######## dff_bank_write_arbiter ########
Figure 1. Routed metal, one colour a layer (dff_bank_write_arbiter).
Scale bar: 20 µm.
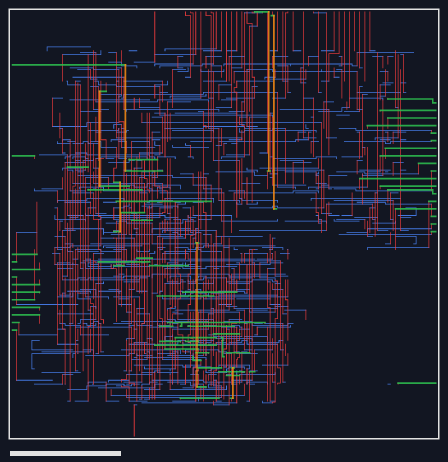
Figure 2. Cell sizes after repair (dff_bank_write_arbiter).
Scale bar: 20 µm.
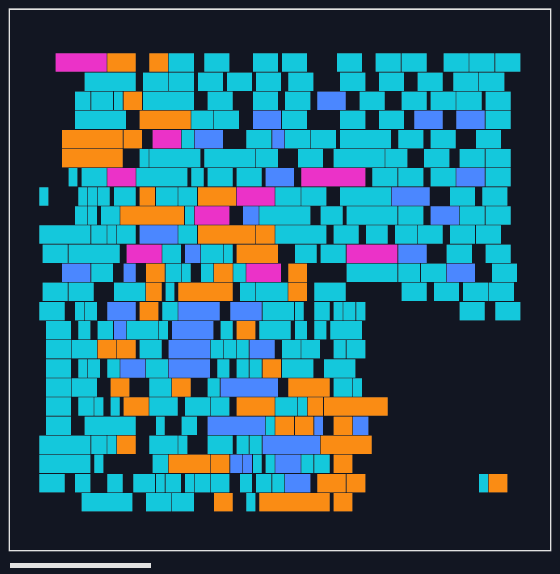
[config.mk]
export PLATFORM = sky130hd
export DESIGN_NAME = dff_bank_write_arbiter
export DESIGN_NICKNAME = d
export VERILOG_FILES = /design/src/rtl/dff_bank_pkg.sv /design/src/rtl/dff_bank_write_arbiter_rr_pick.sv /design/src/rtl/dff_bank_write_arbiter.sv
export SDC_FILE = /design/constraint.sdc
export NUM_CORES = 1
export LEC_CHECK = 0
export CAP_MARGIN = 10
export CORE_MARGIN = 4
export CORE_UTILIZATION = 42
export CTS_CLUSTER_SIZE = 28
export DETAILED_ROUTE_END_ITERATION = 10
export GPL_ROUTABILITY_DRIVEN = 0
export GPL_TIMING_DRIVEN = 0
export PLACE_DENSITY_LB_ADDON = 0.3
export SYNTH_ARGS = -nofsm -noshare
export SYNTH_HDL_FRONTEND = slang
export SYNTH_SLANG_ARGS = --single-unit
export TNS_END_PERCENT = 50
[constraint.sdc]
create_clock -name clk -period 3.65 [get_ports clk]
set_input_delay 0.5475 -clock clk [delete_from_list [all_inputs] [get_ports clk]]
set_output_delay 0.5475 -clock clk [all_outputs]
set_load 0.02 [all_outputs]
[src/rtl/dff_bank_pkg.sv]
// Shared types and constants for the register-bank write arbiter.
// Holds the arbiter state encoding, a constant clog2 helper and default sizes.
package dff_bank_pkg;

  typedef enum logic [1:0] {
    IDLE  = 2'd0,
    GRANT = 2'd1,
    LOCK  = 2'd2
  } arb_state_e;

  localparam int DEF_NREQ  = 4;
  localparam int DEF_WIDTH = 8;
  localparam int DEF_DEPTH = 4;

  // Ceiling log2, never below 1 so that index/address fields keep a real bit.
  function automatic int clog2(input int value);
    int r;
    r = 0;
    for (int i = 0; i < 31; i++) begin
      if ((32'd1 << i) < value) begin
        r = i + 1;
      end else begin
        r = r;
      end
    end
    if (r < 1) begin
      r = 1;
    end else begin
      r = r;
    end
    return r;
  endfunction

endpackage

[src/rtl/dff_bank_write_arbiter_rr_pick.sv]
// Combinational rotate-priority picker.
// Scans cand starting at ptr and wrapping modulo NREQ; reports the first set
// bit as a one-hot vector, its index, and whether anything was found.
module rr_pick
  import dff_bank_pkg::*;
#(
  parameter int NREQ  = DEF_NREQ,
  parameter int PTR_W = clog2(DEF_NREQ)
) (
  input  logic [NREQ-1:0]  cand,
  input  logic [PTR_W-1:0] ptr,
  output logic [NREQ-1:0]  win,
  output logic [PTR_W-1:0] win_idx,
  output logic             any
);

  // First candidate at or after ptr, wrapping around the requester ring.
  always_comb begin
    int idx;
    idx     = 0;
    win     = '0;
    win_idx = '0;
    any     = 1'b0;
    for (int i = 0; i < NREQ; i++) begin
      idx = int'(ptr) + i;
      if (idx >= NREQ) begin
        idx = idx - NREQ;
      end else begin
        idx = idx;
      end
      if (!any && cand[idx]) begin
        any          = 1'b1;
        win[idx]     = 1'b1;
        win_idx      = PTR_W'(idx);
      end else begin
        any = any;
      end
    end
  end

endmodule

[src/rtl/dff_bank_write_arbiter.sv]
// Round-robin arbiter sharing the single write port of a register bank.
// Grants one requester per cycle (registered, one-hot), drives bank write
// enable/address/data from the winner, and supports a lock that lets the
// owner write back-to-back. Out-of-range addresses still get a grant but
// raise wr_err instead of bank_we.
// Optional feature macro: ARB_COLL_CNT_EN adds a saturating 16-bit count of
// cycles with two or more competing candidates (port coll_cnt).
module dff_bank_write_arbiter
  import dff_bank_pkg::*;
#(
  parameter int NREQ   = DEF_NREQ,
  parameter int WIDTH  = DEF_WIDTH,
  parameter int DEPTH  = DEF_DEPTH,
  parameter int ADDR_W = clog2(DEF_DEPTH)
) (
  input  logic                    clk,
  input  logic                    rst,
  input  logic [NREQ-1:0]         req,
  input  logic [NREQ-1:0]         lock,
  input  logic [NREQ*ADDR_W-1:0]  req_addr,
  input  logic [NREQ*WIDTH-1:0]   req_wdata,
  output logic [NREQ-1:0]         gnt,
  output logic                    bank_we,
  output logic [ADDR_W-1:0]       bank_addr,
  output logic [WIDTH-1:0]        bank_wdata,
  output logic                    wr_err,
`ifdef ARB_COLL_CNT_EN
  output logic [15:0]             coll_cnt,
`endif
  output logic                    busy
);

  localparam int PTR_W = clog2(NREQ);
  localparam logic [ADDR_W:0] DEPTH_L = (ADDR_W+1)'(DEPTH);
  localparam logic [PTR_W-1:0] LAST_IDX = PTR_W'(NREQ - 1);

  arb_state_e        state_r, state_nxt_s;
  logic [PTR_W-1:0]  ptr_r, ptr_nxt_s;
  logic [PTR_W-1:0]  owner_r, owner_nxt_s;
  logic [NREQ-1:0]   gnt_r, gnt_nxt_s;
  logic              bank_we_r, wr_err_r, busy_r;
  logic [ADDR_W-1:0] bank_addr_r;
  logic [WIDTH-1:0]  bank_wdata_r;

  logic [NREQ-1:0]   cand_s, pick_cand_s;
  logic [PTR_W-1:0]  pick_ptr_s;
  logic [NREQ-1:0]   win_s;
  logic [PTR_W-1:0]  win_idx_s;
  logic              any_s;
  logic              hold_s;
  logic              grant_s;
  logic [PTR_W-1:0]  sel_idx_s;
  logic [ADDR_W-1:0] sel_addr_s;
  logic [WIDTH-1:0]  sel_wdata_s;
  logic              addr_ok_s;

  // Next index around the requester ring.
  function automatic logic [PTR_W-1:0] ring_next(input logic [PTR_W-1:0] idx);
    if (idx == LAST_IDX) begin
      return '0;
    end else begin
      return idx + PTR_W'(1);
    end
  endfunction

  // Candidate set and picker inputs; a locked owner is never masked by its own grant.
  always_comb begin
    cand_s      = req & ~gnt_r;
    hold_s      = 1'b0;
    pick_cand_s = '0;
    pick_ptr_s  = ptr_r;
    if (state_r == LOCK) begin
      cand_s[owner_r]      = req[owner_r];
      hold_s               = req[owner_r] & lock[owner_r];
      pick_cand_s          = cand_s;
      pick_cand_s[owner_r] = 1'b0;
      pick_ptr_s           = ring_next(owner_r);
    end else begin
      pick_cand_s = cand_s;
      pick_ptr_s  = ptr_r;
    end
  end

  rr_pick #(
    .NREQ  (NREQ),
    .PTR_W (PTR_W)
  ) u_rr_pick (
    .cand    (pick_cand_s),
    .ptr     (pick_ptr_s),
    .win     (win_s),
    .win_idx (win_idx_s),
    .any     (any_s)
  );

  // Arbitration FSM: next state, pointer, owner and grant vector.
  always_comb begin
    state_nxt_s = state_r;
    ptr_nxt_s   = ptr_r;
    owner_nxt_s = owner_r;
    gnt_nxt_s   = '0;
    sel_idx_s   = win_idx_s;
    case (state_r)
      IDLE, GRANT: begin
        if (any_s) begin
          gnt_nxt_s   = win_s;
          sel_idx_s   = win_idx_s;
          owner_nxt_s = win_idx_s;
          ptr_nxt_s   = ring_next(win_idx_s);
          state_nxt_s = lock[win_idx_s] ? LOCK : GRANT;
        end else begin
          state_nxt_s = IDLE;
        end
      end
      LOCK: begin
        if (hold_s) begin
          gnt_nxt_s[owner_r] = 1'b1;
          sel_idx_s          = owner_r;
          state_nxt_s        = LOCK;
        end else if (any_s) begin
          gnt_nxt_s   = win_s;
          sel_idx_s   = win_idx_s;
          owner_nxt_s = win_idx_s;
          ptr_nxt_s   = ring_next(win_idx_s);
          state_nxt_s = lock[win_idx_s] ? LOCK : GRANT;
        end else begin
          ptr_nxt_s   = ring_next(owner_r);
          state_nxt_s = IDLE;
        end
      end
      default: begin
        state_nxt_s = IDLE;
        ptr_nxt_s   = '0;
        owner_nxt_s = '0;
      end
    endcase
  end

  // Winner's write fields and whether its address lands inside the bank.
  always_comb begin
    grant_s     = |gnt_nxt_s;
    sel_addr_s  = req_addr[int'(sel_idx_s)*ADDR_W +: ADDR_W];
    sel_wdata_s = req_wdata[int'(sel_idx_s)*WIDTH +: WIDTH];
    addr_ok_s   = ({1'b0, sel_addr_s} < DEPTH_L);
  end

  // Control state registers; reset drops any ownership and restarts at requester 0.
  always_ff @(posedge clk) begin
    if (rst) begin
      state_r <= IDLE;
      ptr_r   <= '0;
      owner_r <= '0;
      gnt_r   <= '0;
      busy_r  <= 1'b0;
    end else begin
      state_r <= state_nxt_s;
      ptr_r   <= ptr_nxt_s;
      owner_r <= owner_nxt_s;
      gnt_r   <= gnt_nxt_s;
      busy_r  <= grant_s;
    end
  end

  // Bank write port; address/data hold their last values when nothing is granted.
  always_ff @(posedge clk) begin
    if (rst) begin
      bank_we_r    <= 1'b0;
      wr_err_r     <= 1'b0;
      bank_addr_r  <= '0;
      bank_wdata_r <= '0;
    end else begin
      bank_we_r <= grant_s & addr_ok_s;
      wr_err_r  <= grant_s & ~addr_ok_s;
      if (grant_s) begin
        bank_addr_r  <= sel_addr_s;
        bank_wdata_r <= sel_wdata_s;
      end else begin
        bank_addr_r  <= bank_addr_r;
        bank_wdata_r <= bank_wdata_r;
      end
    end
  end

`ifdef ARB_COLL_CNT_EN
  logic [15:0] coll_cnt_r;
  logic        coll_s;

  // More than one candidate bit set (clearing the lowest set bit leaves something).
  always_comb begin
    coll_s = ((cand_s & (cand_s - NREQ'(1))) != '0);
  end

  // Saturating count of contended cycles.
  always_ff @(posedge clk) begin
    if (rst) begin
      coll_cnt_r <= 16'd0;
    end else if (coll_s && (coll_cnt_r != 16'hFFFF)) begin
      coll_cnt_r <= coll_cnt_r + 16'd1;
    end else begin
      coll_cnt_r <= coll_cnt_r;
    end
  end

  assign coll_cnt = coll_cnt_r;
`endif

  assign gnt        = gnt_r;
  assign bank_we    = bank_we_r;
  assign bank_addr  = bank_addr_r;
  assign bank_wdata = bank_wdata_r;
  assign wr_err     = wr_err_r;
  assign busy       = busy_r;

endmodule

==> run_results.csv <==
group,metric,value,unit
run_status,status,"finished, final reports clean",
cells_and_area,nets,378,
floorplan,fp.dieW,76.8,µm
route,drt_iter0_drc,111,
worst_hold_path,min_from,"bank_addr[0]",
critical_path,setup.worst_path.class,"register to register",
synth,synth_async_sr_flop_share,0,%
cells_and_area,fin_util,70.5,%
global_route,grt_pass1_wl,9720,µm
pwr,power_density,1270,nW/µm²
synth,ys_ff,21,
route,drc,0,
sta,hold_violations,0,
cells_and_area,sh_comb_area,51.2,%
cts,clkTransAtPathRegs,90,ps
sta,fin_skew,12.6,ps
route,firstDrtPassIters,4,
route,drt_wl_total,6420,µm
Notes on Figure 1 above:
colour	layer	wire length
orange	M4	139 µm
blue	M1	2690 µm
red	M2	3210 µm
green	M3	375 µm
via count of the routed design: 2128
total track usage: 19.9%

Notes on Figure 2 above:
colour	size	cells	share	most used
magenta	x6 and larger	9	2.9%	clkbuf_8
cyan	x1 and smaller	226	72%	clkdlybuf4s50_1
blue	x2	35	11%	mux2_2
orange	x3 and x4	45	14%	buf_4
final worst slack: 54.6 ps
Non-CTS buffers: 99
synthesis-to-finish area growth: 58.4%

## sequential cells by signal, summed over array words and instances, names as in the netlist
signal and cells:
bank_addr 2, bank_wdata 8, bank_we 1, gnt 4
owner_r 2, ptr_r 2, state_r 2
## timing repair
action | CTS | global route
gates resized | 20 | 15
gates cloned | 0 | 2
endpoints found under the setup margin | 15 | 13
hold buffers | 0 | 0
pin swaps | 10 | 10
buffers inserted | 14 | 10
## cell usage in the layout (no fill, tap or decap), drive strengths merged, types with 2 or more instances in the layout
cell type / netlist / final
a2111o: 2 / 2
a21o: 2 / 2
nand4: 2 / 2
nand2b: 7 / 7
and2: 3 / 3
nor2: 18 / 18
a21oi: 11 / 11
a31oi: 3 / 3
mux2: 13 / 13
o21ai: 10 / 10
clkdlybuf4s50: 0 / 64
a2111oi: 2 / 2
and3b: 6 / 6
buf: 8 / 34
mux4: 3 / 3
mux2i: 24 / 24
a211oi: 6 / 6
ha: 12 / 12
dfxtp: 21 / 21
inv: 11 / 11
o211ai: 2 / 2
nand2: 12 / 12
a32oi: 4 / 4
nand3: 9 / 9
a211o: 2 / 2
o32ai: 2 / 2
o2bb2ai: 9 / 9
o21bai: 2 / 2
clkbuf: 1 / 4
or2: 4 / 4
o211a: 2 / 2

######## hex_keypad_scanner_flat ########
Figure 3. Register map, names as in the netlist (hex_keypad_scanner_flat).
Scale bar: 20 µm. Other sequential cells in the stronger grey, the rest of the logic in the fainter grey.
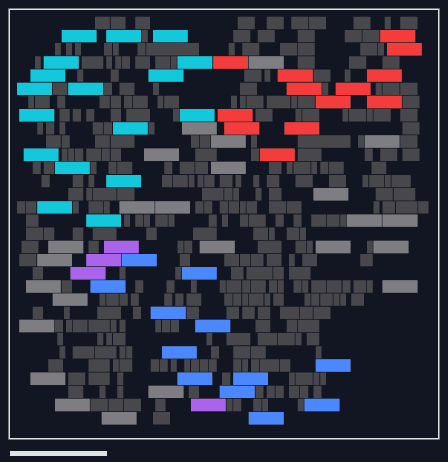
Figure 4. Cell sizes after repair (hex_keypad_scanner_flat).
Scale bar: 20 µm.
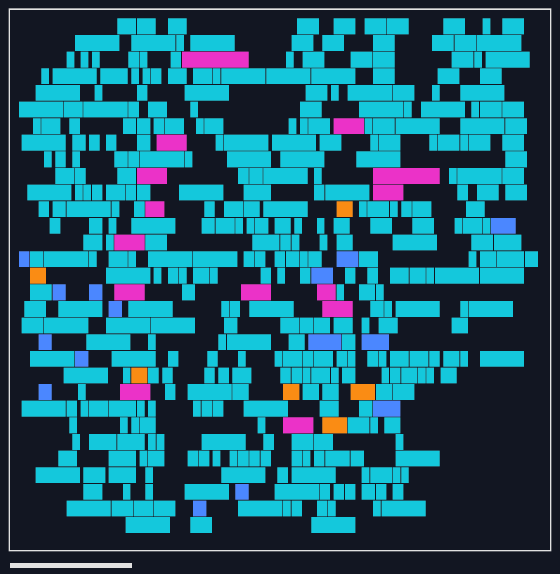
## config.mk

```make
export PLATFORM = sky130hd
export DESIGN_NAME = hex_keypad_scanner_flat
export DESIGN_NICKNAME = d
export VERILOG_FILES = /design/src/rtl/hex_keypad_scanner_if.sv /design/src/rtl/hex_keypad_scanner.sv /design/src/flat_wrapper.sv
export SDC_FILE = /design/constraint.sdc
export NUM_CORES = 1
export LEC_CHECK = 0
export CORE_UTILIZATION = 45
export DETAILED_ROUTE_END_ITERATION = 8
export PLACE_DENSITY = 0.61
export SYNTH_ARGS = -nofsm -noshare
export SYNTH_HDL_FRONTEND = slang
export SYNTH_SLANG_ARGS = --single-unit
```

## constraint.sdc

```tcl
create_clock -name clk -period 3.4 [get_ports clk]
set_input_delay 0.34 -clock clk [delete_from_list [all_inputs] [get_ports clk]]
set_output_delay 0.34 -clock clk [all_outputs]
set_load 0.02 [all_outputs]
```

## src/rtl/hex_keypad_scanner_if.sv

```systemverilog
// Keypad-side signal bundle: the scanner (master) drives the columns and key outputs,
// the keypad/consumer side (slave) supplies the rows.
interface hex_keypad_scanner_if;
  logic [3:0]  row;
  logic [3:0]  col;
  logic        key_valid;
  logic [3:0]  key_code;
  logic        key_held;
  logic [15:0] entry;

  modport master (
    input  row,
    output col,
    output key_valid,
    output key_code,
    output key_held,
    output entry
  );

  modport slave (
    output row,
    input  col,
    input  key_valid,
    input  key_code,
    input  key_held,
    input  entry
  );
endinterface

```

## src/rtl/hex_keypad_scanner.sv

```systemverilog
// 4x4 hex keypad scanner: walks an active-low column, samples synchronized rows and
// debounces single-key presses across whole scans, shifting accepted digits into entry.
module hex_keypad_scanner #(
  parameter int unsigned SCAN_DIV       = 100000,
  parameter int unsigned DEBOUNCE_SCANS = 4
) (
  input logic                  clk,
  input logic                  reset,
  hex_keypad_scanner_if.master kp
);

  localparam int unsigned DwellW = $clog2(SCAN_DIV);
  localparam int unsigned CntW   = $clog2(DEBOUNCE_SCANS + 1);

  // Key codes indexed by press-vector bit 4*col + row, index 15 in the top nibble.
  localparam logic [63:0] CodeMap = {4'hD, 4'hC, 4'hB, 4'hA,
                                     4'hE, 4'h9, 4'h6, 4'h3,
                                     4'hF, 4'h8, 4'h5, 4'h2,
                                     4'h0, 4'h7, 4'h4, 4'h1};

  typedef enum logic [1:0] {StReleased, StPressWait, StHeld, StReleaseWait} state_e;

  logic [3:0]        row_meta_q, row_sync_q;
  logic [DwellW-1:0] dwell_q;
  logic [1:0]        col_idx_q;
  logic [3:0]        col_q;
  logic [11:0]       press_q;
  state_e            state_q;
  logic [CntW-1:0]   cnt_q;
  logic [3:0]        cand_q;
  logic              key_valid_q;
  logic [3:0]        key_code_q;
  logic              key_held_q;
  logic [15:0]       entry_q;

  logic              sample;
  logic              scan_done;
  logic [3:0]        row_hit;
  logic [15:0]       scan_vec;
  logic              is_none;
  logic              is_single;
  logic [3:0]        hit_idx;
  logic [CntW-1:0]   cnt_inc;
  logic              cnt_full;
  logic [3:0]        cand_code;

  always_comb begin
    sample    = (dwell_q == DwellW'(SCAN_DIV - 1));
    scan_done = sample && (col_idx_q == 2'd3);
    row_hit   = ~row_sync_q;
    // Column 3 is never stored; its rows complete the vector in the sampling cycle.
    scan_vec  = {row_hit, press_q};
    is_none   = (scan_vec == 16'h0000);
    is_single = !is_none && ((scan_vec & (scan_vec - 16'd1)) == 16'h0000);
    hit_idx   = 4'd0;
    for (int i = 0; i < 16; i++) begin
      if (scan_vec[i]) hit_idx = 4'(i);
    end
    cnt_inc   = cnt_q + 1'b1;
    cnt_full  = (cnt_inc == CntW'(DEBOUNCE_SCANS));
    cand_code = CodeMap[{cand_q, 2'b00} +: 4];
  end

  always_ff @(posedge clk) begin
    if (reset) begin
      row_meta_q  <= 4'b1111;
      row_sync_q  <= 4'b1111;
      dwell_q     <= '0;
      col_idx_q   <= 2'd0;
      col_q       <= 4'b1110;
      press_q     <= '0;
      state_q     <= StReleased;
      cnt_q       <= '0;
      cand_q      <= 4'd0;
      key_valid_q <= 1'b0;
      key_code_q  <= 4'd0;
      key_held_q  <= 1'b0;
      entry_q     <= 16'h0000;
    end else begin
      row_meta_q  <= kp.row;
      row_sync_q  <= row_meta_q;
      key_valid_q <= 1'b0;

      if (sample) begin
        dwell_q   <= '0;
        col_idx_q <= col_idx_q + 2'd1;
        col_q     <= ~(4'b0001 << (col_idx_q + 2'd1));
        if (col_idx_q != 2'd3) begin
          press_q[{col_idx_q, 2'b00} +: 4] <= row_hit;
        end
      end else begin
        dwell_q <= dwell_q + 1'b1;
      end

      if (scan_done) begin
        unique case (state_q)
          StReleased: begin
            if (is_single) begin
              state_q <= StPressWait;
              cand_q  <= hit_idx;
              cnt_q   <= CntW'(1);
            end
          end
          StPressWait: begin
            if (is_single && (hit_idx == cand_q)) begin
              if (cnt_full) begin
                state_q     <= StHeld;
                cnt_q       <= '0;
                key_valid_q <= 1'b1;
                key_code_q  <= cand_code;
                entry_q     <= {entry_q[11:0], cand_code};
                key_held_q  <= 1'b1;
              end else begin
                cnt_q <= cnt_inc;
              end
            end else begin
              // No restart with a different key in the same scan.
              state_q <= StReleased;
              cnt_q   <= '0;
            end
          end
          StHeld: begin
            if (is_none) begin
              state_q <= StReleaseWait;
              cnt_q   <= CntW'(1);
            end
          end
          StReleaseWait: begin
            if (is_none) begin
              if (cnt_full) begin
                state_q    <= StReleased;
                cnt_q      <= '0;
                key_held_q <= 1'b0;
              end else begin
                cnt_q <= cnt_inc;
              end
            end else begin
              state_q <= StHeld;
              cnt_q   <= '0;
            end
          end
          default: begin
            state_q <= StReleased;
            cnt_q   <= '0;
          end
        endcase
      end
    end
  end

  assign kp.col       = col_q;
  assign kp.key_valid = key_valid_q;
  assign kp.key_code  = key_code_q;
  assign kp.key_held  = key_held_q;
  assign kp.entry     = entry_q;

endmodule

```

## src/flat_wrapper.sv

```systemverilog
// flat-port wrapper written by rule: the top's interface ports become plain ports
module hex_keypad_scanner_flat 
#(
  parameter int unsigned SCAN_DIV       = 100000,
  parameter int unsigned DEBOUNCE_SCANS = 4
)
  (clk, reset, kp_row, kp_col, kp_key_valid, kp_key_code, kp_key_held, kp_entry);
  hex_keypad_scanner_if kp_i ();
  input logic clk;
  input logic reset;
  input wire logic [$bits(kp_i.row)-1:0] kp_row;
  output wire logic [$bits(kp_i.col)-1:0] kp_col;
  output wire logic [$bits(kp_i.key_valid)-1:0] kp_key_valid;
  output wire logic [$bits(kp_i.key_code)-1:0] kp_key_code;
  output wire logic [$bits(kp_i.key_held)-1:0] kp_key_held;
  output wire logic [$bits(kp_i.entry)-1:0] kp_entry;
  assign kp_i.row = kp_row;
  assign kp_col = kp_i.col;
  assign kp_key_valid = kp_i.key_valid;
  assign kp_key_code = kp_i.key_code;
  assign kp_key_held = kp_i.key_held;
  assign kp_entry = kp_i.entry;
  hex_keypad_scanner #(.SCAN_DIV(SCAN_DIV), .DEBOUNCE_SCANS(DEBOUNCE_SCANS)) u_core (.clk(clk), .reset(reset), .kp(kp_i));
endmodule
```

==> run_results.csv <==
group,metric,value,unit
route,drt_wl_total,6480,µm
synth,synth_async_sr_flop_share,0,%
global_route,grtUsageMet2,26.2,%
route,met3_length,189,µm
run_status,status,"complete, but fails checks",
synth,yosys_most_used_dff,"dfxtp_1",
synth,top_cells_by_count,"dfxtp_1 (70), nor2_1 (69), nand2_1 (26)",
pwr,power_density,421,nW/µm²
cts,cts_tree,"built",
synth,syn_inst,391,
cts,clockRootBuffer,"clkbuf_8",
floorplan,num_rows,31,
synth,yosysChipArea,3360,µm²
cells_and_area,largest_register,"u_core.dwell_q",
sta,layout_min_cycle_time,2660,ps
run_status,violations,"DRC",
global_route,grt_max_degree,57,
route,drc,2,
route,ant_nets,0,
Notes on Figure 3 above:
colour	netlist name	placed flops
cyan	u_core.dwell_q	17
red	u_core.kp.entry	13
purple	u_core.row_sync_q	4
blue	u_core.press_q	12
not coloured	24
final core occ: 54.1%
Seq area share: 35.9%

Notes on Figure 4 above:
colour	size	cells	share
blue	x2	15	3.6%
cyan	x1 and smaller	381	92%
magenta	x6 and larger	14	3.4%
orange	x3 and x4	6	1.4%
design area: 3910 µm²
final worst slack: 735 ps
Non-CTS buffers: 33

## path summary, 6_finish.rpt
path	from	end	slack, ps
worst max-delay path	u_core.press_q[11]	u_core.kp.key_code[2]	740
worst min-delay path	u_core.row_meta_q[2]	u_core.row_sync_q[2]	410
worst max register to register	u_core.press_q[11]	u_core.kp.key_code[2]	740
worst min register to register	u_core.row_meta_q[2]	u_core.row_sync_q[2]	410
## through the flow
step	cells	util [%]
after floorplan	391	-
after global placement	499	51.0
after detailed placement	499	51.0
after CTS	515	54.1
after global routing	515	54.1
final	515	54.1
## layout make-up
| type | instances | area [µm²] |
|---|---|---|
| Sequential cell | 70 | 1400 |
| Fill cell | 704 | 3310 |
| Clock buffer | 10 | 138 |
| Tap cell | 99 | 124 |
| Timing Repair Buffer | 33 | 320 |
| Clock inverter | 6 | 92.6 |
| Multi-Input combinational cell | 290 | 1800 |
| Inverter | 7 | 26.3 |
## kinds of logic after synthesis
group	after synthesis	synth area share, %
buffers and inverters	31	4.47
flip-flops	70	41.8
XOR/XNOR	18	4.70
AND-OR/OR-AND	64	12.9
AND/OR/NAND/NOR	177	26.2
multiplexers	18	5.41
adder cells (fa/ha/maj)	13	4.62

######## draw_background_pipelined ########
### src/rtl/draw_background_pipelined.sv
// draw_background_pipelined
//   Pipelined oscilloscope background generator. For each VGA pixel
//   coordinate it produces a 12-bit {R,G,B} background colour. The colour
//   is made of a grid (solid or dotted), two solid centre axes, and tick
//   marks along both axes. Grid/tick positions come from incremental phase
//   counters instead of per-pixel modulo arithmetic.
//
//   Pipeline: stage 1 registers the phase counters and geometry flags.
//   Stage 2 registers the selected colour. The colour appears exactly
//   2 clocks after its coordinate, and one pixel is accepted per clock.
//
//   Mode and colours are held in shadow registers. These registers load only
//   at frame start (x==0, y==0), so the picture never tears mid-frame.
//
// Ports
//   CLK_VGA          pixel clock
//   RESETn           asynchronous active-low reset
//   VGA_HORZ_COORD   current x (+1 per clock, back to 0 each line)
//   VGA_VERT_COORD   current y (changes only when x returns to 0)
//   MODE             00 blank, 01 grid, 10 grid+axes+ticks, 11 dotted grid+axes+ticks
//   GRID_RGB         grid colour
//   AXIS_RGB         axis / tick colour
//   BG_RGB           background colour
//   VGA_*_Grid       4-bit colour channels to the overlay mux
//   COORD_ERR        sticky flag: x stepped by something other than +1 or wrap to 0
//
// DOT_LOG2 must be >= 1. Each pitch parameter must be >= 1.

module draw_background_pipelined #(
  parameter int COORD_W  = 12,
  parameter int H_ACTIVE = 1280,
  parameter int V_ACTIVE = 1024,
  parameter int H_GRID   = 80,
  parameter int V_GRID   = 64,
  parameter int H_TICK   = 16,
  parameter int V_TICK   = 8,
  parameter int H_CENTER = 640,
  parameter int V_CENTER = 512,
  parameter int TICK_LEN = 4,
  parameter int DOT_LOG2 = 2
) (
  input  logic               CLK_VGA,
  input  logic               RESETn,
  input  logic [COORD_W-1:0] VGA_HORZ_COORD,
  input  logic [COORD_W-1:0] VGA_VERT_COORD,
  input  logic [1:0]         MODE,
  input  logic [11:0]        GRID_RGB,
  input  logic [11:0]        AXIS_RGB,
  input  logic [11:0]        BG_RGB,
  output logic [3:0]         VGA_Red_Grid,
  output logic [3:0]         VGA_Green_Grid,
  output logic [3:0]         VGA_Blue_Grid,
  output logic               COORD_ERR
);

  // Phase counter widths and wrap values
  localparam int HG_W = (H_GRID > 1) ? $clog2(H_GRID) : 1;
  localparam int VG_W = (V_GRID > 1) ? $clog2(V_GRID) : 1;
  localparam int HT_W = (H_TICK > 1) ? $clog2(H_TICK) : 1;
  localparam int VT_W = (V_TICK > 1) ? $clog2(V_TICK) : 1;

  localparam logic [HG_W-1:0] HG_LAST = HG_W'(H_GRID - 1);
  localparam logic [VG_W-1:0] VG_LAST = VG_W'(V_GRID - 1);
  localparam logic [HT_W-1:0] HT_LAST = HT_W'(H_TICK - 1);
  localparam logic [VT_W-1:0] VT_LAST = VT_W'(V_TICK - 1);

  // Geometry comparisons are done on zero-extended coordinates two bits
  // wider than COORD_W. Then "coord + TICK_LEN" cannot overflow, and no
  // signed subtraction is needed for the |coord - centre| tests.
  localparam int EW = COORD_W + 2;

  localparam logic [EW-1:0] H_ACTIVE_E = EW'(H_ACTIVE);
  localparam logic [EW-1:0] V_ACTIVE_E = EW'(V_ACTIVE);
  localparam logic [EW-1:0] H_CENTER_E = EW'(H_CENTER);
  localparam logic [EW-1:0] V_CENTER_E = EW'(V_CENTER);
  localparam logic [EW-1:0] TICK_LEN_E = EW'(TICK_LEN);

  localparam logic [1:0]  MODE_RST = 2'b10;
  localparam logic [11:0] GRID_RST = 12'h0D0;
  localparam logic [11:0] AXIS_RST = 12'hFFF;
  localparam logic [11:0] BG_RST   = 12'h000;

  logic              x_zero;
  logic              y_zero;
  logic              frame_start;
  logic [EW-1:0]     x_e;
  logic [EW-1:0]     y_e;

  assign x_zero      = (VGA_HORZ_COORD == '0);
  assign y_zero      = (VGA_VERT_COORD == '0);
  assign frame_start = x_zero && y_zero;
  assign x_e         = {2'b00, VGA_HORZ_COORD};
  assign y_e         = {2'b00, VGA_VERT_COORD};

  // ---------------------------------------------------------------------
  // Shadow configuration, loaded only at frame start
  // ---------------------------------------------------------------------
  logic [1:0]  mode_q;
  logic [11:0] grid_q;
  logic [11:0] axis_q;
  logic [11:0] bg_q;

  always_ff @(posedge CLK_VGA or negedge RESETn) begin
    if (!RESETn) begin
      mode_q <= MODE_RST;
      grid_q <= GRID_RST;
      axis_q <= AXIS_RST;
      bg_q   <= BG_RST;
    end else if (frame_start) begin
      mode_q <= MODE;
      grid_q <= GRID_RGB;
      axis_q <= AXIS_RGB;
      bg_q   <= BG_RGB;
    end
  end

  // ---------------------------------------------------------------------
  // Phase counters. Each register holds the phase of the previous pixel.
  // The *_next value is the phase of the pixel currently on the inputs.
  // x==0 restarts the horizontal counters, and y==0 (seen at x==0)
  // restarts the vertical ones. This also resynchronises them after a
  // mid-frame reset.
  // ---------------------------------------------------------------------
  logic [HG_W-1:0] hg_q, hg_next;
  logic [HT_W-1:0] ht_q, ht_next;
  logic [VG_W-1:0] vg_q, vg_next;
  logic [VT_W-1:0] vt_q, vt_next;

  always_comb begin
    if (x_zero || (hg_q == HG_LAST)) hg_next = '0;
    else                             hg_next = hg_q + 1'b1;

    if (x_zero || (ht_q == HT_LAST)) ht_next = '0;
    else                             ht_next = ht_q + 1'b1;
  end

  always_comb begin
    vg_next = vg_q;
    vt_next = vt_q;
    if (x_zero) begin
      if (y_zero || (vg_q == VG_LAST)) vg_next = '0;
      else                             vg_next = vg_q + 1'b1;

      if (y_zero || (vt_q == VT_LAST)) vt_next = '0;
      else                             vt_next = vt_q + 1'b1;
    end
  end

  always_ff @(posedge CLK_VGA or negedge RESETn) begin
    if (!RESETn) begin
      hg_q <= '0;
      ht_q <= '0;
      vg_q <= '0;
      vt_q <= '0;
    end else begin
      hg_q <= hg_next;
      ht_q <= ht_next;
      vg_q <= vg_next;
      vt_q <= vt_next;
    end
  end

  // ---------------------------------------------------------------------
  // Stage 1 flags
  // ---------------------------------------------------------------------
  logic hg_hit_d, ht_hit_d, vg_hit_d, vt_hit_d;
  logic in_active_d, on_vaxis_d, on_haxis_d, near_vaxis_d, near_haxis_d;
  logic dot_x, dot_y, dot_on_d;

  assign hg_hit_d = (hg_next == '0);
  assign ht_hit_d = (ht_next == '0);
  assign vg_hit_d = (vg_next == '0);
  assign vt_hit_d = (vt_next == '0);

  assign in_active_d  = (x_e < H_ACTIVE_E) && (y_e < V_ACTIVE_E);
  assign on_vaxis_d   = (x_e == H_CENTER_E);
  assign on_haxis_d   = (y_e == V_CENTER_E);
  assign near_vaxis_d = ((x_e + TICK_LEN_E) >= H_CENTER_E) && (x_e <= (H_CENTER_E + TICK_LEN_E));
  assign near_haxis_d = ((y_e + TICK_LEN_E) >= V_CENTER_E) && (y_e <= (V_CENTER_E + TICK_LEN_E));

  // "low DOT_LOG2 bits < 2^(DOT_LOG2-1)" is the same as their top bit being 0.
  // A vertical grid line runs along y, so its dots follow y. A horizontal
  // grid line runs along x, so its dots follow x.
  assign dot_x    = ~VGA_HORZ_COORD[DOT_LOG2-1];
  assign dot_y    = ~VGA_VERT_COORD[DOT_LOG2-1];
  assign dot_on_d = (hg_hit_d & dot_y) | (vg_hit_d & dot_x);

  logic s1_hg_hit, s1_ht_hit, s1_vg_hit, s1_vt_hit;
  logic s1_in_active, s1_on_vaxis, s1_on_haxis, s1_near_vaxis, s1_near_haxis;
  logic s1_dot_on;

  always_ff @(posedge CLK_VGA or negedge RESETn) begin
    if (!RESETn) begin
      s1_hg_hit     <= 1'b0;
      s1_ht_hit     <= 1'b0;
      s1_vg_hit     <= 1'b0;
      s1_vt_hit     <= 1'b0;
      s1_in_active  <= 1'b0;
      s1_on_vaxis   <= 1'b0;
      s1_on_haxis   <= 1'b0;
      s1_near_vaxis <= 1'b0;
      s1_near_haxis <= 1'b0;
      s1_dot_on     <= 1'b0;
    end else begin
      s1_hg_hit     <= hg_hit_d;
      s1_ht_hit     <= ht_hit_d;
      s1_vg_hit     <= vg_hit_d;
      s1_vt_hit     <= vt_hit_d;
      s1_in_active  <= in_active_d;
      s1_on_vaxis   <= on_vaxis_d;
      s1_on_haxis   <= on_haxis_d;
      s1_near_vaxis <= near_vaxis_d;
      s1_near_haxis <= near_haxis_d;
      s1_dot_on     <= dot_on_d;
    end
  end

  // ---------------------------------------------------------------------
  // Stage 2 colour select. The shadow registers update on the same edge
  // that captures the frame-start pixel into stage 1. So that pixel (and
  // every later one) sees the new configuration here, and the pixel ahead
  // of it still sees the old configuration.
  // ---------------------------------------------------------------------
  logic        axes_on;
  logic        tick_on;
  logic        grid_on;
  logic [11:0] colour_d;
  logic [11:0] colour_q;

  assign axes_on = mode_q[1] & (s1_on_vaxis | s1_on_haxis);
  assign tick_on = mode_q[1] & ((s1_ht_hit & s1_near_haxis) | (s1_vt_hit & s1_near_vaxis));
  assign grid_on = (s1_hg_hit | s1_vg_hit) & ((mode_q != 2'b11) | s1_dot_on);

  always_comb begin
    colour_d = bg_q;
    if (!s1_in_active)        colour_d = 12'h000;
    else if (mode_q == 2'b00) colour_d = bg_q;
    else if (axes_on)         colour_d = axis_q;
    else if (tick_on)         colour_d = axis_q;
    else if (grid_on)         colour_d = grid_q;
    else                      colour_d = bg_q;
  end

  always_ff @(posedge CLK_VGA or negedge RESETn) begin
    if (!RESETn) colour_q <= 12'h000;
    else         colour_q <= colour_d;
  end

  assign VGA_Red_Grid   = colour_q[11:8];
  assign VGA_Green_Grid = colour_q[7:4];
  assign VGA_Blue_Grid  = colour_q[3:0];

  // ---------------------------------------------------------------------
  // Coordinate continuity monitor. The first pixel after reset is only
  // recorded, not checked, so releasing reset mid-line is not an error.
  // ---------------------------------------------------------------------
  logic [COORD_W-1:0] prev_x_q;
  logic [COORD_W-1:0] x_expect;
  logic               prev_valid_q;
  logic               coord_err_q;

  assign x_expect = prev_x_q + 1'b1;

  always_ff @(posedge CLK_VGA or negedge RESETn) begin
    if (!RESETn) begin
      prev_x_q     <= '0;
      prev_valid_q <= 1'b0;
      coord_err_q  <= 1'b0;
    end else begin
      prev_x_q     <= VGA_HORZ_COORD;
      prev_valid_q <= 1'b1;
      if (prev_valid_q && (VGA_HORZ_COORD != x_expect) && !x_zero)
        coord_err_q <= 1'b1;
    end
  end

  assign COORD_ERR = coord_err_q;

endmodule

### config.mk
export PLATFORM = sky130hd
export DESIGN_NAME = draw_background_pipelined
export DESIGN_NICKNAME = d
export VERILOG_FILES = /design/src/rtl/draw_background_pipelined.sv
export SDC_FILE = /design/constraint.sdc
export NUM_CORES = 1
export LEC_CHECK = 0
export ABC_CLOCK_PERIOD_IN_PS = 2800
export CELL_PAD_IN_SITES_DETAIL_PLACEMENT = 0
export CELL_PAD_IN_SITES_GLOBAL_PLACEMENT = 1
export CORE_ASPECT_RATIO = 1.1
export CORE_MARGIN = 2
export CORE_UTILIZATION = 25
export DETAILED_ROUTE_END_ITERATION = 10
export PLACE_DENSITY_LB_ADDON = 0.05
export SYNTH_ARGS = -nofsm -noshare
export SYNTH_HDL_FRONTEND = slang
export SYNTH_SLANG_ARGS = --single-unit
### constraint.sdc
create_clock -name CLK_VGA -period 2.8 [get_ports CLK_VGA]
set_input_delay 0.28 -clock CLK_VGA [delete_from_list [all_inputs] [get_ports CLK_VGA]]
set_output_delay 0.28 -clock CLK_VGA [all_outputs]
set_load 0.02 [all_outputs]
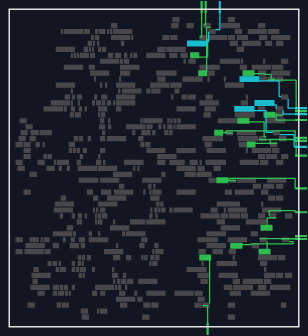
Figure 5: draw_background_pipelined, port wiring.
colour	port	bits	direction	edge	end cells	wire
cyan	VGA_Red_Grid	4	output	3 east, 1 north	4	83.5 µm
green	AXIS_RGB	12	input	9 east, 2 north, 1 south	12	401 µm
PortBufs: 76
# IOs: 77

==> run_results.csv <==
group,metric,value,unit
critical_path,reg2reg_slack,660,ps
pwr,power_leakage,2.59,nW
synth,yosysWarnings,0,
cells_and_area,final_cells,724,
synth,xor_share,3.32,%
route,drc,0,
synth,ys_sh_mux,14.1,%
synth,ys_seq_share,52.9,%
floorplan,fp.dieW,132,µm
cells_and_area,buf_share,15.6,%
critical_path,path_cells,"clkdlybuf4s50_1 -> or4_4 -> nor3_4 -> nand2_2 -> nor2_4 -> buf_12 -> mux2_2",
run_status,status,"finished, final reports clean",
critical_path,critPathTopFamily,"simple AND/OR/NAND/NOR gates",
cts,clkLatencyLatePin,350,ps
cts,clock_sinks,94,
global_route,grt_overflow,0,
critical_path,endpoint_kind,"register",
cts,clkTransAtPathRegs,70,ps
sta,tns,0,ps
pwr,power_density,539,nW/µm²
sta,fmax,447,MHz
synth,netlist.area_leader.share,43.5,%
critical_path,r2r_cells,6,
cells_and_area,sh_seq_area,39.9,%
cells_and_area,sh_comb_area,33.6,%
global_route,antenna_found_initial,0,
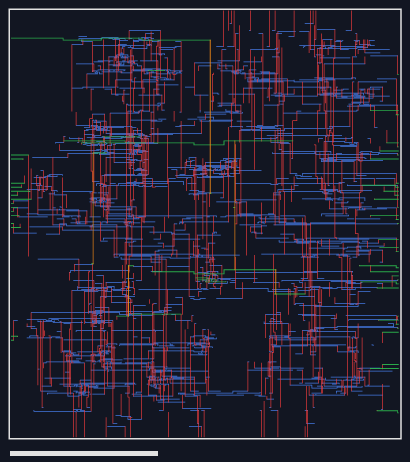
Figure 6: draw_background_pipelined, routed metal, one colour a layer.
Scale bar: 50 µm.
colour	layer	wire length
red	M2	5070 µm
blue	M1	5310 µm
green	M3	485 µm
orange	M4	158 µm
Routed WL per cell: 15.2 µm
final wirelength: 11000 µm
total track usage: 12.3%
via count of the routed design: 3290

how the worst max path moves through the flow:
stage / to / slack, ps / cells after the start
6_report: bg_q[11] / 560 / 7
5_1_grt: bg_q[11] / 450 / 7
3_5_place_dp: bg_q[9] / 170 / 7
4_1_cts: bg_q[9] / 550 / 7
2_1_floorplan: grid_q[0] / 830 / 7
3_3_place_gp: bg_q[10] / 220 / 7
power groups by stage:
stage | sequential, mW | clock [mW] | combinational (mW)
final | 1.51 | 1.30 | 0.399
after global routing | 1.53 | 1.41 | 0.453
after CTS | 1.51 | 1.34 | 0.409
after detailed placement | 1.54 | 0 | 0.406
after global placement | 1.54 | 0 | 0.404
after floorplan | 1.51 | 0 | 0.232
logic make-up after synthesis:
logic type	after synthesis
muxes	51
xor gates and xnor gates	17
adders and majority gates	6
other	1
and+or+nand+nor	129
AOI/OAI and AO/OA	69
buffers and inverters	21
DFF	94
sequential cells by signal (all words and copies together) (netlist names), 2 cells and up:
signal and flops:
grid_q 12, prev_x_q 12, vt_q 3, mode_q 2, vg_q 6, bg_q 12, hg_q 7, colour_q 12
axis_q 12, ht_q 4

######## uart_tx_dev ########
File: src/rtl/uart_tx_dev.sv
// Memory-mapped 8N1 UART transmitter with a TX FIFO, programmable bit divisor and a "drained" IRQ.
// Define UART_TX_PARITY_EN to add an optional even-parity bit selected by CTRL[2].
module uart_tx_dev #(
    parameter int          FIFO_DEPTH  = 8,
    parameter logic [15:0] DIV_DEFAULT = 16'd16
) (
    input  logic        clk,
    input  logic        reset,
    input  logic [29:0] Addr,
    input  logic        WE,
    input  logic [31:0] Din,
    output logic [31:0] Dout,
    output logic        IRQ,
    output logic        tx
);

    localparam int         AW      = (FIFO_DEPTH > 1) ? $clog2(FIFO_DEPTH) : 1;
    localparam logic [6:0] DEPTH_C = 7'(FIFO_DEPTH);

    localparam logic [2:0] S_IDLE   = 3'd0;
    localparam logic [2:0] S_START  = 3'd1;
    localparam logic [2:0] S_DATA   = 3'd2;
    localparam logic [2:0] S_STOP   = 3'd4;
`ifdef UART_TX_PARITY_EN
    localparam logic [2:0] S_PARITY = 3'd3;
`endif

    logic [7:0]    fifo_mem [FIFO_DEPTH];
    logic [AW-1:0] wr_ptr;
    logic [AW-1:0] rd_ptr;
    logic [6:0]    count;
    logic          ovf;
    logic          en;
    logic          irq_en;
    logic          parity_en;
    logic [15:0]   divisor;

    logic [2:0]    state;
    logic [15:0]   bit_cnt;
    logic [2:0]    bit_idx;
    logic [7:0]    shift;
`ifdef UART_TX_PARITY_EN
    logic          par_bit;
    logic          par_mode;
`endif

    logic [1:0]    sel;
    logic          wr_data;
    logic          wr_status;
    logic          wr_ctrl;
    logic          wr_div;
    logic          empty;
    logic          full;
    logic          busy;
    logic          pop;
    logic          push_ok;
    logic          bit_end;
    logic          can_pop;
    logic [15:0]   d_eff;
    logic [7:0]    head;
    logic          tx_next;
    logic          unused_bits;

    assign unused_bits = ^{Addr[29:2], Din[31:16]};

    assign sel       = Addr[1:0];
    assign wr_data   = WE && (sel == 2'd0);
    assign wr_status = WE && (sel == 2'd1);
    assign wr_ctrl   = WE && (sel == 2'd2);
    assign wr_div    = WE && (sel == 2'd3);

    assign empty   = (count == 7'd0);
    assign full    = (count == DEPTH_C);
    assign busy    = (state != S_IDLE);
    assign d_eff   = (divisor == 16'd0) ? 16'd1 : divisor;
    assign head    = fifo_mem[rd_ptr];
    assign bit_end = (bit_cnt == 16'd0);
    assign can_pop = en && !empty;

    // A pop in the same cycle frees a slot, so a push into a full FIFO is still accepted.
    assign pop     = ((state == S_IDLE) && can_pop) || ((state == S_STOP) && bit_end && can_pop);
    assign push_ok = wr_data && (!full || pop);

    always_ff @(posedge clk) begin
        if (push_ok) begin
            fifo_mem[wr_ptr] <= Din[7:0];
        end
    end

    always_ff @(posedge clk) begin
        if (reset) begin
            wr_ptr <= '0;
            rd_ptr <= '0;
            count  <= 7'd0;
            ovf    <= 1'b0;
        end else begin
            if (push_ok) wr_ptr <= wr_ptr + 1'b1;
            if (pop)     rd_ptr <= rd_ptr + 1'b1;
            count <= count + {6'd0, push_ok} - {6'd0, pop};
            if (wr_status)                   ovf <= 1'b0;
            else if (wr_data && full && !pop) ovf <= 1'b1;
        end
    end

    always_ff @(posedge clk) begin
        if (reset) begin
            en      <= 1'b0;
            irq_en  <= 1'b0;
            divisor <= DIV_DEFAULT;
        end else begin
            if (wr_ctrl) begin
                en     <= Din[0];
                irq_en <= Din[1];
            end
            if (wr_div) divisor <= Din[15:0];
        end
    end

`ifdef UART_TX_PARITY_EN
    always_ff @(posedge clk) begin
        if (reset)        parity_en <= 1'b0;
        else if (wr_ctrl) parity_en <= Din[2];
    end
`else
    assign parity_en = 1'b0;
`endif

    // bit_cnt is loaded only at bit boundaries, so a DIVISOR change never stretches or cuts the current bit.
    always_ff @(posedge clk) begin
        if (reset) begin
            state   <= S_IDLE;
            bit_cnt <= 16'd0;
            bit_idx <= 3'd0;
            shift   <= 8'd0;
`ifdef UART_TX_PARITY_EN
            par_bit  <= 1'b0;
            par_mode <= 1'b0;
`endif
        end else begin
            case (state)
                S_IDLE: begin
                    if (pop) begin
                        state   <= S_START;
                        shift   <= head;
                        bit_cnt <= d_eff - 16'd1;
`ifdef UART_TX_PARITY_EN
                        par_bit  <= ^head;
                        par_mode <= parity_en;
`endif
                    end
                end
                S_START: begin
                    if (bit_end) begin
                        state   <= S_DATA;
                        bit_idx <= 3'd0;
                        bit_cnt <= d_eff - 16'd1;
                    end else begin
                        bit_cnt <= bit_cnt - 16'd1;
                    end
                end
                S_DATA: begin
                    if (bit_end) begin
                        bit_cnt <= d_eff - 16'd1;
                        shift   <= {1'b0, shift[7:1]};
                        if (bit_idx == 3'd7) begin
`ifdef UART_TX_PARITY_EN
                            state <= par_mode ? S_PARITY : S_STOP;
`else
                            state <= S_STOP;
`endif
                        end else begin
                            bit_idx <= bit_idx + 3'd1;
                        end
                    end else begin
                        bit_cnt <= bit_cnt - 16'd1;
                    end
                end
`ifdef UART_TX_PARITY_EN
                S_PARITY: begin
                    if (bit_end) begin
                        state   <= S_STOP;
                        bit_cnt <= d_eff - 16'd1;
                    end else begin
                        bit_cnt <= bit_cnt - 16'd1;
                    end
                end
`endif
                S_STOP: begin
                    if (bit_end) begin
                        if (pop) begin
                            state   <= S_START;
                            shift   <= head;
                            bit_cnt <= d_eff - 16'd1;
`ifdef UART_TX_PARITY_EN
                            par_bit  <= ^head;
                            par_mode <= parity_en;
`endif
                        end else begin
                            state <= S_IDLE;
                        end
                    end else begin
                        bit_cnt <= bit_cnt - 16'd1;
                    end
                end
                default: state <= S_IDLE;
            endcase
        end
    end

    always_comb begin
        tx_next = 1'b1;
        case (state)
            S_START:  tx_next = 1'b0;
            S_DATA:   tx_next = shift[0];
`ifdef UART_TX_PARITY_EN
            S_PARITY: tx_next = par_bit;
`endif
            default:  tx_next = 1'b1;
        endcase
    end

    always_ff @(posedge clk) begin
        if (reset) begin
            tx  <= 1'b1;
            IRQ <= 1'b0;
        end else begin
            tx  <= tx_next;
            IRQ <= irq_en && empty && !busy;
        end
    end

    always_comb begin
        Dout = 32'd0;
        case (sel)
            2'd1:    Dout = {22'd0, ovf, busy, full, empty, count[5:0]};
            2'd2:    Dout = {29'd0, parity_en, irq_en, en};
            2'd3:    Dout = {16'd0, divisor};
            default: Dout = 32'd0;
        endcase
    end

endmodule

File: config.mk
export PLATFORM = sky130hd
export DESIGN_NAME = uart_tx_dev
export DESIGN_NICKNAME = d
export VERILOG_FILES = /design/src/rtl/uart_tx_dev.sv
export SDC_FILE = /design/constraint.sdc
export NUM_CORES = 1
export LEC_CHECK = 0
export CELL_PAD_IN_SITES_DETAIL_PLACEMENT = 0
export CELL_PAD_IN_SITES_GLOBAL_PLACEMENT = 1
export CORE_MARGIN = 8
export CORE_UTILIZATION = 40
export CTS_BUF_LIST = sky130_fd_sc_hd__clkbuf_16
export DETAILED_ROUTE_END_ITERATION = 8
export PLACE_DENSITY_LB_ADDON = 0.1
export REMOVE_ABC_BUFFERS = 1
export SLEW_MARGIN = 10
export SYNTH_ARGS = -nofsm -noshare
export SYNTH_HDL_FRONTEND = slang
export SYNTH_SLANG_ARGS = --single-unit
File: constraint.sdc
create_clock -name clk -period 5.1 [get_ports clk]
set_input_delay 0.51 -clock clk [delete_from_list [all_inputs] [get_ports clk]]
set_output_delay 0.51 -clock clk [all_outputs]
set_load 0.02 [all_outputs]
==> run_results.csv <==
group,metric,value,unit
route,vias_per_cell,5.44,
cells_and_area,fin_util,47.2,%
run_status,status,"finished, final reports clean",
cells_and_area,largest_reg_flops,64,
placement,globalplace.congestion,0.895,
sta,max_slew_margin,26.4,%
placement,placed_cell_area,7260,µm²
flow_run,drv_cap,0,
synth,ys_cells,650,
pwr,power_leakage,2.71,nW
flow_run,warnings,72,
global_route,grt_max_degree,64,
synth,synth_async_sr_flop_share,0,%
synth,syn_inst,650,
synth,yosys_most_used_dff,"dfxtp_1",
synth,synth.avg_cell_area,10.3,µm²
floorplan,core_area,16500,µm²
cts,postCtsSetupBuffers,0,
synth,ys_ff,131,
cts,htree_levels,4,
sta,fin_hold_ws,461,ps
==> cell families (layout without fill, tap and decap cells) <==
logic type / count (synthesis) / after routing / share of synthesized area (%)
xor+xnor: 18 / 18 / 2.35
fa+ha+maj: 17 / 17 / 3.24
other cells: 1 / 16 / 0.0559
mux: 48 / 48 / 10.2
buf+inv: 63 / 95 / 4.57
compound gates: 137 / 137 / 12.8
flops: 131 / 131 / 48.6
simple gates: 235 / 235 / 18.2
==> cell type report <==
cell class	count	area [µm²]	area share [%]
clock buffer	17	425	5.45
sequential	131	3260	41.8
timing repair buffer	48	450	5.77
clock inverter	15	123	1.57
inverter	15	56.3	0.721
multi-input combinational	471	3210	41.2
tap	220	275	3.53
==> worst max-delay path by stage <==
| stage | endpoint | slack (ps) | cells past startpoint |
|---|---|---|---|
| after floorplan | count[6] | 1830 | 17 |
| after global placement | count[6] | 1550 | 15 |
| after detailed placement | count[6] | 1550 | 15 |
| after CTS | count[6] | 1570 | 17 |
| after global routing | count[6] | 1210 | 17 |
| final | count[6] | 1530 | 17 |
==> routing by layer <==
metal	up-vias	share of wire (%)
li1	2443	-
met1	2413	49
met5	-	0
met4	0	0.85
met3	10	4.4
met2	127	46
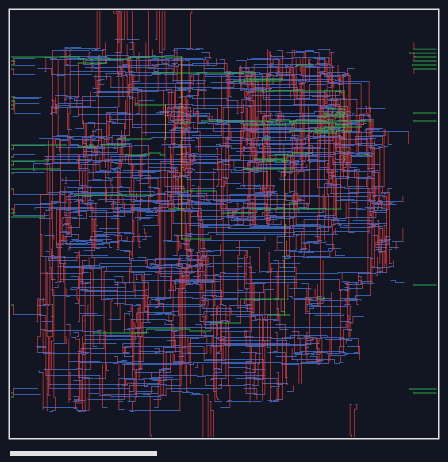
Figure 7: uart_tx_dev, routed metal, one colour a layer.
Scale bar: 50 µm.
colour	layer	wire length
blue	M1	8600 µm
orange	M4	151 µm
red	M2	8040 µm
green	M3	778 µm
Routed WL per cell: 19.2 µm
total track usage: 16.7%
final wirelength: 17600 µm
via count of the routed design: 4993

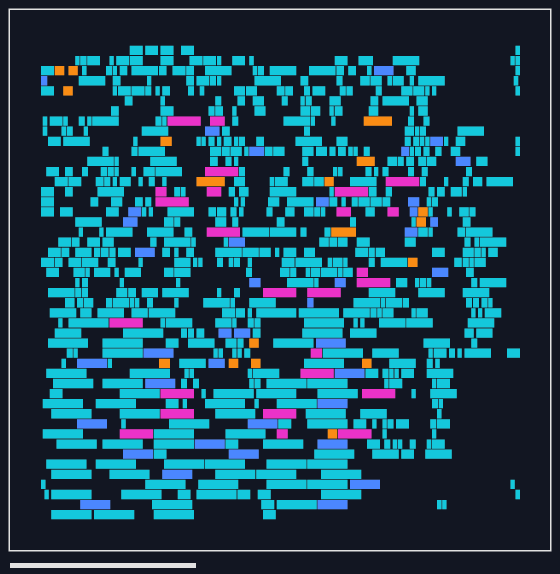
Figure 8: uart_tx_dev, cell sizes after repair.
Scale bar: 50 µm.
colour	size	cells	share	most used
orange	x3 and x4	18	2.6%	buf_4
cyan	x1 and smaller	615	88%	nand2_1
magenta	x6 and larger	25	3.6%	clkbuf_16
blue	x2	39	5.6%	mux4_2
design area: 7810 µm²
Non-CTS buffers: 48
synthesis-to-finish area growth: 16.3%
final worst slack: 1530 ps


######## cbus_axi_bridge_flat ########
Figure 9. Port wiring (cbus_axi_bridge_flat).
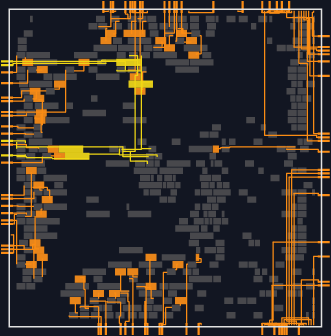
Figure 10. Cell sizes after repair (cbus_axi_bridge_flat).
Scale bar: 20 µm.
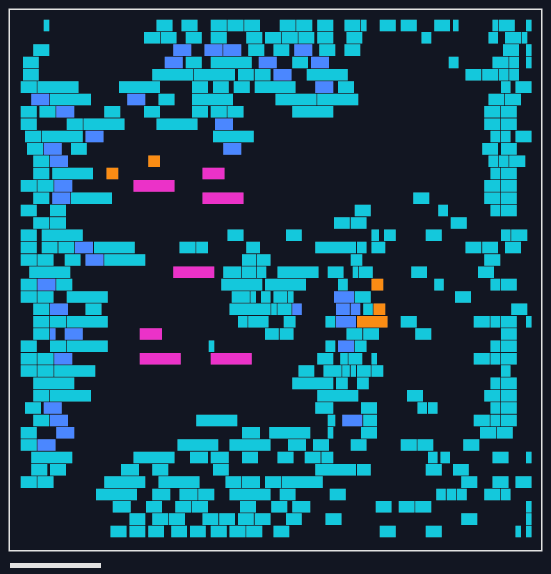
$ cat src/rtl/cbus_axi_bridge_if.sv
// Bundle of the cbus request/response pair and the five AXI3 channels between
// the cache arbiter, the bridge and the SoC interconnect.
interface cbus_axi_bridge_if #(
    parameter int ID_W   = 4,
    parameter int DATA_W = 32
);
    typedef struct packed {
        logic                  valid;
        logic                  is_write;
        logic [2:0]            size;
        logic [31:0]           addr;
        logic [DATA_W/8-1:0]   strobe;
        logic [DATA_W-1:0]     data;
        logic [3:0]            len;
    } cbus_req_t;

    typedef struct packed {
        logic                  ready;
        logic                  last;
        logic [DATA_W-1:0]     data;
    } cbus_resp_t;

    cbus_req_t  creq;
    cbus_resp_t cresp;

    logic [ID_W-1:0]     arid;
    logic [31:0]         araddr;
    logic [3:0]          arlen;
    logic [2:0]          arsize;
    logic [1:0]          arburst;
    logic                arvalid;
    logic                arready;

    logic [ID_W-1:0]     rid;
    logic [DATA_W-1:0]   rdata;
    logic [1:0]          rresp;
    logic                rlast;
    logic                rvalid;
    logic                rready;

    logic [ID_W-1:0]     awid;
    logic [31:0]         awaddr;
    logic [3:0]          awlen;
    logic [2:0]          awsize;
    logic [1:0]          awburst;
    logic                awvalid;
    logic                awready;

    logic [ID_W-1:0]     wid;
    logic [DATA_W-1:0]   wdata;
    logic [DATA_W/8-1:0] wstrb;
    logic                wlast;
    logic                wvalid;
    logic                wready;

    logic [ID_W-1:0]     bid;
    logic [1:0]          bresp;
    logic                bvalid;
    logic                bready;

    logic                bus_err;

    // The bridge is the AXI master and the cbus responder.
    modport master (
        input  creq,
        output cresp,
        output arid, araddr, arlen, arsize, arburst, arvalid,
        input  arready,
        input  rid, rdata, rresp, rlast, rvalid,
        output rready,
        output awid, awaddr, awlen, awsize, awburst, awvalid,
        input  awready,
        output wid, wdata, wstrb, wlast, wvalid,
        input  wready,
        input  bid, bresp, bvalid,
        output bready,
        output bus_err
    );

    modport slave (
        output creq,
        input  cresp,
        input  arid, araddr, arlen, arsize, arburst, arvalid,
        output arready,
        output rid, rdata, rresp, rlast, rvalid,
        input  rready,
        input  awid, awaddr, awlen, awsize, awburst, awvalid,
        output awready,
        input  wid, wdata, wstrb, wlast, wvalid,
        output wready,
        output bid, bresp, bvalid,
        input  bready,
        input  bus_err
    );
endinterface

$ cat src/rtl/cbus_axi_bridge.sv
// Single-outstanding cbus to AXI3 bridge: one arbitrated cache transaction is
// replayed as an AR/R or AW/W/B sequence, single-beat or INCR burst.
module cbus_axi_bridge #(
    parameter int AXI_ID = 0,
    parameter int ID_W   = 4,
    parameter int DATA_W = 32
) (
    input  logic               clk,
    input  logic               reset,
    cbus_axi_bridge_if.master  bus
);
    typedef enum logic [2:0] {IDLE, AR, R, AW, W, B} state_t;

    localparam logic [1:0] BURST_FIXED = 2'b00;
    localparam logic [1:0] BURST_INCR  = 2'b01;
    localparam logic [1:0] RESP_OKAY   = 2'b00;

    state_t      state_q, state_d;
    logic [31:0] addr_q, addr_d;
    logic [3:0]  len_q, len_d;
    logic [2:0]  size_q, size_d;
    logic [3:0]  cnt_q, cnt_d;
    logic        done_q, done_d;

    logic              resp_ready;
    logic              resp_last;
    logic [DATA_W-1:0] resp_data;
    logic              err;
    logic [1:0]        burst;
    logic              unused_ids;

    always_ff @(posedge clk or posedge reset) begin
        if (reset) begin
            state_q <= IDLE;
            addr_q  <= '0;
            len_q   <= '0;
            size_q  <= '0;
            cnt_q   <= '0;
            done_q  <= 1'b0;
        end else begin
            state_q <= state_d;
            addr_q  <= addr_d;
            len_q   <= len_d;
            size_q  <= size_d;
            cnt_q   <= cnt_d;
            done_q  <= done_d;
        end
    end

    always_comb begin
        state_d    = state_q;
        addr_d     = addr_q;
        len_d      = len_q;
        size_d     = size_q;
        cnt_d      = cnt_q;
        done_d     = 1'b0;
        resp_ready = 1'b0;
        resp_last  = 1'b0;
        resp_data  = {DATA_W{1'b0}};
        err        = 1'b0;
        case (state_q)
            IDLE: begin
                // done_q blanks the cycle right after a completion so a stale
                // creq.valid from the finished transaction is never re-sampled.
                if (bus.creq.valid && !done_q) begin
                    addr_d  = bus.creq.addr;
                    len_d   = bus.creq.len;
                    size_d  = bus.creq.size;
                    cnt_d   = '0;
                    state_d = bus.creq.is_write ? AW : AR;
                end
            end
            AR: begin
                if (bus.arready) begin
                    cnt_d   = '0;
                    state_d = R;
                end
            end
            R: begin
                resp_data = bus.rdata;
                if (bus.rvalid) begin
                    resp_ready = 1'b1;
                    resp_last  = bus.rlast;
                    cnt_d      = cnt_q + 4'd1;
                    // Flag a bad response or rlast disagreeing with the beat count.
                    err = (bus.rresp != RESP_OKAY) || (bus.rlast != (cnt_q == len_q));
                    if (bus.rlast) begin
                        state_d = IDLE;
                        done_d  = 1'b1;
                    end
                end
            end
            AW: begin
                if (bus.awready) begin
                    cnt_d   = '0;
                    state_d = W;
                end
            end
            W: begin
                if (bus.wready) begin
                    cnt_d = cnt_q + 4'd1;
                    if (cnt_q == len_q) begin
                        state_d = B;
                    end else begin
                        resp_ready = 1'b1;
                    end
                end
            end
            B: begin
                if (bus.bvalid) begin
                    resp_ready = 1'b1;
                    resp_last  = 1'b1;
                    err        = (bus.bresp != RESP_OKAY);
                    state_d    = IDLE;
                    done_d     = 1'b1;
                end
            end
            default: state_d = IDLE;
        endcase
    end

    assign burst = (len_q != 4'd0) ? BURST_INCR : BURST_FIXED;

    assign bus.arid    = ID_W'(AXI_ID);
    assign bus.araddr  = addr_q;
    assign bus.arlen   = len_q;
    assign bus.arsize  = size_q;
    assign bus.arburst = burst;
    assign bus.arvalid = (state_q == AR);
    assign bus.rready  = (state_q == R);

    assign bus.awid    = ID_W'(AXI_ID);
    assign bus.awaddr  = addr_q;
    assign bus.awlen   = len_q;
    assign bus.awsize  = size_q;
    assign bus.awburst = burst;
    assign bus.awvalid = (state_q == AW);

    // Write data is streamed straight from the requester, which advances on cresp.ready.
    assign bus.wid     = ID_W'(AXI_ID);
    assign bus.wdata   = bus.creq.data;
    assign bus.wstrb   = bus.creq.strobe;
    assign bus.wlast   = (state_q == W) && (cnt_q == len_q);
    assign bus.wvalid  = (state_q == W);
    assign bus.bready  = (state_q == B);

    assign bus.cresp   = {resp_ready, resp_last, resp_data};
    assign bus.bus_err = err;

    assign unused_ids  = ^{bus.rid, bus.bid};
endmodule

$ cat src/flat_wrapper.sv
// flat-port wrapper written by rule: the top's interface ports become plain ports
module cbus_axi_bridge_flat 
#(
    parameter int AXI_ID = 0,
    parameter int ID_W   = 4,
    parameter int DATA_W = 32
)
  (clk, reset, bus_creq, bus_cresp, bus_arid, bus_araddr, bus_arlen, bus_arsize, bus_arburst, bus_arvalid, bus_arready, bus_rid, bus_rdata, bus_rresp, bus_rlast, bus_rvalid, bus_rready, bus_awid, bus_awaddr, bus_awlen, bus_awsize, bus_awburst, bus_awvalid, bus_awready, bus_wid, bus_wdata, bus_wstrb, bus_wlast, bus_wvalid, bus_wready, bus_bid, bus_bresp, bus_bvalid, bus_bready, bus_bus_err);
  cbus_axi_bridge_if #(.ID_W(ID_W), .DATA_W(DATA_W)) bus_i ();
  input  logic clk;
  input  logic reset;
  input wire logic [$bits(bus_i.creq)-1:0] bus_creq;
  output wire logic [$bits(bus_i.cresp)-1:0] bus_cresp;
  output wire logic [$bits(bus_i.arid)-1:0] bus_arid;
  output wire logic [$bits(bus_i.araddr)-1:0] bus_araddr;
  output wire logic [$bits(bus_i.arlen)-1:0] bus_arlen;
  output wire logic [$bits(bus_i.arsize)-1:0] bus_arsize;
  output wire logic [$bits(bus_i.arburst)-1:0] bus_arburst;
  output wire logic [$bits(bus_i.arvalid)-1:0] bus_arvalid;
  input wire logic [$bits(bus_i.arready)-1:0] bus_arready;
  input wire logic [$bits(bus_i.rid)-1:0] bus_rid;
  input wire logic [$bits(bus_i.rdata)-1:0] bus_rdata;
  input wire logic [$bits(bus_i.rresp)-1:0] bus_rresp;
  input wire logic [$bits(bus_i.rlast)-1:0] bus_rlast;
  input wire logic [$bits(bus_i.rvalid)-1:0] bus_rvalid;
  output wire logic [$bits(bus_i.rready)-1:0] bus_rready;
  output wire logic [$bits(bus_i.awid)-1:0] bus_awid;
  output wire logic [$bits(bus_i.awaddr)-1:0] bus_awaddr;
  output wire logic [$bits(bus_i.awlen)-1:0] bus_awlen;
  output wire logic [$bits(bus_i.awsize)-1:0] bus_awsize;
  output wire logic [$bits(bus_i.awburst)-1:0] bus_awburst;
  output wire logic [$bits(bus_i.awvalid)-1:0] bus_awvalid;
  input wire logic [$bits(bus_i.awready)-1:0] bus_awready;
  output wire logic [$bits(bus_i.wid)-1:0] bus_wid;
  output wire logic [$bits(bus_i.wdata)-1:0] bus_wdata;
  output wire logic [$bits(bus_i.wstrb)-1:0] bus_wstrb;
  output wire logic [$bits(bus_i.wlast)-1:0] bus_wlast;
  output wire logic [$bits(bus_i.wvalid)-1:0] bus_wvalid;
  input wire logic [$bits(bus_i.wready)-1:0] bus_wready;
  input wire logic [$bits(bus_i.bid)-1:0] bus_bid;
  input wire logic [$bits(bus_i.bresp)-1:0] bus_bresp;
  input wire logic [$bits(bus_i.bvalid)-1:0] bus_bvalid;
  output wire logic [$bits(bus_i.bready)-1:0] bus_bready;
  output wire logic [$bits(bus_i.bus_err)-1:0] bus_bus_err;
  assign bus_i.creq = bus_creq;
  assign bus_cresp = bus_i.cresp;
  assign bus_arid = bus_i.arid;
  assign bus_araddr = bus_i.araddr;
  assign bus_arlen = bus_i.arlen;
  assign bus_arsize = bus_i.arsize;
  assign bus_arburst = bus_i.arburst;
  assign bus_arvalid = bus_i.arvalid;
  assign bus_i.arready = bus_arready;
  assign bus_i.rid = bus_rid;
  assign bus_i.rdata = bus_rdata;
  assign bus_i.rresp = bus_rresp;
  assign bus_i.rlast = bus_rlast;
  assign bus_i.rvalid = bus_rvalid;
  assign bus_rready = bus_i.rready;
  assign bus_awid = bus_i.awid;
  assign bus_awaddr = bus_i.awaddr;
  assign bus_awlen = bus_i.awlen;
  assign bus_awsize = bus_i.awsize;
  assign bus_awburst = bus_i.awburst;
  assign bus_awvalid = bus_i.awvalid;
  assign bus_i.awready = bus_awready;
  assign bus_wid = bus_i.wid;
  assign bus_wdata = bus_i.wdata;
  assign bus_wstrb = bus_i.wstrb;
  assign bus_wlast = bus_i.wlast;
  assign bus_wvalid = bus_i.wvalid;
  assign bus_i.wready = bus_wready;
  assign bus_i.bid = bus_bid;
  assign bus_i.bresp = bus_bresp;
  assign bus_i.bvalid = bus_bvalid;
  assign bus_bready = bus_i.bready;
  assign bus_bus_err = bus_i.bus_err;
  cbus_axi_bridge #(.AXI_ID(AXI_ID), .ID_W(ID_W), .DATA_W(DATA_W)) u_core (.clk(clk), .reset(reset), .bus(bus_i));
endmodule
$ cat config.mk
export PLATFORM = sky130hd
export DESIGN_NAME = cbus_axi_bridge_flat
export DESIGN_NICKNAME = d
export VERILOG_FILES = /design/src/rtl/cbus_axi_bridge_if.sv /design/src/rtl/cbus_axi_bridge.sv /design/src/flat_wrapper.sv
export SDC_FILE = /design/constraint.sdc
export NUM_CORES = 1
export LEC_CHECK = 0
export CORE_AREA = 2 2 115 117
export DETAILED_ROUTE_END_ITERATION = 12
export DIE_AREA = 0 0 117 119
export PLACE_DENSITY = 0.77
export SYNTH_ARGS = -nofsm -noshare
export SYNTH_HDL_FRONTEND = slang
export SYNTH_SLANG_ARGS = --single-unit
$ cat constraint.sdc
create_clock -name clk -period 3.6 [get_ports clk]
set_clock_uncertainty 0.1 [all_clocks]
set_input_delay 0.72 -clock clk [delete_from_list [all_inputs] [get_ports clk]]
set_output_delay 0.72 -clock clk [all_outputs]
set_load 0.02 [all_outputs]
==> run_results.csv <==
group,metric,value,unit
run_status,status,"finished, final reports clean",
cts,clkTransAtPathRegs,60,ps
critical_path,crit_cells,6,
synth,yosys_most_used_dff,"dfrtp_1",
route,drc,0,
cells_and_area,diodes,0,
cells_and_area,final_cells,585,
cts,cts_tree,"built",
critical_path,crit_top_cell,"clkdlybuf4s50_1",
sta,layout_min_cycle_time,3310,ps
cts,clockBufferDepth,2,
synth,synthTopLogicFamily,"buffers and inverters",
pwr,power.total,4.30,mW
critical_path,setup.worst_path.class,"input pin to primary output",
sta,fin_hold_ws,423,ps
critical_path,critPathTopFamily,"buffers and inverters",
synth,netlist_area,3050,µm²
pwr,switching_share,41.4,%
cts,postCtsSetupBuffers,0,
critical_path,worstPathArrival,2490,ps
critical_path,r2r_cells,5,
route,drt_iter0_drc,40,
cells_and_area,lay_top_count,"clkdlybuf4s50_1",
synth,topCellsByArea,"dfrtp_1 (39%), buf_4 (23%), mux2_2 (11%)",
synth,ys_seq_share,38.6,%
About Figure 9:
colour	port	bits	direction	edge	end cells	wire
yellow	bus_arlen	4	output	west	4	340 µm
orange	bus_creq	77	input	21 north, 19 south, 19 west, 18 east	41	1660 µm
# IOs: 300
PortBufs: 205

About Figure 10:
colour	size	cells	share	most used
blue	x2	37	9.0%	mux2_2
cyan	x1 and smaller	360	88%	clkdlybuf4s50_1
magenta	x6 and larger	7	1.7%	clkbuf_16
orange	x3 and x4	5	1.2%	buf_4
final worst slack: 295 ps
synthesis-to-finish area growth: 57.6%
Non-CTS buffers: 209
design area: 4800 µm²

synthesized netlist by cell type (2+ instances only):
library cell and number:
a21o_1 2, a22oi_2 2, and2_1 34, buf_2 4
buf_4 95, clkbuf_1 3, dfrtp_1 47, inv_1 4
mux2_1 14, mux2_2 29, nand2b_1 3, nand3_1 2
nor2_1 4, nor2b_1 2, nor3_1 2, nor4b_1 3
o2bb2ai_1 2, xnor2_1 5
registers in the layout, indices dropped and copies added (netlist names):
signal / flops
u_core.bus.arlen: 4
u_core.cnt_q: 4
u_core.done_q: 1
u_core.bus.araddr: 32
u_core.state_q: 3
u_core.bus.arsize: 3
power groups by stage:
| stage | logic [mW] | registers (mW) | clock network (mW) |
|---|---|---|---|
| after floorplan | 1.59 | 1.26 | 0 |
| after global placement | 2.75 | 1.05 | 0 |
| after detailed placement | 2.78 | 1.07 | 0 |
| after CTS | 2.79 | 1.07 | 0.505 |
| after global routing | 2.91 | 1.11 | 0.531 |
| final | 2.75 | 1.06 | 0.483 |
cell type report:
cell class,count,area (µm²)
flip-flops and latches,47,1180
inverters,4,15.0
fillers,1279,8070
well taps,176,220
multi-input cells,141,1150
repair buffers,209,2080
clock buffers,8,156

######## display_scan_ctrl ########
===== src/rtl/disp_pkg.sv =====
// rtl/disp_pkg.sv - character codes, seven-segment patterns and buffer entry type
package disp_pkg;

  localparam logic [3:0] CH_MINUS = 4'd10;
  localparam logic [3:0] CH_E     = 4'd11;
  localparam logic [3:0] CH_BLANK = 4'd15;

  // Active-high {g,f,e,d,c,b,a} patterns
  localparam logic [6:0] SEG_0     = 7'h3F;
  localparam logic [6:0] SEG_1     = 7'h06;
  localparam logic [6:0] SEG_2     = 7'h5B;
  localparam logic [6:0] SEG_3     = 7'h4F;
  localparam logic [6:0] SEG_4     = 7'h66;
  localparam logic [6:0] SEG_5     = 7'h6D;
  localparam logic [6:0] SEG_6     = 7'h7D;
  localparam logic [6:0] SEG_7     = 7'h07;
  localparam logic [6:0] SEG_8     = 7'h7F;
  localparam logic [6:0] SEG_9     = 7'h6F;
  localparam logic [6:0] SEG_MINUS = 7'h40;
  localparam logic [6:0] SEG_E     = 7'h79;
  localparam logic [6:0] SEG_BLANK = 7'h00;

  typedef struct packed {
    logic       dp;
    logic [3:0] code;
  } disp_char_t;

  localparam disp_char_t CHAR_BLANK = '{dp: 1'b0, code: CH_BLANK};

endpackage


===== src/rtl/seg7_decoder.sv =====
// rtl/seg7_decoder.sv - character code plus decimal point to active-high segment pattern
module seg7_decoder
  import disp_pkg::*;
(
  input  logic [3:0] code_i,
  input  logic       dp_i,
  output logic [7:0] raw_o
);

  logic [6:0] pattern;

  always_comb begin
    pattern = SEG_BLANK;
    case (code_i)
      4'd0:     pattern = SEG_0;
      4'd1:     pattern = SEG_1;
      4'd2:     pattern = SEG_2;
      4'd3:     pattern = SEG_3;
      4'd4:     pattern = SEG_4;
      4'd5:     pattern = SEG_5;
      4'd6:     pattern = SEG_6;
      4'd7:     pattern = SEG_7;
      4'd8:     pattern = SEG_8;
      4'd9:     pattern = SEG_9;
      CH_MINUS: pattern = SEG_MINUS;
      CH_E:     pattern = SEG_E;
      default:  pattern = SEG_BLANK;
    endcase
  end

  assign raw_o = {dp_i, pattern};

endmodule


===== src/rtl/display_scan_ctrl.sv =====
// rtl/display_scan_ctrl.sv - N-digit multiplexed seven-segment driver with cursor blink
module display_scan_ctrl
  import disp_pkg::*;
#(
  parameter int N_DIGITS    = 8,
  parameter int REFRESH_DIV = 50000,
  parameter int BLINK_DIV   = 25000000,
  parameter int ACTIVE_LOW  = 1
) (
  input  logic                        clock_i,
  input  logic                        reset_i,
  input  logic                        clear_i,
  input  logic                        shift_i,
  input  logic                        wr_en_i,
  input  logic [$clog2(N_DIGITS)-1:0] pos_i,
  input  logic [3:0]                  dig_i,
  input  logic                        dp_in_i,
  input  logic                        blink_en_i,
  input  logic [$clog2(N_DIGITS)-1:0] blink_pos_i,
  output logic [7:0]                  seg_o,
  output logic [N_DIGITS-1:0]         an_o
);

  localparam int PW = $clog2(N_DIGITS);
  localparam int RW = (REFRESH_DIV > 1) ? $clog2(REFRESH_DIV) : 1;
  localparam int BW = (BLINK_DIV > 1) ? $clog2(BLINK_DIV) : 1;
  localparam logic [7:0]          SEG_OFF = (ACTIVE_LOW != 0) ? 8'hFF : 8'h00;
  localparam logic [N_DIGITS-1:0] AN_OFF  = (ACTIVE_LOW != 0) ? '1 : '0;

  disp_char_t          chars_q [N_DIGITS];
  disp_char_t          chars_d [N_DIGITS];
  disp_char_t          new_char;
  logic [RW-1:0]       div_cnt_q, div_cnt_d;
  logic [PW-1:0]       scan_idx_q, scan_idx_d;
  logic [BW-1:0]       blink_cnt_q, blink_cnt_d;
  logic                phase_q, phase_d;
  logic [7:0]          seg_q, seg_d;
  logic [N_DIGITS-1:0] an_q, an_d;
  logic [7:0]          raw;
  disp_char_t          cur_char;

  assign new_char = '{dp: dp_in_i, code: dig_i};

  // clear beats shift beats random write; out-of-range positions are dropped
  always_comb begin
    chars_d = chars_q;
    if (clear_i) begin
      for (int i = 0; i < N_DIGITS; i++) chars_d[i] = CHAR_BLANK;
    end else if (shift_i) begin
      for (int i = N_DIGITS - 1; i > 0; i--) chars_d[i] = chars_q[i-1];
      chars_d[0] = new_char;
    end else if (wr_en_i && (int'(pos_i) < N_DIGITS)) begin
      chars_d[pos_i] = new_char;
    end
  end

  always_comb begin
    div_cnt_d  = div_cnt_q + 1'b1;
    scan_idx_d = scan_idx_q;
    if (div_cnt_q == RW'(REFRESH_DIV - 1)) begin
      div_cnt_d  = '0;
      scan_idx_d = (scan_idx_q == PW'(N_DIGITS - 1)) ? '0 : scan_idx_q + 1'b1;
    end
  end

  always_comb begin
    blink_cnt_d = '0;
    phase_d     = 1'b0;
    if (blink_en_i) begin
      blink_cnt_d = blink_cnt_q + 1'b1;
      phase_d     = phase_q;
      if (blink_cnt_q == BW'(BLINK_DIV - 1)) begin
        blink_cnt_d = '0;
        phase_d     = ~phase_q;
      end
    end
  end

  assign cur_char = chars_q[scan_idx_q];

  seg7_decoder u_decoder (
    .code_i (cur_char.code),
    .dp_i   (cur_char.dp),
    .raw_o  (raw)
  );

  // Blink blanks segments only; the digit enable keeps scanning
  always_comb begin
    seg_d = raw;
    if (blink_en_i && phase_q && (scan_idx_q == blink_pos_i)) seg_d = 8'h00;
    an_d = N_DIGITS'(1) << scan_idx_q;
    if (ACTIVE_LOW != 0) begin
      seg_d = ~seg_d;
      an_d  = ~an_d;
    end
  end

  always_ff @(posedge clock_i) begin
    if (!reset_i) begin
      for (int i = 0; i < N_DIGITS; i++) chars_q[i] <= CHAR_BLANK;
      div_cnt_q   <= '0;
      scan_idx_q  <= '0;
      blink_cnt_q <= '0;
      phase_q     <= 1'b0;
      seg_q       <= SEG_OFF;
      an_q        <= AN_OFF;
    end else begin
      chars_q     <= chars_d;
      div_cnt_q   <= div_cnt_d;
      scan_idx_q  <= scan_idx_d;
      blink_cnt_q <= blink_cnt_d;
      phase_q     <= phase_d;
      seg_q       <= seg_d;
      an_q        <= an_d;
    end
  end

  assign seg_o = seg_q;
  assign an_o  = an_q;

endmodule

===== config.mk =====
export PLATFORM = sky130hd
export DESIGN_NAME = display_scan_ctrl
export DESIGN_NICKNAME = d
export VERILOG_FILES = /design/src/rtl/disp_pkg.sv /design/src/rtl/seg7_decoder.sv /design/src/rtl/display_scan_ctrl.sv
export SDC_FILE = /design/constraint.sdc
export NUM_CORES = 1
export LEC_CHECK = 0
export ABC_CLOCK_PERIOD_IN_PS = 3100
export CAP_MARGIN = 5
export CORE_MARGIN = 5
export CORE_UTILIZATION = 59
export DETAILED_ROUTE_END_ITERATION = 7
export PLACE_DENSITY_LB_ADDON = 0.2
export SLEW_MARGIN = 10
export SYNTH_ARGS = -nofsm -noshare
export SYNTH_HDL_FRONTEND = slang
export SYNTH_SLANG_ARGS = --single-unit

===== constraint.sdc =====
create_clock -name clock_i -period 3.1 [get_ports clock_i]
set_input_delay 0.465 -clock clock_i [delete_from_list [all_inputs] [get_ports clock_i]]
set_output_delay 0.465 -clock clock_i [all_outputs]
set_load 0.03 [all_outputs]

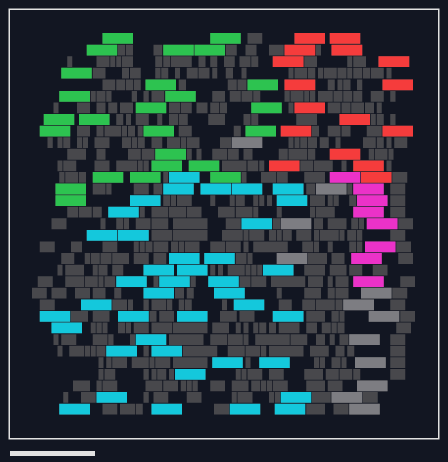
Figure 11: display_scan_ctrl, register map, names as in the netlist.
Scale bar: 20 µm. Other sequential cells in the stronger grey, the rest of the logic in the fainter grey.
colour	netlist name	placed flops
cyan	chars_q	40
green	blink_cnt_q	25
magenta	an_o	8
red	div_cnt_q	16
Seq area share: 37.3%
Flop area: 2020 µm²
Seq. pwr: 1.33 mW

==> run_results.csv <==
group,metric,value,unit
run_status,status,"finished, final reports clean",
sta,setup_slack,817,ps
placement,hpwl,6720,µm
route,drc,0,
pwr,clk-power,735,µW
route,wl_per_cell,14.7,µm
cts,hold_buffers,0,
pwr,power.total,2.26,mW
sta,fmax,438,MHz
cts,numCtsBuffers,9,
cts,cts_resized,0,
route,ant_nets,0,
floorplan,fp.dieW,101,µm
placement,globalplace.congestion,0.871,
floorplan,core_area,8090,µm²
pwr,p_int,1.69,mW
synth,synth.avg_cell_area,9.28,µm²
synth,yosys_most_used_dff,"dfxtp_1",
pwr,switching_share,25.0,%
synth,yosysChipArea,4830,µm²
synth,ys_seq_share,41.8,%
critical_path,r2r_cells,5,
sta,layout_min_cycle_time,2280,ps
synth,top_area_cell,"dfxtp_1",
sta,timing.final.crit_share,73.6,%
critical_path,endpoint,"seg_o[6]",
cells_and_area,nets,579,
synth,netlist_area,4830,µm²
synth,syn_inst,521,
[placed cells by master, fill, tap and decap left out, types with 11 or more instances in the layout]
cell,instances
clkdlybuf4s50_1,31
a21oi_1,18
inv_1,14
nor2_1,43
nand4_1,11
ha_1,14
mux2i_1,41
xnor2_1,21
dfxtp_1,101
mux2_2,19
nand3_1,20
nand2_1,87
[area by class of cell]
| cell class | instances | area share (%) |
|---|---|---|
| multi-input combinational | 379 | 49.0 |
| sequential | 101 | 37.3 |
| timing repair buffer | 42 | 7.20 |
| tap | 105 | 2.42 |
| clock buffer | 10 | 2.35 |
| inverter | 15 | 1.04 |
| clock inverter | 5 | 0.715 |
[worst register-to-register path: stages (launching register included)]
cell and delay [ps]:
dfxtp_1 760, mux4_2 400, mux2_2 340, ha_1 220
nor4_1 370, a21oi_1 70
[cell families (layout without fill, tap and decap cells)]
group / count (synthesis) / after routing / share of synthesized area (%)
multiplexers: 70 / 70 / 17.6
buffers and inverters: 41 / 72 / 3.42
AND-OR/OR-AND: 48 / 48 / 6.24
flip-flops: 101 / 101 / 41.8
adder cells (fa/ha/maj): 14 / 14 / 3.62
XOR/XNOR: 30 / 30 / 5.43
AND/OR/NAND/NOR: 217 / 217 / 21.9

######## branch_predict_buf ########
Figure 12. Register map, names as in the netlist (branch_predict_buf).
Scale bar: 200 µm. Other sequential cells in the stronger grey, the rest of the logic in the fainter grey.
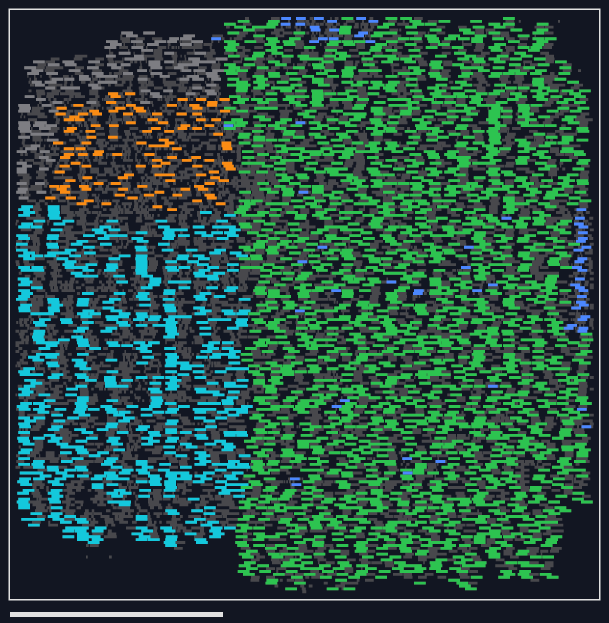
Figure 13. Routed metal, one colour a layer (branch_predict_buf).
Scale bar: 200 µm.
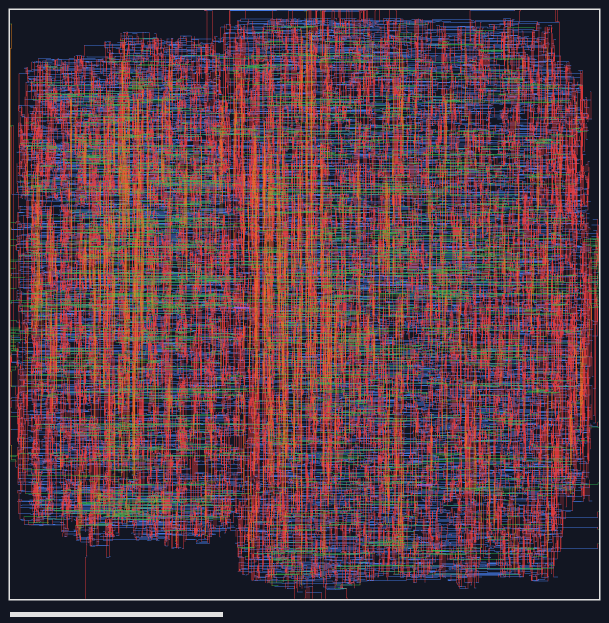
File: src/rtl/branch_predict_buf_pkg.sv
// branch_predict_buf_pkg: shared types, default sizes and counter helper for the branch prediction buffer.
package branch_predict_buf_pkg;
  localparam int BPB_FETCH_WIDTH = 2;
  localparam int BPB_ENTRIES = 64;
  localparam int BPB_TAG_BITS = 10;
  localparam int BPB_RAS_DEPTH = 8;
  typedef struct packed {
    logic hit;
    logic taken;
    logic is_ret;
    logic [31:0] target;
  } bpb_result_t;
  typedef struct packed {
    logic taken;
    logic [31:0] target;
    logic is_call;
    logic is_ret;
  } bpb_commit_t;
  function automatic logic [1:0] ctr_next(input logic [1:0] c, input logic up);
    return up ? (c == 2'b11 ? c : c + 2'd1) : (c == 2'b00 ? c : c - 2'd1);
  endfunction
endpackage

File: src/rtl/branch_predict_buf_ras.sv
// branch_predict_buf_ras: circular return address stack; a full push overwrites the oldest entry.
module branch_predict_buf_ras #(
  parameter int DEPTH = 8
) (
  input  logic        clk,
  input  logic        reset,
  input  logic        push,
  input  logic        pop,
  input  logic [31:0] data,
  output logic [31:0] top,
  output logic        empty
);
  localparam int PW = $clog2(DEPTH);
  logic [31:0] mem [DEPTH];
  logic [PW-1:0] ptr, ptr_pop;
  logic [PW:0] count, count_pop;
  logic pop_ok;
  assign empty = count == '0;
  assign top = mem[ptr - PW'(1)];
  assign pop_ok = pop && !empty;
  // A simultaneous pop and push replaces the top: pop first, then push.
  assign ptr_pop = ptr - PW'(pop_ok);
  assign count_pop = count - (PW+1)'(pop_ok);
  always_ff @(posedge clk or posedge reset)
    if (reset) begin
      ptr <= '0;
      count <= '0;
    end else begin
      ptr <= push ? ptr_pop + PW'(1) : ptr_pop;
      count <= push && count_pop != (PW+1)'(DEPTH) ? count_pop + (PW+1)'(1) : count_pop;
    end
  always_ff @(posedge clk)
    if (push) mem[ptr_pop] <= data;
endmodule

File: src/rtl/branch_predict_buf.sv
// branch_predict_buf: tagged direct-mapped BTB with 2-bit counters, FETCH_WIDTH lookups, one commit update.
// Define BPB_RAS_EN to add the commit-driven return address stack for is_ret predictions.
module branch_predict_buf
  import branch_predict_buf_pkg::*;
#(
  parameter int FETCH_WIDTH = BPB_FETCH_WIDTH,
  parameter int ENTRIES = BPB_ENTRIES,
  parameter int TAG_BITS = BPB_TAG_BITS,
  parameter int RAS_DEPTH = BPB_RAS_DEPTH
) (
  input  logic                              clk,
  input  logic                              reset,
  input  logic                              stall,
  input  logic [FETCH_WIDTH-1:0][31:0]      pc_predict,
  output bpb_result_t [FETCH_WIDTH-1:0]     destpc_predict,
  input  logic                              wen,
  input  logic [31:0]                       pc_commit,
  input  bpb_commit_t                       destpc_commit
);
  localparam int IDX = $clog2(ENTRIES);
  logic [ENTRIES-1:0] valid, is_ret;
  logic [TAG_BITS-1:0] tag [ENTRIES];
  logic [1:0] ctr [ENTRIES];
  logic [31:0] target [ENTRIES];
  logic [IDX-1:0] c_idx;
  logic [TAG_BITS-1:0] c_tag;
  logic c_hit, c_write, ras_ok, unused_bits;
  logic [31:0] ras_top;
  bpb_result_t lookup [FETCH_WIDTH];
  assign c_idx = pc_commit[IDX+1:2];
  assign c_tag = pc_commit[IDX+TAG_BITS+1:IDX+2];
  assign c_hit = valid[c_idx] && tag[c_idx] == c_tag;
  assign c_write = wen && (c_hit || destpc_commit.taken);
  assign unused_bits = ^{pc_predict, pc_commit, destpc_commit.is_call};
  always_ff @(posedge clk or posedge reset)
    if (reset) begin
      valid <= '0;
      for (int i = 0; i < ENTRIES; i++) ctr[i] <= 2'b01;
    end else if (c_write) begin
      valid[c_idx] <= 1'b1;
      ctr[c_idx] <= c_hit ? ctr_next(ctr[c_idx], destpc_commit.taken) : 2'b10;
    end
  // Payload needs no reset: valid gates every use of it.
  always_ff @(posedge clk) begin
    if (c_write) is_ret[c_idx] <= destpc_commit.is_ret;
    if (wen && !c_hit && destpc_commit.taken) tag[c_idx] <= c_tag;
    if (wen && destpc_commit.taken) target[c_idx] <= destpc_commit.target;
  end
`ifdef BPB_RAS_EN
  logic ras_empty;
  branch_predict_buf_ras #(.DEPTH(RAS_DEPTH)) u_ras (
    .clk(clk),
    .reset(reset),
    .push(wen && destpc_commit.is_call),
    .pop(wen && destpc_commit.is_ret),
    .data(pc_commit + 32'd8),
    .top(ras_top),
    .empty(ras_empty)
  );
  assign ras_ok = !ras_empty;
`else
  assign ras_ok = 1'b0;
  assign ras_top = '0;
`endif
  for (genvar s = 0; s < FETCH_WIDTH; s++) begin : g_slot
    logic [IDX-1:0] idx;
    logic hit, ret;
    assign idx = pc_predict[s][IDX+1:2];
    assign hit = valid[idx] && tag[idx] == pc_predict[s][IDX+TAG_BITS+1:IDX+2];
    assign ret = hit && is_ret[idx];
    assign lookup[s] = '{
      hit: hit,
      taken: hit && (ctr[idx][1] || (ret && ras_ok)),
      is_ret: ret,
      target: !hit ? 32'd0 : (ret && ras_ok) ? ras_top : target[idx]
    };
  end
  always_ff @(posedge clk or posedge reset)
    if (reset) destpc_predict <= '0;
    else if (!stall)
      for (int i = 0; i < FETCH_WIDTH; i++) destpc_predict[i] <= lookup[i];
endmodule
File: config.mk
export PLATFORM = sky130hd
export DESIGN_NAME = branch_predict_buf
export DESIGN_NICKNAME = d
export VERILOG_FILES = /design/src/rtl/branch_predict_buf_pkg.sv /design/src/rtl/branch_predict_buf_ras.sv /design/src/rtl/branch_predict_buf.sv
export SDC_FILE = /design/constraint.sdc
export NUM_CORES = 2
export LEC_CHECK = 0
export ABC_CLOCK_PERIOD_IN_PS = 13900
export CAP_MARGIN = 40
export CORE_MARGIN = 5
export CORE_UTILIZATION = 50
export CTS_CLUSTER_SIZE = 16
export DETAILED_ROUTE_END_ITERATION = 16
export PLACE_DENSITY_LB_ADDON = 0.1
export SETUP_SLACK_MARGIN = 0.5
export SLEW_MARGIN = 20
export SYNTH_ARGS = -nofsm -noshare
export SYNTH_HDL_FRONTEND = slang
export SYNTH_HIERARCHICAL = 1
export SYNTH_SLANG_ARGS = --single-unit
File: constraint.sdc
create_clock -name clk -period 13.9 [get_ports clk]
set_clock_uncertainty 0.15 [all_clocks]
set_input_delay 3.475 -clock clk [delete_from_list [all_inputs] [get_ports clk]]
set_output_delay 3.475 -clock clk [all_outputs]
set_load 0.01 [all_outputs]
==> run_results.csv <==
group,metric,value,unit
synth,ys_sh_aoi,3.53,%
route,wl_met2,237000,µm
cells_and_area,fill_cells,21800,
cts,clockRootBuffer,"clkbuf_16",
cells_and_area,design.seq.count,3014,
critical_path,critPathTopFamily,"buffers and inverters",
run_status,status,"finished, final reports clean",
synth,fa_ha_area_share,0.00678,%
worst_hold_path,hold_depth,2,
pwr,seq_power_share,48.6,%
route,firstDrtPassIters,6,
sta,layout_min_cycle_time,9180,ps
route,drt_iter0_drc,13300,
route,drc,0,
synth,synth.most_common_cell,"edfxtp_1",
Notes on Figure 12 above:
colour	netlist name	placed flops
green	target	2048
orange	ctr	128
blue	destpc_predict	70
cyan	tag	640
Seq area share: 53.3%
Flop area: 89300 µm²

Notes on Figure 13 above:
colour	layer	wire length
orange	M4	26.6 mm
red	M2	237 mm
blue	M1	187 mm
green	M3	50.8 mm
purple	M5	25.8 µm
total track usage: 32.4%
Routed WL per cell: 42.3 µm

final timing paths:
kind / startpoint / endpoint / slack, ps
worst max-delay path: pc_commit[5] / ctr[80] / 4720
worst min-delay path: destpc_predict[32] / destpc_predict[32] / 340
worst max register to register: tag[4][2] / ctr[80] / 8430
worst min register to register: destpc_predict[32] / destpc_predict[32] / 340
max in group asynchronous: reset / ctr[25] / 8920
min in group asynchronous: reset / destpc_predict[36] / 2860
per-stage QoR:
stage | instances | util [%] | area [µm²] | total power [mW] | hold slack (ps)
after floorplan | 7413 | - | 148000 | 11.3 | 322
after global routing | 11800 | 57.0 | 168000 | 21.1 | 355
after global placement | 11100 | 52.4 | 154000 | 12.0 | 319
after detailed placement | 11200 | 53.3 | 157000 | 12.1 | 323
after CTS | 11800 | 56.8 | 167000 | 20.6 | 338
final | 11800 | 57.0 | 168000 | 20.6 | 338
flip-flops by register name, indices dropped and copies added, names as in the netlist:
name and count:
ctr 128, destpc_predict 70, is_ret 64, tag 640
target 2048, valid 64

######## pattern_tx ########
Figure 14. Register map, names as in the netlist (pattern_tx).
Scale bar: 20 µm. Other sequential cells in the stronger grey, the rest of the logic in the fainter grey.
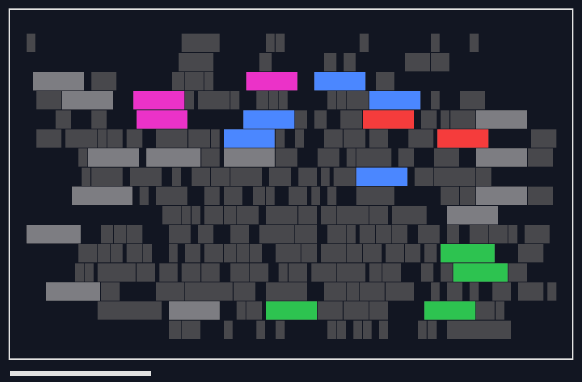
Figure 15. Cell sizes after repair (pattern_tx).
Scale bar: 20 µm.
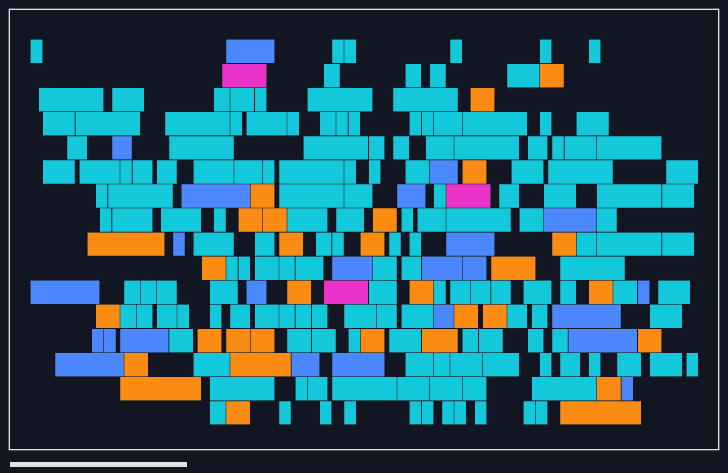
$ cat src/rtl/pattern_tx_pkg.sv
`default_nettype none
// ============================================================================
// Module      : pattern_tx_pkg
// Description : Shared types and constants for the serial pattern transmitter.
//               FSM state enum, command codes, pattern bit strings and the
//               pattern-select helper.
// Revision    : 1.0 - initial release
// ============================================================================
package pattern_tx_pkg;

    typedef enum logic [1:0] {
        ST_IDLE = 2'd0,
        ST_SEND = 2'd1,
        ST_GAP  = 2'd2,
        ST_NOP  = 2'd3
    } state_t;

    localparam logic [1:0] CMD_NOP = 2'b00;
    localparam logic [1:0] CMD_A   = 2'b01;
    localparam logic [1:0] CMD_RSV = 2'b10;
    localparam logic [1:0] CMD_B   = 2'b11;

    localparam int PAT_LEN = 5;

    localparam logic [PAT_LEN-1:0] PAT_A = 5'b10001;
    localparam logic [PAT_LEN-1:0] PAT_B = 5'b10101;

    // Only called with CMD_A / CMD_B in a meaningful way; other codes never
    // reach the SEND state, so the fallback value is irrelevant.
    function automatic logic [PAT_LEN-1:0] pat_of(input logic [1:0] code);
        return (code == CMD_B) ? PAT_B : PAT_A;
    endfunction

endpackage
`default_nettype wire

$ cat src/rtl/pattern_tx_sat_cnt.sv
`default_nettype none
// ============================================================================
// Module      : pattern_tx_sat_cnt
// Description : Saturating up-counter with increment enable. Sticks at
//               all-ones; cleared only by reset.
// Ports       : clk, rst   - clock, synchronous active-high reset
//               i_inc      - increment request
//               o_count    - current count (registered)
// Revision    : 1.0 - initial release
// ============================================================================
module pattern_tx_sat_cnt #(
    parameter int WIDTH = 16
) (
    input  logic             clk,
    input  logic             rst,
    input  logic             i_inc,
    output logic [WIDTH-1:0] o_count
);

    localparam logic [WIDTH-1:0] c_ONE = 1;

    logic [WIDTH-1:0] r_count;

    always_ff @(posedge clk) begin
        if (rst) begin
            r_count <= '0;
        end else if (i_inc && (r_count != '1)) begin
            r_count <= r_count + c_ONE;
        end
    end

    assign o_count = r_count;

endmodule
`default_nettype wire

$ cat src/rtl/pattern_tx.sv
`default_nettype none
// ============================================================================
// Module      : pattern_tx
// Description : Serial pattern transmitter. Accepts a command over a
//               valid/ready handshake and shifts pattern A (10001) or
//               B (10101) out MSB first, rpt+1 times, each followed by GAP
//               zero bits. Also drives the Moore detector response expected
//               for the transmitted stream (exp_y).
// Ports       : clk, rst        - clock, synchronous active-high reset
//               cmd_valid/ready - command handshake (ready only in IDLE)
//               cmd, rpt        - pattern select, additional repeat count
//               x               - serial data out
//               busy            - SEND or GAP in progress
//               exp_y           - expected detector output
//               done, err       - completion / reserved-command pulses
//               sent_cnt        - completed-pattern count
// Config      : PATTERN_TX_CNT_EN - build the saturating sent_cnt counter;
//               when undefined sent_cnt is tied to zero.
// Revision    : 1.0 - initial release
// ============================================================================
module pattern_tx
    import pattern_tx_pkg::*;
#(
    parameter int GAP   = 4,
    parameter int REP_W = 4
) (
    input  logic             clk,
    input  logic             rst,
    input  logic             cmd_valid,
    output logic             cmd_ready,
    input  logic [1:0]       cmd,
    input  logic [REP_W-1:0] rpt,
    output logic             x,
    output logic             busy,
    output logic [1:0]       exp_y,
    output logic             done,
    output logic             err,
    output logic [15:0]      sent_cnt
);

    localparam logic [3:0]       c_GAP_LAST = 4'(GAP - 1);
    localparam logic [2:0]       c_BIT_LAST = 3'(PAT_LEN - 1);
    localparam logic [REP_W-1:0] c_REP_ONE  = 1;

    state_t             r_state;
    logic [PAT_LEN-1:0] r_shift;
    logic [2:0]         r_bit;
    logic [3:0]         r_gap;
    logic [REP_W-1:0]   r_rpt;
    logic [1:0]         r_code;

    logic               r_x;
    logic               r_busy;
    logic               r_ready;
    logic [1:0]         r_exp_y;
    logic               r_done;
    logic               r_err;

    state_t             w_state_nxt;
    logic [PAT_LEN-1:0] w_shift_nxt;
    logic [2:0]         w_bit_nxt;
    logic [3:0]         w_gap_nxt;
    logic [REP_W-1:0]   w_rpt_nxt;
    logic [1:0]         w_code_nxt;
    logic               w_first_gap;

    // ------------------------------------------------------------------
    // State register
    // ------------------------------------------------------------------
    always_ff @(posedge clk) begin
        if (rst) begin
            r_state <= ST_IDLE;
            r_shift <= '0;
            r_bit   <= '0;
            r_gap   <= '0;
            r_rpt   <= '0;
            r_code  <= CMD_NOP;
        end else begin
            r_state <= w_state_nxt;
            r_shift <= w_shift_nxt;
            r_bit   <= w_bit_nxt;
            r_gap   <= w_gap_nxt;
            r_rpt   <= w_rpt_nxt;
            r_code  <= w_code_nxt;
        end
    end

    // ------------------------------------------------------------------
    // Next-state logic
    // ------------------------------------------------------------------
    always_comb begin
        w_state_nxt = r_state;
        w_shift_nxt = r_shift;
        w_bit_nxt   = r_bit;
        w_gap_nxt   = r_gap;
        w_rpt_nxt   = r_rpt;
        w_code_nxt  = r_code;

        case (r_state)
            ST_IDLE: begin
                if (cmd_valid) begin
                    w_code_nxt  = cmd;
                    w_rpt_nxt   = rpt;
                    w_shift_nxt = pat_of(cmd);
                    w_bit_nxt   = c_BIT_LAST;
                    if ((cmd == CMD_A) || (cmd == CMD_B)) begin
                        w_state_nxt = ST_SEND;
                    end else begin
                        w_state_nxt = ST_NOP;
                    end
                end
            end
            ST_SEND: begin
                if (r_bit == 3'd0) begin
                    w_state_nxt = ST_GAP;
                    w_gap_nxt   = c_GAP_LAST;
                end else begin
                    w_shift_nxt = r_shift << 1;
                    w_bit_nxt   = r_bit - 3'd1;
                end
            end
            ST_GAP: begin
                if (r_gap == 4'd0) begin
                    if (r_rpt != '0) begin
                        w_rpt_nxt   = r_rpt - c_REP_ONE;
                        w_shift_nxt = pat_of(r_code);
                        w_bit_nxt   = c_BIT_LAST;
                        w_state_nxt = ST_SEND;
                    end else begin
                        w_state_nxt = ST_IDLE;
                    end
                end else begin
                    w_gap_nxt = r_gap - 4'd1;
                end
            end
            ST_NOP: begin
                w_state_nxt = ST_IDLE;
            end
            default: begin
                w_state_nxt = ST_IDLE;
            end
        endcase
    end

    // The SEND->GAP transition marks the first gap cycle: the detector has
    // just sampled the last pattern bit, so its Moore output shows the code.
    assign w_first_gap = (r_state == ST_SEND) && (w_state_nxt == ST_GAP);

    // ------------------------------------------------------------------
    // Output registers, decoded from the next state so every output is a
    // flop and still lines up with the state it describes.
    // ------------------------------------------------------------------
    always_ff @(posedge clk) begin
        if (rst) begin
            r_x     <= 1'b0;
            r_busy  <= 1'b0;
            r_ready <= 1'b1;
            r_exp_y <= 2'b00;
            r_done  <= 1'b0;
            r_err   <= 1'b0;
        end else begin
            r_x     <= (w_state_nxt == ST_SEND) && w_shift_nxt[PAT_LEN-1];
            r_busy  <= (w_state_nxt == ST_SEND) || (w_state_nxt == ST_GAP);
            r_ready <= (w_state_nxt == ST_IDLE);
            r_exp_y <= w_first_gap ? r_code : 2'b00;
            r_done  <= (w_state_nxt == ST_NOP) ||
                       ((w_state_nxt == ST_GAP) && (w_gap_nxt == 4'd0) && (w_rpt_nxt == '0));
            r_err   <= (w_state_nxt == ST_NOP) && (w_code_nxt == CMD_RSV);
        end
    end

    assign x         = r_x;
    assign busy      = r_busy;
    assign cmd_ready = r_ready;
    assign exp_y     = r_exp_y;
    assign done      = r_done;
    assign err       = r_err;

`ifdef PATTERN_TX_CNT_EN
    pattern_tx_sat_cnt #(
        .WIDTH (16)
    ) u_sent_cnt (
        .clk     (clk),
        .rst     (rst),
        .i_inc   (w_first_gap),
        .o_count (sent_cnt)
    );
`else
    assign sent_cnt = 16'd0;
`endif

endmodule
`default_nettype wire
$ cat config.mk
export PLATFORM = sky130hd
export DESIGN_NAME = pattern_tx
export DESIGN_NICKNAME = d
export VERILOG_FILES = /design/src/rtl/pattern_tx_pkg.sv /design/src/rtl/pattern_tx_sat_cnt.sv /design/src/rtl/pattern_tx.sv
export SDC_FILE = /design/constraint.sdc
export NUM_CORES = 1
export LEC_CHECK = 0
export CAP_MARGIN = 20
export CORE_ASPECT_RATIO = 0.6
export CORE_MARGIN = 2
export CORE_UTILIZATION = 46
export CTS_BUF_LIST = sky130_fd_sc_hd__clkbuf_8 sky130_fd_sc_hd__clkbuf_16
export CTS_CLUSTER_SIZE = 14
export DETAILED_ROUTE_END_ITERATION = 8
export GPL_ROUTABILITY_DRIVEN = 0
export PLACE_DENSITY = 0.75
export SYNTH_ARGS = -nofsm -noshare
export SYNTH_HDL_FRONTEND = slang
export SYNTH_HIERARCHICAL = 1
export SYNTH_SLANG_ARGS = --single-unit
$ cat constraint.sdc
create_clock -name clk -period 2.3 [get_ports clk]
set_input_delay 0.46 -clock clk [delete_from_list [all_inputs] [get_ports clk]]
set_output_delay 0.46 -clock clk [all_outputs]
set_load 0.02 [all_outputs]
==> run_results.csv <==
group,metric,value,unit
sta,slew_violations,0,
pwr,power_density,911,nW/µm²
worst_hold_path,hold_depth,2,
synth,edf_count,0,
critical_path,r2r_cells,11,
synth,ys_sh_aoi,17.2,%
route,drt_iter0_drc,119,
floorplan,die_h,49.6,µm
cts,cts_tree,"built",
global_route,grt_max_degree,24,
synth,yosysWarnings,6,
global_route,grt_pass1_vias,1179,
run_status,status,"finished, final reports clean",
pwr,combPwrFrac,52.2,%
pwr,maxPowerGroup,"combinational logic",
synth,yosysChipArea,1590,µm²
placement,placed_cell_area,1860,µm²
cells_and_area,layout_top_cells,"buf_4 (25), dfxtp_1 (21), conb_1 (16)",
flow_run,warnings,33,
cts,cts_resized,2,
synth,ys_types,52,
critical_path,setup.worst_path.class,"register to register",
placement,hpwl,2710,µm
synth,synth.avg_cell_area,8.70,µm²
critical_path,endpoint_kind,"register",
About Figure 14:
colour	netlist name	placed flops
green	r_rpt	4
red	r_code	2
blue	r_shift	5
magenta	r_bit	3
not coloured	13
Seq. pwr: 608 µW
Flop area: 551 µm²
Seq area share: 27.3%
final core occ: 61.5%

About Figure 15:
colour	size	cells	share
magenta	x6 and larger	3	1.4%
orange	x3 and x4	31	14%
cyan	x1 and smaller	163	74%
blue	x2	24	11%
Non-CTS buffers: 40
design area: 2020 µm²
final worst slack: 26.6 ps

[synth_stat cells (4+ instances only)]
master | count | share of area (%)
inv_1 | 14 | 3.3
buf_4 | 16 | 7.5
a311oi_1 | 4 | 2.2
nand2_1 | 10 | 2.4
and3_1 | 4 | 1.6
dfxtp_1 | 27 | 34
nand3_1 | 4 | 1.3
ha_1 | 12 | 9.4
a21oi_1 | 14 | 4.4
nor2b_1 | 5 | 2.0
nor2_1 | 13 | 3.1
[per-stage QoR]
step | power [mW] | std cells
2_1_floorplan | 1.17 | 198
3_3_place_gp | 1.43 | 256
3_5_place_dp | 1.45 | 256
4_1_cts | 1.73 | 262
5_1_grt | 1.96 | 266
6_report | 1.84 | 266
[area by class of cell]
type                       count  area (µm²)  area share [%]
clock inverter                 1        3.75           0.186
clock buffer                   3        41.3            2.05
inverter                      14        52.6            2.60
timing repair buffer          40         338            16.7
sequential                    27         551            27.3
multi-input combinational    136         976            48.4
tap                           45        56.3            2.79
[kinds of logic after synthesis]
kind of cell               Yosys count
other                                1
DFF                                 27
AOI/OAI and AO/OA                   40
muxes                                5
buffers and inverters               35
adders and majority gates           12
and+or+nand+nor                     62
xor gates and xnor gates             1

######## multicycle_controller ########
--- src/rtl/multicycle_controller.sv ---
// multicycle_controller
// Control FSM for the multicycle RV32I subset core (lw, sw, R-type, I-type ALU,
// beq, jal). Per-state control bits are held in registers that are loaded
// together with the state register. The ALU decoder, the immediate-format
// select and the branch-qualified PC write are combinational.
//
// Optional build macro: BNE_SUPPORT_EN
//   defined   : funct3[0] inverts the branch condition, so bne is supported.
//   undefined : the branch condition ignores funct3; every branch acts as beq.
module multicycle_controller #(
    parameter int STATE_W = 4
) (
    input  logic       clk,
    input  logic       reset,
    input  logic [6:0] op,
    input  logic [2:0] funct3,
    input  logic       funct7b5,
    input  logic       Zero,
    output logic       PCWrite,
    output logic       AdrSrc,
    output logic       MemWrite,
    output logic       IRWrite,
    output logic       RegWrite,
    output logic [1:0] ResultSrc,
    output logic [1:0] ALUSrcA,
    output logic [1:0] ALUSrcB,
    output logic [1:0] ImmSrc,
    output logic [2:0] ALUControl,
    output logic       InstrDone,
    output logic       Illegal
);

    typedef enum logic [STATE_W-1:0] {
        FETCH    = STATE_W'(0),
        DECODE   = STATE_W'(1),
        MEMADR   = STATE_W'(2),
        MEMREAD  = STATE_W'(3),
        MEMWB    = STATE_W'(4),
        MEMWRITE = STATE_W'(5),
        EXECUTER = STATE_W'(6),
        EXECUTEI = STATE_W'(7),
        ALUWB    = STATE_W'(8),
        BEQ      = STATE_W'(9),
        JAL      = STATE_W'(10)
    } state_t;

    // Control bits owned by a state; registered alongside the state itself.
    typedef struct packed {
        logic       pcupdate;
        logic       branch;
        logic       adrsrc;
        logic       memwrite;
        logic       irwrite;
        logic       regwrite;
        logic [1:0] resultsrc;
        logic [1:0] alusrca;
        logic [1:0] alusrcb;
        logic [1:0] aluop;
        logic       done;
    } ctrl_t;

    localparam logic [6:0] OP_LW   = 7'b0000011;
    localparam logic [6:0] OP_SW   = 7'b0100011;
    localparam logic [6:0] OP_R    = 7'b0110011;
    localparam logic [6:0] OP_I    = 7'b0010011;
    localparam logic [6:0] OP_BR   = 7'b1100011;
    localparam logic [6:0] OP_JAL  = 7'b1101111;

    state_t state_r;
    state_t next_state_s;
    ctrl_t  ctrl_r;
    logic   state_legal_s;
    logic   illegal_s;
    logic   strobe_en_s;
    logic   branch_cond_s;

    // Moore control word for a given state; unlisted fields stay zero.
    function automatic ctrl_t ctrl_for_state(input state_t s);
        ctrl_t c;
        c = '0;
        case (s)
            FETCH: begin
                c.irwrite   = 1'b1;
                c.alusrcb   = 2'b10;
                c.resultsrc = 2'b10;
                c.pcupdate  = 1'b1;
            end
            DECODE: begin
                c.alusrca = 2'b01;
                c.alusrcb = 2'b01;
            end
            MEMADR: begin
                c.alusrca = 2'b10;
                c.alusrcb = 2'b01;
            end
            MEMREAD: begin
                c.adrsrc = 1'b1;
            end
            MEMWB: begin
                c.resultsrc = 2'b01;
                c.regwrite  = 1'b1;
                c.done      = 1'b1;
            end
            MEMWRITE: begin
                c.adrsrc   = 1'b1;
                c.memwrite = 1'b1;
                c.done     = 1'b1;
            end
            EXECUTER: begin
                c.alusrca = 2'b10;
                c.alusrcb = 2'b00;
                c.aluop   = 2'b10;
            end
            EXECUTEI: begin
                c.alusrca = 2'b10;
                c.alusrcb = 2'b01;
                c.aluop   = 2'b10;
            end
            ALUWB: begin
                c.regwrite = 1'b1;
                c.done     = 1'b1;
            end
            BEQ: begin
                c.alusrca = 2'b10;
                c.alusrcb = 2'b00;
                c.aluop   = 2'b01;
                c.branch  = 1'b1;
                c.done    = 1'b1;
            end
            JAL: begin
                c.alusrca  = 2'b01;
                c.alusrcb  = 2'b10;
                c.pcupdate = 1'b1;
            end
            default: c = '0;
        endcase
        return c;
    endfunction

    // True for the six opcodes this core executes.
    function automatic logic legal_op(input logic [6:0] o);
        logic ok;
        case (o)
            OP_LW, OP_SW, OP_R, OP_I, OP_BR, OP_JAL: ok = 1'b1;
            default:                                 ok = 1'b0;
        endcase
        return ok;
    endfunction

    // Next-state selection; anything unexpected falls back to FETCH.
    always_comb begin
        next_state_s = FETCH;
        case (state_r)
            FETCH: next_state_s = DECODE;
            DECODE: begin
                case (op)
                    OP_LW, OP_SW: next_state_s = MEMADR;
                    OP_R:         next_state_s = EXECUTER;
                    OP_I:         next_state_s = EXECUTEI;
                    OP_BR:        next_state_s = BEQ;
                    OP_JAL:       next_state_s = JAL;
                    default:      next_state_s = FETCH;
                endcase
            end
            MEMADR: begin
                if (op[5]) begin
                    next_state_s = MEMWRITE;
                end else begin
                    next_state_s = MEMREAD;
                end
            end
            MEMREAD:  next_state_s = MEMWB;
            EXECUTER: next_state_s = ALUWB;
            EXECUTEI: next_state_s = ALUWB;
            JAL:      next_state_s = ALUWB;
            MEMWB:    next_state_s = FETCH;
            MEMWRITE: next_state_s = FETCH;
            ALUWB:    next_state_s = FETCH;
            BEQ:      next_state_s = FETCH;
            default:  next_state_s = FETCH;
        endcase
    end

    // Flags whether the state register holds one of the defined encodings.
    always_comb begin
        state_legal_s = 1'b0;
        case (state_r)
            FETCH, DECODE, MEMADR, MEMREAD, MEMWB, MEMWRITE,
            EXECUTER, EXECUTEI, ALUWB, BEQ, JAL: state_legal_s = 1'b1;
            default:                             state_legal_s = 1'b0;
        endcase
    end

    // State register and its registered control word.
    always_ff @(posedge clk or posedge reset) begin
        if (reset) begin
            state_r <= FETCH;
            ctrl_r  <= ctrl_for_state(FETCH);
        end else begin
            state_r <= next_state_s;
            ctrl_r  <= ctrl_for_state(next_state_s);
        end
    end

    // Strobes are killed while reset is held and in any corrupted state.
    assign strobe_en_s = ~reset & state_legal_s;
    assign illegal_s   = (state_r == DECODE) & ~legal_op(op);

`ifdef BNE_SUPPORT_EN
    assign branch_cond_s = Zero ^ funct3[0];
`else
    assign branch_cond_s = Zero;
`endif

    assign PCWrite   = strobe_en_s & (ctrl_r.pcupdate | (ctrl_r.branch & branch_cond_s));
    assign MemWrite  = strobe_en_s & ctrl_r.memwrite;
    assign IRWrite   = strobe_en_s & ctrl_r.irwrite;
    assign RegWrite  = strobe_en_s & ctrl_r.regwrite;
    assign InstrDone = strobe_en_s & (ctrl_r.done | illegal_s);
    assign Illegal   = strobe_en_s & illegal_s;
    assign AdrSrc    = ctrl_r.adrsrc;
    assign ResultSrc = ctrl_r.resultsrc;
    assign ALUSrcA   = ctrl_r.alusrca;
    assign ALUSrcB   = ctrl_r.alusrcb;

    // Immediate format follows the opcode in every state.
    always_comb begin
        ImmSrc = 2'b00;
        case (op)
            OP_SW:   ImmSrc = 2'b01;
            OP_BR:   ImmSrc = 2'b10;
            OP_JAL:  ImmSrc = 2'b11;
            default: ImmSrc = 2'b00;
        endcase
    end

    // ALU decoder: add for address/PC math, sub for compare, funct3 for execute.
    always_comb begin
        ALUControl = 3'b000;
        case (ctrl_r.aluop)
            2'b00: ALUControl = 3'b000;
            2'b01: ALUControl = 3'b001;
            2'b10: begin
                case (funct3)
                    3'b000: begin
                        if (op[5] & funct7b5) begin
                            ALUControl = 3'b001;
                        end else begin
                            ALUControl = 3'b000;
                        end
                    end
                    3'b010:  ALUControl = 3'b101;
                    3'b110:  ALUControl = 3'b011;
                    3'b111:  ALUControl = 3'b010;
                    default: ALUControl = 3'b000;
                endcase
            end
            default: ALUControl = 3'b000;
        endcase
    end

endmodule

--- config.mk ---
export PLATFORM = sky130hd
export DESIGN_NAME = multicycle_controller
export DESIGN_NICKNAME = d
export VERILOG_FILES = /design/src/rtl/multicycle_controller.sv
export SDC_FILE = /design/constraint.sdc
export NUM_CORES = 1
export LEC_CHECK = 0
export CAP_MARGIN = 30
export CORE_ASPECT_RATIO = 0.8
export CORE_UTILIZATION = 50
export DETAILED_ROUTE_END_ITERATION = 12
export PLACE_DENSITY = 0.9
export SLEW_MARGIN = 20
export SYNTH_ARGS = -nofsm -noshare
export SYNTH_HDL_FRONTEND = slang
export SYNTH_SLANG_ARGS = --single-unit
--- constraint.sdc ---
create_clock -name clk -period 3.45 [get_ports clk]
set_clock_uncertainty 0.05 [all_clocks]
set_input_delay 0.69 -clock clk [delete_from_list [all_inputs] [get_ports clk]]
set_output_delay 0.69 -clock clk [all_outputs]
set_load 0.03 [all_outputs]
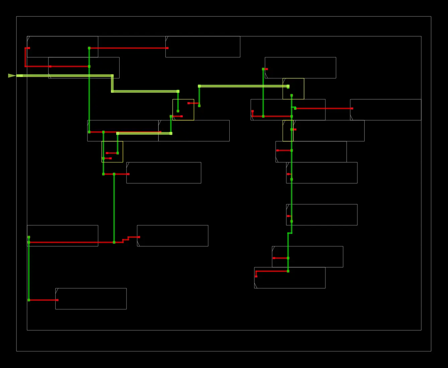
Figure 16: multicycle_controller, the clock network.
clock sink count: 18
Num CTS Buffers: 3
flip-flops: 18
Clock Buffer Count: 4
Power Clock: 106 µW

==> run_results.csv <==
group,metric,value,unit
pwr,power_density,552,nW/µm²
placement,portBuffers,31,
synth,ys_types,45,
cells_and_area,fill_cells,148,
cells_and_area,lay_top_count,"clkdlybuf4s50_1",
sta,setup_slack,61.8,ps
critical_path,reg2reg_slack,1470,ps
floorplan,ios,32,
cts,cts_resized,0,
cells_and_area,flop_area,454,µm²
run_status,status,"finished, final reports clean",
synth,fp_nets,127,
placement,hpwl,1930,µm
critical_path,r2r_cells,4,
cts,hold_buffers,0,
cells_and_area,reg_top3,"ctrl_r x8, state_r x4",
cells_and_area,drive_gt1_share,16.5,%
cts,htree_levels,1,
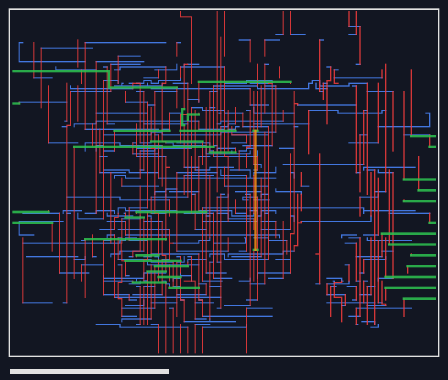
Figure 17: multicycle_controller, routed metal, one colour a layer.
Scale bar: 20 µm.
colour	layer	wire length
red	M2	1250 µm
green	M3	187 µm
blue	M1	1010 µm
orange	M4	15.0 µm
total track usage: 23.7%
Routed WL per cell: 15.1 µm
via count of the routed design: 925
final wirelength: 2470 µm

-- area by class of cell --
type,count,share of cell area (%)
multi-input cells,76,37.4
flip-flops and latches,18,33.0
repair buffers,32,23.1
inverters,9,2.45
well taps,24,2.18
clock buffers,4,1.91
-- cell families (layout without fill, tap and decap cells) --
logic type / count (synthesis) / after routing / synth area share [%]
flops: 18 / 18 / 42.5
xor+xnor: 1 / 1 / 0.819
compound gates: 25 / 25 / 17.8
simple gates: 48 / 48 / 27.1
buf+inv: 17 / 45 / 9.47
fa+ha+maj: 2 / 2 / 2.34
-- worst max-delay path: cells and delay by family --
kind | cells | cell delay [ps]
buf+inv | 3 | 1220
simple gates | 2 | 750
-- power by group through the flow --
stage	registers, mW	logic, mW	clock network (mW)
after floorplan	0.279	0.291	0
after global placement	0.291	0.352	0
after detailed placement	0.294	0.360	0
after CTS	0.290	0.362	0.110
after global routing	0.294	0.382	0.122
final	0.292	0.362	0.106
-- per-layer routing --
layer	wire length, µm	vias to the layer above	global-route usage (%)
met1	1010	437	28.2
met4	14	0	4.74
met3	186	2	7.37
met2	1250	56	41.7
met5	0	-	0
li1	-	430	-

######## uart_tx_rr_arbiter ########
Figure 18. Register map, names as in the netlist (uart_tx_rr_arbiter).
Scale bar: 20 µm. Other sequential cells in the stronger grey, the rest of the logic in the fainter grey.
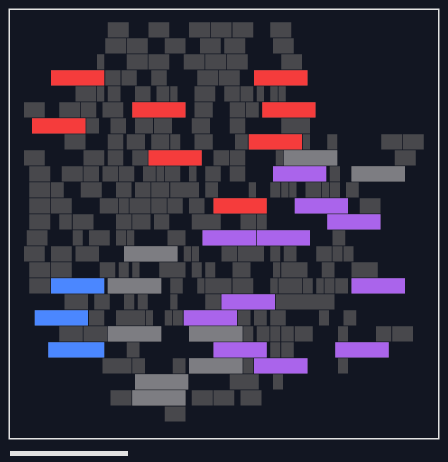
`src/rtl/uart_tx_rr_arbiter.sv`:
```
// uart_tx_rr_arbiter: shares one UART TX byte interface between three
// clients with round-robin arbitration. A client requests when any bit of
// its 3-bit request vector is set. Each transfer is granted, held until the
// transmitter accepts it (or a stall timeout drops it), then acknowledged.
module uart_tx_rr_arbiter #(
    parameter int DATA_W  = 8,
    parameter int TIMEOUT = 1024,
    parameter int CNT_W   = 11
) (
    input  logic              clk,
    input  logic              rst_n,
    input  logic [2:0]        a1,
    input  logic [2:0]        a2,
    input  logic [2:0]        a3,
    input  logic [DATA_W-1:0] d1,
    input  logic [DATA_W-1:0] d2,
    input  logic [DATA_W-1:0] d3,
    output logic              y1,
    output logic              y2,
    output logic              y3,
    output logic [2:0]        grant,
    output logic              tx_valid,
    output logic [DATA_W-1:0] tx_data,
    input  logic              tx_ready,
    output logic              busy,
    output logic              timeout_err
);

    typedef enum logic [0:0] {
        IDLE = 1'b0,
        SEND = 1'b1
    } state_t;

    // Registered state and outputs
    state_t             r_state;
    logic [2:0]         r_grant;
    logic               r_tx_valid;
    logic [DATA_W-1:0]  r_tx_data;
    logic               r_busy;
    logic [2:0]         r_ack;
    logic               r_timeout_err;
    logic [CNT_W-1:0]   r_cnt;
    logic [2:0]         r_last;      // one-hot owner of the previous transfer

    // Next-state values
    state_t             w_state_nxt;
    logic [2:0]         w_grant_nxt;
    logic               w_tx_valid_nxt;
    logic [DATA_W-1:0]  w_tx_data_nxt;
    logic               w_busy_nxt;
    logic [2:0]         w_ack_nxt;
    logic               w_timeout_err_nxt;
    logic [CNT_W-1:0]   w_cnt_nxt;
    logic [2:0]         w_last_nxt;

    logic [2:0]         w_req;
    logic [2:0]         w_pick;
    logic [DATA_W-1:0]  w_pick_data;
    logic               w_expire;

    // First requesting client in rotation order after the previous owner
    // (1 -> 2 -> 3 -> 1). Returns a one-hot vector, or zero with no request.
    function automatic logic [2:0] rr_pick(input logic [2:0] req,
                                           input logic [2:0] last);
        logic [2:0] pick;
        pick = 3'b000;
        case (last)
            3'b001: begin
                if (req[1])      pick = 3'b010;
                else if (req[2]) pick = 3'b100;
                else if (req[0]) pick = 3'b001;
                else             pick = 3'b000;
            end
            3'b010: begin
                if (req[2])      pick = 3'b100;
                else if (req[0]) pick = 3'b001;
                else if (req[1]) pick = 3'b010;
                else             pick = 3'b000;
            end
            default: begin
                if (req[0])      pick = 3'b001;
                else if (req[1]) pick = 3'b010;
                else if (req[2]) pick = 3'b100;
                else             pick = 3'b000;
            end
        endcase
        return pick;
    endfunction

    // Request decode is a plain OR-reduce of each client's vector
    assign w_req = {|a3, |a2, |a1};
    assign w_pick = rr_pick(w_req, r_last);
    assign w_expire = (TIMEOUT != 0) && (r_cnt == CNT_W'(TIMEOUT - 1));

    // Byte of the client being granted this cycle
    always_comb begin
        w_pick_data = {DATA_W{1'b0}};
        case (w_pick)
            3'b001:  w_pick_data = d1;
            3'b010:  w_pick_data = d2;
            3'b100:  w_pick_data = d3;
            default: w_pick_data = {DATA_W{1'b0}};
        endcase
    end

    // Next-state and next-output logic for the grant/send sequence
    always_comb begin
        w_state_nxt       = r_state;
        w_grant_nxt       = r_grant;
        w_tx_valid_nxt    = r_tx_valid;
        w_tx_data_nxt     = r_tx_data;
        w_busy_nxt        = r_busy;
        w_ack_nxt         = 3'b000;
        w_timeout_err_nxt = 1'b0;
        w_cnt_nxt         = r_cnt;
        w_last_nxt        = r_last;
        case (r_state)
            IDLE: begin
                // tx_ready is ignored here; only a request starts a transfer
                if (|w_req) begin
                    w_state_nxt    = SEND;
                    w_grant_nxt    = w_pick;
                    w_tx_valid_nxt = 1'b1;
                    w_tx_data_nxt  = w_pick_data;
                    w_busy_nxt     = 1'b1;
                    w_cnt_nxt      = {CNT_W{1'b0}};
                end else begin
                    w_state_nxt    = IDLE;
                    w_grant_nxt    = 3'b000;
                    w_tx_valid_nxt = 1'b0;
                    w_busy_nxt     = 1'b0;
                end
            end
            SEND: begin
                // Accept takes precedence over an expiry in the same cycle
                if (tx_ready) begin
                    w_state_nxt    = IDLE;
                    w_ack_nxt      = r_grant;
                    w_last_nxt     = r_grant;
                    w_grant_nxt    = 3'b000;
                    w_tx_valid_nxt = 1'b0;
                    w_busy_nxt     = 1'b0;
                end else if (w_expire) begin
                    // Stalled owner is dropped and loses priority
                    w_state_nxt       = IDLE;
                    w_timeout_err_nxt = 1'b1;
                    w_last_nxt        = r_grant;
                    w_grant_nxt       = 3'b000;
                    w_tx_valid_nxt    = 1'b0;
                    w_busy_nxt        = 1'b0;
                end else begin
                    w_cnt_nxt = r_cnt + CNT_W'(1);
                end
            end
            default: begin
                w_state_nxt    = IDLE;
                w_grant_nxt    = 3'b000;
                w_tx_valid_nxt = 1'b0;
                w_busy_nxt     = 1'b0;
                w_cnt_nxt      = {CNT_W{1'b0}};
            end
        endcase
    end

    // State, counter and output registers; reset abandons any transfer
    always_ff @(posedge clk or negedge rst_n) begin
        if (!rst_n) begin
            r_state       <= IDLE;
            r_grant       <= 3'b000;
            r_tx_valid    <= 1'b0;
            r_tx_data     <= {DATA_W{1'b0}};
            r_busy        <= 1'b0;
            r_ack         <= 3'b000;
            r_timeout_err <= 1'b0;
            r_cnt         <= {CNT_W{1'b0}};
            r_last        <= 3'b100;
        end else begin
            r_state       <= w_state_nxt;
            r_grant       <= w_grant_nxt;
            r_tx_valid    <= w_tx_valid_nxt;
            r_tx_data     <= w_tx_data_nxt;
            r_busy        <= w_busy_nxt;
            r_ack         <= w_ack_nxt;
            r_timeout_err <= w_timeout_err_nxt;
            r_cnt         <= w_cnt_nxt;
            r_last        <= w_last_nxt;
        end
    end

    assign grant       = r_grant;
    assign tx_valid    = r_tx_valid;
    assign tx_data     = r_tx_data;
    assign busy        = r_busy;
    assign y1          = r_ack[0];
    assign y2          = r_ack[1];
    assign y3          = r_ack[2];
    assign timeout_err = r_timeout_err;

endmodule
```
`config.mk`:
```
export PLATFORM = sky130hd
export DESIGN_NAME = uart_tx_rr_arbiter
export DESIGN_NICKNAME = d
export VERILOG_FILES = /design/src/rtl/uart_tx_rr_arbiter.sv
export SDC_FILE = /design/constraint.sdc
export NUM_CORES = 1
export LEC_CHECK = 0
export CORE_MARGIN = 2
export CORE_UTILIZATION = 35
export DETAILED_ROUTE_END_ITERATION = 10
export GPL_TIMING_DRIVEN = 1
export PLACE_DENSITY = 0.72
export SETUP_SLACK_MARGIN = 0.15
export SLEW_MARGIN = 25
export SYNTH_ARGS = -nofsm -noshare
export SYNTH_HDL_FRONTEND = slang
export SYNTH_SLANG_ARGS = --single-unit
export TNS_END_PERCENT = 5
```
`constraint.sdc`:
```
create_clock -name clk -period 2.19 [get_ports clk]
set_clock_uncertainty 0.15 [all_clocks]
set_input_delay 0.3285 -clock clk [delete_from_list [all_inputs] [get_ports clk]]
set_output_delay 0.3285 -clock clk [all_outputs]
set_load 0.02 [all_outputs]
```
==> run_results.csv <==
group,metric,value,unit
synth,netlist.area_leader.share,45.4,%
synth,simple_gate_share,16.4,%
synth,synth.avg_cell_area,9.96,µm²
global_route,grt_pass1_vias,1637,
critical_path,r2r_cells,5,
pwr,p_int,1.60,mW
run_status,status,"finished, final reports clean",
pwr,power.total,2.55,mW
pwr,switching_power,955,µW
critical_path,path_cells,"clkdlybuf4s50_1 -> or3_1 -> o31ai_2 -> buf_4 -> a41oi_1 -> a31oi_1",
floorplan,fp_util,35.7,%
floorplan,core_area,4630,µm²
route,wl_met1,1890,µm
floorplan,die_h,72.7,µm
synth,ys_sh_aoi,28.5,%
cells_and_area,logic_area,800,µm²
route,met3_length,251,µm
sta,setup_slack,205,ps
route,firstDrtPassIters,4,
synth,synthTopLogicFamily,"AND-OR/OR-AND gates",
placement,hpwl,3230,µm
flow_run,drv_cap,0,
synth,fa_ha_area_share,0.757,%
synth,ys_ff,31,
About Figure 18:
colour	netlist name	placed flops
red	tx_data	8
blue	r_last	3
purple	r_cnt	11
not coloured	9
Seq area share: 32.3%
Flop area: 777 µm²

==> power groups by stage <==
stage | Sequential, mW | Clock (mW) | Combinational [mW]
final | 0.884 | 0.454 | 1.22
after global routing | 0.911 | 0.497 | 1.32
after CTS | 0.885 | 0.464 | 1.22
after detailed placement | 0.893 | 0 | 1.22
after global placement | 0.894 | 0 | 1.20
after floorplan | 0.994 | 0 | 0.566
==> how the worst min path moves through the flow <==
| stage | startpoint | to | slack (ps) | depth (start not counted) |
|---|---|---|---|---|
| 6_report | rst_n | r_cnt[7] | 300 | 2 |
| 5_1_grt | rst_n | r_cnt[9] | 320 | 2 |
| 3_5_place_dp | busy | busy | 360 | 2 |
| 3_3_place_gp | busy | busy | 350 | 2 |
| 2_1_floorplan | rst_n | busy | -120 | 0 |
| 4_1_cts | rst_n | r_cnt[9] | 310 | 2 |
==> final cells by class <==
type / count / share of cell area, %
repair buffers: 70 / 27.2
clock inverters: 1 / 0.208
well taps: 54 / 2.81
clock buffers: 6 / 3.43
flip-flops and latches: 31 / 32.3
inverters: 5 / 0.780
multi-input cells: 118 / 33.2

######## frame_loader ########
Figure 19. Cell sizes after repair (frame_loader).
Scale bar: 20 µm.
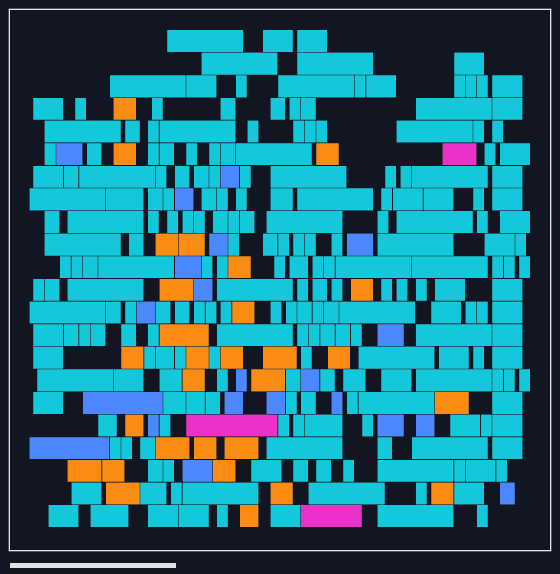
Figure 20. Register map, names as in the netlist (frame_loader).
Scale bar: 20 µm. Other sequential cells in the stronger grey, the rest of the logic in the fainter grey.
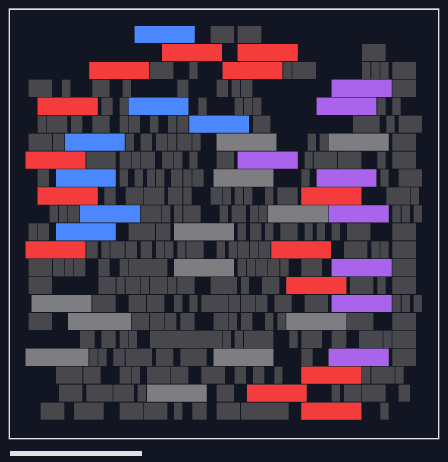
<file path="config.mk">
export PLATFORM = sky130hd
export DESIGN_NAME = frame_loader
export DESIGN_NICKNAME = d
export VERILOG_FILES = /design/src/rtl/frame_loader.sv
export SDC_FILE = /design/constraint.sdc
export NUM_CORES = 1
export LEC_CHECK = 0
export ABC_AREA = 1
export ABC_CLOCK_PERIOD_IN_PS = 1800
export CORE_MARGIN = 2
export CORE_UTILIZATION = 52
export CTS_BUF_LIST = sky130_fd_sc_hd__clkbuf_4
export CTS_CLUSTER_SIZE = 28
export DETAILED_ROUTE_END_ITERATION = 10
export PLACE_DENSITY = 0.82
export SYNTH_ARGS = -nofsm -noshare
export SYNTH_HDL_FRONTEND = slang
export SYNTH_SLANG_ARGS = --single-unit
</file>
<file path="constraint.sdc">
create_clock -name clk -period 1.8 [get_ports clk]
set_clock_uncertainty 0.1 [all_clocks]
set_input_delay 0.27 -clock clk [delete_from_list [all_inputs] [get_ports clk]]
set_output_delay 0.27 -clock clk [all_outputs]
set_load 0.005 [all_outputs]
</file>
<file path="src/rtl/frame_loader.sv">
// Raster pixel loader: writes one frame into the image RAM in row-major order, then starts the convolution core.
// Optional statistics counters (frame_cnt, err_cnt) are built when LOADER_STATS_EN is defined.
module frame_loader #(
    parameter int IMG_W  = 128,
    parameter int IMG_H  = 128,
    parameter int ADDR_W = 14
) (
    input  logic              clk,
    input  logic              rstn,
    input  logic              s_valid,
    output logic              s_ready,
    input  logic [7:0]        s_data,
    input  logic              s_sof,
    input  logic              s_eol,
    output logic              mem_we,
    output logic [ADDR_W-1:0] mem_addr,
    output logic [7:0]        mem_wdata,
    output logic              conv_start,
    input  logic              conv_done,
    output logic              busy,
    output logic              frame_err,
    output logic [1:0]        dbg_state
`ifdef LOADER_STATS_EN
   ,output logic [15:0]       frame_cnt,
    output logic [15:0]       err_cnt
`endif
);
    localparam int XW = $clog2(IMG_W);
    localparam int YW = $clog2(IMG_H);

    typedef enum logic [1:0] {
        ST_IDLE  = 2'd0,
        ST_LOAD  = 2'd1,
        ST_START = 2'd2,
        ST_WAIT  = 2'd3
    } state_t;

    state_t            r_state;
    state_t            w_state_nxt;
    logic [XW-1:0]     r_x;
    logic [XW-1:0]     w_x_nxt;
    logic [YW-1:0]     r_y;
    logic [YW-1:0]     w_y_nxt;
    logic              w_xfer;
    logic              w_x_last;
    logic              w_y_last;
    logic              w_we;
    logic              w_err;
    logic [ADDR_W-1:0] w_addr;
    logic [ADDR_W-1:0] w_pix_addr;
    logic              r_we;
    logic [ADDR_W-1:0] r_addr;
    logic [7:0]        r_wdata;
    logic              r_conv_start;
    logic              r_err;

    // A pixel moves on a rising edge where s_valid and s_ready are both high; the source
    // holds s_data/s_sof/s_eol stable while s_valid is high and s_ready is low.
    assign s_ready    = rstn && ((r_state == ST_IDLE) || (r_state == ST_LOAD));
    assign w_xfer     = s_valid && s_ready;
    assign w_x_last   = (r_x == XW'(IMG_W - 1));
    assign w_y_last   = (r_y == YW'(IMG_H - 1));
    assign w_pix_addr = ADDR_W'(r_y) * ADDR_W'(IMG_W) + ADDR_W'(r_x);

    always_ff @(posedge clk or negedge rstn) begin
        if (!rstn) begin
            r_state <= ST_IDLE;
            r_x     <= '0;
            r_y     <= '0;
        end else begin
            r_state <= w_state_nxt;
            r_x     <= w_x_nxt;
            r_y     <= w_y_nxt;
        end
    end

    always_comb begin
        w_state_nxt = r_state;
        w_x_nxt     = r_x;
        w_y_nxt     = r_y;
        w_we        = 1'b0;
        w_err       = 1'b0;
        w_addr      = '0;
        case (r_state)
            ST_IDLE: begin
                if (w_xfer) begin
                    if (s_sof) begin
                        w_we        = 1'b1;
                        w_x_nxt     = XW'(1);
                        w_y_nxt     = '0;
                        w_state_nxt = ST_LOAD;
                    end else begin
                        w_err = 1'b1;
                    end
                end
            end
            ST_LOAD: begin
                if (w_xfer) begin
                    if (s_sof) begin
                        // Restart: this pixel becomes (0,0) of a fresh frame
                        w_we    = 1'b1;
                        w_err   = 1'b1;
                        w_x_nxt = XW'(1);
                        w_y_nxt = '0;
                    end else if (s_eol != w_x_last) begin
                        w_err       = 1'b1;
                        w_x_nxt     = '0;
                        w_y_nxt     = '0;
                        w_state_nxt = ST_IDLE;
                    end else begin
                        w_we   = 1'b1;
                        w_addr = w_pix_addr;
                        if (w_x_last) begin
                            w_x_nxt = '0;
                            if (w_y_last) begin
                                w_y_nxt     = '0;
                                w_state_nxt = ST_START;
                            end else begin
                                w_y_nxt = r_y + 1'b1;
                            end
                        end else begin
                            w_x_nxt = r_x + 1'b1;
                        end
                    end
                end
            end
            ST_START: w_state_nxt = ST_WAIT;
            ST_WAIT: begin
                if (conv_done) begin
                    w_state_nxt = ST_IDLE;
                end
            end
            default: w_state_nxt = ST_IDLE;
        endcase
    end

    always_ff @(posedge clk or negedge rstn) begin
        if (!rstn) begin
            r_we         <= 1'b0;
            r_addr       <= '0;
            r_wdata      <= 8'd0;
            r_conv_start <= 1'b0;
            r_err        <= 1'b0;
        end else begin
            r_we         <= w_we;
            r_err        <= w_err;
            // Delayed a cycle so the start lands after the final write is in RAM
            r_conv_start <= (r_state == ST_START);
            if (w_we) begin
                r_addr  <= w_addr;
                r_wdata <= s_data;
            end
        end
    end

    assign mem_we     = r_we;
    assign mem_addr   = r_addr;
    assign mem_wdata  = r_wdata;
    assign conv_start = r_conv_start;
    assign frame_err  = r_err;
    assign busy       = (r_state != ST_IDLE);
    assign dbg_state  = r_state;

`ifdef LOADER_STATS_EN
    logic [15:0] r_frame_cnt;
    logic [15:0] r_err_cnt;

    always_ff @(posedge clk or negedge rstn) begin
        if (!rstn) begin
            r_frame_cnt <= 16'd0;
            r_err_cnt   <= 16'd0;
        end else begin
            if (r_state == ST_START) begin
                r_frame_cnt <= r_frame_cnt + 16'd1;
            end
            if (w_err && (r_err_cnt != 16'hFFFF)) begin
                r_err_cnt <= r_err_cnt + 16'd1;
            end
        end
    end

    assign frame_cnt = r_frame_cnt;
    assign err_cnt   = r_err_cnt;
`endif

endmodule

</file>
==> run_results.csv <==
group,metric,value,unit
cells_and_area,clkbuf_count,6,
floorplan,num_rows,22,
cells_and_area,sh_comb_area,30.8,%
synth,ys_ff,41,
cells_and_area,largest_class,"sequential cells",
sta,tightest_slew,505,ps
pwr,maxPowerGroup,"registers",
floorplan,core_area,3610,µm²
sta,rsz0062_at_grt,"true",
sta,timing.final.crit_share,94.1,%
cells_and_area,logic_area,801,µm²
floorplan,ios,43,
worst_hold_path,hold_path_class,"input pin to register",
run_status,status,"finished, final reports clean",
cells_and_area,lay_top_count,"nand2_1",
cells_and_area,diodes,0,
pwr,switching_share,32.5,%
route,firstDrtPassIters,4,
global_route,grt_max_degree,42,
sta,hold_violations,0,
critical_path,slowest_delay,470,ps
cells_and_area,clk_share,3.03,%
About Figure 19:
colour	size	cells	share
magenta	x6 and larger	3	1.1%
orange	x3 and x4	29	10%
blue	x2	21	7.4%
cyan	x1 and smaller	229	81%
final worst slack: 106 ps
synthesis-to-finish area growth: 34.7%
Non-CTS buffers: 54
design area: 2600 µm²

About Figure 20:
colour	netlist name	placed flops
purple	mem_wdata	8
red	mem_addr	14
blue	r_y	7
Seq. pwr: 1.26 mW
Flop area: 1030 µm²
Seq area share: 39.6%
final core occ: 72.1%

-- metrics by stage --
step | cells | power [mW] | TNS (ps)
2_1_floorplan | 221 | 1.74 | 0
3_3_place_gp | 316 | 2.23 | -310
3_5_place_dp | 316 | 2.26 | -564
4_1_cts | 326 | 2.86 | 0
5_1_grt | 330 | 3.10 | -23.4
6_report | 330 | 2.88 | 0
-- kinds of logic after synthesis --
kind of cell             Yosys count  synth area share [%]
AND/OR/NAND/NOR                  114                  28.2
buffers and inverters             31                  7.26
flip-flops                        41                  53.1
AND-OR/OR-AND                     33                  10.1
adder cells (fa/ha/maj)            2                  1.30
-- critical path, delay by kind of cell, from the launching register on --
family / cells / cell delay (ps)
and+or+nand+nor: 6 / 470
buffers and inverters: 4 / 500
DFF: 1 / 470
AOI/OAI and AO/OA: 1 / 100
-- flip-flops by register name, indices dropped and copies added, names as in the netlist, named ones only --
name / count
mem_addr: 14
mem_wdata: 8
r_x: 7
r_y: 7
conv_start: 1
dbg_state: 1
frame_err: 1
mem_we: 1
-- metal layers --
metal | routed length [µm] | vias up
li1 | - | 836
met1 | 1920 | 798
met2 | 2140 | 59
met3 | 323 | 6
met4 | 41 | 0
met5 | 0 | -

######## fadd_norm_pipe ########
Figure 21. Register map, names as in the netlist (fadd_norm_pipe).
Scale bar: 20 µm. Other sequential cells in the stronger grey, the rest of the logic in the fainter grey.
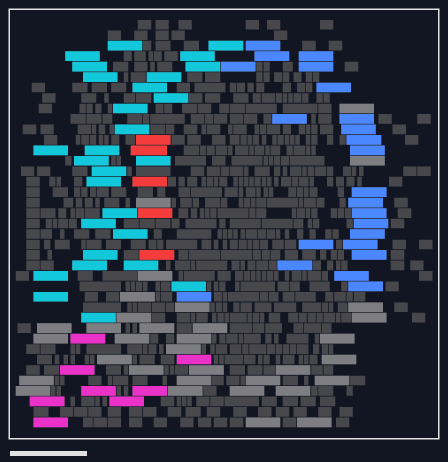
Figure 22. The clock network (fadd_norm_pipe).
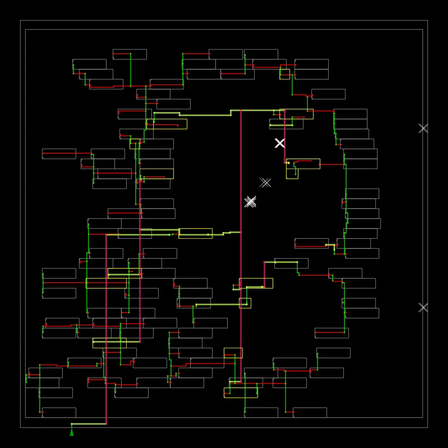
--- config.mk ---
export PLATFORM = sky130hd
export DESIGN_NAME = fadd_norm_pipe
export DESIGN_NICKNAME = d
export VERILOG_FILES = /design/src/rtl/fp_pkg.sv /design/src/rtl/fp_lzc.sv /design/src/rtl/fadd_norm_pipe.sv
export SDC_FILE = /design/constraint.sdc
export NUM_CORES = 1
export LEC_CHECK = 0
export CORE_UTILIZATION = 49
export CTS_CLUSTER_DIAMETER = 120
export DETAILED_ROUTE_END_ITERATION = 6
export GPL_ROUTABILITY_DRIVEN = 0
export GPL_TIMING_DRIVEN = 0
export PLACE_DENSITY = 0.86
export SYNTH_ARGS = -nofsm -noshare
export SYNTH_HDL_FRONTEND = slang
export SYNTH_HIERARCHICAL = 1
export SYNTH_SLANG_ARGS = --single-unit
export TNS_END_PERCENT = 30
--- constraint.sdc ---
create_clock -name clk -period 2.7 [get_ports clk]
set_clock_uncertainty 0.1 [all_clocks]
set_input_delay 0.27 -clock clk [delete_from_list [all_inputs] [get_ports clk]]
set_output_delay 0.27 -clock clk [all_outputs]
set_load 0.005 [all_outputs]
--- src/rtl/fp_pkg.sv ---
// Shared FP add/sub datapath definitions: field widths, exponent limit,
// rounding-mode encoding and the normalizer result record.
package fp_pkg;

  localparam int EXP_W = 8;
  localparam int MAN_W = 23;
  localparam logic [EXP_W-1:0] EXP_MAX = 8'd255;

  typedef enum logic [2:0] {
    RNE = 3'd0,
    RTZ = 3'd1,
    RDN = 3'd2,
    RUP = 3'd3,
    RMM = 3'd4
  } rm_e;

  typedef struct packed {
    logic             sign;
    logic [EXP_W-1:0] exp;
    logic [MAN_W-1:0] man;
    logic [2:0]       grs;
    logic             underflow;
  } norm_out_t;

endpackage

--- src/rtl/fp_lzc.sv ---
// Combinational leading-zero counter; an all-zero vector reports W.
module fp_lzc #(
  parameter int W   = 27,
  parameter int LZW = 5
) (
  input  logic [W-1:0]   vec,
  output logic [LZW-1:0] lz
);

  // The highest set bit is visited last, so its count wins.
  always_comb begin
    lz = LZW'(W);
    for (int i = 0; i < W; i++) begin
      if (vec[i]) lz = LZW'(W - 1 - i);
    end
  end

endmodule

--- src/rtl/fadd_norm_pipe.sv ---
// Two-stage normalizer between the mantissa adder and rounding, elastic handshake.
// Define FNORM_SUBNORMAL_EN to emit subnormals instead of flushing to zero.
module fadd_norm_pipe #(
  parameter int EXP_W = fp_pkg::EXP_W,
  parameter int MAN_W = fp_pkg::MAN_W,
  parameter int LZC_W = 5
) (
  input  logic             clk,
  input  logic             reset_n,
  input  logic             flush,
  input  logic             in_valid,
  output logic             in_ready,
  input  logic [MAN_W+4:0] sum_mag,
  input  logic [EXP_W-1:0] exp_in,
  input  logic             sign_in,
  input  logic             eff_sub,
  input  logic             nan_in,
  input  logic             inf1_in,
  input  logic             inf2_in,
  input  logic             sign1_in,
  input  logic             sign2_in,
  input  logic [2:0]       rm_in,
  output logic             out_valid,
  input  logic             out_ready,
  output logic             sign_res,
  output logic [EXP_W-1:0] exp_norm,
  output logic [MAN_W-1:0] mantissa_norm,
  output logic [2:0]       grs,
  output logic             underflow,
  output logic             nan_o,
  output logic             inf1_o,
  output logic             inf2_o,
  output logic             sign1_o,
  output logic             sign2_o,
  output logic [2:0]       rm_o
);

  import fp_pkg::*;

  localparam int SUM_W = MAN_W + 5;

  logic             s1_adv, s2_adv;
  logic             vld_p1, vld_p2;
  logic [SUM_W-1:0] mag_p1;
  logic [EXP_W-1:0] exp_p1;
  logic             sign_p1, eff_sub_p1;
  logic [LZC_W-1:0] lz_p1;
  logic [7:0]       flags_p1, flags_p2;
  logic [2:0]       rm_p1;
  logic [LZC_W-1:0] lz_c;
  norm_out_t        res_c, res_p2;

  function automatic logic [EXP_W-1:0] sat_inc(input logic [EXP_W-1:0] e);
    logic [EXP_W:0] wide;
    wide = {1'b0, e} + 1'b1;
    return wide[EXP_W] ? EXP_MAX : wide[EXP_W-1:0];
  endfunction

  function automatic norm_out_t normalize(
    input logic [SUM_W-1:0] mag,
    input logic [EXP_W-1:0] e,
    input logic [LZC_W-1:0] lz,
    input logic             sgn,
    input logic             esub,
    input logic [2:0]       rm
  );
    norm_out_t        r;
    logic [MAN_W+3:0] sh;
`ifdef FNORM_SUBNORMAL_EN
    logic [EXP_W-1:0] sub_amt;
`endif
    r      = '0;
    r.sign = sgn;
    sh     = '0;
    if (mag == '0) begin
      r.sign = esub ? (rm == RDN) : sgn;
    end else if (mag[MAN_W+4]) begin
      r.man = mag[MAN_W+3:4];
      r.grs = {mag[3], mag[2], mag[1] | mag[0]};
      r.exp = sat_inc(e);
    end else if (EXP_W'(lz) < e) begin
      sh    = mag[MAN_W+3:0] << lz;
      r.man = sh[MAN_W+2:3];
      r.grs = sh[2:0];
      r.exp = e - EXP_W'(lz);
    end else begin
`ifdef FNORM_SUBNORMAL_EN
      // Denormalize only as far as the minimum exponent allows.
      sub_amt = (e == '0) ? '0 : e - 1'b1;
      sh      = mag[MAN_W+3:0] << sub_amt;
      r.man   = sh[MAN_W+2:3];
      r.grs   = sh[2:0];
`else
      r.underflow = 1'b1;
`endif
    end
    return r;
  endfunction

  assign s2_adv   = !vld_p2 || out_ready;
  assign s1_adv   = !vld_p1 || s2_adv;
  assign in_ready = s1_adv;

  fp_lzc #(.W(MAN_W + 4), .LZW(LZC_W)) u_lzc (
    .vec (sum_mag[MAN_W+3:0]),
    .lz  (lz_c)
  );

  always_ff @(posedge clk or negedge reset_n) begin
    if (!reset_n) begin
      vld_p1 <= 1'b0;
      vld_p2 <= 1'b0;
    end else if (flush) begin
      vld_p1 <= 1'b0;
      vld_p2 <= 1'b0;
    end else begin
      if (s1_adv) vld_p1 <= in_valid;
      if (s2_adv) vld_p2 <= vld_p1;
    end
  end

  // Stage 1: capture raw sum, exponent, flags and leading-zero count
  always_ff @(posedge clk or negedge reset_n) begin
    if (!reset_n) begin
      mag_p1     <= '0;
      exp_p1     <= '0;
      sign_p1    <= 1'b0;
      eff_sub_p1 <= 1'b0;
      lz_p1      <= '0;
      flags_p1   <= '0;
      rm_p1      <= '0;
    end else if (s1_adv && in_valid) begin
      mag_p1     <= sum_mag;
      exp_p1     <= exp_in;
      sign_p1    <= sign_in;
      eff_sub_p1 <= eff_sub;
      lz_p1      <= lz_c;
      flags_p1   <= {nan_in, inf1_in, inf2_in, sign1_in, sign2_in, rm_in};
      rm_p1      <= rm_in;
    end
  end

  assign res_c = normalize(mag_p1, exp_p1, lz_p1, sign_p1, eff_sub_p1, rm_p1);

  // Stage 2: normalized result registers feeding rounding
  always_ff @(posedge clk or negedge reset_n) begin
    if (!reset_n) begin
      res_p2   <= '0;
      flags_p2 <= '0;
    end else if (s2_adv && vld_p1) begin
      res_p2   <= res_c;
      flags_p2 <= flags_p1;
    end
  end

  assign out_valid     = vld_p2;
  assign sign_res      = res_p2.sign;
  assign exp_norm      = res_p2.exp;
  assign mantissa_norm = res_p2.man;
  assign grs           = res_p2.grs;
  assign underflow     = res_p2.underflow;
  assign {nan_o, inf1_o, inf2_o, sign1_o, sign2_o, rm_o} = flags_p2;

endmodule

==> run_results.csv <==
group,metric,value,unit
cts,clkTransAtPathRegs,70,ps
cells_and_area,fill_cells,889,
critical_path,slowest_delay,470,ps
cells_and_area,logic_gate_count,448,
cells_and_area,drive_gt1_share,17.1,%
critical_path,path_max_fanout,10,
run_status,status,"complete, but fails checks",
route,drc,30,
critical_path,path_cells,"clkinv_2 -> ha_2 -> or4b_4 -> o22ai_2 -> a21oi_4 -> nand3_1 -> nor2_1 -> a221o_1",
cells_and_area,layout_top_cells,"dfrtp_1 (96), clkdlybuf4s50_1 (95), nand2_1 (71)",
synth,syn_inst,596,
sta,tns,0,ps
critical_path,crit_path_start_kind,"register",
synth,ys_types,61,
floorplan,die_h,111,µm
cts,clockBufferDepth,2,
flow_run,warnings,27,
synth,yosysWarnings,6,
critical_path,cp_slowest_cell,"or4b_4",
cells_and_area,logic_area,3240,µm²
pwr,seq_power_share,40.7,%
cts,cts_tree,"built",
synth,ys_cells,596,
run_status,violations,"DRC",
synth,yosys_most_used_dff,"dfrtp_1",
synth,ys_sh_mux,20.3,%
synth,synthTopLogicFamily,"multiplexers",
route,wl_met2,7760,µm
Notes on Figure 21 above:
colour	netlist name	placed flops
blue	mantissa_norm	23
magenta	flags_p2	8
cyan	mag_p1	28
red	lz_p1	5
not coloured	33
final core occ: 64.2%
Seq area share: 32.8%
Seq. pwr: 1.91 mW
Flop area: 2430 µm²

Notes on Figure 22 above:
Num CTS Buffers: 9
clock sink count: 97
Insertion Delay late pin: 360 ps
Clock Buffer Count: 10

-- how the worst max path moves through the flow --
stage                                    to  startpoint  cells after the start  slack (ps)
final                                grs[1]    lz_p1[4]                      8          70
after global routing      mantissa_norm[22]    lz_p1[0]                      9         -20
after CTS                 mantissa_norm[19]    lz_p1[1]                     10          30
after detailed placement        exp_norm[7]    lz_p1[4]                      9        -260
after global placement    mantissa_norm[11]     reset_n                      1       -1970
after floorplan           mantissa_norm[18]    lz_p1[1]                     10         120
-- registers in the layout, indices dropped and copies added (netlist names), 3 cells and up --
signal,flops
grs,3
lz_p1,5
mantissa_norm,23
flags_p1,8
mag_p1,28
exp_norm,8
flags_p2,8
exp_p1,8
-- power by group through the flow --
stage | sequential, mW | combinational, mW | clock [mW]
after global placement | 1.91 | 1.36 | 0
after detailed placement | 1.93 | 1.41 | 0
after global routing | 1.94 | 1.58 | 1.38
after CTS | 1.90 | 1.43 | 1.31
after floorplan | 1.87 | 0.778 | 0
final | 1.91 | 1.48 | 1.31
-- critical path, delay by kind of cell, from the launching register on --
family	cells	cell delay (ps)
flops	1	440
buf+inv	1	180
fa+ha+maj	1	420
compound gates	3	610
simple gates	3	760

######## uart_rx_fifo ########
Figure 23. Routed metal, one colour a layer (uart_rx_fifo).
Scale bar: 50 µm.
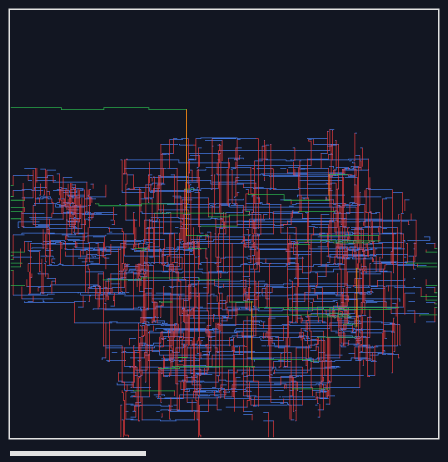
Figure 24. Cell sizes after repair (uart_rx_fifo).
Scale bar: 50 µm.
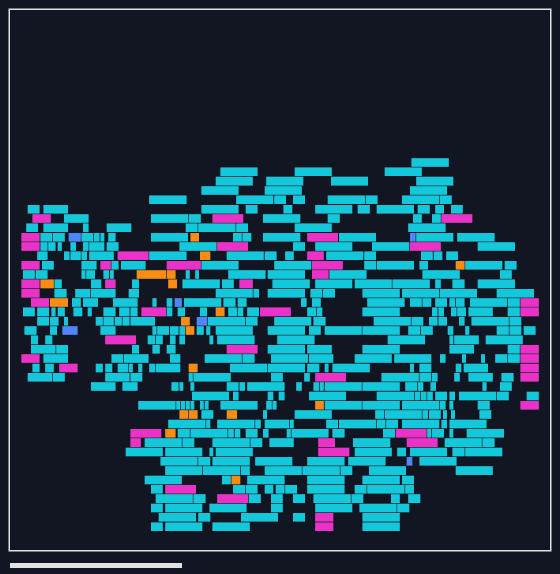
File: src/rtl/uart_pkg.sv
// Shared UART definitions: default widths, RX entry layout
// and pointer sizing helper.
package uart_pkg;

  localparam int WORD_WIDTH    = 8;
  localparam int RX_FIFO_DEPTH = 16;

  typedef struct packed {
    logic       err;
    logic [7:0] data;
  } rx_entry_t;

  function automatic int ptr_width(input int depth);
    return (depth > 1) ? $clog2(depth) : 1;
  endfunction

endpackage

File: src/rtl/fifo_mem.sv
// Dual-port register array: synchronous write port,
// registered read port that holds between reads.
import uart_pkg::*;

module fifo_mem #(
  parameter int G_WIDTH = 9,
  parameter int G_DEPTH = 16,
  localparam int AW     = ptr_width(G_DEPTH)
) (
  input  logic               i_clk,
  input  logic               i_rst_n,
  input  logic               i_wr_en,
  input  logic [AW-1:0]      i_wr_addr,
  input  logic [G_WIDTH-1:0] i_wr_data,
  input  logic               i_rd_en,
  input  logic [AW-1:0]      i_rd_addr,
  output logic [G_WIDTH-1:0] o_rd_data
);

  logic [G_WIDTH-1:0] mem_q [G_DEPTH];
  logic [G_WIDTH-1:0] rd_data_q;
  logic [G_WIDTH-1:0] rd_data_d;

  // Next read register value: load on read, else hold
  always_comb begin
    rd_data_d = rd_data_q;
    if (i_rd_en) rd_data_d = mem_q[i_rd_addr];
  end

  // Storage array is intentionally not reset
  always_ff @(posedge i_clk) begin
    if (i_wr_en) mem_q[i_wr_addr] <= i_wr_data;
  end

  // Read data register with synchronous reset
  always_ff @(posedge i_clk) begin
    if (!i_rst_n) rd_data_q <= '0;
    else          rd_data_q <= rd_data_d;
  end

  assign o_rd_data = rd_data_q;

endmodule

File: src/rtl/uart_rx_fifo.sv
// RX buffer: captures each completed UART frame on the busy
// falling edge into a circular FIFO with pop/valid read port.
import uart_pkg::*;

module uart_rx_fifo #(
  parameter int G_WORD_WIDTH   = WORD_WIDTH,
  parameter int G_DEPTH        = RX_FIFO_DEPTH,
  parameter bit G_DROP_ERRORED = 1'b0
) (
  input  logic                    i_clk,
  input  logic                    i_rst_n,
  input  logic [G_WORD_WIDTH-1:0] i_rx_data,
  input  logic                    i_rx_busy,
  input  logic                    i_rx_error,
  input  logic                    i_rd_en,
  output logic [G_WORD_WIDTH-1:0] o_rd_data,
  output logic                    o_rd_err,
  output logic                    o_rd_valid,
  output logic                    o_empty,
  output logic                    o_full,
  output logic [$clog2(G_DEPTH):0] o_count,
  output logic                    o_overflow,
  input  logic                    i_clr_overflow
);

  localparam int PW = ptr_width(G_DEPTH);
  localparam int CW = $clog2(G_DEPTH) + 1;
  localparam int EW = G_WORD_WIDTH + 1;

  logic          busy_prev_q, busy_prev_d;
  logic [PW-1:0] wr_ptr_q, wr_ptr_d;
  logic [PW-1:0] rd_ptr_q, rd_ptr_d;
  logic [CW-1:0] count_q, count_d;
  logic          valid_q, valid_d;
  logic          ovf_q, ovf_d;

  logic          empty, full;
  logic          push_req, push, pop, ovf_set;
  logic [EW-1:0] rd_entry;

  assign empty = (count_q == '0);
  assign full  = (count_q == CW'(G_DEPTH));

  // Frame detect, push/pop arbitration and next-state
  always_comb begin
    busy_prev_d = i_rx_busy;
    push_req    = busy_prev_q & ~i_rx_busy
                & ~(G_DROP_ERRORED & i_rx_error);
    pop         = i_rd_en & ~empty;
    push        = push_req & (~full | pop);
    ovf_set     = push_req & full & ~pop;
    wr_ptr_d    = push ? wr_ptr_q + PW'(1) : wr_ptr_q;
    rd_ptr_d    = pop ? rd_ptr_q + PW'(1) : rd_ptr_q;
    count_d     = count_q;
    unique case ({push, pop})
      2'b10:   count_d = count_q + CW'(1);
      2'b01:   count_d = count_q - CW'(1);
      default: count_d = count_q;
    endcase
    valid_d = pop;
    ovf_d   = ovf_q;
    if (ovf_set)             ovf_d = 1'b1;
    else if (i_clr_overflow) ovf_d = 1'b0;
  end

  // Control state registers
  always_ff @(posedge i_clk) begin
    if (!i_rst_n) begin
      busy_prev_q <= 1'b0;
      wr_ptr_q    <= '0;
      rd_ptr_q    <= '0;
      count_q     <= '0;
      valid_q     <= 1'b0;
      ovf_q       <= 1'b0;
    end else begin
      busy_prev_q <= busy_prev_d;
      wr_ptr_q    <= wr_ptr_d;
      rd_ptr_q    <= rd_ptr_d;
      count_q     <= count_d;
      valid_q     <= valid_d;
      ovf_q       <= ovf_d;
    end
  end

  fifo_mem #(
    .G_WIDTH (EW),
    .G_DEPTH (G_DEPTH)
  ) u_mem (
    .i_clk     (i_clk),
    .i_rst_n   (i_rst_n),
    .i_wr_en   (push),
    .i_wr_addr (wr_ptr_q),
    .i_wr_data ({i_rx_error, i_rx_data}),
    .i_rd_en   (pop),
    .i_rd_addr (rd_ptr_q),
    .o_rd_data (rd_entry)
  );

  assign o_rd_data  = rd_entry[G_WORD_WIDTH-1:0];
  assign o_rd_err   = rd_entry[G_WORD_WIDTH];
  assign o_rd_valid = valid_q;
  assign o_empty    = empty;
  assign o_full     = full;
  assign o_count    = count_q;
  assign o_overflow = ovf_q;

endmodule
File: config.mk
export PLATFORM = sky130hd
export DESIGN_NAME = uart_rx_fifo
export DESIGN_NICKNAME = d
export VERILOG_FILES = /design/src/rtl/uart_pkg.sv /design/src/rtl/fifo_mem.sv /design/src/rtl/uart_rx_fifo.sv
export SDC_FILE = /design/constraint.sdc
export NUM_CORES = 1
export LEC_CHECK = 0
export ABC_CLOCK_PERIOD_IN_PS = 4700
export CAP_MARGIN = 40
export CORE_MARGIN = 3
export CORE_UTILIZATION = 30
export DETAILED_ROUTE_END_ITERATION = 8
export MAX_ROUTING_LAYER = met4
export SKIP_CTS_REPAIR_TIMING = 1
export SLEW_MARGIN = 5
export SYNTH_ARGS = -nofsm -noshare
export SYNTH_HDL_FRONTEND = slang
export SYNTH_HIERARCHICAL = 1
export SYNTH_SLANG_ARGS = --single-unit
File: constraint.sdc
create_clock -name i_clk -period 4.7 [get_ports i_clk]
set_clock_uncertainty 0.05 [all_clocks]
set_input_delay 0.94 -clock i_clk [delete_from_list [all_inputs] [get_ports i_clk]]
set_output_delay 0.94 -clock i_clk [all_outputs]
set_load 0.1 [all_outputs]
==> run_results.csv <==
group,metric,value,unit
worst_hold_path,hold_end,"u_mem/o_rd_data[6]",
placement,pre_cts_ws,1000,ps
run_status,status,"finished, final reports clean",
worst_hold_path,min_from,"u_mem/o_rd_data[6]",
pwr,power_density,491,nW/µm²
route,firstDrtPassIters,5,
placement,globalplace.congestion,0.781,
route,ant_nets,0,
global_route,grt_overflow,0,
floorplan,fp.dieW,157,µm
cells_and_area,diodes,0,
critical_path,critPathTopFamily,"buffers and inverters",
critical_path,crit_path_start_kind,"input pin",
critical_path,worstPathArrival,3580,ps
placement,hpwl,8970,µm
critical_path,critPathLaunch,"i_rd_en",
route,vias,3818,
cells_and_area,fin_util,37.3,%
route,vias_per_cell,4.82,
global_route,grt_max_degree,50,
global_route,grt_pass1_vias,3854,
synth,ys_types,42,
route,wl_met2,6390,µm
critical_path,reg2reg_slack,1940,ps
global_route,antenna_found_initial,0,
cells_and_area,drive_gt1_share,13.3,%
synth,yosysChipArea,6870,µm²
## Picture notes: Figure 23
colour	layer	wire length
blue	M1	6380 µm
red	M2	6390 µm
green	M3	699 µm
orange	M4	97.9 µm
total track usage: 11.9%
Routed WL per cell: 17.1 µm
final wirelength: 13600 µm

## Picture notes: Figure 24
colour	size	cells	share	most used
blue	x2	6	1.2%	clkinv_2
cyan	x1 and smaller	444	87%	edfxtp_1
magenta	x6 and larger	44	8.6%	buf_8
orange	x3 and x4	18	3.5%	buf_4
Non-CTS buffers: 60
final worst slack: 1430 ps
synthesis-to-finish area growth: 20.5%
design area: 8280 µm²

[registers in the layout, indices dropped and copies added, names as in the netlist]
name	cells
busy_prev_q	1
u_mem/mem_q	144
rd_ptr_q	4
o_count	5
wr_ptr_q	4
o_overflow	1
u_mem/o_rd_data	9
o_rd_valid	1
[synthesized netlist by cell type, drive strengths merged, types with 2 or more instances]
master    n  area (µm²)
xor2      2        17.5
o211ai    2        15.0
nor3      4        20.0
edfxtp  144        4320
nor2b     7        43.8
ha        6        75.1
mux2i    78         781
xnor2     4        35.0
and2     10        62.6
nor2     16        78.8
nand2b    6        37.5
clkbuf    3        11.3
buf      17         179
nand2    26        97.6
o21a      2        22.5
nand3b    2        15.0
nand3    32         160
a22oi    27         203
a21oi    12        60.1
dfxtp    25         500
inv       2        7.51
[final cells by class]
class	instances	area, µm²	share of cell area, %
timing repair buffer	60	687	8.30
inverter	2	7.51	0.0907
tap	280	350	4.23
clock inverter	12	88.8	1.07
multi-input combinational	249	1850	22.3
clock buffer	20	467	5.64
sequential	169	4830	58.3
[where the power goes]
part | switching [mW] | internal [mW]
logic | 0.673 | 0.377
clock network | 0.557 | 0.721
registers | 0.0600 | 1.68

######## mmc1_cpu_write_capture ########
Figure 25. Register map, names as in the netlist (mmc1_cpu_write_capture).
Scale bar: 20 µm. Other sequential cells in the stronger grey, the rest of the logic in the fainter grey.
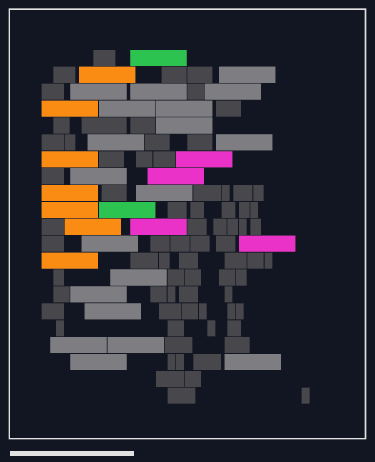
<file path="config.mk">
export PLATFORM = sky130hd
export DESIGN_NAME = mmc1_cpu_write_capture
export DESIGN_NICKNAME = d
export VERILOG_FILES = /design/src/rtl/mmc1_cpu_write_capture.sv
export SDC_FILE = /design/constraint.sdc
export NUM_CORES = 1
export LEC_CHECK = 0
export CAP_MARGIN = 20
export CORE_ASPECT_RATIO = 1.25
export CORE_MARGIN = 5
export CORE_UTILIZATION = 45
export DETAILED_ROUTE_END_ITERATION = 10
export DONT_BUFFER_PORTS = 1
export HOLD_SLACK_MARGIN = 0.08
export PLACE_DENSITY = 0.71
export SKIP_CTS_REPAIR_TIMING = 1
export SYNTH_ARGS = -nofsm -noshare
export SYNTH_HDL_FRONTEND = slang
export SYNTH_SLANG_ARGS = --single-unit
</file>
<file path="constraint.sdc">
create_clock -name CLK -period 2 [get_ports CLK]
set_clock_uncertainty 0.15 [all_clocks]
set_input_delay 0.2 -clock CLK [delete_from_list [all_inputs] [get_ports CLK]]
set_output_delay 0.2 -clock CLK [all_outputs]
set_load 0.01 [all_outputs]
</file>
<file path="src/rtl/mmc1_cpu_write_capture.sv">
// MMC1 CPU write front end: synchronises the CPU bus and emits one CLK-domain strobe per completed $8000-$FFFF write.
// Optional MMC1_RMW_IGNORE_EN: reject the second write of a back-to-back pair (read-modify-write) via WR_DROP.
module mmc1_cpu_write_capture #(
    parameter int SYNC_STAGES = 2,
    parameter int MIN_M2_HIGH = 3,
    parameter int CNT_W       = 4
) (
    input  logic       CLK,
    input  logic       nRESET,
    input  logic       CPU_M2,
    input  logic       nCPU_ROMSEL,
    input  logic       nCPU_RW,
    input  logic       CPU_A13,
    input  logic       CPU_A14,
    input  logic       CPU_D0,
    input  logic       CPU_D7,
    output logic       WR_STB,
    output logic [1:0] WR_SEL,
    output logic       WR_BIT,
    output logic       WR_CLR,
    output logic       WR_DROP,
    output logic [1:0] fsm_state
);

    typedef enum logic [1:0] {IDLE = 2'd0, HIGH = 2'd1, ARMED = 2'd2, EMIT = 2'd3} state_t;

    localparam logic [CNT_W-1:0] CNT_MAX = {CNT_W{1'b1}};
    localparam logic [CNT_W-1:0] MIN_CNT = CNT_W'(MIN_M2_HIGH);

    // Bus bit order: {D7, D0, A14, A13, R/W, /ROMSEL, M2}
    logic [6:0]             bus_raw;
    logic [6:0]             sync_q [SYNC_STAGES];
    logic [SYNC_STAGES-1:0] vld_q;
    logic                   m2_s, romsel_s, rw_s, m2_valid;
    logic [1:0]             a_s;
    logic                   d0_s, d7_s;

    state_t           state, state_nxt;
    logic [CNT_W-1:0] cnt, cnt_nxt, cnt_inc;
    logic [1:0]       sh_sel, sh_sel_nxt;
    logic             sh_bit, sh_bit_nxt, sh_clr, sh_clr_nxt;
    logic             low_seen, low_seen_nxt;
    logic             emit_go, reject;

    assign bus_raw  = {CPU_D7, CPU_D0, CPU_A14, CPU_A13, nCPU_RW, nCPU_ROMSEL, CPU_M2};
    assign m2_s     = sync_q[SYNC_STAGES-1][0];
    assign romsel_s = sync_q[SYNC_STAGES-1][1];
    assign rw_s     = sync_q[SYNC_STAGES-1][2];
    assign a_s      = sync_q[SYNC_STAGES-1][4:3];
    assign d0_s     = sync_q[SYNC_STAGES-1][5];
    assign d7_s     = sync_q[SYNC_STAGES-1][6];
    assign m2_valid = vld_q[SYNC_STAGES-1];
    assign cnt_inc  = (cnt == CNT_MAX) ? cnt : cnt + 1'b1;
    assign fsm_state = state;

    always_ff @(posedge CLK or negedge nRESET) begin
        if (!nRESET) begin
            for (int i = 0; i < SYNC_STAGES; i++) sync_q[i] <= '0;
            vld_q <= '0;
        end else begin
            sync_q[0] <= bus_raw;
            for (int i = 1; i < SYNC_STAGES; i++) sync_q[i] <= sync_q[i-1];
            vld_q <= {vld_q[SYNC_STAGES-2:0], 1'b1};
        end
    end

`ifdef MMC1_RMW_IGNORE_EN
    logic last_wr, last_wr_nxt;
    assign reject = last_wr;
`else
    assign reject = 1'b0;
`endif

    always_comb begin
        state_nxt    = state;
        cnt_nxt      = cnt;
        sh_sel_nxt   = sh_sel;
        sh_bit_nxt   = sh_bit;
        sh_clr_nxt   = sh_clr;
        // A rise only counts once M2 has been seen low through a filled chain,
        // so a pulse already high at reset release never qualifies.
        low_seen_nxt = low_seen | (m2_valid & ~m2_s);
        emit_go      = 1'b0;
`ifdef MMC1_RMW_IGNORE_EN
        last_wr_nxt  = last_wr;
`endif
        case (state)
            IDLE: begin
                if (m2_s && low_seen) begin
                    cnt_nxt      = CNT_W'(1);
                    low_seen_nxt = 1'b0;
                    state_nxt    = HIGH;
                end
            end
            HIGH: begin
                if (!m2_s) begin
                    state_nxt = IDLE;
`ifdef MMC1_RMW_IGNORE_EN
                    last_wr_nxt = 1'b0;
`endif
                end else begin
                    cnt_nxt = cnt_inc;
                    if (cnt_inc >= MIN_CNT && !romsel_s && !rw_s) begin
                        state_nxt  = ARMED;
                        sh_sel_nxt = a_s;
                        sh_bit_nxt = d0_s;
                        sh_clr_nxt = d7_s;
                    end
                end
            end
            ARMED: begin
                if (!m2_s) begin
                    state_nxt = EMIT;
                    emit_go   = 1'b1;
`ifdef MMC1_RMW_IGNORE_EN
                    last_wr_nxt = ~last_wr;
`endif
                end else begin
                    cnt_nxt = cnt_inc;
                    if (romsel_s || rw_s) begin
                        state_nxt = HIGH;
                    end else begin
                        sh_sel_nxt = a_s;
                        sh_bit_nxt = d0_s;
                        sh_clr_nxt = d7_s;
                    end
                end
            end
            default: state_nxt = IDLE;
        endcase
    end

    always_ff @(posedge CLK or negedge nRESET) begin
        if (!nRESET) begin
            state    <= IDLE;
            cnt      <= '0;
            sh_sel   <= '0;
            sh_bit   <= 1'b0;
            sh_clr   <= 1'b0;
            low_seen <= 1'b0;
        end else begin
            state    <= state_nxt;
            cnt      <= cnt_nxt;
            sh_sel   <= sh_sel_nxt;
            sh_bit   <= sh_bit_nxt;
            sh_clr   <= sh_clr_nxt;
            low_seen <= low_seen_nxt;
        end
    end

    // Outputs are registered on entry to EMIT so the strobe spans exactly the EMIT cycle.
    always_ff @(posedge CLK or negedge nRESET) begin
        if (!nRESET) begin
            WR_STB <= 1'b0;
            WR_SEL <= '0;
            WR_BIT <= 1'b0;
            WR_CLR <= 1'b0;
        end else begin
            WR_STB <= emit_go & ~reject;
            if (emit_go) begin
                WR_SEL <= sh_sel;
                WR_BIT <= sh_bit;
                WR_CLR <= sh_clr;
            end
        end
    end

`ifdef MMC1_RMW_IGNORE_EN
    always_ff @(posedge CLK or negedge nRESET) begin
        if (!nRESET) begin
            WR_DROP <= 1'b0;
            last_wr <= 1'b0;
        end else begin
            WR_DROP <= emit_go & reject;
            last_wr <= last_wr_nxt;
        end
    end
`else
    assign WR_DROP = 1'b0;
`endif

endmodule

</file>
==> run_results.csv <==
group,metric,value,unit
synth,ys_sh_mux,9.71,%
cts,clkLatencyLatePin,330,ps
floorplan,fp_util,46.6,%
cells_and_area,fin_area,1440,µm²
sta,rsz0062_at_grt,"false",
pwr,power_density,1340,nW/µm²
cells_and_area,clk_share,3.92,%
pwr,vdd_ir_drop_max,864,µV
global_route,grt_pass1_vias,722,
synth,synthTopLogicFamily,"AND-OR/OR-AND gates",
run_status,status,"finished, final reports clean",
critical_path,r2r_cells,6,
cts,numCtsBuffers,5,
synth,top_area_cell,"dfrtp_1",
sta,fin_hold_ws,150,ps
route,wl_per_cell,13.7,µm
sta,layout_min_cycle_time,1900,ps
synth,synth.avg_cell_area,13.7,µm²
global_route,grt_max_degree,33,
synth,edf_count,0,
cells_and_area,nNonClkInverters,4,
synth,netlist_area,1250,µm²
sta,setup_slack,101,ps
## Picture notes: Figure 25
colour	netlist name	placed flops
orange	sync_q	7
magenta	cnt	4
green	WR_SEL	2
not coloured	19
Seq area share: 55.7%
final core occ: 53.6%
Flop area: 801 µm²

report_power, final:
group	switching, mW	internal, mW	leakage [nW]
clock	0.218	0.135	0.0349
sequential	0.157	0.811	0.385
combinational	0.308	0.291	0.234
registers in the layout, summed over array words and instances, names as in the netlist:
name / flops
sync_q: 7
sh_sel: 2
a_s: 2
rw_s: 1
WR_STB: 1
cnt: 4
low_seen: 1
WR_SEL: 2
WR_CLR: 1
WR_BIT: 1
m2_s: 1
fsm_state: 2
sh_bit: 1
d7_s: 1
romsel_s: 1
vld_q: 2
d0_s: 1
sh_clr: 1
critical path: stages (launching register included):
cell and delay [ps]:
dfrtp_1 470, inv_1 120, ha_1 290, mux2_2 250, nand2_1 80, a41o_1 240, a22o_1 190
stage by stage:
| step | cells | power [mW] |
|---|---|---|
| 6_report | 140 | 1.92 |
| 5_1_grt | 140 | 2.06 |
| 4_1_cts | 131 | 1.92 |
| 3_5_place_dp | 123 | 1.56 |
| 3_3_place_gp | 123 | 1.52 |
| 2_1_floorplan | 91 | 1.42 |

######## cic_decim_tail ########
Figure 26. Routed metal, one colour a layer (cic_decim_tail).
Scale bar: 100 µm.
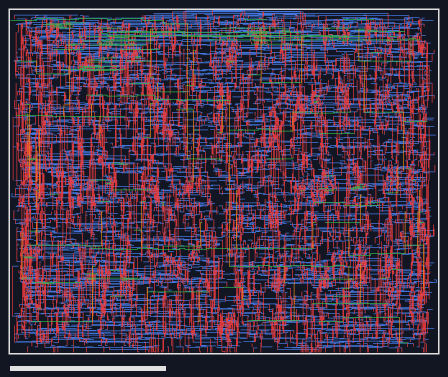
==> src/rtl/cic_pkg.sv <==
// Shared definitions for the CIC decimator back end (cic_decim_tail).
//
// Contents:
//   clog2       - ceiling log2 usable in constant expressions
//   cnt_width   - width of the valid-sample counter in the downsampler
//   CicR*/CicN* - default values used by the top-level parameters
package cic_pkg;

  localparam int unsigned CicDwDefault     = 32;
  localparam int unsigned CicRateDwDefault = 32;
  localparam int unsigned CicRDefault      = 10;
  localparam int unsigned CicNDefault      = 7;
  localparam int unsigned CicMDefault      = 1;

  // Ceiling log2; clog2(0) = clog2(1) = 0.
  function automatic int unsigned clog2(input int unsigned value);
    int unsigned res;
    res = 0;
    for (int unsigned i = 0; i < 32; i++) begin
      if ((32'd1 << i) < value) begin
        res = i + 1;
      end
    end
    return res;
  endfunction

  // A run-time ratio can be anything RATE_DW bits can hold, so the counter must
  // span the full rate width. A fixed ratio only needs to reach CIC_R-1.
  // Never narrower than one bit so the counter stays a legal vector.
  function automatic int unsigned cnt_width(input int unsigned rate_dw,
                                            input int unsigned cic_r,
                                            input bit          var_rate);
    int unsigned w;
    if (var_rate) begin
      w = rate_dw;
    end else begin
      w = clog2(cic_r);
    end
    return (w < 1) ? 1 : w;
  endfunction

endpackage

==> src/rtl/cic_decim_tail_comb.sv <==
// One CIC comb stage: y = x - x delayed by CIC_M input strobes.
//
// The delay line advances only when valid_i is high, so the differential delay
// is counted in samples, not clock cycles. Output data and strobe are both
// registered; the subtraction wraps modulo 2^DW.
//
// Ports:
//   clk      in   clock, rising edge
//   reset_n  in   synchronous active-low reset
//   valid_i  in   input sample strobe
//   data_i   in   DW-bit two's-complement input sample
//   valid_o  out  output strobe, valid_i delayed by one cycle
//   data_o   out  DW-bit comb result, updated on each input strobe
module cic_decim_tail_comb #(
  parameter int unsigned DW    = 32,
  parameter int unsigned CIC_M = 1
) (
  input  logic          clk,
  input  logic          reset_n,
  input  logic          valid_i,
  input  logic [DW-1:0] data_i,
  output logic          valid_o,
  output logic [DW-1:0] data_o
);

  // dly_q[0] is the most recent past sample, dly_q[CIC_M-1] the oldest.
  logic [CIC_M-1:0][DW-1:0] dly_q, dly_d;
  logic [DW-1:0]            data_q, data_d;
  logic                     valid_q, valid_d;

  always_comb begin
    dly_d   = dly_q;
    data_d  = data_q;
    valid_d = valid_i;
    if (valid_i) begin
      data_d   = data_i - dly_q[CIC_M-1];
      dly_d[0] = data_i;
      for (int unsigned i = 1; i < CIC_M; i++) begin
        dly_d[i] = dly_q[i-1];
      end
    end
  end

  always_ff @(posedge clk) begin
    if (!reset_n) begin
      dly_q   <= '0;
      data_q  <= '0;
      valid_q <= 1'b0;
    end else begin
      dly_q   <= dly_d;
      data_q  <= data_d;
      valid_q <= valid_d;
    end
  end

  assign valid_o = valid_q;
  assign data_o  = data_q;

endmodule

==> src/rtl/cic_decim_tail.sv <==
// Decimating back end of the CIC decimator.
//
// Keeps one of every R valid integrator samples, runs the survivors through
// CIC_N comb stages (differential delay CIC_M) and registers the OUT_DW MSBs
// of the last comb result as a single-cycle-strobe stream. No back-pressure:
// every input strobe is consumed.
//
// Latency from the R-th valid input to m_axis_out_tvalid is CIC_N + 2 cycles
// (downsampler register, CIC_N comb registers, output register).
//
// Build option:
//   VARIABLE_RATE_EN  defined   - rate register loaded from s_axis_rate_*,
//                                 reset value CIC_R.
//                     undefined - ratio fixed at CIC_R, s_axis_rate_* ignored.
//
// Ports:
//   clk                 in   clock, rising edge
//   reset_n             in   synchronous active-low reset
//   s_axis_in_tdata     in   DW-bit signed integrator output
//   s_axis_in_tvalid    in   input sample strobe
//   s_axis_rate_tdata   in   RATE_DW-bit unsigned decimation ratio
//   s_axis_rate_tvalid  in   rate load strobe
//   m_axis_out_tdata    out  OUT_DW-bit signed decimated result (OUT_DW <= DW)
//   m_axis_out_tvalid   out  one-cycle output strobe
module cic_decim_tail
  import cic_pkg::*;
#(
  parameter int unsigned DW      = CicDwDefault,
  parameter int unsigned OUT_DW  = 32,
  parameter int unsigned RATE_DW = CicRateDwDefault,
  parameter int unsigned CIC_R   = CicRDefault,
  parameter int unsigned CIC_N   = CicNDefault,
  parameter int unsigned CIC_M   = CicMDefault
) (
  input  logic               clk,
  input  logic               reset_n,
  input  logic [DW-1:0]      s_axis_in_tdata,
  input  logic               s_axis_in_tvalid,
  input  logic [RATE_DW-1:0] s_axis_rate_tdata,
  input  logic               s_axis_rate_tvalid,
  output logic [OUT_DW-1:0]  m_axis_out_tdata,
  output logic               m_axis_out_tvalid
);

`ifdef VARIABLE_RATE_EN
  localparam bit VarRate = 1'b1;
`else
  localparam bit VarRate = 1'b0;
`endif

  localparam int unsigned CntW = cnt_width(RATE_DW, CIC_R, VarRate);

  // ---------------------------------------------------------------------------
  // Downsampler
  // ---------------------------------------------------------------------------
  logic [CntW-1:0] cnt_q, cnt_d;
  logic [DW-1:0]   ds_data_q, ds_data_d;
  logic            ds_valid_q, ds_valid_d;

  logic in_take;    // input strobe that counts toward the ratio
  logic hit;        // counter sits on the last sample of a frame
  logic rate_load;  // counter restart request

`ifdef VARIABLE_RATE_EN
  logic [RATE_DW-1:0] rate_q, rate_d;
  logic [RATE_DW-1:0] rate_last;

  always_comb begin
    rate_d = rate_q;
    if (s_axis_rate_tvalid) begin
      rate_d = s_axis_rate_tdata;
    end
  end

  always_ff @(posedge clk) begin
    if (!reset_n) begin
      rate_q <= RATE_DW'(CIC_R);
    end else begin
      rate_q <= rate_d;
    end
  end

  assign rate_last = rate_q - RATE_DW'(1);
  assign rate_load = s_axis_rate_tvalid;
  // A sample arriving in the load cycle belongs to neither the old nor the
  // new ratio, so it is dropped.
  assign in_take   = s_axis_in_tvalid & ~s_axis_rate_tvalid;
  // Ratios 0 and 1 both mean "pass everything".
  assign hit       = (rate_q <= RATE_DW'(1)) | (cnt_q == rate_last);
`else
  localparam logic [CntW-1:0] LastCnt = (CIC_R > 1) ? CntW'(CIC_R - 1) : '0;

  logic unused_rate;
  assign unused_rate = ^{s_axis_rate_tdata, s_axis_rate_tvalid};

  assign rate_load = 1'b0;
  assign in_take   = s_axis_in_tvalid;
  assign hit       = (CIC_R <= 1) || (cnt_q == LastCnt);
`endif

  always_comb begin
    cnt_d      = cnt_q;
    ds_data_d  = ds_data_q;
    ds_valid_d = 1'b0;
    if (rate_load) begin
      cnt_d = '0;
    end else if (in_take) begin
      if (hit) begin
        cnt_d      = '0;
        ds_valid_d = 1'b1;
        ds_data_d  = s_axis_in_tdata;
      end else begin
        cnt_d = cnt_q + CntW'(1);
      end
    end
  end

  // ---------------------------------------------------------------------------
  // Comb chain: stage k reads stg_*[k] and drives stg_*[k+1]
  // ---------------------------------------------------------------------------
  logic [CIC_N:0] stg_valid;
  logic [DW-1:0]  stg_data [CIC_N+1];

  assign stg_valid[0] = ds_valid_q;
  assign stg_data[0]  = ds_data_q;

  for (genvar k = 0; k < CIC_N; k++) begin : g_comb
    cic_decim_tail_comb #(
      .DW    (DW),
      .CIC_M (CIC_M)
    ) u_comb (
      .clk     (clk),
      .reset_n (reset_n),
      .valid_i (stg_valid[k]),
      .data_i  (stg_data[k]),
      .valid_o (stg_valid[k+1]),
      .data_o  (stg_data[k+1])
    );
  end

  // ---------------------------------------------------------------------------
  // Output register: keep the OUT_DW MSBs of the last comb result
  // ---------------------------------------------------------------------------
  logic [DW-1:0]     comb_last;
  logic [OUT_DW-1:0] out_data_q, out_data_d;
  logic              out_valid_q, out_valid_d;

  assign comb_last = stg_data[CIC_N];

  // Truncated LSBs are intentionally discarded.
  logic [DW-1:0] unused_comb_last;
  assign unused_comb_last = comb_last;

  always_comb begin
    out_valid_d = stg_valid[CIC_N];
    out_data_d  = out_data_q;
    if (stg_valid[CIC_N]) begin
      out_data_d = comb_last[DW-1 -: OUT_DW];
    end
  end

  always_ff @(posedge clk) begin
    if (!reset_n) begin
      cnt_q       <= '0;
      ds_data_q   <= '0;
      ds_valid_q  <= 1'b0;
      out_data_q  <= '0;
      out_valid_q <= 1'b0;
    end else begin
      cnt_q       <= cnt_d;
      ds_data_q   <= ds_data_d;
      ds_valid_q  <= ds_valid_d;
      out_data_q  <= out_data_d;
      out_valid_q <= out_valid_d;
    end
  end

  assign m_axis_out_tdata  = out_data_q;
  assign m_axis_out_tvalid = out_valid_q;

endmodule

==> config.mk <==
export PLATFORM = sky130hd
export DESIGN_NAME = cic_decim_tail
export DESIGN_NICKNAME = d
export VERILOG_FILES = /design/src/rtl/cic_pkg.sv /design/src/rtl/cic_decim_tail_comb.sv /design/src/rtl/cic_decim_tail.sv
export SDC_FILE = /design/constraint.sdc
export NUM_CORES = 1
export LEC_CHECK = 0
export CAP_MARGIN = 20
export CELL_PAD_IN_SITES_DETAIL_PLACEMENT = 0
export CELL_PAD_IN_SITES_GLOBAL_PLACEMENT = 1
export CORE_ASPECT_RATIO = 0.8
export CORE_UTILIZATION = 53
export CTS_BUF_LIST = sky130_fd_sc_hd__clkbuf_4 sky130_fd_sc_hd__clkbuf_8
export DETAILED_ROUTE_END_ITERATION = 16
export HOLD_SLACK_MARGIN = 0.08
export PLACE_DENSITY_LB_ADDON = 0.1
export SLEW_MARGIN = 10
export SYNTH_ARGS = -nofsm -noshare
export SYNTH_HDL_FRONTEND = slang
export SYNTH_HIERARCHICAL = 1
export SYNTH_SLANG_ARGS = --single-unit
==> constraint.sdc <==
create_clock -name clk -period 4.65 [get_ports clk]
set_input_delay 1.1625 -clock clk [delete_from_list [all_inputs] [get_ports clk]]
set_output_delay 1.1625 -clock clk [all_outputs]
set_load 0.1 [all_outputs]
==> run_results.csv <==
group,metric,value,unit
run_status,status,"finished, final reports clean",
cells_and_area,fin_util,59.0,%
cells_and_area,synthToLayoutAreaGrowth,9.84,%
synth,synthTopLogicFamily,"AND-OR/OR-AND gates",
pwr,power.total,9.08,mW
pwr,maxPowerGroup,"registers",
synth,fa_ha_area_share,9.13,%
pwr,switching_share,21.6,%
placement,placed_cell_area,32400,µm²
critical_path,reg2reg_slack,1580,ps
synth,xor_share,4.84,%
critical_path,crit_path_start_kind,"register",
global_route,antenna_found_initial,0,
cts,numCtsBuffers,86,
floorplan,chipArea,60000,µm²
worst_hold_path,hold_depth,2,
critical_path,slowest_delay,1160,ps
sta,rsz0062_at_grt,"false",
## Picture notes: Figure 26
colour	layer	wire length
red	M2	33.0 mm
orange	M4	1250 µm
blue	M1	35.9 mm
green	M3	3010 µm
final wirelength: 73200 µm
via count of the routed design: 25000
total track usage: 24.3%
Routed WL per cell: 16.5 µm

how the worst max path moves through the flow:
| stage | cells after the start | end | start | slack, ps |
|---|---|---|---|---|
| final | 1 | m_axis_out_tdata[28] | m_axis_out_tdata[28] | 1250 |
| after global routing | 1 | m_axis_out_tdata[28] | m_axis_out_tdata[28] | 1160 |
| after CTS | 1 | m_axis_out_tdata[28] | m_axis_out_tdata[28] | 1190 |
| after detailed placement | 4 | ds_data_q[22] | s_axis_in_tvalid | 1500 |
| after global placement | 4 | ds_data_q[26] | s_axis_in_tvalid | 1610 |
| after floorplan | 12 | g_comb[3].u_comb/data_o[28] | g_comb[2].u_comb/data_o[0] | 2040 |
cell type report:
type,count,area (µm²)
Inverter,304,1140
Fill cell,5248,23900
Clock buffer,129,1660
Timing Repair Buffer,88,900
Tap cell,769,962
Clock inverter,22,253
Multi-Input combinational cell,2608,18900
Sequential cell,525,10500
layer usage:
layer  vias to the layer above  wire length [µm]  share of wire, %
met1                     11800             35900                49
met4                         0              1250               1.7
met3                       107              3010               4.1
li1                      12700                 -                 -
met2                       349             33000                45
met5                         -                 0                 0

######## inv_shift_rows_stage ########
$ cat config.mk
export PLATFORM = sky130hd
export DESIGN_NAME = inv_shift_rows_stage
export DESIGN_NICKNAME = d
export VERILOG_FILES = /design/src/rtl/aes_pkg.sv /design/src/rtl/inv_shift_rows_comb.sv /design/src/rtl/inv_shift_rows_stage.sv
export SDC_FILE = /design/constraint.sdc
export NUM_CORES = 1
export LEC_CHECK = 0
export ABC_AREA = 1
export CAP_MARGIN = 20
export CORE_ASPECT_RATIO = 2
export CORE_MARGIN = 8
export CORE_UTILIZATION = 51
export CTS_CLUSTER_DIAMETER = 120
export DETAILED_ROUTE_END_ITERATION = 12
export GPL_ROUTABILITY_DRIVEN = 0
export GPL_TIMING_DRIVEN = 0
export PLACE_DENSITY = 0.9
export SETUP_SLACK_MARGIN = 0.5
export SLEW_MARGIN = 20
export SYNTH_ARGS = -nofsm -noshare
export SYNTH_HDL_FRONTEND = slang
export SYNTH_SLANG_ARGS = --single-unit
$ cat constraint.sdc
create_clock -name clk -period 11.5 [get_ports clk]
set_input_delay 1.15 -clock clk [delete_from_list [all_inputs] [get_ports clk]]
set_output_delay 1.15 -clock clk [all_outputs]
set_load 0.05 [all_outputs]
$ cat src/rtl/aes_pkg.sv
// Shared AES datapath definitions: word layout, column-major state view and
// the row-rotation helpers used by the ShiftRows / InvShiftRows stages.
package aes_pkg;

    localparam int HDR_W   = 4;
    localparam int STATE_W = 128;
    localparam int WORD_W  = HDR_W + STATE_W;

    // Indexed [column][row][bit]; byte p sits at column p/4, row p%4.
    typedef logic [3:0][3:0][7:0] state_t;

    function automatic state_t to_state(input logic [STATE_W-1:0] bits);
        state_t s;
        for (int c = 0; c < 4; c++) begin
            for (int r = 0; r < 4; r++) begin
                s[c][r] = bits[(4*c + r)*8 +: 8];
            end
        end
        return s;
    endfunction

    function automatic logic [STATE_W-1:0] from_state(input state_t s);
        logic [STATE_W-1:0] bits;
        for (int c = 0; c < 4; c++) begin
            for (int r = 0; r < 4; r++) begin
                bits[(4*c + r)*8 +: 8] = s[c][r];
            end
        end
        return bits;
    endfunction

    // Row 3 is the unrotated row; rows 0..2 rotate by 1..3 columns.
    function automatic logic [1:0] row_rot(input int r);
        return 2'((r + 1) % 4);
    endfunction

    // Source column feeding out[r][c] on the decrypt side.
    function automatic logic [1:0] inv_src_col(input int c, input int r);
        return 2'(c) + row_rot(r);
    endfunction

    // Source column feeding out[r][c] on the encrypt side.
    function automatic logic [1:0] fwd_src_col(input int c, input int r);
        return 2'(c) - row_rot(r);
    endfunction

endpackage

$ cat src/rtl/inv_shift_rows_comb.sv
// Pure InvShiftRows byte permutation on a header+state word; the header
// passes through untouched.
module inv_shift_rows_comb
    import aes_pkg::*;
#(
    parameter int HDR_W = 4
) (
    input  logic [HDR_W+STATE_W-1:0] word_in,
    output logic [HDR_W+STATE_W-1:0] word_out
);

    state_t state_in;
    state_t state_out;

    assign state_in = to_state(word_in[STATE_W-1:0]);

    always_comb begin
        state_out = '0;
        for (int c = 0; c < 4; c++) begin
            for (int r = 0; r < 4; r++) begin
                state_out[c][r] = state_in[inv_src_col(c, r)][r];
            end
        end
    end

    assign word_out[STATE_W-1:0]             = from_state(state_out);
    assign word_out[HDR_W+STATE_W-1:STATE_W] = word_in[HDR_W+STATE_W-1:STATE_W];

endmodule

$ cat src/rtl/inv_shift_rows_stage.sv
// Decrypt-path InvShiftRows stage: permutes the incoming word and buffers the
// result in a small valid/ready FIFO so the decrypt pipeline can stall.
module inv_shift_rows_stage
    import aes_pkg::*;
#(
    parameter int DEPTH = 2,
    parameter int HDR_W = 4,
    parameter int CNT_W = $clog2(DEPTH) + 1
) (
    input  logic                     clk,
    input  logic                     rst,
    input  logic                     flush,
    input  logic                     in_valid,
    output logic                     in_ready,
    input  logic [HDR_W+STATE_W-1:0] in_data,
    output logic                     out_valid,
    input  logic                     out_ready,
    output logic [HDR_W+STATE_W-1:0] out_data,
    output logic [CNT_W-1:0]         occupancy
);

    localparam int W     = HDR_W + STATE_W;
    localparam int PTR_W = (DEPTH > 1) ? $clog2(DEPTH) : 1;

    logic [W-1:0]     shifted_p0;
    logic [W-1:0]     mem_p1 [DEPTH];
    logic [PTR_W-1:0] wr_ptr;
    logic [PTR_W-1:0] rd_ptr;
    logic [CNT_W-1:0] count;
    logic             push;
    logic             pop;

    inv_shift_rows_comb #(
        .HDR_W (HDR_W)
    ) u_perm (
        .word_in  (in_data),
        .word_out (shifted_p0)
    );

    // A full FIFO still accepts when the head leaves in the same cycle.
    assign in_ready  = (count < CNT_W'(DEPTH)) | out_ready;
    assign out_valid = (count != '0);
    assign push      = in_valid & in_ready;
    assign pop       = out_valid & out_ready;

    // ---- stage p0 -> p1: capture permuted word, advance pointers ----
    always_ff @(posedge clk or posedge rst) begin
        if (rst) begin
            count  <= '0;
            wr_ptr <= '0;
            rd_ptr <= '0;
            for (int i = 0; i < DEPTH; i++) begin
                mem_p1[i] <= '0;
            end
        end else if (flush) begin
            count  <= '0;
            wr_ptr <= '0;
            rd_ptr <= '0;
        end else begin
            if (push) begin
                mem_p1[wr_ptr] <= shifted_p0;
                wr_ptr         <= wr_ptr + PTR_W'(1);
            end
            if (pop) begin
                rd_ptr <= rd_ptr + PTR_W'(1);
            end
            case ({push, pop})
                2'b10:   count <= count + CNT_W'(1);
                2'b01:   count <= count - CNT_W'(1);
                default: count <= count;
            endcase
        end
    end

    assign out_data  = out_valid ? mem_p1[rd_ptr] : '0;
    assign occupancy = count;

endmodule

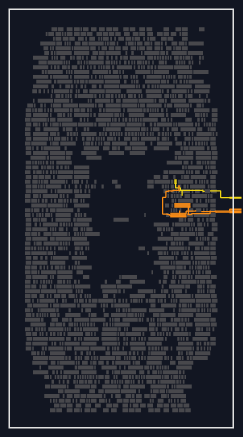
Figure 27: inv_shift_rows_stage, port wiring.
colour	port	bits	direction	edge	end cells	wire
orange	occupancy	2	output	east	2	100 µm
yellow	out_valid	1	output	east	1	41.6 µm
# IOs: 273
PortBufs: 272

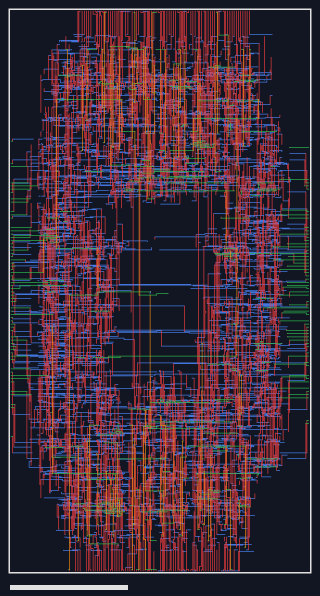
Figure 28: inv_shift_rows_stage, routed metal, one colour a layer.
Scale bar: 50 µm.
colour	layer	wire length
blue	M1	13200 µm
green	M3	2080 µm
orange	M4	2710 µm
red	M2	20.8 mm
final wirelength: 38800 µm
via count of the routed design: 11400
Routed WL per cell: 18.8 µm
total track usage: 25.5%

==> run_results.csv <==
group,metric,value,unit
run_status,status,"finished, final reports clean",
critical_path,critPathTopFamily,"buffers and inverters",
critical_path,r2r_cells,7,
sta,max_slew_margin,54.2,%
cells_and_area,fin_util,67.9,%
cells_and_area,nets,1897,
floorplan,chipArea,30300,µm²
floorplan,num_rows,81,
pwr,vdd_ir_drop_max,162,µV
floorplan,die_h,238,µm
synth,ys_ff,268,
flow_run,drv_cap,0,
global_route,grt_max_degree,116,
critical_path,path_max_fanout,10,
cells_and_area,largest_reg_flops,264,
cells_and_area,drive_gt1_share,14.7,%
synth,ys_sh_aoi,19.9,%
pwr,switching_power,1.58,mW
worst_hold_path,hold_end,"mem_p1[44]",
global_route,grt_overflow,0,
pwr,p_comb,1.60,mW
floorplan,fp_util,51.7,%
placement,hpwl,28000,µm
floorplan,core_area,24300,µm²
pwr,power.total,3.82,mW
pwr,switching_share,41.4,%
critical_path,path_cells,"buf_2 -> buf_2 -> clkbuf_1 -> nand2_1 -> a21oi_1 -> clkdlybuf4s50_1",
pwr,seq-power,1.42,mW
floorplan,fp.dieW,127,µm
==> worst min-delay path, delay by kind of cell (launching register included) <==
family          cells  cell delay (ps)
flops               1              340
simple gates        1               60
compound gates      1               50
==> area by class of cell <==
class | count | area [µm²] | share of cell area [%]
clock buffer | 35 | 733 | 4.44
clock inverter | 8 | 46.3 | 0.280
timing repair buffer | 274 | 2780 | 16.8
sequential | 268 | 6710 | 40.6
tap | 290 | 363 | 2.20
inverter | 140 | 533 | 3.23
buffer | 102 | 757 | 4.59
multi-input combinational | 950 | 4590 | 27.8
==> metal layers <==
metal | routed length (µm) | track usage, %
met3 | 2080 | 3.60
met4 | 2710 | 17.7
met2 | 20800 | 46.4
met1 | 13200 | 26.5
met5 | 0 | 0
==> placed cells by master, fill, tap and decap left out, types with 3 or more instances in the layout <==
cell type,netlist,final
o21ai_2,130,130
a21oi_1,133,133
buf_6,42,42
inv_1,138,137
clkdlybuf4s50_1,0,272
o21ai_0,4,4
clkbuf_1,19,22
clkbuf_16,0,25
dfrtp_1,268,268
buf_4,3,3
nand4_1,3,3
buf_2,38,38
clkbuf_8,0,7
nand3_1,4,4
nand2_1,538,538
clkinv_2,0,6
o21ai_1,132,132

######## fifo_wr_arb ########
==> src/rtl/fifo_wr_arb.sv <==
// Packet-atomic round-robin write arbiter in front of a shared show-ahead FIFO.
// Latency: one cycle from requester accept to FIFO write; one idle cycle between packets.
// Backpressure: packets are admitted only with worst-case room; fifo_full stalls the granted requester.
module fifo_wr_arb #(
  parameter int NREQ   = 4,
  parameter int DW     = 256,
  parameter int AW     = 9,
  parameter int DEPTH  = 512,
  parameter int MAXPKT = 16,
  parameter int IW     = 2
) (
  input  logic                 clock,
  input  logic                 aclr_n,
  input  logic                 flush,
  input  logic [NREQ-1:0]      req_valid,
  input  logic [NREQ*DW-1:0]   req_data,
  input  logic [NREQ-1:0]      req_eop,
  output logic [NREQ-1:0]      req_ready,
  output logic [DW-1:0]        fifo_data,
  output logic                 fifo_wrreq,
  input  logic [AW-1:0]        fifo_usedw,
  input  logic                 fifo_full,
  output logic [IW-1:0]        grant_id,
  output logic                 busy,
  output logic                 pkt_err
);

  // Word counter saturates one past MAXPKT so an overlong packet never wraps back to "legal".
  localparam int            CW        = $clog2(MAXPKT + 2);
  localparam logic [CW-1:0] CNT_MAX   = CW'(MAXPKT);
  localparam logic [CW-1:0] CNT_SAT   = CW'(MAXPKT + 1);
  localparam logic [AW:0]   SPACE_LIM = (AW + 1)'(DEPTH - MAXPKT - 1);

  typedef enum logic {
    ST_IDLE = 1'b0,
    ST_XFER = 1'b1
  } state_t;

  state_t          state_q;
  logic [IW-1:0]   grant_q;
  logic [IW-1:0]   last_q;
  logic [CW-1:0]   cnt_q;
  logic            wrreq_q;
  logic [DW-1:0]   data_q;
  logic            err_q;

  logic [AW:0]     fill;
  logic            space_ok;
  logic            pick_vld;
  logic [IW-1:0]   pick_idx;
  logic            sel_valid;
  logic            sel_eop;
  logic [DW-1:0]   sel_data;
  logic            accept;
  logic [CW-1:0]   cnt_inc;

  // The write issued last cycle is not yet reflected in usedw, so count it here.
  assign fill     = {1'b0, fifo_usedw} + {{AW{1'b0}}, wrreq_q};
  assign space_ok = (fill <= SPACE_LIM);

  assign sel_valid = req_valid[grant_q];
  assign sel_eop   = req_eop[grant_q];
  assign sel_data  = req_data[grant_q*DW +: DW];
  assign accept    = (state_q == ST_XFER) && sel_valid && !fifo_full;
  assign cnt_inc   = (cnt_q == CNT_SAT) ? cnt_q : cnt_q + 1'b1;

  // Round-robin pick: lowest valid index above last_q first, then wrap to the lowest at or below it.
  always_comb begin
    pick_vld = 1'b0;
    pick_idx = '0;
    for (int i = 0; i < NREQ; i++) begin
      if (!pick_vld && req_valid[i] && (IW'(i) > last_q)) begin
        pick_vld = 1'b1;
        pick_idx = IW'(i);
      end
    end
    for (int i = 0; i < NREQ; i++) begin
      if (!pick_vld && req_valid[i] && (IW'(i) <= last_q)) begin
        pick_vld = 1'b1;
        pick_idx = IW'(i);
      end
    end
  end

  // Only the granted requester sees ready, and only while the FIFO is not full.
  always_comb begin
    req_ready = '0;
    if ((state_q == ST_XFER) && !fifo_full) begin
      req_ready[grant_q] = 1'b1;
    end
  end

  // Arbitration FSM with registered FIFO write port, grant and sticky error.
  always_ff @(posedge clock or negedge aclr_n) begin
    if (!aclr_n) begin
      state_q <= ST_IDLE;
      grant_q <= '0;
      last_q  <= IW'(NREQ - 1);
      cnt_q   <= '0;
      wrreq_q <= 1'b0;
      data_q  <= '0;
      err_q   <= 1'b0;
    end else if (flush) begin
      // Abort: the word accepted this cycle is dropped; last_q keeps fairness across the abort.
      state_q <= ST_IDLE;
      wrreq_q <= 1'b0;
      cnt_q   <= '0;
      err_q   <= 1'b0;
    end else begin
      wrreq_q <= accept;
      if (accept) begin
        data_q <= sel_data;
      end
      // Writing into a full FIFO means someone upstream broke the space contract.
      if (wrreq_q && fifo_full) begin
        err_q <= 1'b1;
      end
      case (state_q)
        ST_IDLE: begin
          if (pick_vld && space_ok) begin
            grant_q <= pick_idx;
            cnt_q   <= '0;
            state_q <= ST_XFER;
          end
        end
        ST_XFER: begin
          if (accept) begin
            cnt_q <= cnt_inc;
            // Overlong packets are flagged but still carried through to their eop.
            if (cnt_inc > CNT_MAX) begin
              err_q <= 1'b1;
            end
            if (sel_eop) begin
              last_q  <= grant_q;
              state_q <= ST_IDLE;
            end
          end
        end
        default: state_q <= ST_IDLE;
      endcase
    end
  end

  assign fifo_wrreq = wrreq_q;
  assign fifo_data  = data_q;
  assign grant_id   = grant_q;
  assign busy       = (state_q == ST_XFER);
  assign pkt_err    = err_q;

endmodule

==> config.mk <==
export PLATFORM = sky130hd
export DESIGN_NAME = fifo_wr_arb
export DESIGN_NICKNAME = d
export VERILOG_FILES = /design/src/rtl/fifo_wr_arb.sv
export SDC_FILE = /design/constraint.sdc
export NUM_CORES = 1
export LEC_CHECK = 0
export CORE_AREA = 10 10 499 501
export CTS_CLUSTER_DIAMETER = 200
export DETAILED_ROUTE_END_ITERATION = 10
export DIE_AREA = 0 0 509 511
export PLACE_DENSITY = 0.32
export SLEW_MARGIN = 20
export SYNTH_ARGS = -nofsm -noshare
export SYNTH_HDL_FRONTEND = slang
export SYNTH_SLANG_ARGS = --single-unit
==> constraint.sdc <==
create_clock -name clock -period 2.9 [get_ports clock]
set_input_delay 0.435 -clock clock [delete_from_list [all_inputs] [get_ports clock]]
set_output_delay 0.435 -clock clock [all_outputs]
set_load 0.005 [all_outputs]
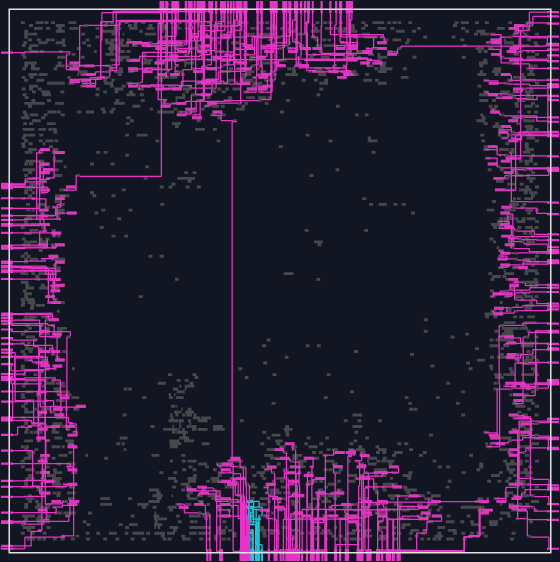
Figure 29: fifo_wr_arb, port wiring.
colour	port	bits	direction	edge	end cells	wire
magenta	fifo_data	256	output	74 north, 66 east, 62 south, 54 west	256	21.1 mm
cyan	fifo_usedw	9	input	south	9	417 µm
# IOs: 1310
PortBufs: 1309

==> run_results.csv <==
group,metric,value,unit
critical_path,reg2reg_slack,560,ps
sta,slew_violations,0,
cells_and_area,fin_util,15.2,%
synth,ys_sh_aoi,1.12,%
synth,simple_gate_share,1.17,%
cells_and_area,nets,3346,
worst_hold_path,hold_path_class,"input pin to asynchronous set/reset pin",
sta,fin_skew,13.9,ps
sta,hold_violations,0,
pwr,clk-power,5.78,mW
cts,clock_sinks,268,
sta,max_slew_margin,52.3,%
critical_path,critPathTopFamily,"buffers and inverters",
run_status,status,"finished, final reports clean",
sta,tns,0,ps
route,drt_iter0_drc,996,
route,vias,17000,
cells_and_area,layout_top_cells,"clkdlybuf4s50_1 (1308), dfrtp_1 (264), mux4_2 (258)",
route,drc,0,
synth,ys_ff,268,
-- final cells by class --
type	count	area share (%)
well taps	3185	11.0
clock inverters	23	0.901
clock buffers	54	3.26
flip-flops and latches	268	18.5
multi-input cells	589	27.5
diodes	43	0.296
inverters	5	0.0516
repair buffers	1391	38.6
-- how the worst min path moves through the flow --
| stage | start | end | depth (start not counted) |
|---|---|---|---|
| 2_1_floorplan | aclr_n | busy | 0 |
| 3_5_place_dp | aclr_n | fifo_data[96] | 1 |
| 3_3_place_gp | aclr_n | fifo_data[96] | 1 |
| 6_report | aclr_n | fifo_data[97] | 2 |
| 4_1_cts | aclr_n | fifo_data[97] | 2 |
| 5_1_grt | aclr_n | fifo_data[97] | 2 |
-- per-layer routing --
metal  GRT usage (%)  wire length, µm  vias up  part of all wire, %
met5               0              828        -                 0.44
met4            2.18             3200      130                  1.7
met3            7.87            26400      328                   14
met2            22.7            86100     1289                   46
met1            15.4            69700     8516                   37
li1                -                -     6710                    -
-- flip-flops by register name, summed over array words and instances, names as in the netlist --
register	flops
fifo_data	256
cnt_q	5
grant_id	2
last_q	2
busy	1
fifo_wrreq	1
pkt_err	1

######## sqrt_seq_ctrl ########
Figure 30. Register map, names as in the netlist (sqrt_seq_ctrl).
Scale bar: 20 µm. Other sequential cells in the stronger grey, the rest of the logic in the fainter grey.
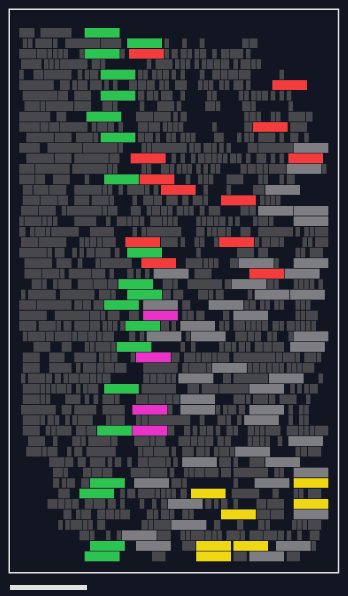
Figure 31. Port wiring (sqrt_seq_ctrl).
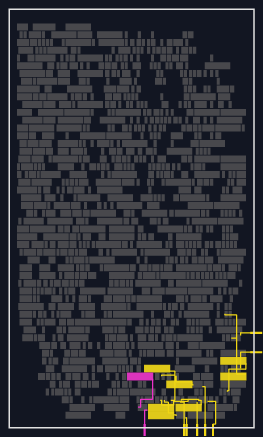
**src/rtl/sqrt_seq_ctrl.sv**
```systemverilog
// Sequential square-root engine: bit-serial restoring root, then decimal split into whole.hundredths.
// Define SQRT_ROUND_EN to round to the nearest hundredth instead of truncating.
module sqrt_seq_ctrl #(
  parameter int IN_W = 9
) (
  input  logic            clk,
  input  logic            rst_n,
  input  logic            start,
  input  logic [IN_W-1:0] number_in,
  output logic            busy,
  output logic            done,
  output logic            result_valid,
  output logic [6:0]      whole,
  output logic [6:0]      fracture
);

`ifdef SQRT_ROUND_EN
  localparam int unsigned SCALE = 40000;
  localparam int unsigned XW    = IN_W + 16;
`else
  localparam int unsigned SCALE = 10000;
  localparam int unsigned XW    = IN_W + 14;
`endif
  localparam int unsigned ITER = (XW + 1) / 2;
  localparam int unsigned PW   = 2 * ITER;
  localparam int unsigned RW   = ITER + 2;
  localparam int unsigned CW   = $clog2(ITER + 1);

  localparam logic [PW-1:0]   SCALE_V = PW'(SCALE);
  localparam logic [ITER-1:0] HUNDRED = ITER'(100);
  localparam logic [CW-1:0]   LAST    = CW'(ITER - 1);

  typedef enum logic [1:0] {
    S_IDLE,
    S_ROOT,
    S_CONV,
    S_DONE
  } state_t;

  state_t          state;
  logic [PW-1:0]   x_sr;
  logic [ITER-1:0] root;
  logic [RW-1:0]   rmd;
  logic [CW-1:0]   cnt;
  logic [ITER-1:0] conv_rem;
  logic [6:0]      wcnt;

  logic [PW-1:0]   x_init;
  logic [RW-1:0]   rmd_sh;
  logic [RW-1:0]   trial;
  logic [RW-1:0]   rmd_nxt;
  logic [ITER-1:0] root_nxt;
  logic [ITER-1:0] r_fin;
  logic            ge;

  // One restoring step: bring down two operand bits, try (root<<2)|1.
  always_comb begin
    x_init   = {{(PW-IN_W){1'b0}}, number_in} * SCALE_V;
    rmd_sh   = (rmd << 2) | RW'(x_sr[PW-1:PW-2]);
    trial    = {root, 2'b01};
    ge       = (rmd_sh >= trial);
    rmd_nxt  = ge ? (rmd_sh - trial) : rmd_sh;
    root_nxt = {root[ITER-2:0], ge};
`ifdef SQRT_ROUND_EN
    // Root is in half-hundredths; add one half-step and halve to round half-up.
    r_fin    = ITER'(({1'b0, root_nxt} + (ITER+1)'(1)) >> 1);
`else
    r_fin    = root_nxt;
`endif
  end

  always_ff @(posedge clk or negedge rst_n) begin
    if (!rst_n) begin
      state        <= S_IDLE;
      x_sr         <= '0;
      root         <= '0;
      rmd          <= '0;
      cnt          <= '0;
      conv_rem     <= '0;
      wcnt         <= '0;
      busy         <= 1'b0;
      done         <= 1'b0;
      result_valid <= 1'b0;
      whole        <= '0;
      fracture     <= '0;
    end else begin
      case (state)
        S_IDLE: begin
          done <= 1'b0;
          if (start) begin
            x_sr         <= x_init;
            root         <= '0;
            rmd          <= '0;
            cnt          <= '0;
            result_valid <= 1'b0;
            busy         <= 1'b1;
            state        <= S_ROOT;
          end
        end
        S_ROOT: begin
          x_sr <= x_sr << 2;
          root <= root_nxt;
          rmd  <= rmd_nxt;
          cnt  <= cnt + 1'b1;
          if (cnt == LAST) begin
            conv_rem <= r_fin;
            wcnt     <= '0;
            state    <= S_CONV;
          end
        end
        S_CONV: begin
          if (conv_rem >= HUNDRED) begin
            conv_rem <= conv_rem - HUNDRED;
            wcnt     <= wcnt + 1'b1;
          end else begin
            whole        <= wcnt;
            fracture     <= conv_rem[6:0];
            busy         <= 1'b0;
            done         <= 1'b1;
            result_valid <= 1'b1;
            state        <= S_DONE;
          end
        end
        S_DONE: begin
          done  <= 1'b0;
          state <= S_IDLE;
        end
        default: begin
          busy  <= 1'b0;
          done  <= 1'b0;
          state <= S_IDLE;
        end
      endcase
    end
  end

endmodule

```
**config.mk**
```make
export PLATFORM = sky130hd
export DESIGN_NAME = sqrt_seq_ctrl
export DESIGN_NICKNAME = d
export VERILOG_FILES = /design/src/rtl/sqrt_seq_ctrl.sv
export SDC_FILE = /design/constraint.sdc
export NUM_CORES = 1
export LEC_CHECK = 0
export ABC_AREA = 1
export CAP_MARGIN = 10
export CORE_ASPECT_RATIO = 1.75
export CORE_MARGIN = 2
export CORE_UTILIZATION = 55
export CTS_CLUSTER_DIAMETER = 30
export DETAILED_ROUTE_END_ITERATION = 16
export PLACE_DENSITY = 0.74
export SYNTH_ARGS = -nofsm -noshare
export SYNTH_HDL_FRONTEND = slang
export SYNTH_SLANG_ARGS = --single-unit
```
**constraint.sdc**
```tcl
create_clock -name clk -period 2.3 [get_ports clk]
set_input_delay 0.46 -clock clk [delete_from_list [all_inputs] [get_ports clk]]
set_output_delay 0.46 -clock clk [all_outputs]
set_load 0.02 [all_outputs]
```
==> run_results.csv <==
group,metric,value,unit
worst_hold_path,hold_path_class,"input pin to asynchronous set/reset pin",
synth,simple_gate_share,26.0,%
cells_and_area,largest_reg_flops,20,
synth,xor_share,1.80,%
pwr,power.total,11.3,mW
critical_path,path_max_fanout,4,
floorplan,chipArea,12400,µm²
sta,rsz0062_at_grt,"true",
floorplan,fp_util,56.8,%
sta,timing.final.crit_share,135,%
run_status,status,"complete, but fails checks",
synth,ys_sh_aoi,9.73,%
sta,max_slew_margin,57.4,%
pwr,p_int,5.88,mW
route,wl_met2,10000,µm
run_status,violations,"setup timing",
sta,setup_viol,12,
global_route,grtUsageMet2,56.6,%
pwr,seq_power_share,21.0,%
critical_path,critPathTopFamily,"adder cells",
sta,setup_slack,-796,ps
route,drt_iter0_drc,303,
Notes on Figure 30 above:
colour	netlist name	placed flops
green	x_sr	20
magenta	cnt	4
red	rmd	12
yellow	fracture	7
Flop area: 2150 µm²
Seq area share: 27.3%

Notes on Figure 31 above:
colour	port	bits	direction	edge	end cells	wire
yellow	fracture	7	output	5 south, 2 east	7	168 µm
magenta	result_valid	1	output	south	1	21.4 µm
PortBufs: 28
# IOs: 29

worst max-delay path by stage:
stage	startpoint	endpoint	slack [ps]	cells past startpoint
2_1_floorplan	number_in[8]	x_sr[20]	-870	14
5_1_grt	number_in[6]	x_sr[22]	-900	16
3_3_place_gp	number_in[7]	x_sr[20]	-1560	15
4_1_cts	number_in[6]	x_sr[19]	-820	14
6_report	number_in[6]	x_sr[22]	-800	16
3_5_place_dp	number_in[0]	x_sr[18]	-1630	16
stage by stage:
stage          setup slack, ps  cells  TNS, ps  utilization [%]  hold WS, ps
3_3_place_gp             -1560   1012   -18160             64.5          439
4_1_cts                   -817   1030    -7450             69.4         78.9
3_5_place_dp             -1630   1012   -19230             64.5          441
5_1_grt                   -905   1033    -8350             70.6         90.5
2_1_floorplan             -870    820    -9490                -          164
6_report                  -796   1033    -7450             70.6         65.1
layout make-up:
class / count / area (µm²) / area share, %
multi-input cells: 573 / 3950 / 50.0
flip-flops and latches: 86 / 2150 / 27.3
repair buffers: 84 / 749 / 9.50
inverters: 142 / 542 / 6.87
clock buffers: 10 / 239 / 3.03
well taps: 132 / 165 / 2.09
clock inverters: 6 / 92.6 / 1.17

######## rbm_sampler ########
Figure 32. Register map, names as in the netlist (rbm_sampler).
Scale bar: 20 µm. Other sequential cells in the stronger grey, the rest of the logic in the fainter grey.
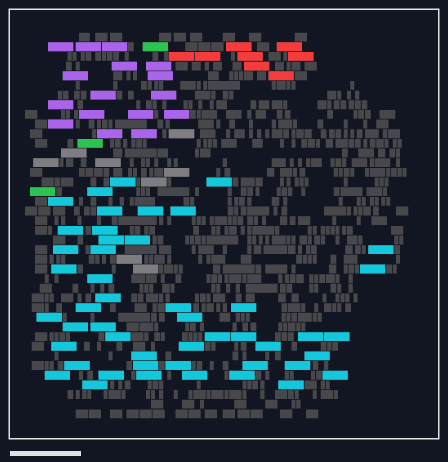
Figure 33. Port wiring (rbm_sampler).
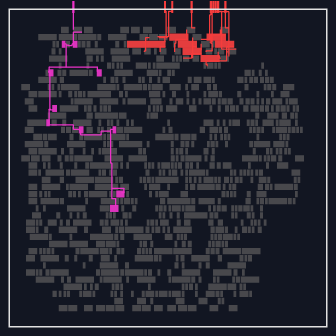
<file path="src/rtl/rbm_sampler.sv">
// rbm_sampler: stochastic activation / sampling stage behind rbm_core.
// Captures one partial-sum vector, evaluates a piecewise-linear sigmoid per
// neuron (one per cycle) and emits a binary state against an LFSR draw.
// Optional build macro: RBM_SAMPLER_DETERMINISTIC_EN replaces the random
// comparison with a fixed threshold at one half and removes the LFSR.

// Piecewise-linear sigmoid plus probability conversion for one neuron.
module rbm_sampler_plan #(
    parameter int BW_PS   = 16,
    parameter int FRAC    = 8,
    parameter int BW_RAND = 8
) (
    input  logic signed [BW_PS-1:0]   x,
    output logic        [BW_RAND-1:0] p
);
    // f is carried with FRAC+5 fractional bits so a/32 and 27/32 are exact
    localparam int FW = BW_PS + FRAC + 8;
    localparam int PW = FW + BW_RAND;
    localparam int FB = FRAC + 5;

    logic [BW_PS-1:0]   a;
    logic [FW-1:0]      ax;
    logic [FW-1:0]      f;
    logic [PW-1:0]      prod;
    logic [BW_RAND-1:0] pp;

    // |x| with saturation, segment select, scale to BW_RAND bits, fold sign
    always_comb begin
        if (x == {1'b1, {(BW_PS-1){1'b0}}})
            a = {1'b0, {(BW_PS-1){1'b1}}};
        else if (x[BW_PS-1])
            a = BW_PS'(-x);
        else
            a = BW_PS'(x);

        ax = FW'(a);
        if (ax >= (FW'(5) << FRAC))
            f = FW'(32) << FRAC;
        else if (ax >= (FW'(19) << (FRAC-3)))
            f = ax + (FW'(27) << FRAC);
        else if (ax >= (FW'(1) << FRAC))
            f = (ax << 2) + (FW'(20) << FRAC);
        else
            f = (ax << 3) + (FW'(16) << FRAC);

        prod = (PW'(f) << BW_RAND) >> FB;
        if (prod >= (PW'(1) << BW_RAND))
            pp = '1;
        else
            pp = prod[BW_RAND-1:0];

        // (2^BW_RAND - 1) - pp is just the bitwise complement
        p = x[BW_PS-1] ? ~pp : pp;
    end
endmodule

module rbm_sampler #(
    parameter int          NUM_N   = 3,
    parameter int          BW_PS   = 16,
    parameter int          FRAC    = 8,
    parameter int          BW_RAND = 8,
    parameter logic [15:0] SEED    = 16'hACE1
) (
    input  logic                     clk,
    input  logic                     rst,
    input  logic                     en,
    input  logic                     done_in,
    input  logic [BW_PS*NUM_N-1:0]   ps_in,
    output logic                     receive,
    output logic [NUM_N-1:0]         new_states,
    output logic [NUM_N-1:0]         new_states_en,
    output logic                     sample_done,
    output logic [BW_RAND-1:0]       dbg_prob
);
    localparam int IW = (NUM_N > 1) ? $clog2(NUM_N) : 1;

    typedef enum logic {IDLE, SAMPLE} state_t;

    state_t                   state_q, state_d;
    logic [IW-1:0]            idx_q, idx_d;
    logic                     armed_q, armed_d;
    logic [BW_PS*NUM_N-1:0]   ps_q, ps_d;

    logic                     rcv_d, sd_d;
    logic [NUM_N-1:0]         ns_d, nse_d;
    logic [BW_RAND-1:0]       prob_d;

    logic signed [BW_PS-1:0]  cur_x;
    logic [BW_RAND-1:0]       cur_p;
    logic                     sample_bit;
    logic [NUM_N-1:0]         onehot;

    assign cur_x  = ps_q[int'(idx_q)*BW_PS +: BW_PS];
    assign onehot = NUM_N'(1) << idx_q;

    rbm_sampler_plan #(.BW_PS(BW_PS), .FRAC(FRAC), .BW_RAND(BW_RAND)) u_plan (
        .x (cur_x),
        .p (cur_p)
    );

`ifdef RBM_SAMPLER_DETERMINISTIC_EN
    assign sample_bit = (cur_p >= (BW_RAND'(1) << (BW_RAND-1)));
`else
    logic [15:0] lfsr_q;

    // Galois LFSR, right shift; runs whenever the block is enabled
    always_ff @(posedge clk) begin
        if (rst)
            lfsr_q <= SEED;
        else if (en)
            lfsr_q <= {1'b0, lfsr_q[15:1]} ^ (lfsr_q[0] ? 16'hB400 : 16'h0000);
    end

    assign sample_bit = (lfsr_q[BW_RAND-1:0] < cur_p);
`endif

    // next-state and next-output logic; outputs default to idle values
    always_comb begin
        state_d = state_q;
        idx_d   = idx_q;
        armed_d = armed_q;
        ps_d    = ps_q;
        rcv_d   = 1'b0;
        sd_d    = 1'b0;
        ns_d    = '0;
        nse_d   = '0;
        prob_d  = dbg_prob;
        if (en) begin
            // a low done_in re-arms capture in either state
            if (!done_in)
                armed_d = 1'b1;
            case (state_q)
                IDLE: begin
                    if (done_in && armed_q) begin
                        ps_d    = ps_in;
                        armed_d = 1'b0;
                        rcv_d   = 1'b1;
                        idx_d   = '0;
                        state_d = SAMPLE;
                    end
                end
                SAMPLE: begin
                    nse_d  = onehot;
                    ns_d   = sample_bit ? onehot : '0;
                    prob_d = cur_p;
                    if (idx_q == IW'(NUM_N-1)) begin
                        sd_d    = 1'b1;
                        idx_d   = '0;
                        state_d = IDLE;
                    end else begin
                        idx_d = idx_q + 1'b1;
                    end
                end
                default: state_d = IDLE;
            endcase
        end
    end

    // state and registered outputs
    always_ff @(posedge clk) begin
        if (rst) begin
            state_q       <= IDLE;
            idx_q         <= '0;
            armed_q       <= 1'b0;
            ps_q          <= '0;
            receive       <= 1'b0;
            new_states    <= '0;
            new_states_en <= '0;
            sample_done   <= 1'b0;
            dbg_prob      <= '0;
        end else begin
            state_q       <= state_d;
            idx_q         <= idx_d;
            armed_q       <= armed_d;
            ps_q          <= ps_d;
            receive       <= rcv_d;
            new_states    <= ns_d;
            new_states_en <= nse_d;
            sample_done   <= sd_d;
            dbg_prob      <= prob_d;
        end
    end
endmodule
</file>
<file path="config.mk">
export PLATFORM = sky130hd
export DESIGN_NAME = rbm_sampler
export DESIGN_NICKNAME = d
export VERILOG_FILES = /design/src/rtl/rbm_sampler.sv
export SDC_FILE = /design/constraint.sdc
export NUM_CORES = 1
export LEC_CHECK = 0
export ABC_AREA = 1
export CAP_MARGIN = 0
export CORE_MARGIN = 4
export CORE_UTILIZATION = 39
export CTS_CLUSTER_SIZE = 8
export DETAILED_ROUTE_END_ITERATION = 10
export HOLD_SLACK_MARGIN = 0.12
export SLEW_MARGIN = 20
export SYNTH_ARGS = -nofsm -noshare
export SYNTH_HDL_FRONTEND = slang
export SYNTH_SLANG_ARGS = --single-unit
</file>
<file path="constraint.sdc">
create_clock -name clk -period 6.9 [get_ports clk]
set_clock_uncertainty 0.05 [all_clocks]
set_input_delay 2.07 -clock clk [delete_from_list [all_inputs] [get_ports clk]]
set_output_delay 2.07 -clock clk [all_outputs]
set_load 0.01 [all_outputs]
</file>
==> run_results.csv <==
group,metric,value,unit
run_status,status,"finished, final reports clean",
synth,xor_share,1.77,%
synth,top_area_cell,"dfxtp_1",
global_route,use_met1,27.5,%
flow_run,warnings,31,
critical_path,setup.worst_path.class,"register to register",
global_route,track_usage,18.9,%
placement,globalplace.congestion,0.861,
route,ant_nets,0,
cts,clock_sinks,83,
cells_and_area,logic_area,2870,µm²
synth,netlist_area,4940,µm²
floorplan,core_area,12200,µm²
critical_path,crit_path_start_kind,"register",
cells_and_area,fill_cells,1256,
synth,ys_ff,83,
critical_path,cp.required,7120,ps
flow_run,drv_cap,0,
critical_path,path_max_fanout,13,
synth,syn_inst,731,
cells_and_area,fin_area,5960,µm²
sta,layout_min_cycle_time,5200,ps
sta,tns,0,ps
floorplan,fp_util,40.4,%
sta,timing.final.crit_share,75.3,%
worst_hold_path,hold_path_class,"register to register",
cells_and_area,layout_top_cells,"nand2_1 (148), nor2_1 (146), dfxtp_1 (83)",
About Figure 32:
colour	netlist name	placed flops
cyan	ps_q	48
purple	lfsr_q	16
green	new_states_en	3
red	dbg_prob	8
final core occ: 48.8%
Flop area: 1660 µm²
Seq area share: 27.9%
Seq. pwr: 507 µW

About Figure 33:
colour	port	bits	direction	edge	end cells	wire
red	dbg_prob	8	output	north	8	203 µm
magenta	rst	1	input	north	10	140 µm
# IOs: 68
PortBufs: 67

[power by group through the flow]
stage	Sequential, mW	Clock (mW)	Combinational, mW
floorplan	0.514	0	0.233
global placement	0.517	0	0.304
detailed placement	0.518	0	0.309
CTS	0.507	0.499	0.313
global route	0.509	0.515	0.360
finish	0.507	0.492	0.314
[per-stage QoR]
stage                     power [mW]  hold WS (ps)  cells
after floorplan                0.747           380    731
after global placement         0.822           394    935
after detailed placement       0.827           402    935
after CTS                       1.32           416    951
after global routing            1.38           448    951
final                           1.31           412    951
[area by class of cell]
cell class	count	area share [%]
clock buffer	10	3.84
clock inverter	6	1.20
inverter	62	3.91
multi-input combinational	553	48.1
sequential	83	27.9
tap	168	3.53
timing repair buffer	69	11.5
[state kept, by name, summed over array words and instances, names as in the netlist]
register and count:
ps_q 48, lfsr_q 16, dbg_prob 8, new_states 3
new_states_en 3, idx_q 2, armed_q 1, receive 1
state_q 1
[worst reg2reg max path: cells and delay by family (launching register included)]
family	cells	cell delay, ps
and+or+nand+nor	20	2370
DFF	1	720
adders and majority gates	3	720
buffers and inverters	4	630
AOI/OAI and AO/OA	2	420
xor gates and xnor gates	1	190

######## uart_rx_cfg_flat ########
Figure 34. Register map, names as in the netlist (uart_rx_cfg_flat).
Scale bar: 50 µm. Other sequential cells in the stronger grey, the rest of the logic in the fainter grey.
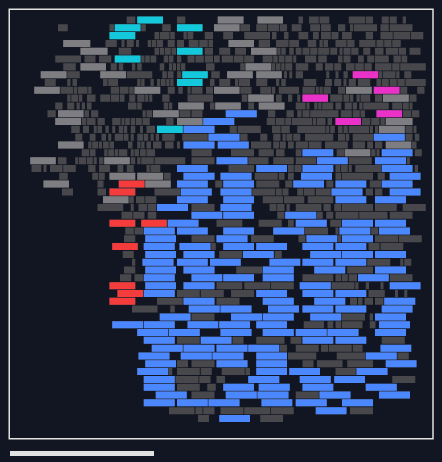
$ cat src/rtl/uart_pkg.sv
// Shared constants, encodings and FSM state type for the configurable UART receiver.
package uart_pkg;

    localparam logic [2:0] ADDR_PERIOD = 3'd4;
    localparam logic [2:0] ADDR_FIFO   = 3'd5;
    localparam logic [2:0] ADDR_LEVEL  = 3'd6;
    localparam logic [2:0] ADDR_CTRL   = 3'd7;

    localparam logic [1:0] PM_NONE = 2'b00;
    localparam logic [1:0] PM_EVEN = 2'b01;
    localparam logic [1:0] PM_ODD  = 2'b10;
    localparam logic [1:0] PM_RSVD = 2'b11;

    typedef enum logic [2:0] {
        ST_IDLE,
        ST_START,
        ST_DATA,
        ST_PARITY,
        ST_STOP1,
        ST_STOP2,
        ST_PUSH
    } rx_state_e;

    // CTRL/STAT read-side bit positions
    localparam int CS_EN    = 0;
    localparam int CS_RDY   = 1;
    localparam int CS_OVR   = 2;
    localparam int CS_PM_LO = 3;
    localparam int CS_STOP2 = 5;
    localparam int CS_FULL  = 6;

    // CTRL write-side bit positions
    localparam int CW_EN    = 0;
    localparam int CW_PM_LO = 1;
    localparam int CW_STOP2 = 3;

    function automatic logic parity_on(input logic [1:0] pm);
        return (pm == PM_EVEN) || (pm == PM_ODD);
    endfunction

endpackage

$ cat src/rtl/uart_rx_cfg_if.sv
// Host register bus plus the serial line of the UART receiver.
interface uart_rx_cfg_if ();

    logic       wren;
    logic       rden;
    logic [2:0] addr;
    logic [7:0] din;
    logic [9:0] dout;
    logic       rxin;

    modport master (
        output wren, rden, addr, din, rxin,
        input  dout
    );

    modport slave (
        input  wren, rden, addr, din, rxin,
        output dout
    );

endinterface

$ cat src/rtl/uart_rx_fifo.sv
// Synchronous receive FIFO with flush, fill level and full/empty flags.
module uart_rx_fifo #(
    parameter int unsigned WIDTH = 10,
    parameter int unsigned DEPTH = 16,
    localparam int unsigned AW   = $clog2(DEPTH)
) (
    input  logic             clk,
    input  logic             reset,
    input  logic             push,
    input  logic             pop,
    input  logic             flush,
    input  logic [WIDTH-1:0] din,
    output logic [WIDTH-1:0] dout,
    output logic [AW:0]      level,
    output logic             full,
    output logic             empty
);

    localparam logic [AW:0] FULL_LVL = (AW + 1)'(DEPTH);
    localparam logic [AW:0] ONE      = (AW + 1)'(1);

    logic [WIDTH-1:0] mem_q [DEPTH];
    logic [AW:0]      wp_q, wp_d;
    logic [AW:0]      rp_q, rp_d;
    logic             do_push, do_pop;

    assign level = wp_q - rp_q;
    assign full  = (level == FULL_LVL);
    assign empty = (level == '0);
    assign dout  = mem_q[rp_q[AW-1:0]];

    // A pop frees a slot in the same cycle, so push on full succeeds with it
    assign do_pop  = pop && !empty;
    assign do_push = push && (!full || do_pop);

    always_comb begin
        wp_d = wp_q;
        rp_d = rp_q;
        if (flush) begin
            wp_d = '0;
            rp_d = '0;
        end else begin
            if (do_push) wp_d = wp_q + ONE;
            if (do_pop)  rp_d = rp_q + ONE;
        end
    end

    always_ff @(posedge clk) begin
        if (do_push && !flush) mem_q[wp_q[AW-1:0]] <= din;
    end

    always_ff @(posedge clk or posedge reset) begin
        if (reset) begin
            wp_q <= '0;
            rp_q <= '0;
        end else begin
            wp_q <= wp_d;
            rp_q <= rp_d;
        end
    end

endmodule

$ cat src/rtl/uart_rx_cfg.sv
// Configurable UART receiver: baud tick, majority-vote framing FSM,
// receive FIFO and a 3-bit address register bus.
module uart_rx_cfg
    import uart_pkg::*;
#(
    parameter int unsigned DATA_W     = 8,
    parameter int unsigned FIFO_DEPTH = 16,
    parameter logic [7:0]  PERIOD_RST = 8'h00
) (
    input  logic         clk,
    input  logic         reset,
    uart_rx_cfg_if.slave bus
);

    localparam int unsigned LVL_W    = $clog2(FIFO_DEPTH) + 1;
    localparam logic [2:0]  LAST_BIT = 3'(DATA_W - 1);

    logic [7:0] period_q, period_d;
    logic       en_q, en_d;
    logic [1:0] pmode_q, pmode_d;
    logic       stop2_q, stop2_d;
    logic       ovr_q, ovr_d;
    logic [8:0] cnt_q, cnt_d;
    logic       s1_q, s2_q;

    rx_state_e  state_q, state_d;
    logic       armed_q, armed_d;
    logic [3:0] tcnt_q, tcnt_d;
    logic [2:0] bitn_q, bitn_d;
    logic [7:0] sh_q, sh_d;
    logic [1:0] vote_q, vote_d;
    logic       perr_q, perr_d;
    logic       ferr_q, ferr_d;
    logic [1:0] cpm_q, cpm_d;
    logic       cs2_q, cs2_d;

    logic             wr_period, wr_ctrl, rd_fifo, flush;
    logic             tick, maj, exp_par;
    logic [1:0]       vsum;
    logic [7:0]       data8;
    logic             push, pop, overflow;
    logic [9:0]       fifo_dout, ctrl_rd, rdata;
    logic [LVL_W-1:0] fifo_level;
    logic             fifo_full, fifo_empty;

    assign wr_period = bus.wren && (bus.addr == ADDR_PERIOD);
    assign wr_ctrl   = bus.wren && (bus.addr == ADDR_CTRL);
    assign rd_fifo   = bus.rden && (bus.addr == ADDR_FIFO);
    assign flush     = wr_ctrl && !bus.din[CW_EN];

    assign tick = en_q && (cnt_q == {period_q, 1'b1});

    // Third sample of the vote is the live line value at tick 9
    assign vsum    = vote_q + {1'b0, s2_q};
    assign maj     = vsum[1];
    assign data8   = sh_q >> (8 - DATA_W);
    assign exp_par = (^data8) ^ (cpm_q == PM_ODD);

    assign pop      = rd_fifo;
    assign push     = (state_q == ST_PUSH) && !flush;
    assign overflow = push && fifo_full && !(pop && !fifo_empty);

    always_comb begin
        period_d = period_q;
        en_d     = en_q;
        pmode_d  = pmode_q;
        stop2_d  = stop2_q;
        if (wr_period) period_d = bus.din;
        if (wr_ctrl) begin
            en_d    = bus.din[CW_EN];
            pmode_d = bus.din[CW_PM_LO +: 2];
            stop2_d = bus.din[CW_STOP2];
        end
        ovr_d = flush ? 1'b0 : (ovr_q | overflow);
        cnt_d = cnt_q;
        if (wr_period) cnt_d = '0;
        else if (en_q) cnt_d = tick ? '0 : cnt_q + 9'd1;
    end

    always_comb begin
        state_d = state_q;
        armed_d = armed_q;
        tcnt_d  = tcnt_q;
        bitn_d  = bitn_q;
        sh_d    = sh_q;
        vote_d  = vote_q;
        perr_d  = perr_q;
        ferr_d  = ferr_q;
        cpm_d   = cpm_q;
        cs2_d   = cs2_q;
        if (!en_q || flush) begin
            state_d = ST_IDLE;
            armed_d = 1'b0;
        end else begin
            unique case (state_q)
                ST_IDLE: begin
                    if (s2_q) begin
                        armed_d = 1'b1;
                    end else if (armed_q) begin
                        state_d = ST_START;
                        tcnt_d  = '0;
                        bitn_d  = '0;
                        perr_d  = 1'b0;
                        ferr_d  = 1'b0;
                        cpm_d   = pmode_q;
                        cs2_d   = stop2_q;
                    end
                end
                ST_PUSH: begin
                    state_d = ST_IDLE;
                    armed_d = 1'b0;
                end
                default: begin
                    if (tick) begin
                        tcnt_d = tcnt_q + 4'd1;
                        if (tcnt_q == 4'd7) vote_d = {1'b0, s2_q};
                        if (tcnt_q == 4'd8) vote_d = vsum;
                        case (state_q)
                            ST_START: begin
                                if (tcnt_q == 4'd9 && maj) begin
                                    state_d = ST_IDLE;
                                    armed_d = 1'b0;
                                end else if (tcnt_q == 4'd15) begin
                                    state_d = ST_DATA;
                                end
                            end
                            ST_DATA: begin
                                if (tcnt_q == 4'd9) sh_d = {maj, sh_q[7:1]};
                                if (tcnt_q == 4'd15) begin
                                    if (bitn_q == LAST_BIT)
                                        state_d = parity_on(cpm_q) ? ST_PARITY : ST_STOP1;
                                    else
                                        bitn_d = bitn_q + 3'd1;
                                end
                            end
                            ST_PARITY: begin
                                if (tcnt_q == 4'd9)  perr_d  = maj ^ exp_par;
                                if (tcnt_q == 4'd15) state_d = ST_STOP1;
                            end
                            ST_STOP1: begin
                                if (tcnt_q == 4'd9) begin
                                    ferr_d = !maj;
                                    if (!cs2_q) state_d = ST_PUSH;
                                end else if (tcnt_q == 4'd15) begin
                                    state_d = ST_STOP2;
                                end
                            end
                            ST_STOP2: begin
                                if (tcnt_q == 4'd9) begin
                                    ferr_d  = ferr_q | !maj;
                                    state_d = ST_PUSH;
                                end
                            end
                            default: ;
                        endcase
                    end
                end
            endcase
        end
    end

    always_ff @(posedge clk or posedge reset) begin
        if (reset) begin
            period_q <= PERIOD_RST;
            en_q     <= 1'b0;
            pmode_q  <= PM_NONE;
            stop2_q  <= 1'b0;
            ovr_q    <= 1'b0;
            cnt_q    <= '0;
            s1_q     <= 1'b1;
            s2_q     <= 1'b1;
            state_q  <= ST_IDLE;
            armed_q  <= 1'b0;
            tcnt_q   <= '0;
            bitn_q   <= '0;
            sh_q     <= '0;
            vote_q   <= '0;
            perr_q   <= 1'b0;
            ferr_q   <= 1'b0;
            cpm_q    <= PM_NONE;
            cs2_q    <= 1'b0;
        end else begin
            period_q <= period_d;
            en_q     <= en_d;
            pmode_q  <= pmode_d;
            stop2_q  <= stop2_d;
            ovr_q    <= ovr_d;
            cnt_q    <= cnt_d;
            s1_q     <= bus.rxin;
            s2_q     <= s1_q;
            state_q  <= state_d;
            armed_q  <= armed_d;
            tcnt_q   <= tcnt_d;
            bitn_q   <= bitn_d;
            sh_q     <= sh_d;
            vote_q   <= vote_d;
            perr_q   <= perr_d;
            ferr_q   <= ferr_d;
            cpm_q    <= cpm_d;
            cs2_q    <= cs2_d;
        end
    end

    uart_rx_fifo #(
        .WIDTH (10),
        .DEPTH (FIFO_DEPTH)
    ) u_fifo (
        .clk   (clk),
        .reset (reset),
        .push  (push),
        .pop   (pop),
        .flush (flush),
        .din   ({perr_q, ferr_q, data8}),
        .dout  (fifo_dout),
        .level (fifo_level),
        .full  (fifo_full),
        .empty (fifo_empty)
    );

    always_comb begin
        ctrl_rd = '0;
        ctrl_rd[CS_EN]         = en_q;
        ctrl_rd[CS_RDY]        = !fifo_empty;
        ctrl_rd[CS_OVR]        = ovr_q;
        ctrl_rd[CS_PM_LO +: 2] = pmode_q;
        ctrl_rd[CS_STOP2]      = stop2_q;
        ctrl_rd[CS_FULL]       = fifo_full;
    end

    always_comb begin
        rdata = '0;
        if (bus.rden) begin
            unique case (bus.addr)
                ADDR_PERIOD: rdata = {2'b00, period_q};
                ADDR_FIFO:   rdata = fifo_dout;
                ADDR_LEVEL:  rdata = 10'(fifo_level);
                ADDR_CTRL:   rdata = ctrl_rd;
                default:     rdata = '0;
            endcase
        end
    end

    assign bus.dout = rdata;

endmodule

$ cat src/flat_wrapper.sv
// flat-port wrapper written by rule: the top's interface ports become plain ports
module uart_rx_cfg_flat import uart_pkg::*;
#(
    parameter int unsigned DATA_W     = 8,
    parameter int unsigned FIFO_DEPTH = 16,
    parameter logic [7:0]  PERIOD_RST = 8'h00
)
  (clk, reset, bus_wren, bus_rden, bus_addr, bus_din, bus_rxin, bus_dout);
  uart_rx_cfg_if bus_i ();
  input  logic clk;
  input  logic reset;
  input wire logic [$bits(bus_i.wren)-1:0] bus_wren;
  input wire logic [$bits(bus_i.rden)-1:0] bus_rden;
  input wire logic [$bits(bus_i.addr)-1:0] bus_addr;
  input wire logic [$bits(bus_i.din)-1:0] bus_din;
  input wire logic [$bits(bus_i.rxin)-1:0] bus_rxin;
  output wire logic [$bits(bus_i.dout)-1:0] bus_dout;
  assign bus_i.wren = bus_wren;
  assign bus_i.rden = bus_rden;
  assign bus_i.addr = bus_addr;
  assign bus_i.din = bus_din;
  assign bus_i.rxin = bus_rxin;
  assign bus_dout = bus_i.dout;
  uart_rx_cfg #(.DATA_W(DATA_W), .FIFO_DEPTH(FIFO_DEPTH), .PERIOD_RST(PERIOD_RST)) u_core (.clk(clk), .reset(reset), .bus(bus_i));
endmodule
$ cat config.mk
export PLATFORM = sky130hd
export DESIGN_NAME = uart_rx_cfg_flat
export DESIGN_NICKNAME = d
export VERILOG_FILES = /design/src/rtl/uart_pkg.sv /design/src/rtl/uart_rx_cfg_if.sv /design/src/rtl/uart_rx_fifo.sv /design/src/rtl/uart_rx_cfg.sv /design/src/flat_wrapper.sv
export SDC_FILE = /design/constraint.sdc
export NUM_CORES = 1
export LEC_CHECK = 0
export ABC_CLOCK_PERIOD_IN_PS = 3500
export CAP_MARGIN = 20
export CORE_AREA = 2 2 145 147
export DETAILED_ROUTE_END_ITERATION = 8
export DIE_AREA = 0 0 147 149
export PLACE_DENSITY = 0.73
export SYNTH_ARGS = -nofsm -noshare
export SYNTH_HDL_FRONTEND = slang
export SYNTH_SLANG_ARGS = --single-unit
$ cat constraint.sdc
create_clock -name clk -period 3.5 [get_ports clk]
set_clock_uncertainty 0.15 [all_clocks]
set_input_delay 0.875 -clock clk [delete_from_list [all_inputs] [get_ports clk]]
set_output_delay 0.875 -clock clk [all_outputs]
set_load 0.01 [all_outputs]
==> run_results.csv <==
group,metric,value,unit
run_status,status,"complete, but fails checks",
run_status,violations,"setup timing",
floorplan,num_rows,53,
cells_and_area,layout_top_cells,"edfxtp_1 (160), buf_4 (75), dfrtp_1 (57)",
sta,setup_slack,-492,ps
synth,fp_nets,708,
route,ant_nets,0,
global_route,grt_overflow,0,
synth,xor_share,2.09,%
placement,globalplace.congestion,0.915,
sta,setup_viol,10,
cts,clockRootBuffer,"clkbuf_16",
floorplan,core_area,20600,µm²
cells_and_area,lay_top_count,"edfxtp_1",
synth,ys_types,70,
critical_path,path_cells,"inv_2 -> ha_4 -> inv_2 -> fa_2 -> xor2_2 -> nor3b_2 -> or4b_4 -> buf_4 -> a21oi_4 -> a41o_1 -> buf_6",
critical_path,crit_cells,11,
placement,pre_cts_ws,-418,ps
critical_path,cp_slowest_cell,"or4b_4",
critical_path,endpoint,"bus_dout[6]",
About Figure 34:
colour	netlist name	placed flops
blue	u_core.u_fifo.mem_q	160
red	u_core.data8	8
magenta	u_core.u_fifo.wp_q	5
cyan	u_core.cnt_q	9
Seq. pwr: 3.06 mW
final core occ: 60.8%
Seq area share: 50.5%
Flop area: 6310 µm²

## worst min-delay path by stage
stage / depth (start not counted) / to / slack (ps) / start
global placement: 0 / u_core.s2_q / 200 / u_core.s1_q
detailed placement: 0 / u_core.s2_q / 200 / u_core.s1_q
finish: 0 / u_core.s2_q / 210 / u_core.s1_q
floorplan: 0 / u_core.s2_q / 200 / u_core.s1_q
CTS: 0 / u_core.s2_q / 210 / u_core.s1_q
global route: 0 / u_core.s2_q / 210 / u_core.s1_q
## final cells by class
class	count	area [µm²]	share of cell area (%)
flip-flops and latches	220	6310	50.5
multi-input cells	402	3700	29.6
repair buffers	127	1280	10.3
clock buffers	28	594	4.75
well taps	275	344	2.75
clock inverters	13	188	1.50
inverters	21	78.8	0.631
## routing by layer
metal	global-route usage, %	vias to the layer above
met5	0	-
met4	6.49	0
met1	30.2	3307
met2	41.5	251
li1	-	2852
met3	2.75	45
## synth_stat cells, drive strengths merged, types with 10 or more instances
cell type  number
and2           18
a21oi          30
nand2          56
nand3          20
clkbuf         10
dfrtp          58
mux2           27
nor2           27
o21ai          21
inv            21
xnor2          19
buf            21
edfxtp        160
mux4           46
ha             17

######## fbank_lut_seq ########
===== config.mk =====
export PLATFORM = sky130hd
export DESIGN_NAME = fbank_lut_seq
export DESIGN_NICKNAME = d
export VERILOG_FILES = /design/src/rtl/fbank_pkg.sv /design/src/rtl/fbank_seq_skid.sv /design/src/rtl/fbank_lut_seq.sv
export SDC_FILE = /design/constraint.sdc
export NUM_CORES = 1
export LEC_CHECK = 0
export CAP_MARGIN = 10
export CORE_MARGIN = 5
export CORE_UTILIZATION = 45
export CTS_CLUSTER_DIAMETER = 80
export DETAILED_ROUTE_END_ITERATION = 10
export PLACE_DENSITY = 0.85
export SLEW_MARGIN = 40
export SYNTH_ARGS = -nofsm -noshare
export SYNTH_HDL_FRONTEND = slang
export SYNTH_SLANG_ARGS = --single-unit

===== constraint.sdc =====
create_clock -name clk -period 6.49 [get_ports clk]
set_input_delay 1.298 -clock clk [delete_from_list [all_inputs] [get_ports clk]]
set_output_delay 1.298 -clock clk [all_outputs]
set_load 0.02 [all_outputs]

===== src/rtl/fbank_pkg.sv =====
// fbank_pkg: shared definitions for the filter-bank LUT sequencer.
//   - Default LUT address/data widths.
//   - Sequencer FSM state encoding.
//   - Output beat record (coefficient data, bin index, last-bin flag).
package fbank_pkg;

    localparam int unsigned FBANK_ADDR_WIDTH = 10;
    localparam int unsigned FBANK_DATA_WIDTH = 17;

    typedef enum logic [1:0] {
        StIdle  = 2'd0,
        StRun   = 2'd1,
        StDrain = 2'd2,
        StHost  = 2'd3
    } fbank_state_e;

    typedef struct packed {
        logic [FBANK_DATA_WIDTH-1:0] data;
        logic [FBANK_ADDR_WIDTH-1:0] idx;
        logic                        last;
    } fbank_beat_t;

endpackage


===== src/rtl/fbank_seq_skid.sv =====
// fbank_seq_skid: 2-entry output FIFO between the LUT read pipe and the coefficient stream.
// Ports:
//   clk, rst          single clock, synchronous active-high reset (empties the buffer)
//   push_i            write push_beat_i this cycle (caller guarantees a free slot)
//   push_beat_i       beat captured from the LUT read
//   out_valid_o       head entry present
//   out_ready_i       downstream accepts the head entry
//   out_beat_o        head entry, zero while empty
//   cnt_o             occupied entries (0..2)
module fbank_seq_skid
    import fbank_pkg::*;
#(
    parameter type beat_t = fbank_beat_t
) (
    input  logic       clk,
    input  logic       rst,
    input  logic       push_i,
    input  beat_t      push_beat_i,
    output logic       out_valid_o,
    input  logic       out_ready_i,
    output beat_t      out_beat_o,
    output logic [1:0] cnt_o
);

    beat_t      ent_q [2];
    logic       rd_ptr_q, rd_ptr_d;
    logic       wr_ptr_q, wr_ptr_d;
    logic [1:0] cnt_q, cnt_d;
    logic       pop;

    assign pop = (cnt_q != 2'd0) && out_ready_i;

    always_comb begin
        rd_ptr_d = rd_ptr_q;
        wr_ptr_d = wr_ptr_q;
        if (pop) begin
            rd_ptr_d = ~rd_ptr_q;
        end
        if (push_i) begin
            wr_ptr_d = ~wr_ptr_q;
        end
        cnt_d = cnt_q + {1'b0, push_i} - {1'b0, pop};
    end

    always_ff @(posedge clk) begin
        if (rst) begin
            ent_q[0] <= '0;
            ent_q[1] <= '0;
            rd_ptr_q <= 1'b0;
            wr_ptr_q <= 1'b0;
            cnt_q    <= 2'd0;
        end else begin
            // A push into a full buffer only happens alongside a pop, so the slot
            // being overwritten is the one leaving this cycle.
            if (push_i) begin
                ent_q[wr_ptr_q] <= push_beat_i;
            end
            rd_ptr_q <= rd_ptr_d;
            wr_ptr_q <= wr_ptr_d;
            cnt_q    <= cnt_d;
        end
    end

    assign out_valid_o = (cnt_q != 2'd0);
    assign out_beat_o  = out_valid_o ? ent_q[rd_ptr_q] : '0;
    assign cnt_o       = cnt_q;

endmodule


===== src/rtl/fbank_lut_seq.sv =====
// fbank_lut_seq: streams BIN_CNT filter-bank coefficients out of a single-port LUT per frame
// pass and arbitrates host read/write access to the same LUT between passes.
// Ports:
//   clk, rst                        single clock, synchronous active-high reset
//   start / busy / done             pass request, pass active, one-cycle end-of-pass pulse
//   coef_valid/ready/data/idx/last  coefficient stream (valid/ready handshake)
//   host_req/we/addr/wdata          host access request, held until host_gnt
//   host_gnt/rdata/rvalid           one-cycle grant; read data the cycle after grant
//   lut_addr/wr_en/wr_data          LUT control; lut_rd_data valid one cycle after lut_addr
//   perf_stall_cnt                  stall-cycle counter, present only with FBANK_SEQ_PERF_EN
// Build option: define FBANK_SEQ_PERF_EN to add the saturating stall counter.
module fbank_lut_seq
    import fbank_pkg::*;
#(
    parameter int unsigned ADDR_WIDTH = FBANK_ADDR_WIDTH,
    parameter int unsigned DATA_WIDTH = FBANK_DATA_WIDTH,
    parameter int unsigned BIN_CNT    = 512
) (
`ifdef FBANK_SEQ_PERF_EN
    output logic [15:0]           perf_stall_cnt,
`endif
    input  logic                  clk,
    input  logic                  rst,
    input  logic                  start,
    output logic                  busy,
    output logic                  done,
    output logic                  coef_valid,
    input  logic                  coef_ready,
    output logic [DATA_WIDTH-1:0] coef_data,
    output logic [ADDR_WIDTH-1:0] coef_idx,
    output logic                  coef_last,
    input  logic                  host_req,
    input  logic                  host_we,
    input  logic [ADDR_WIDTH-1:0] host_addr,
    input  logic [DATA_WIDTH-1:0] host_wdata,
    output logic                  host_gnt,
    output logic [DATA_WIDTH-1:0] host_rdata,
    output logic                  host_rvalid,
    output logic [ADDR_WIDTH-1:0] lut_addr,
    output logic                  lut_wr_en,
    output logic [DATA_WIDTH-1:0] lut_wr_data,
    input  logic [DATA_WIDTH-1:0] lut_rd_data
);

    typedef struct packed {
        logic [DATA_WIDTH-1:0] data;
        logic [ADDR_WIDTH-1:0] idx;
        logic                  last;
    } beat_t;

    localparam logic [ADDR_WIDTH-1:0] LastAddr = ADDR_WIDTH'(BIN_CNT - 1);

    fbank_state_e          state_q, state_d;
    logic [ADDR_WIDTH-1:0] rd_addr_q, rd_addr_d;
    logic                  pend_q;
    logic [ADDR_WIDTH-1:0] pend_idx_q;
    logic                  host_rvalid_q, host_rvalid_d;
    logic                  issue;
    logic                  accept;
    logic [1:0]            buf_cnt;
    logic [1:0]            free_slots;
    beat_t                 push_beat;
    beat_t                 out_beat;

    assign accept = coef_valid && coef_ready;

    // Slots free at the end of this cycle, counting a pop happening now; a read issued
    // now lands one cycle after the read already in flight, so it needs a slot beyond it.
    assign free_slots = 2'd2 - buf_cnt + {1'b0, accept};
    assign issue      = (state_q == StRun) && (free_slots > {1'b0, pend_q});

    always_comb begin
        state_d   = state_q;
        rd_addr_d = rd_addr_q;
        case (state_q)
            StIdle: begin
                if (start) begin
                    state_d   = StRun;
                    rd_addr_d = '0;
                end else if (host_req) begin
                    state_d = StHost;
                end
            end
            StRun: begin
                if (issue) begin
                    rd_addr_d = rd_addr_q + 1'b1;
                    if (rd_addr_q == LastAddr) begin
                        state_d = StDrain;
                    end
                end
            end
            StDrain: begin
                if (accept && coef_last) begin
                    state_d = StIdle;
                end
            end
            StHost:  state_d = StIdle;
            default: state_d = StIdle;
        endcase
    end

    assign host_rvalid_d = (state_q == StHost) && !host_we;

    always_ff @(posedge clk) begin
        if (rst) begin
            state_q       <= StIdle;
            rd_addr_q     <= '0;
            pend_q        <= 1'b0;
            pend_idx_q    <= '0;
            host_rvalid_q <= 1'b0;
        end else begin
            state_q       <= state_d;
            rd_addr_q     <= rd_addr_d;
            pend_q        <= issue;
            host_rvalid_q <= host_rvalid_d;
            if (issue) begin
                pend_idx_q <= rd_addr_q;
            end
        end
    end

    // LUT port: sequencer reads in RUN, host owns the port for its single grant cycle.
    always_comb begin
        lut_addr    = '0;
        lut_wr_en   = 1'b0;
        lut_wr_data = '0;
        if (state_q == StRun) begin
            lut_addr = rd_addr_q;
        end else if (state_q == StHost) begin
            lut_addr  = host_addr;
            lut_wr_en = host_we;
            if (host_we) begin
                lut_wr_data = host_wdata;
            end
        end
    end

    assign push_beat.data = lut_rd_data;
    assign push_beat.idx  = pend_idx_q;
    assign push_beat.last = (pend_idx_q == LastAddr);

    fbank_seq_skid #(
        .beat_t (beat_t)
    ) u_skid (
        .clk         (clk),
        .rst         (rst),
        .push_i      (pend_q),
        .push_beat_i (push_beat),
        .out_valid_o (coef_valid),
        .out_ready_i (coef_ready),
        .out_beat_o  (out_beat),
        .cnt_o       (buf_cnt)
    );

    assign coef_data   = out_beat.data;
    assign coef_idx    = out_beat.idx;
    assign coef_last   = out_beat.last;
    assign busy        = (state_q == StRun) || (state_q == StDrain);
    assign done        = (state_q == StDrain) && accept && coef_last;
    assign host_gnt    = (state_q == StHost);
    assign host_rvalid = host_rvalid_q;
    assign host_rdata  = host_rvalid_q ? lut_rd_data : '0;

`ifdef FBANK_SEQ_PERF_EN
    logic [15:0] stall_cnt_q, stall_cnt_d;

    always_comb begin
        stall_cnt_d = stall_cnt_q;
        if ((state_q == StIdle) && start) begin
            stall_cnt_d = '0;
        end else if (coef_valid && !coef_ready && (stall_cnt_q != 16'hFFFF)) begin
            stall_cnt_d = stall_cnt_q + 16'd1;
        end
    end

    always_ff @(posedge clk) begin
        if (rst) begin
            stall_cnt_q <= '0;
        end else begin
            stall_cnt_q <= stall_cnt_d;
        end
    end

    assign perf_stall_cnt = stall_cnt_q;
`endif

endmodule


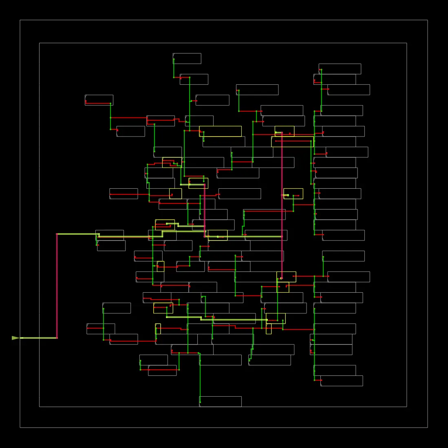
Figure 35: fbank_lut_seq, the clock network.
Clock Buffer Count: 9
clock sink count: 85

==> run_results.csv <==
group,metric,value,unit
synth,fp_nets,444,
critical_path,crit_path_start_kind,"input pin",
cells_and_area,logic_gate_count,268,
route,firstDrtPassIters,5,
sta,setup_viol,0,
cts,hold_buffers,0,
placement,portBuffers,127,
route,ant_nets,0,
route,drt_iter0_drc,98,
synth,ys_seq_share,53.8,%
synth,ys_sh_aoi,6.70,%
synth,yosysChipArea,4200,µm²
floorplan,num_rows,35,
cells_and_area,clk_share,3.69,%
floorplan,fp_util,45.9,%
run_status,status,"finished, final reports clean",
sta,tightest_slew,713,ps
global_route,grt_overflow,0,
floorplan,core_area,9150,µm²
placement,globalplace.congestion,0.808,
global_route,grt_pass1_wl,15500,µm
route,wl_met1,3890,µm
cts,htree_levels,3,
floorplan,die_h,107,µm
critical_path,worstPathArrival,3050,ps
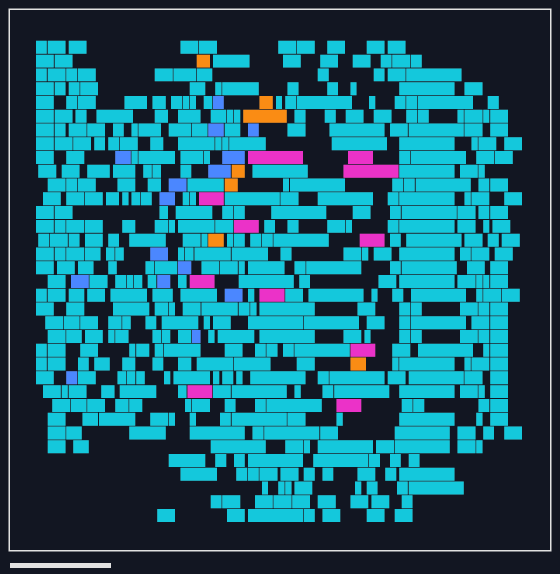
Figure 36: fbank_lut_seq, cell sizes after repair.
Scale bar: 20 µm.
colour	size	cells	share
blue	x2	15	2.9%
cyan	x1 and smaller	478	94%
magenta	x6 and larger	11	2.2%
orange	x3 and x4	7	1.4%
Non-CTS buffers: 131
final worst slack: 2140 ps
synthesis-to-finish area growth: 37.8%

-- final timing paths --
| check | start | endpoint | cells past startpoint |
|---|---|---|---|
| worst max-delay path | host_we | lut_wr_data[10] | 5 |
| worst min-delay path | state_q[0] | state_q[0] | 2 |
| worst max register to register | u_skid.cnt_o[1] | rd_addr_q[6] | 8 |
| worst min register to register | state_q[0] | state_q[0] | 2 |
-- cells in the final DEF (no fill, tap or decap), types with 6 or more instances in the layout --
| cell type | count |
|---|---|
| edfxtp_1 | 56 |
| clkdlybuf4s50_1 | 127 |
| clkbuf_8 | 9 |
| a21oi_1 | 11 |
| nor2_1 | 44 |
| ha_1 | 9 |
| inv_1 | 11 |
| nand2_1 | 6 |
| dfxtp_1 | 28 |
| a22o_1 | 9 |
| and2_1 | 88 |
| o31ai_1 | 6 |
| mux2i_1 | 40 |
-- state kept, by name (all words and copies together), names as in the netlist, 2 cells and up, named ones only --
register	flops
rd_addr_q	10
state_q	2
u_skid.cnt_o	2
u_skid.ent_q	56
pend_idx_q	10
-- report_power, final --
part           internal (mW)  total, mW  switching, mW
logic                  0.307      0.671          0.365
registers              0.642      0.708         0.0660
clock network          0.215      0.396          0.181
total                   1.16       1.78          0.612

######## ga_selection_ctrl ########
Figure 37. The clock network (ga_selection_ctrl).
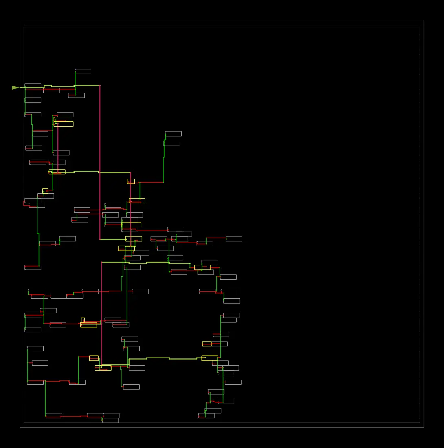
Figure 38. Port wiring (ga_selection_ctrl).
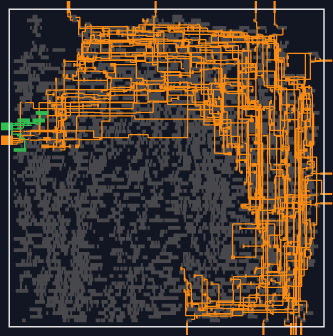
**src/rtl/ga_rtl_pkg.sv**
```systemverilog
`default_nettype none
// ==== ga_rtl_pkg : shared types for the GA selection engine (rev 1.0) ====
package ga_rtl_pkg;

    typedef enum logic {
        SEL_PROPORTIONATE = 1'b0,
        SEL_RANK          = 1'b1
    } selection_t;

    typedef enum logic [2:0] {
        ST_IDLE = 3'd0,
        ST_SUM  = 3'd1,
        ST_DRAW = 3'd2,
        ST_SCAN = 3'd3,
        ST_EMIT = 3'd4
    } sel_state_t;

    // Sum of rank weights 1..pop_size
    function automatic int unsigned rank_total(input int unsigned pop_size);
        return (pop_size * (pop_size + 1)) / 2;
    endfunction

endpackage
`default_nettype wire

```
**src/rtl/ga_target_scale.sv**
```systemverilog
`default_nettype none
// ==== ga_target_scale : registered ACC_W x ACC_W multiply, upper half kept (rev 1.0) ====
module ga_target_scale #(
    parameter int ACC_W = 20
) (
    input  logic             clk,
    input  logic             reset_n,
    input  logic             load,
    input  logic [ACC_W-1:0] a,
    input  logic [ACC_W-1:0] b,
    output logic [ACC_W-1:0] p
);

    logic [2*ACC_W-1:0] w_prod;

    assign w_prod = {{ACC_W{1'b0}}, a} * {{ACC_W{1'b0}}, b};

    always_ff @(posedge clk or negedge reset_n) begin
        if (!reset_n) begin
            p <= '0;
        end else if (load) begin
            p <= w_prod[2*ACC_W-1:ACC_W];
        end
    end

endmodule
`default_nettype wire

```
**src/rtl/ga_selection_ctrl.sv**
```systemverilog
`default_nettype none
// ==== ga_selection_ctrl : roulette-wheel / rank parent-selection controller (rev 1.0) ====
module ga_selection_ctrl
    import ga_rtl_pkg::*;
#(
    parameter int POP_SIZE = 16,
    parameter int FIT_W    = 16,
    localparam int IDX_W   = $clog2(POP_SIZE),
    localparam int ACC_W   = FIT_W + IDX_W
) (
    input  logic             clk,
    input  logic             reset_n,
    input  logic             start,
    input  logic             mode,
    input  logic [7:0]       num_sel,
    output logic             fit_rd_en,
    output logic [IDX_W-1:0] fit_rd_addr,
    input  logic [FIT_W-1:0] fit_rd_data,
    input  logic [ACC_W-1:0] rand_data,
    input  logic             rand_vld,
    output logic             rand_rdy,
    output logic [IDX_W-1:0] sel_idx,
    output logic             sel_vld,
    input  logic             sel_rdy,
    output logic             busy,
    output logic             done
);

    localparam logic [IDX_W:0]   C_POP     = (IDX_W+1)'(POP_SIZE);
    localparam logic [IDX_W-1:0] C_LAST    = IDX_W'(POP_SIZE - 1);
    localparam logic [ACC_W-1:0] C_RANKSUM = ACC_W'(rank_total(POP_SIZE));

    sel_state_t       r_state, w_next;
    selection_t       r_mode;
    logic [7:0]       r_remain;
    logic [ACC_W-1:0] r_total, r_partial, w_target, w_weight, w_sum;
    logic [IDX_W:0]   r_cnt;
    logic [IDX_W-1:0] r_sel_idx, w_idx;
    logic             r_done, w_data_vld, w_hit, w_rand_hs, w_accept;

    ga_target_scale #(.ACC_W(ACC_W)) u_scale (
        .clk     (clk),
        .reset_n (reset_n),
        .load    (w_rand_hs),
        .a       (rand_data),
        .b       (r_total),
        .p       (w_target)
    );

    // r_cnt counts issued reads; data for index r_cnt-1 is on the bus this cycle
    assign w_idx      = r_cnt[IDX_W-1:0] - IDX_W'(1);
    assign w_data_vld = (r_cnt != '0);
    assign w_weight   = (r_mode == SEL_RANK) ? (ACC_W'(w_idx) + ACC_W'(1))
                                             : ACC_W'(fit_rd_data);
    assign w_sum      = r_partial + w_weight;
    assign w_hit      = (r_state == ST_SCAN) && w_data_vld &&
                        ((w_sum > w_target) || (w_idx == C_LAST));
    assign w_rand_hs  = (r_state == ST_DRAW) && rand_vld;
    assign w_accept   = (r_state == ST_EMIT) && sel_rdy;
    assign sel_idx    = r_sel_idx;
    assign done       = r_done;

    always_ff @(posedge clk or negedge reset_n) begin
        if (!reset_n) r_state <= ST_IDLE;
        else          r_state <= w_next;
    end

    always_comb begin
        w_next = r_state;
        case (r_state)
            ST_IDLE: if (start && (num_sel != 8'd0)) w_next = ST_SUM;
            ST_SUM:  if ((r_mode == SEL_RANK) || (r_cnt == C_POP)) w_next = ST_DRAW;
            ST_DRAW: if (w_rand_hs) w_next = (r_total == '0) ? ST_EMIT : ST_SCAN;
            ST_SCAN: if (w_hit) w_next = ST_EMIT;
            ST_EMIT: if (w_accept) w_next = (r_remain == 8'd1) ? ST_IDLE : ST_DRAW;
            default: w_next = ST_IDLE;
        endcase
    end

    // Read strobe is gated by the hit so nothing is fetched past the selected index
    always_comb begin
        busy        = (r_state != ST_IDLE);
        rand_rdy    = (r_state == ST_DRAW);
        sel_vld     = (r_state == ST_EMIT);
        fit_rd_en   = (r_mode == SEL_PROPORTIONATE) && (r_cnt < C_POP) &&
                      ((r_state == ST_SUM) || ((r_state == ST_SCAN) && !w_hit));
        fit_rd_addr = fit_rd_en ? r_cnt[IDX_W-1:0] : '0;
    end

    always_ff @(posedge clk or negedge reset_n) begin
        if (!reset_n) begin
            r_mode    <= SEL_PROPORTIONATE;
            r_remain  <= '0;
            r_total   <= '0;
            r_partial <= '0;
            r_cnt     <= '0;
            r_sel_idx <= '0;
            r_done    <= 1'b0;
        end else begin
            r_done <= 1'b0;
            case (r_state)
                ST_IDLE: if (start) begin
                    r_mode   <= selection_t'(mode);
                    r_remain <= num_sel;
                    r_total  <= '0;
                    r_cnt    <= '0;
                    r_done   <= (num_sel == 8'd0);
                end
                ST_SUM: begin
                    if (r_mode == SEL_RANK) begin
                        r_total <= C_RANKSUM;
                    end else begin
                        r_cnt <= r_cnt + (IDX_W+1)'(1);
                        if (w_data_vld) r_total <= r_total + ACC_W'(fit_rd_data);
                    end
                end
                ST_DRAW: if (w_rand_hs) begin
                    r_cnt     <= '0;
                    r_partial <= '0;
                    if (r_total == '0) r_sel_idx <= rand_data[ACC_W-1 -: IDX_W];
                end
                ST_SCAN: begin
                    if (w_data_vld) r_partial <= w_sum;
                    if (w_hit) r_sel_idx <= w_idx;
                    else       r_cnt     <= r_cnt + (IDX_W+1)'(1);
                end
                ST_EMIT: if (w_accept) begin
                    r_remain <= r_remain - 8'd1;
                    r_done   <= (r_remain == 8'd1);
                end
                default: ;
            endcase
        end
    end

endmodule
`default_nettype wire

```
**config.mk**
```make
export PLATFORM = sky130hd
export DESIGN_NAME = ga_selection_ctrl
export DESIGN_NICKNAME = d
export VERILOG_FILES = /design/src/rtl/ga_rtl_pkg.sv /design/src/rtl/ga_target_scale.sv /design/src/rtl/ga_selection_ctrl.sv
export SDC_FILE = /design/constraint.sdc
export NUM_CORES = 1
export LEC_CHECK = 0
export ABC_AREA = 1
export CORE_AREA = 2 2 228 230
export CTS_CLUSTER_SIZE = 25
export DETAILED_ROUTE_END_ITERATION = 10
export DIE_AREA = 0 0 230 232
export PLACE_DENSITY_LB_ADDON = 0.08
export SETUP_SLACK_MARGIN = 0.4
export SYNTH_ARGS = -nofsm -noshare
export SYNTH_HDL_FRONTEND = slang
export SYNTH_SLANG_ARGS = --single-unit
```
**constraint.sdc**
```tcl
create_clock -name clk -period 6.6 [get_ports clk]
set_input_delay 1.32 -clock clk [delete_from_list [all_inputs] [get_ports clk]]
set_output_delay 1.32 -clock clk [all_outputs]
set_load 0.01 [all_outputs]
```
==> run_results.csv <==
group,metric,value,unit
pwr,power_density,575,nW/µm²
pwr,p_int,7.15,mW
critical_path,critPathTopFamily,"adder cells",
cells_and_area,fin_util,52.4,%
critical_path,crit_top_cell,"fa_1",
route,vias,18400,
pwr,combPwrFrac,89.8,%
global_route,grt_pass1_wl,107000,µm
floorplan,core_area,50900,µm²
cells_and_area,logic_area,16900,µm²
synth,netlist.area_leader.share,31.9,%
critical_path,setup.worst_path.class,"input pin to register",
synth,fa_ha_area_share,44.7,%
sta,max_slew_margin,35.9,%
run_status,status,"finished, final reports clean",
cells_and_area,logic_gate_count,1859,
cells_and_area,fin_area,26600,µm²
pwr,maxPowerGroup,"combinational logic",
sta,hold_violations,0,
synth,top_cells_by_count,"nand2_1 (748), inv_1 (717), fa_1 (321)",
About Figure 37:
Power Clock: 599 µW
clk_skew: 13.5 ps
flip-flops: 82
Clock Buffer Count: 11

About Figure 38:
colour	port	bits	direction	edge	end cells	wire
green	sel_idx	4	output	west	4	121 µm
orange	rand_data	20	input	6 south, 5 north, 5 west, 4 east	402	11900 µm
# IOs: 63
PortBufs: 62

## worst paths after layout
kind | slack [ps] | from | to
min in group asynchronous | 950 | reset_n | r_partial[14]
worst max register to register | 340 | r_total[15] | u_scale.p[18]
worst min-delay path | 480 | sel_idx[0] | sel_idx[0]
worst min register to register | 480 | sel_idx[0] | sel_idx[0]
max in group asynchronous | 4610 | reset_n | u_scale.p[11]
worst max-delay path | 60 | rand_data[6] | u_scale.p[0]
## cell usage in the layout (no fill, tap or decap), types with 30 or more instances in the layout
cell | synthesis | routed
buf_4 | 0 | 279
ha_4 | 0 | 40
dfrtp_1 | 82 | 81
nor2_4 | 1 | 30
o21ai_0 | 104 | 66
buf_6 | 1 | 39
inv_1 | 717 | 659
nand2_2 | 3 | 64
ha_1 | 205 | 160
nor2_1 | 136 | 78
nand2_1 | 748 | 665
a21oi_1 | 111 | 64
nand3_1 | 65 | 49
fa_1 | 321 | 293
inv_2 | 6 | 63
nor2_2 | 1 | 30
## what timing repair did
| action | in CTS | in global routing |
|---|---|---|
| setup endpoints to repair | 25 | 25 |
| gates cloned | 5 | 0 |
| setup buffers | 63 | 20 |
| hold buffers | 0 | 0 |
| pin swaps | 166 | 147 |
| gates resized | 395 | 205 |


==> layout pictures side by side <==
Routed metal, one colour a layer.
shot_01.png
Scale bar: 20 µm.
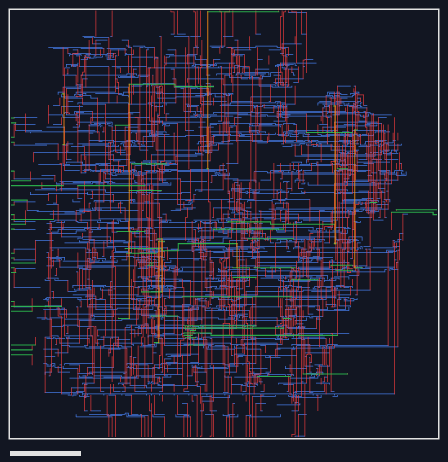
shot_02.png
Scale bar: 20 µm.
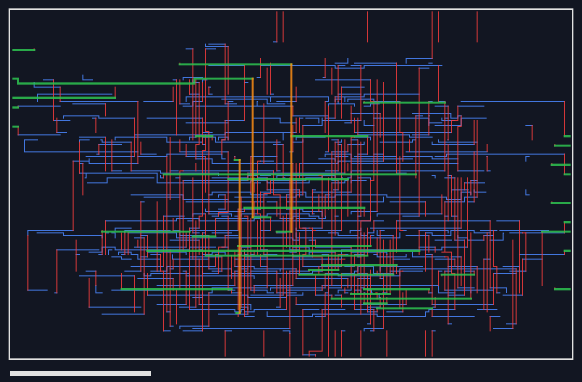
shot_03.png
Scale bar: 200 µm.
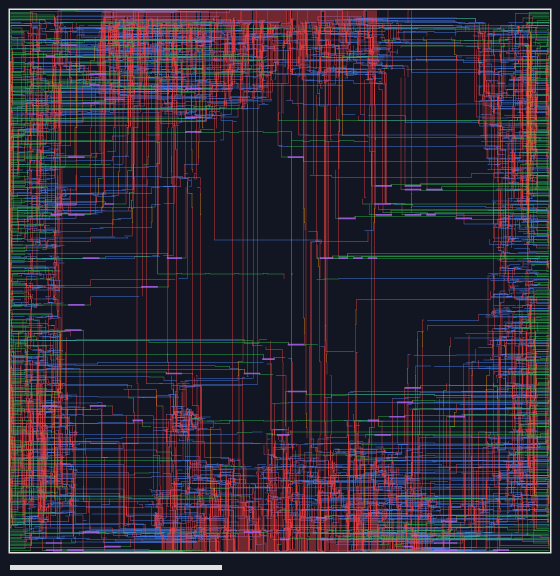
shot_04.png
Scale bar: 50 µm.
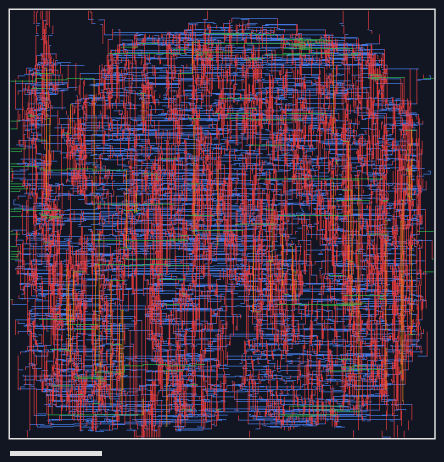
shot_05.png
Scale bar: 20 µm.
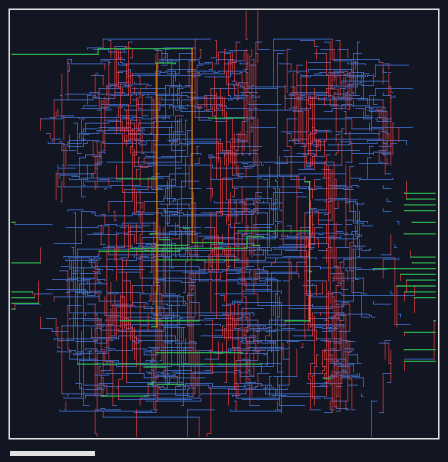
shot_06.png
Scale bar: 20 µm.
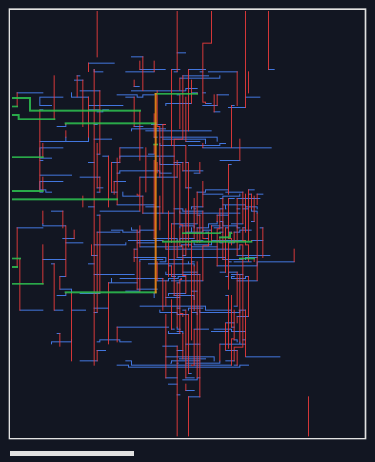
The one with the most wire is shot_03.png.
The one with the largest die is shot_03.png.
For rbm_sampler, see shot_01.png.
For ga_selection_ctrl, see shot_04.png.
For pattern_tx, see shot_02.png.
For display_scan_ctrl, see shot_05.png.
For fifo_wr_arb, see shot_03.png.
For mmc1_cpu_write_capture, see shot_06.png.


==> gallery <==
Routed metal, one colour a layer.
image #1
Scale bar: 20 µm.
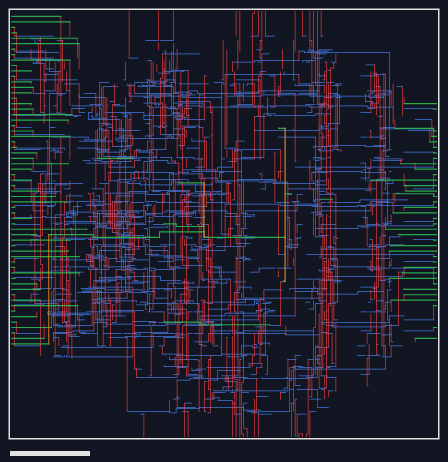
image #2
Scale bar: 20 µm.
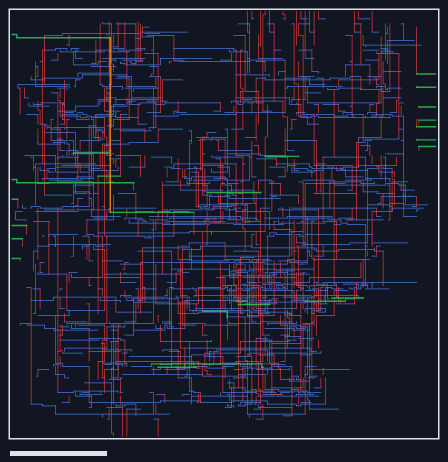
image #3
Scale bar: 20 µm.
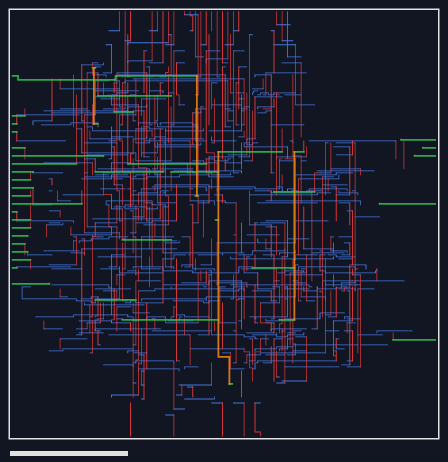
image #4
Scale bar: 20 µm.
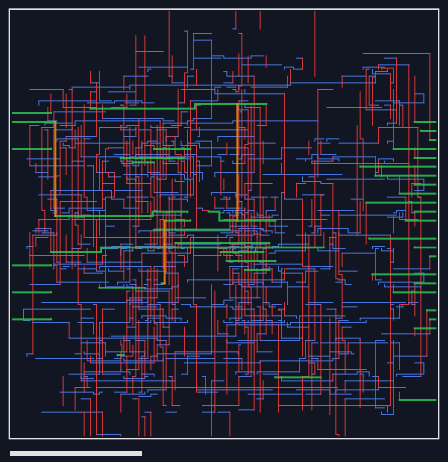
image #5
Scale bar: 50 µm.
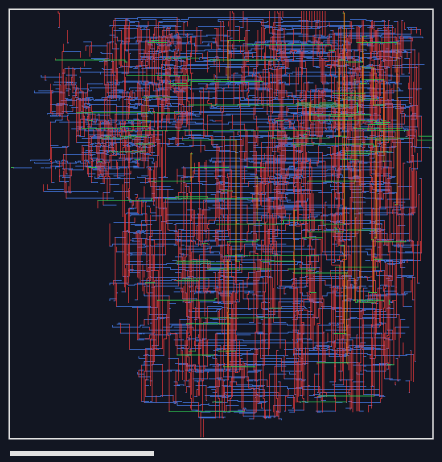
image #6
Scale bar: 20 µm.
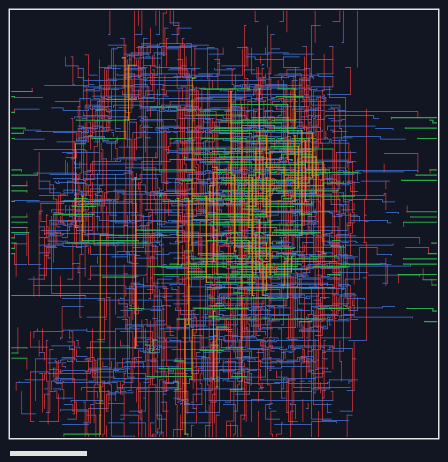
image #5 -> uart_rx_cfg_flat
image #1 -> fbank_lut_seq
image #6 -> fadd_norm_pipe
image #3 -> uart_tx_rr_arbiter
image #2 -> hex_keypad_scanner_flat
image #4 -> frame_loader

Key to image #2:
colour	layer	wire length
red	M2	2850 µm
orange	M4	36.0 µm
green	M3	189 µm
blue	M1	3410 µm

Power is estimated from default activity; no workload was simulated.
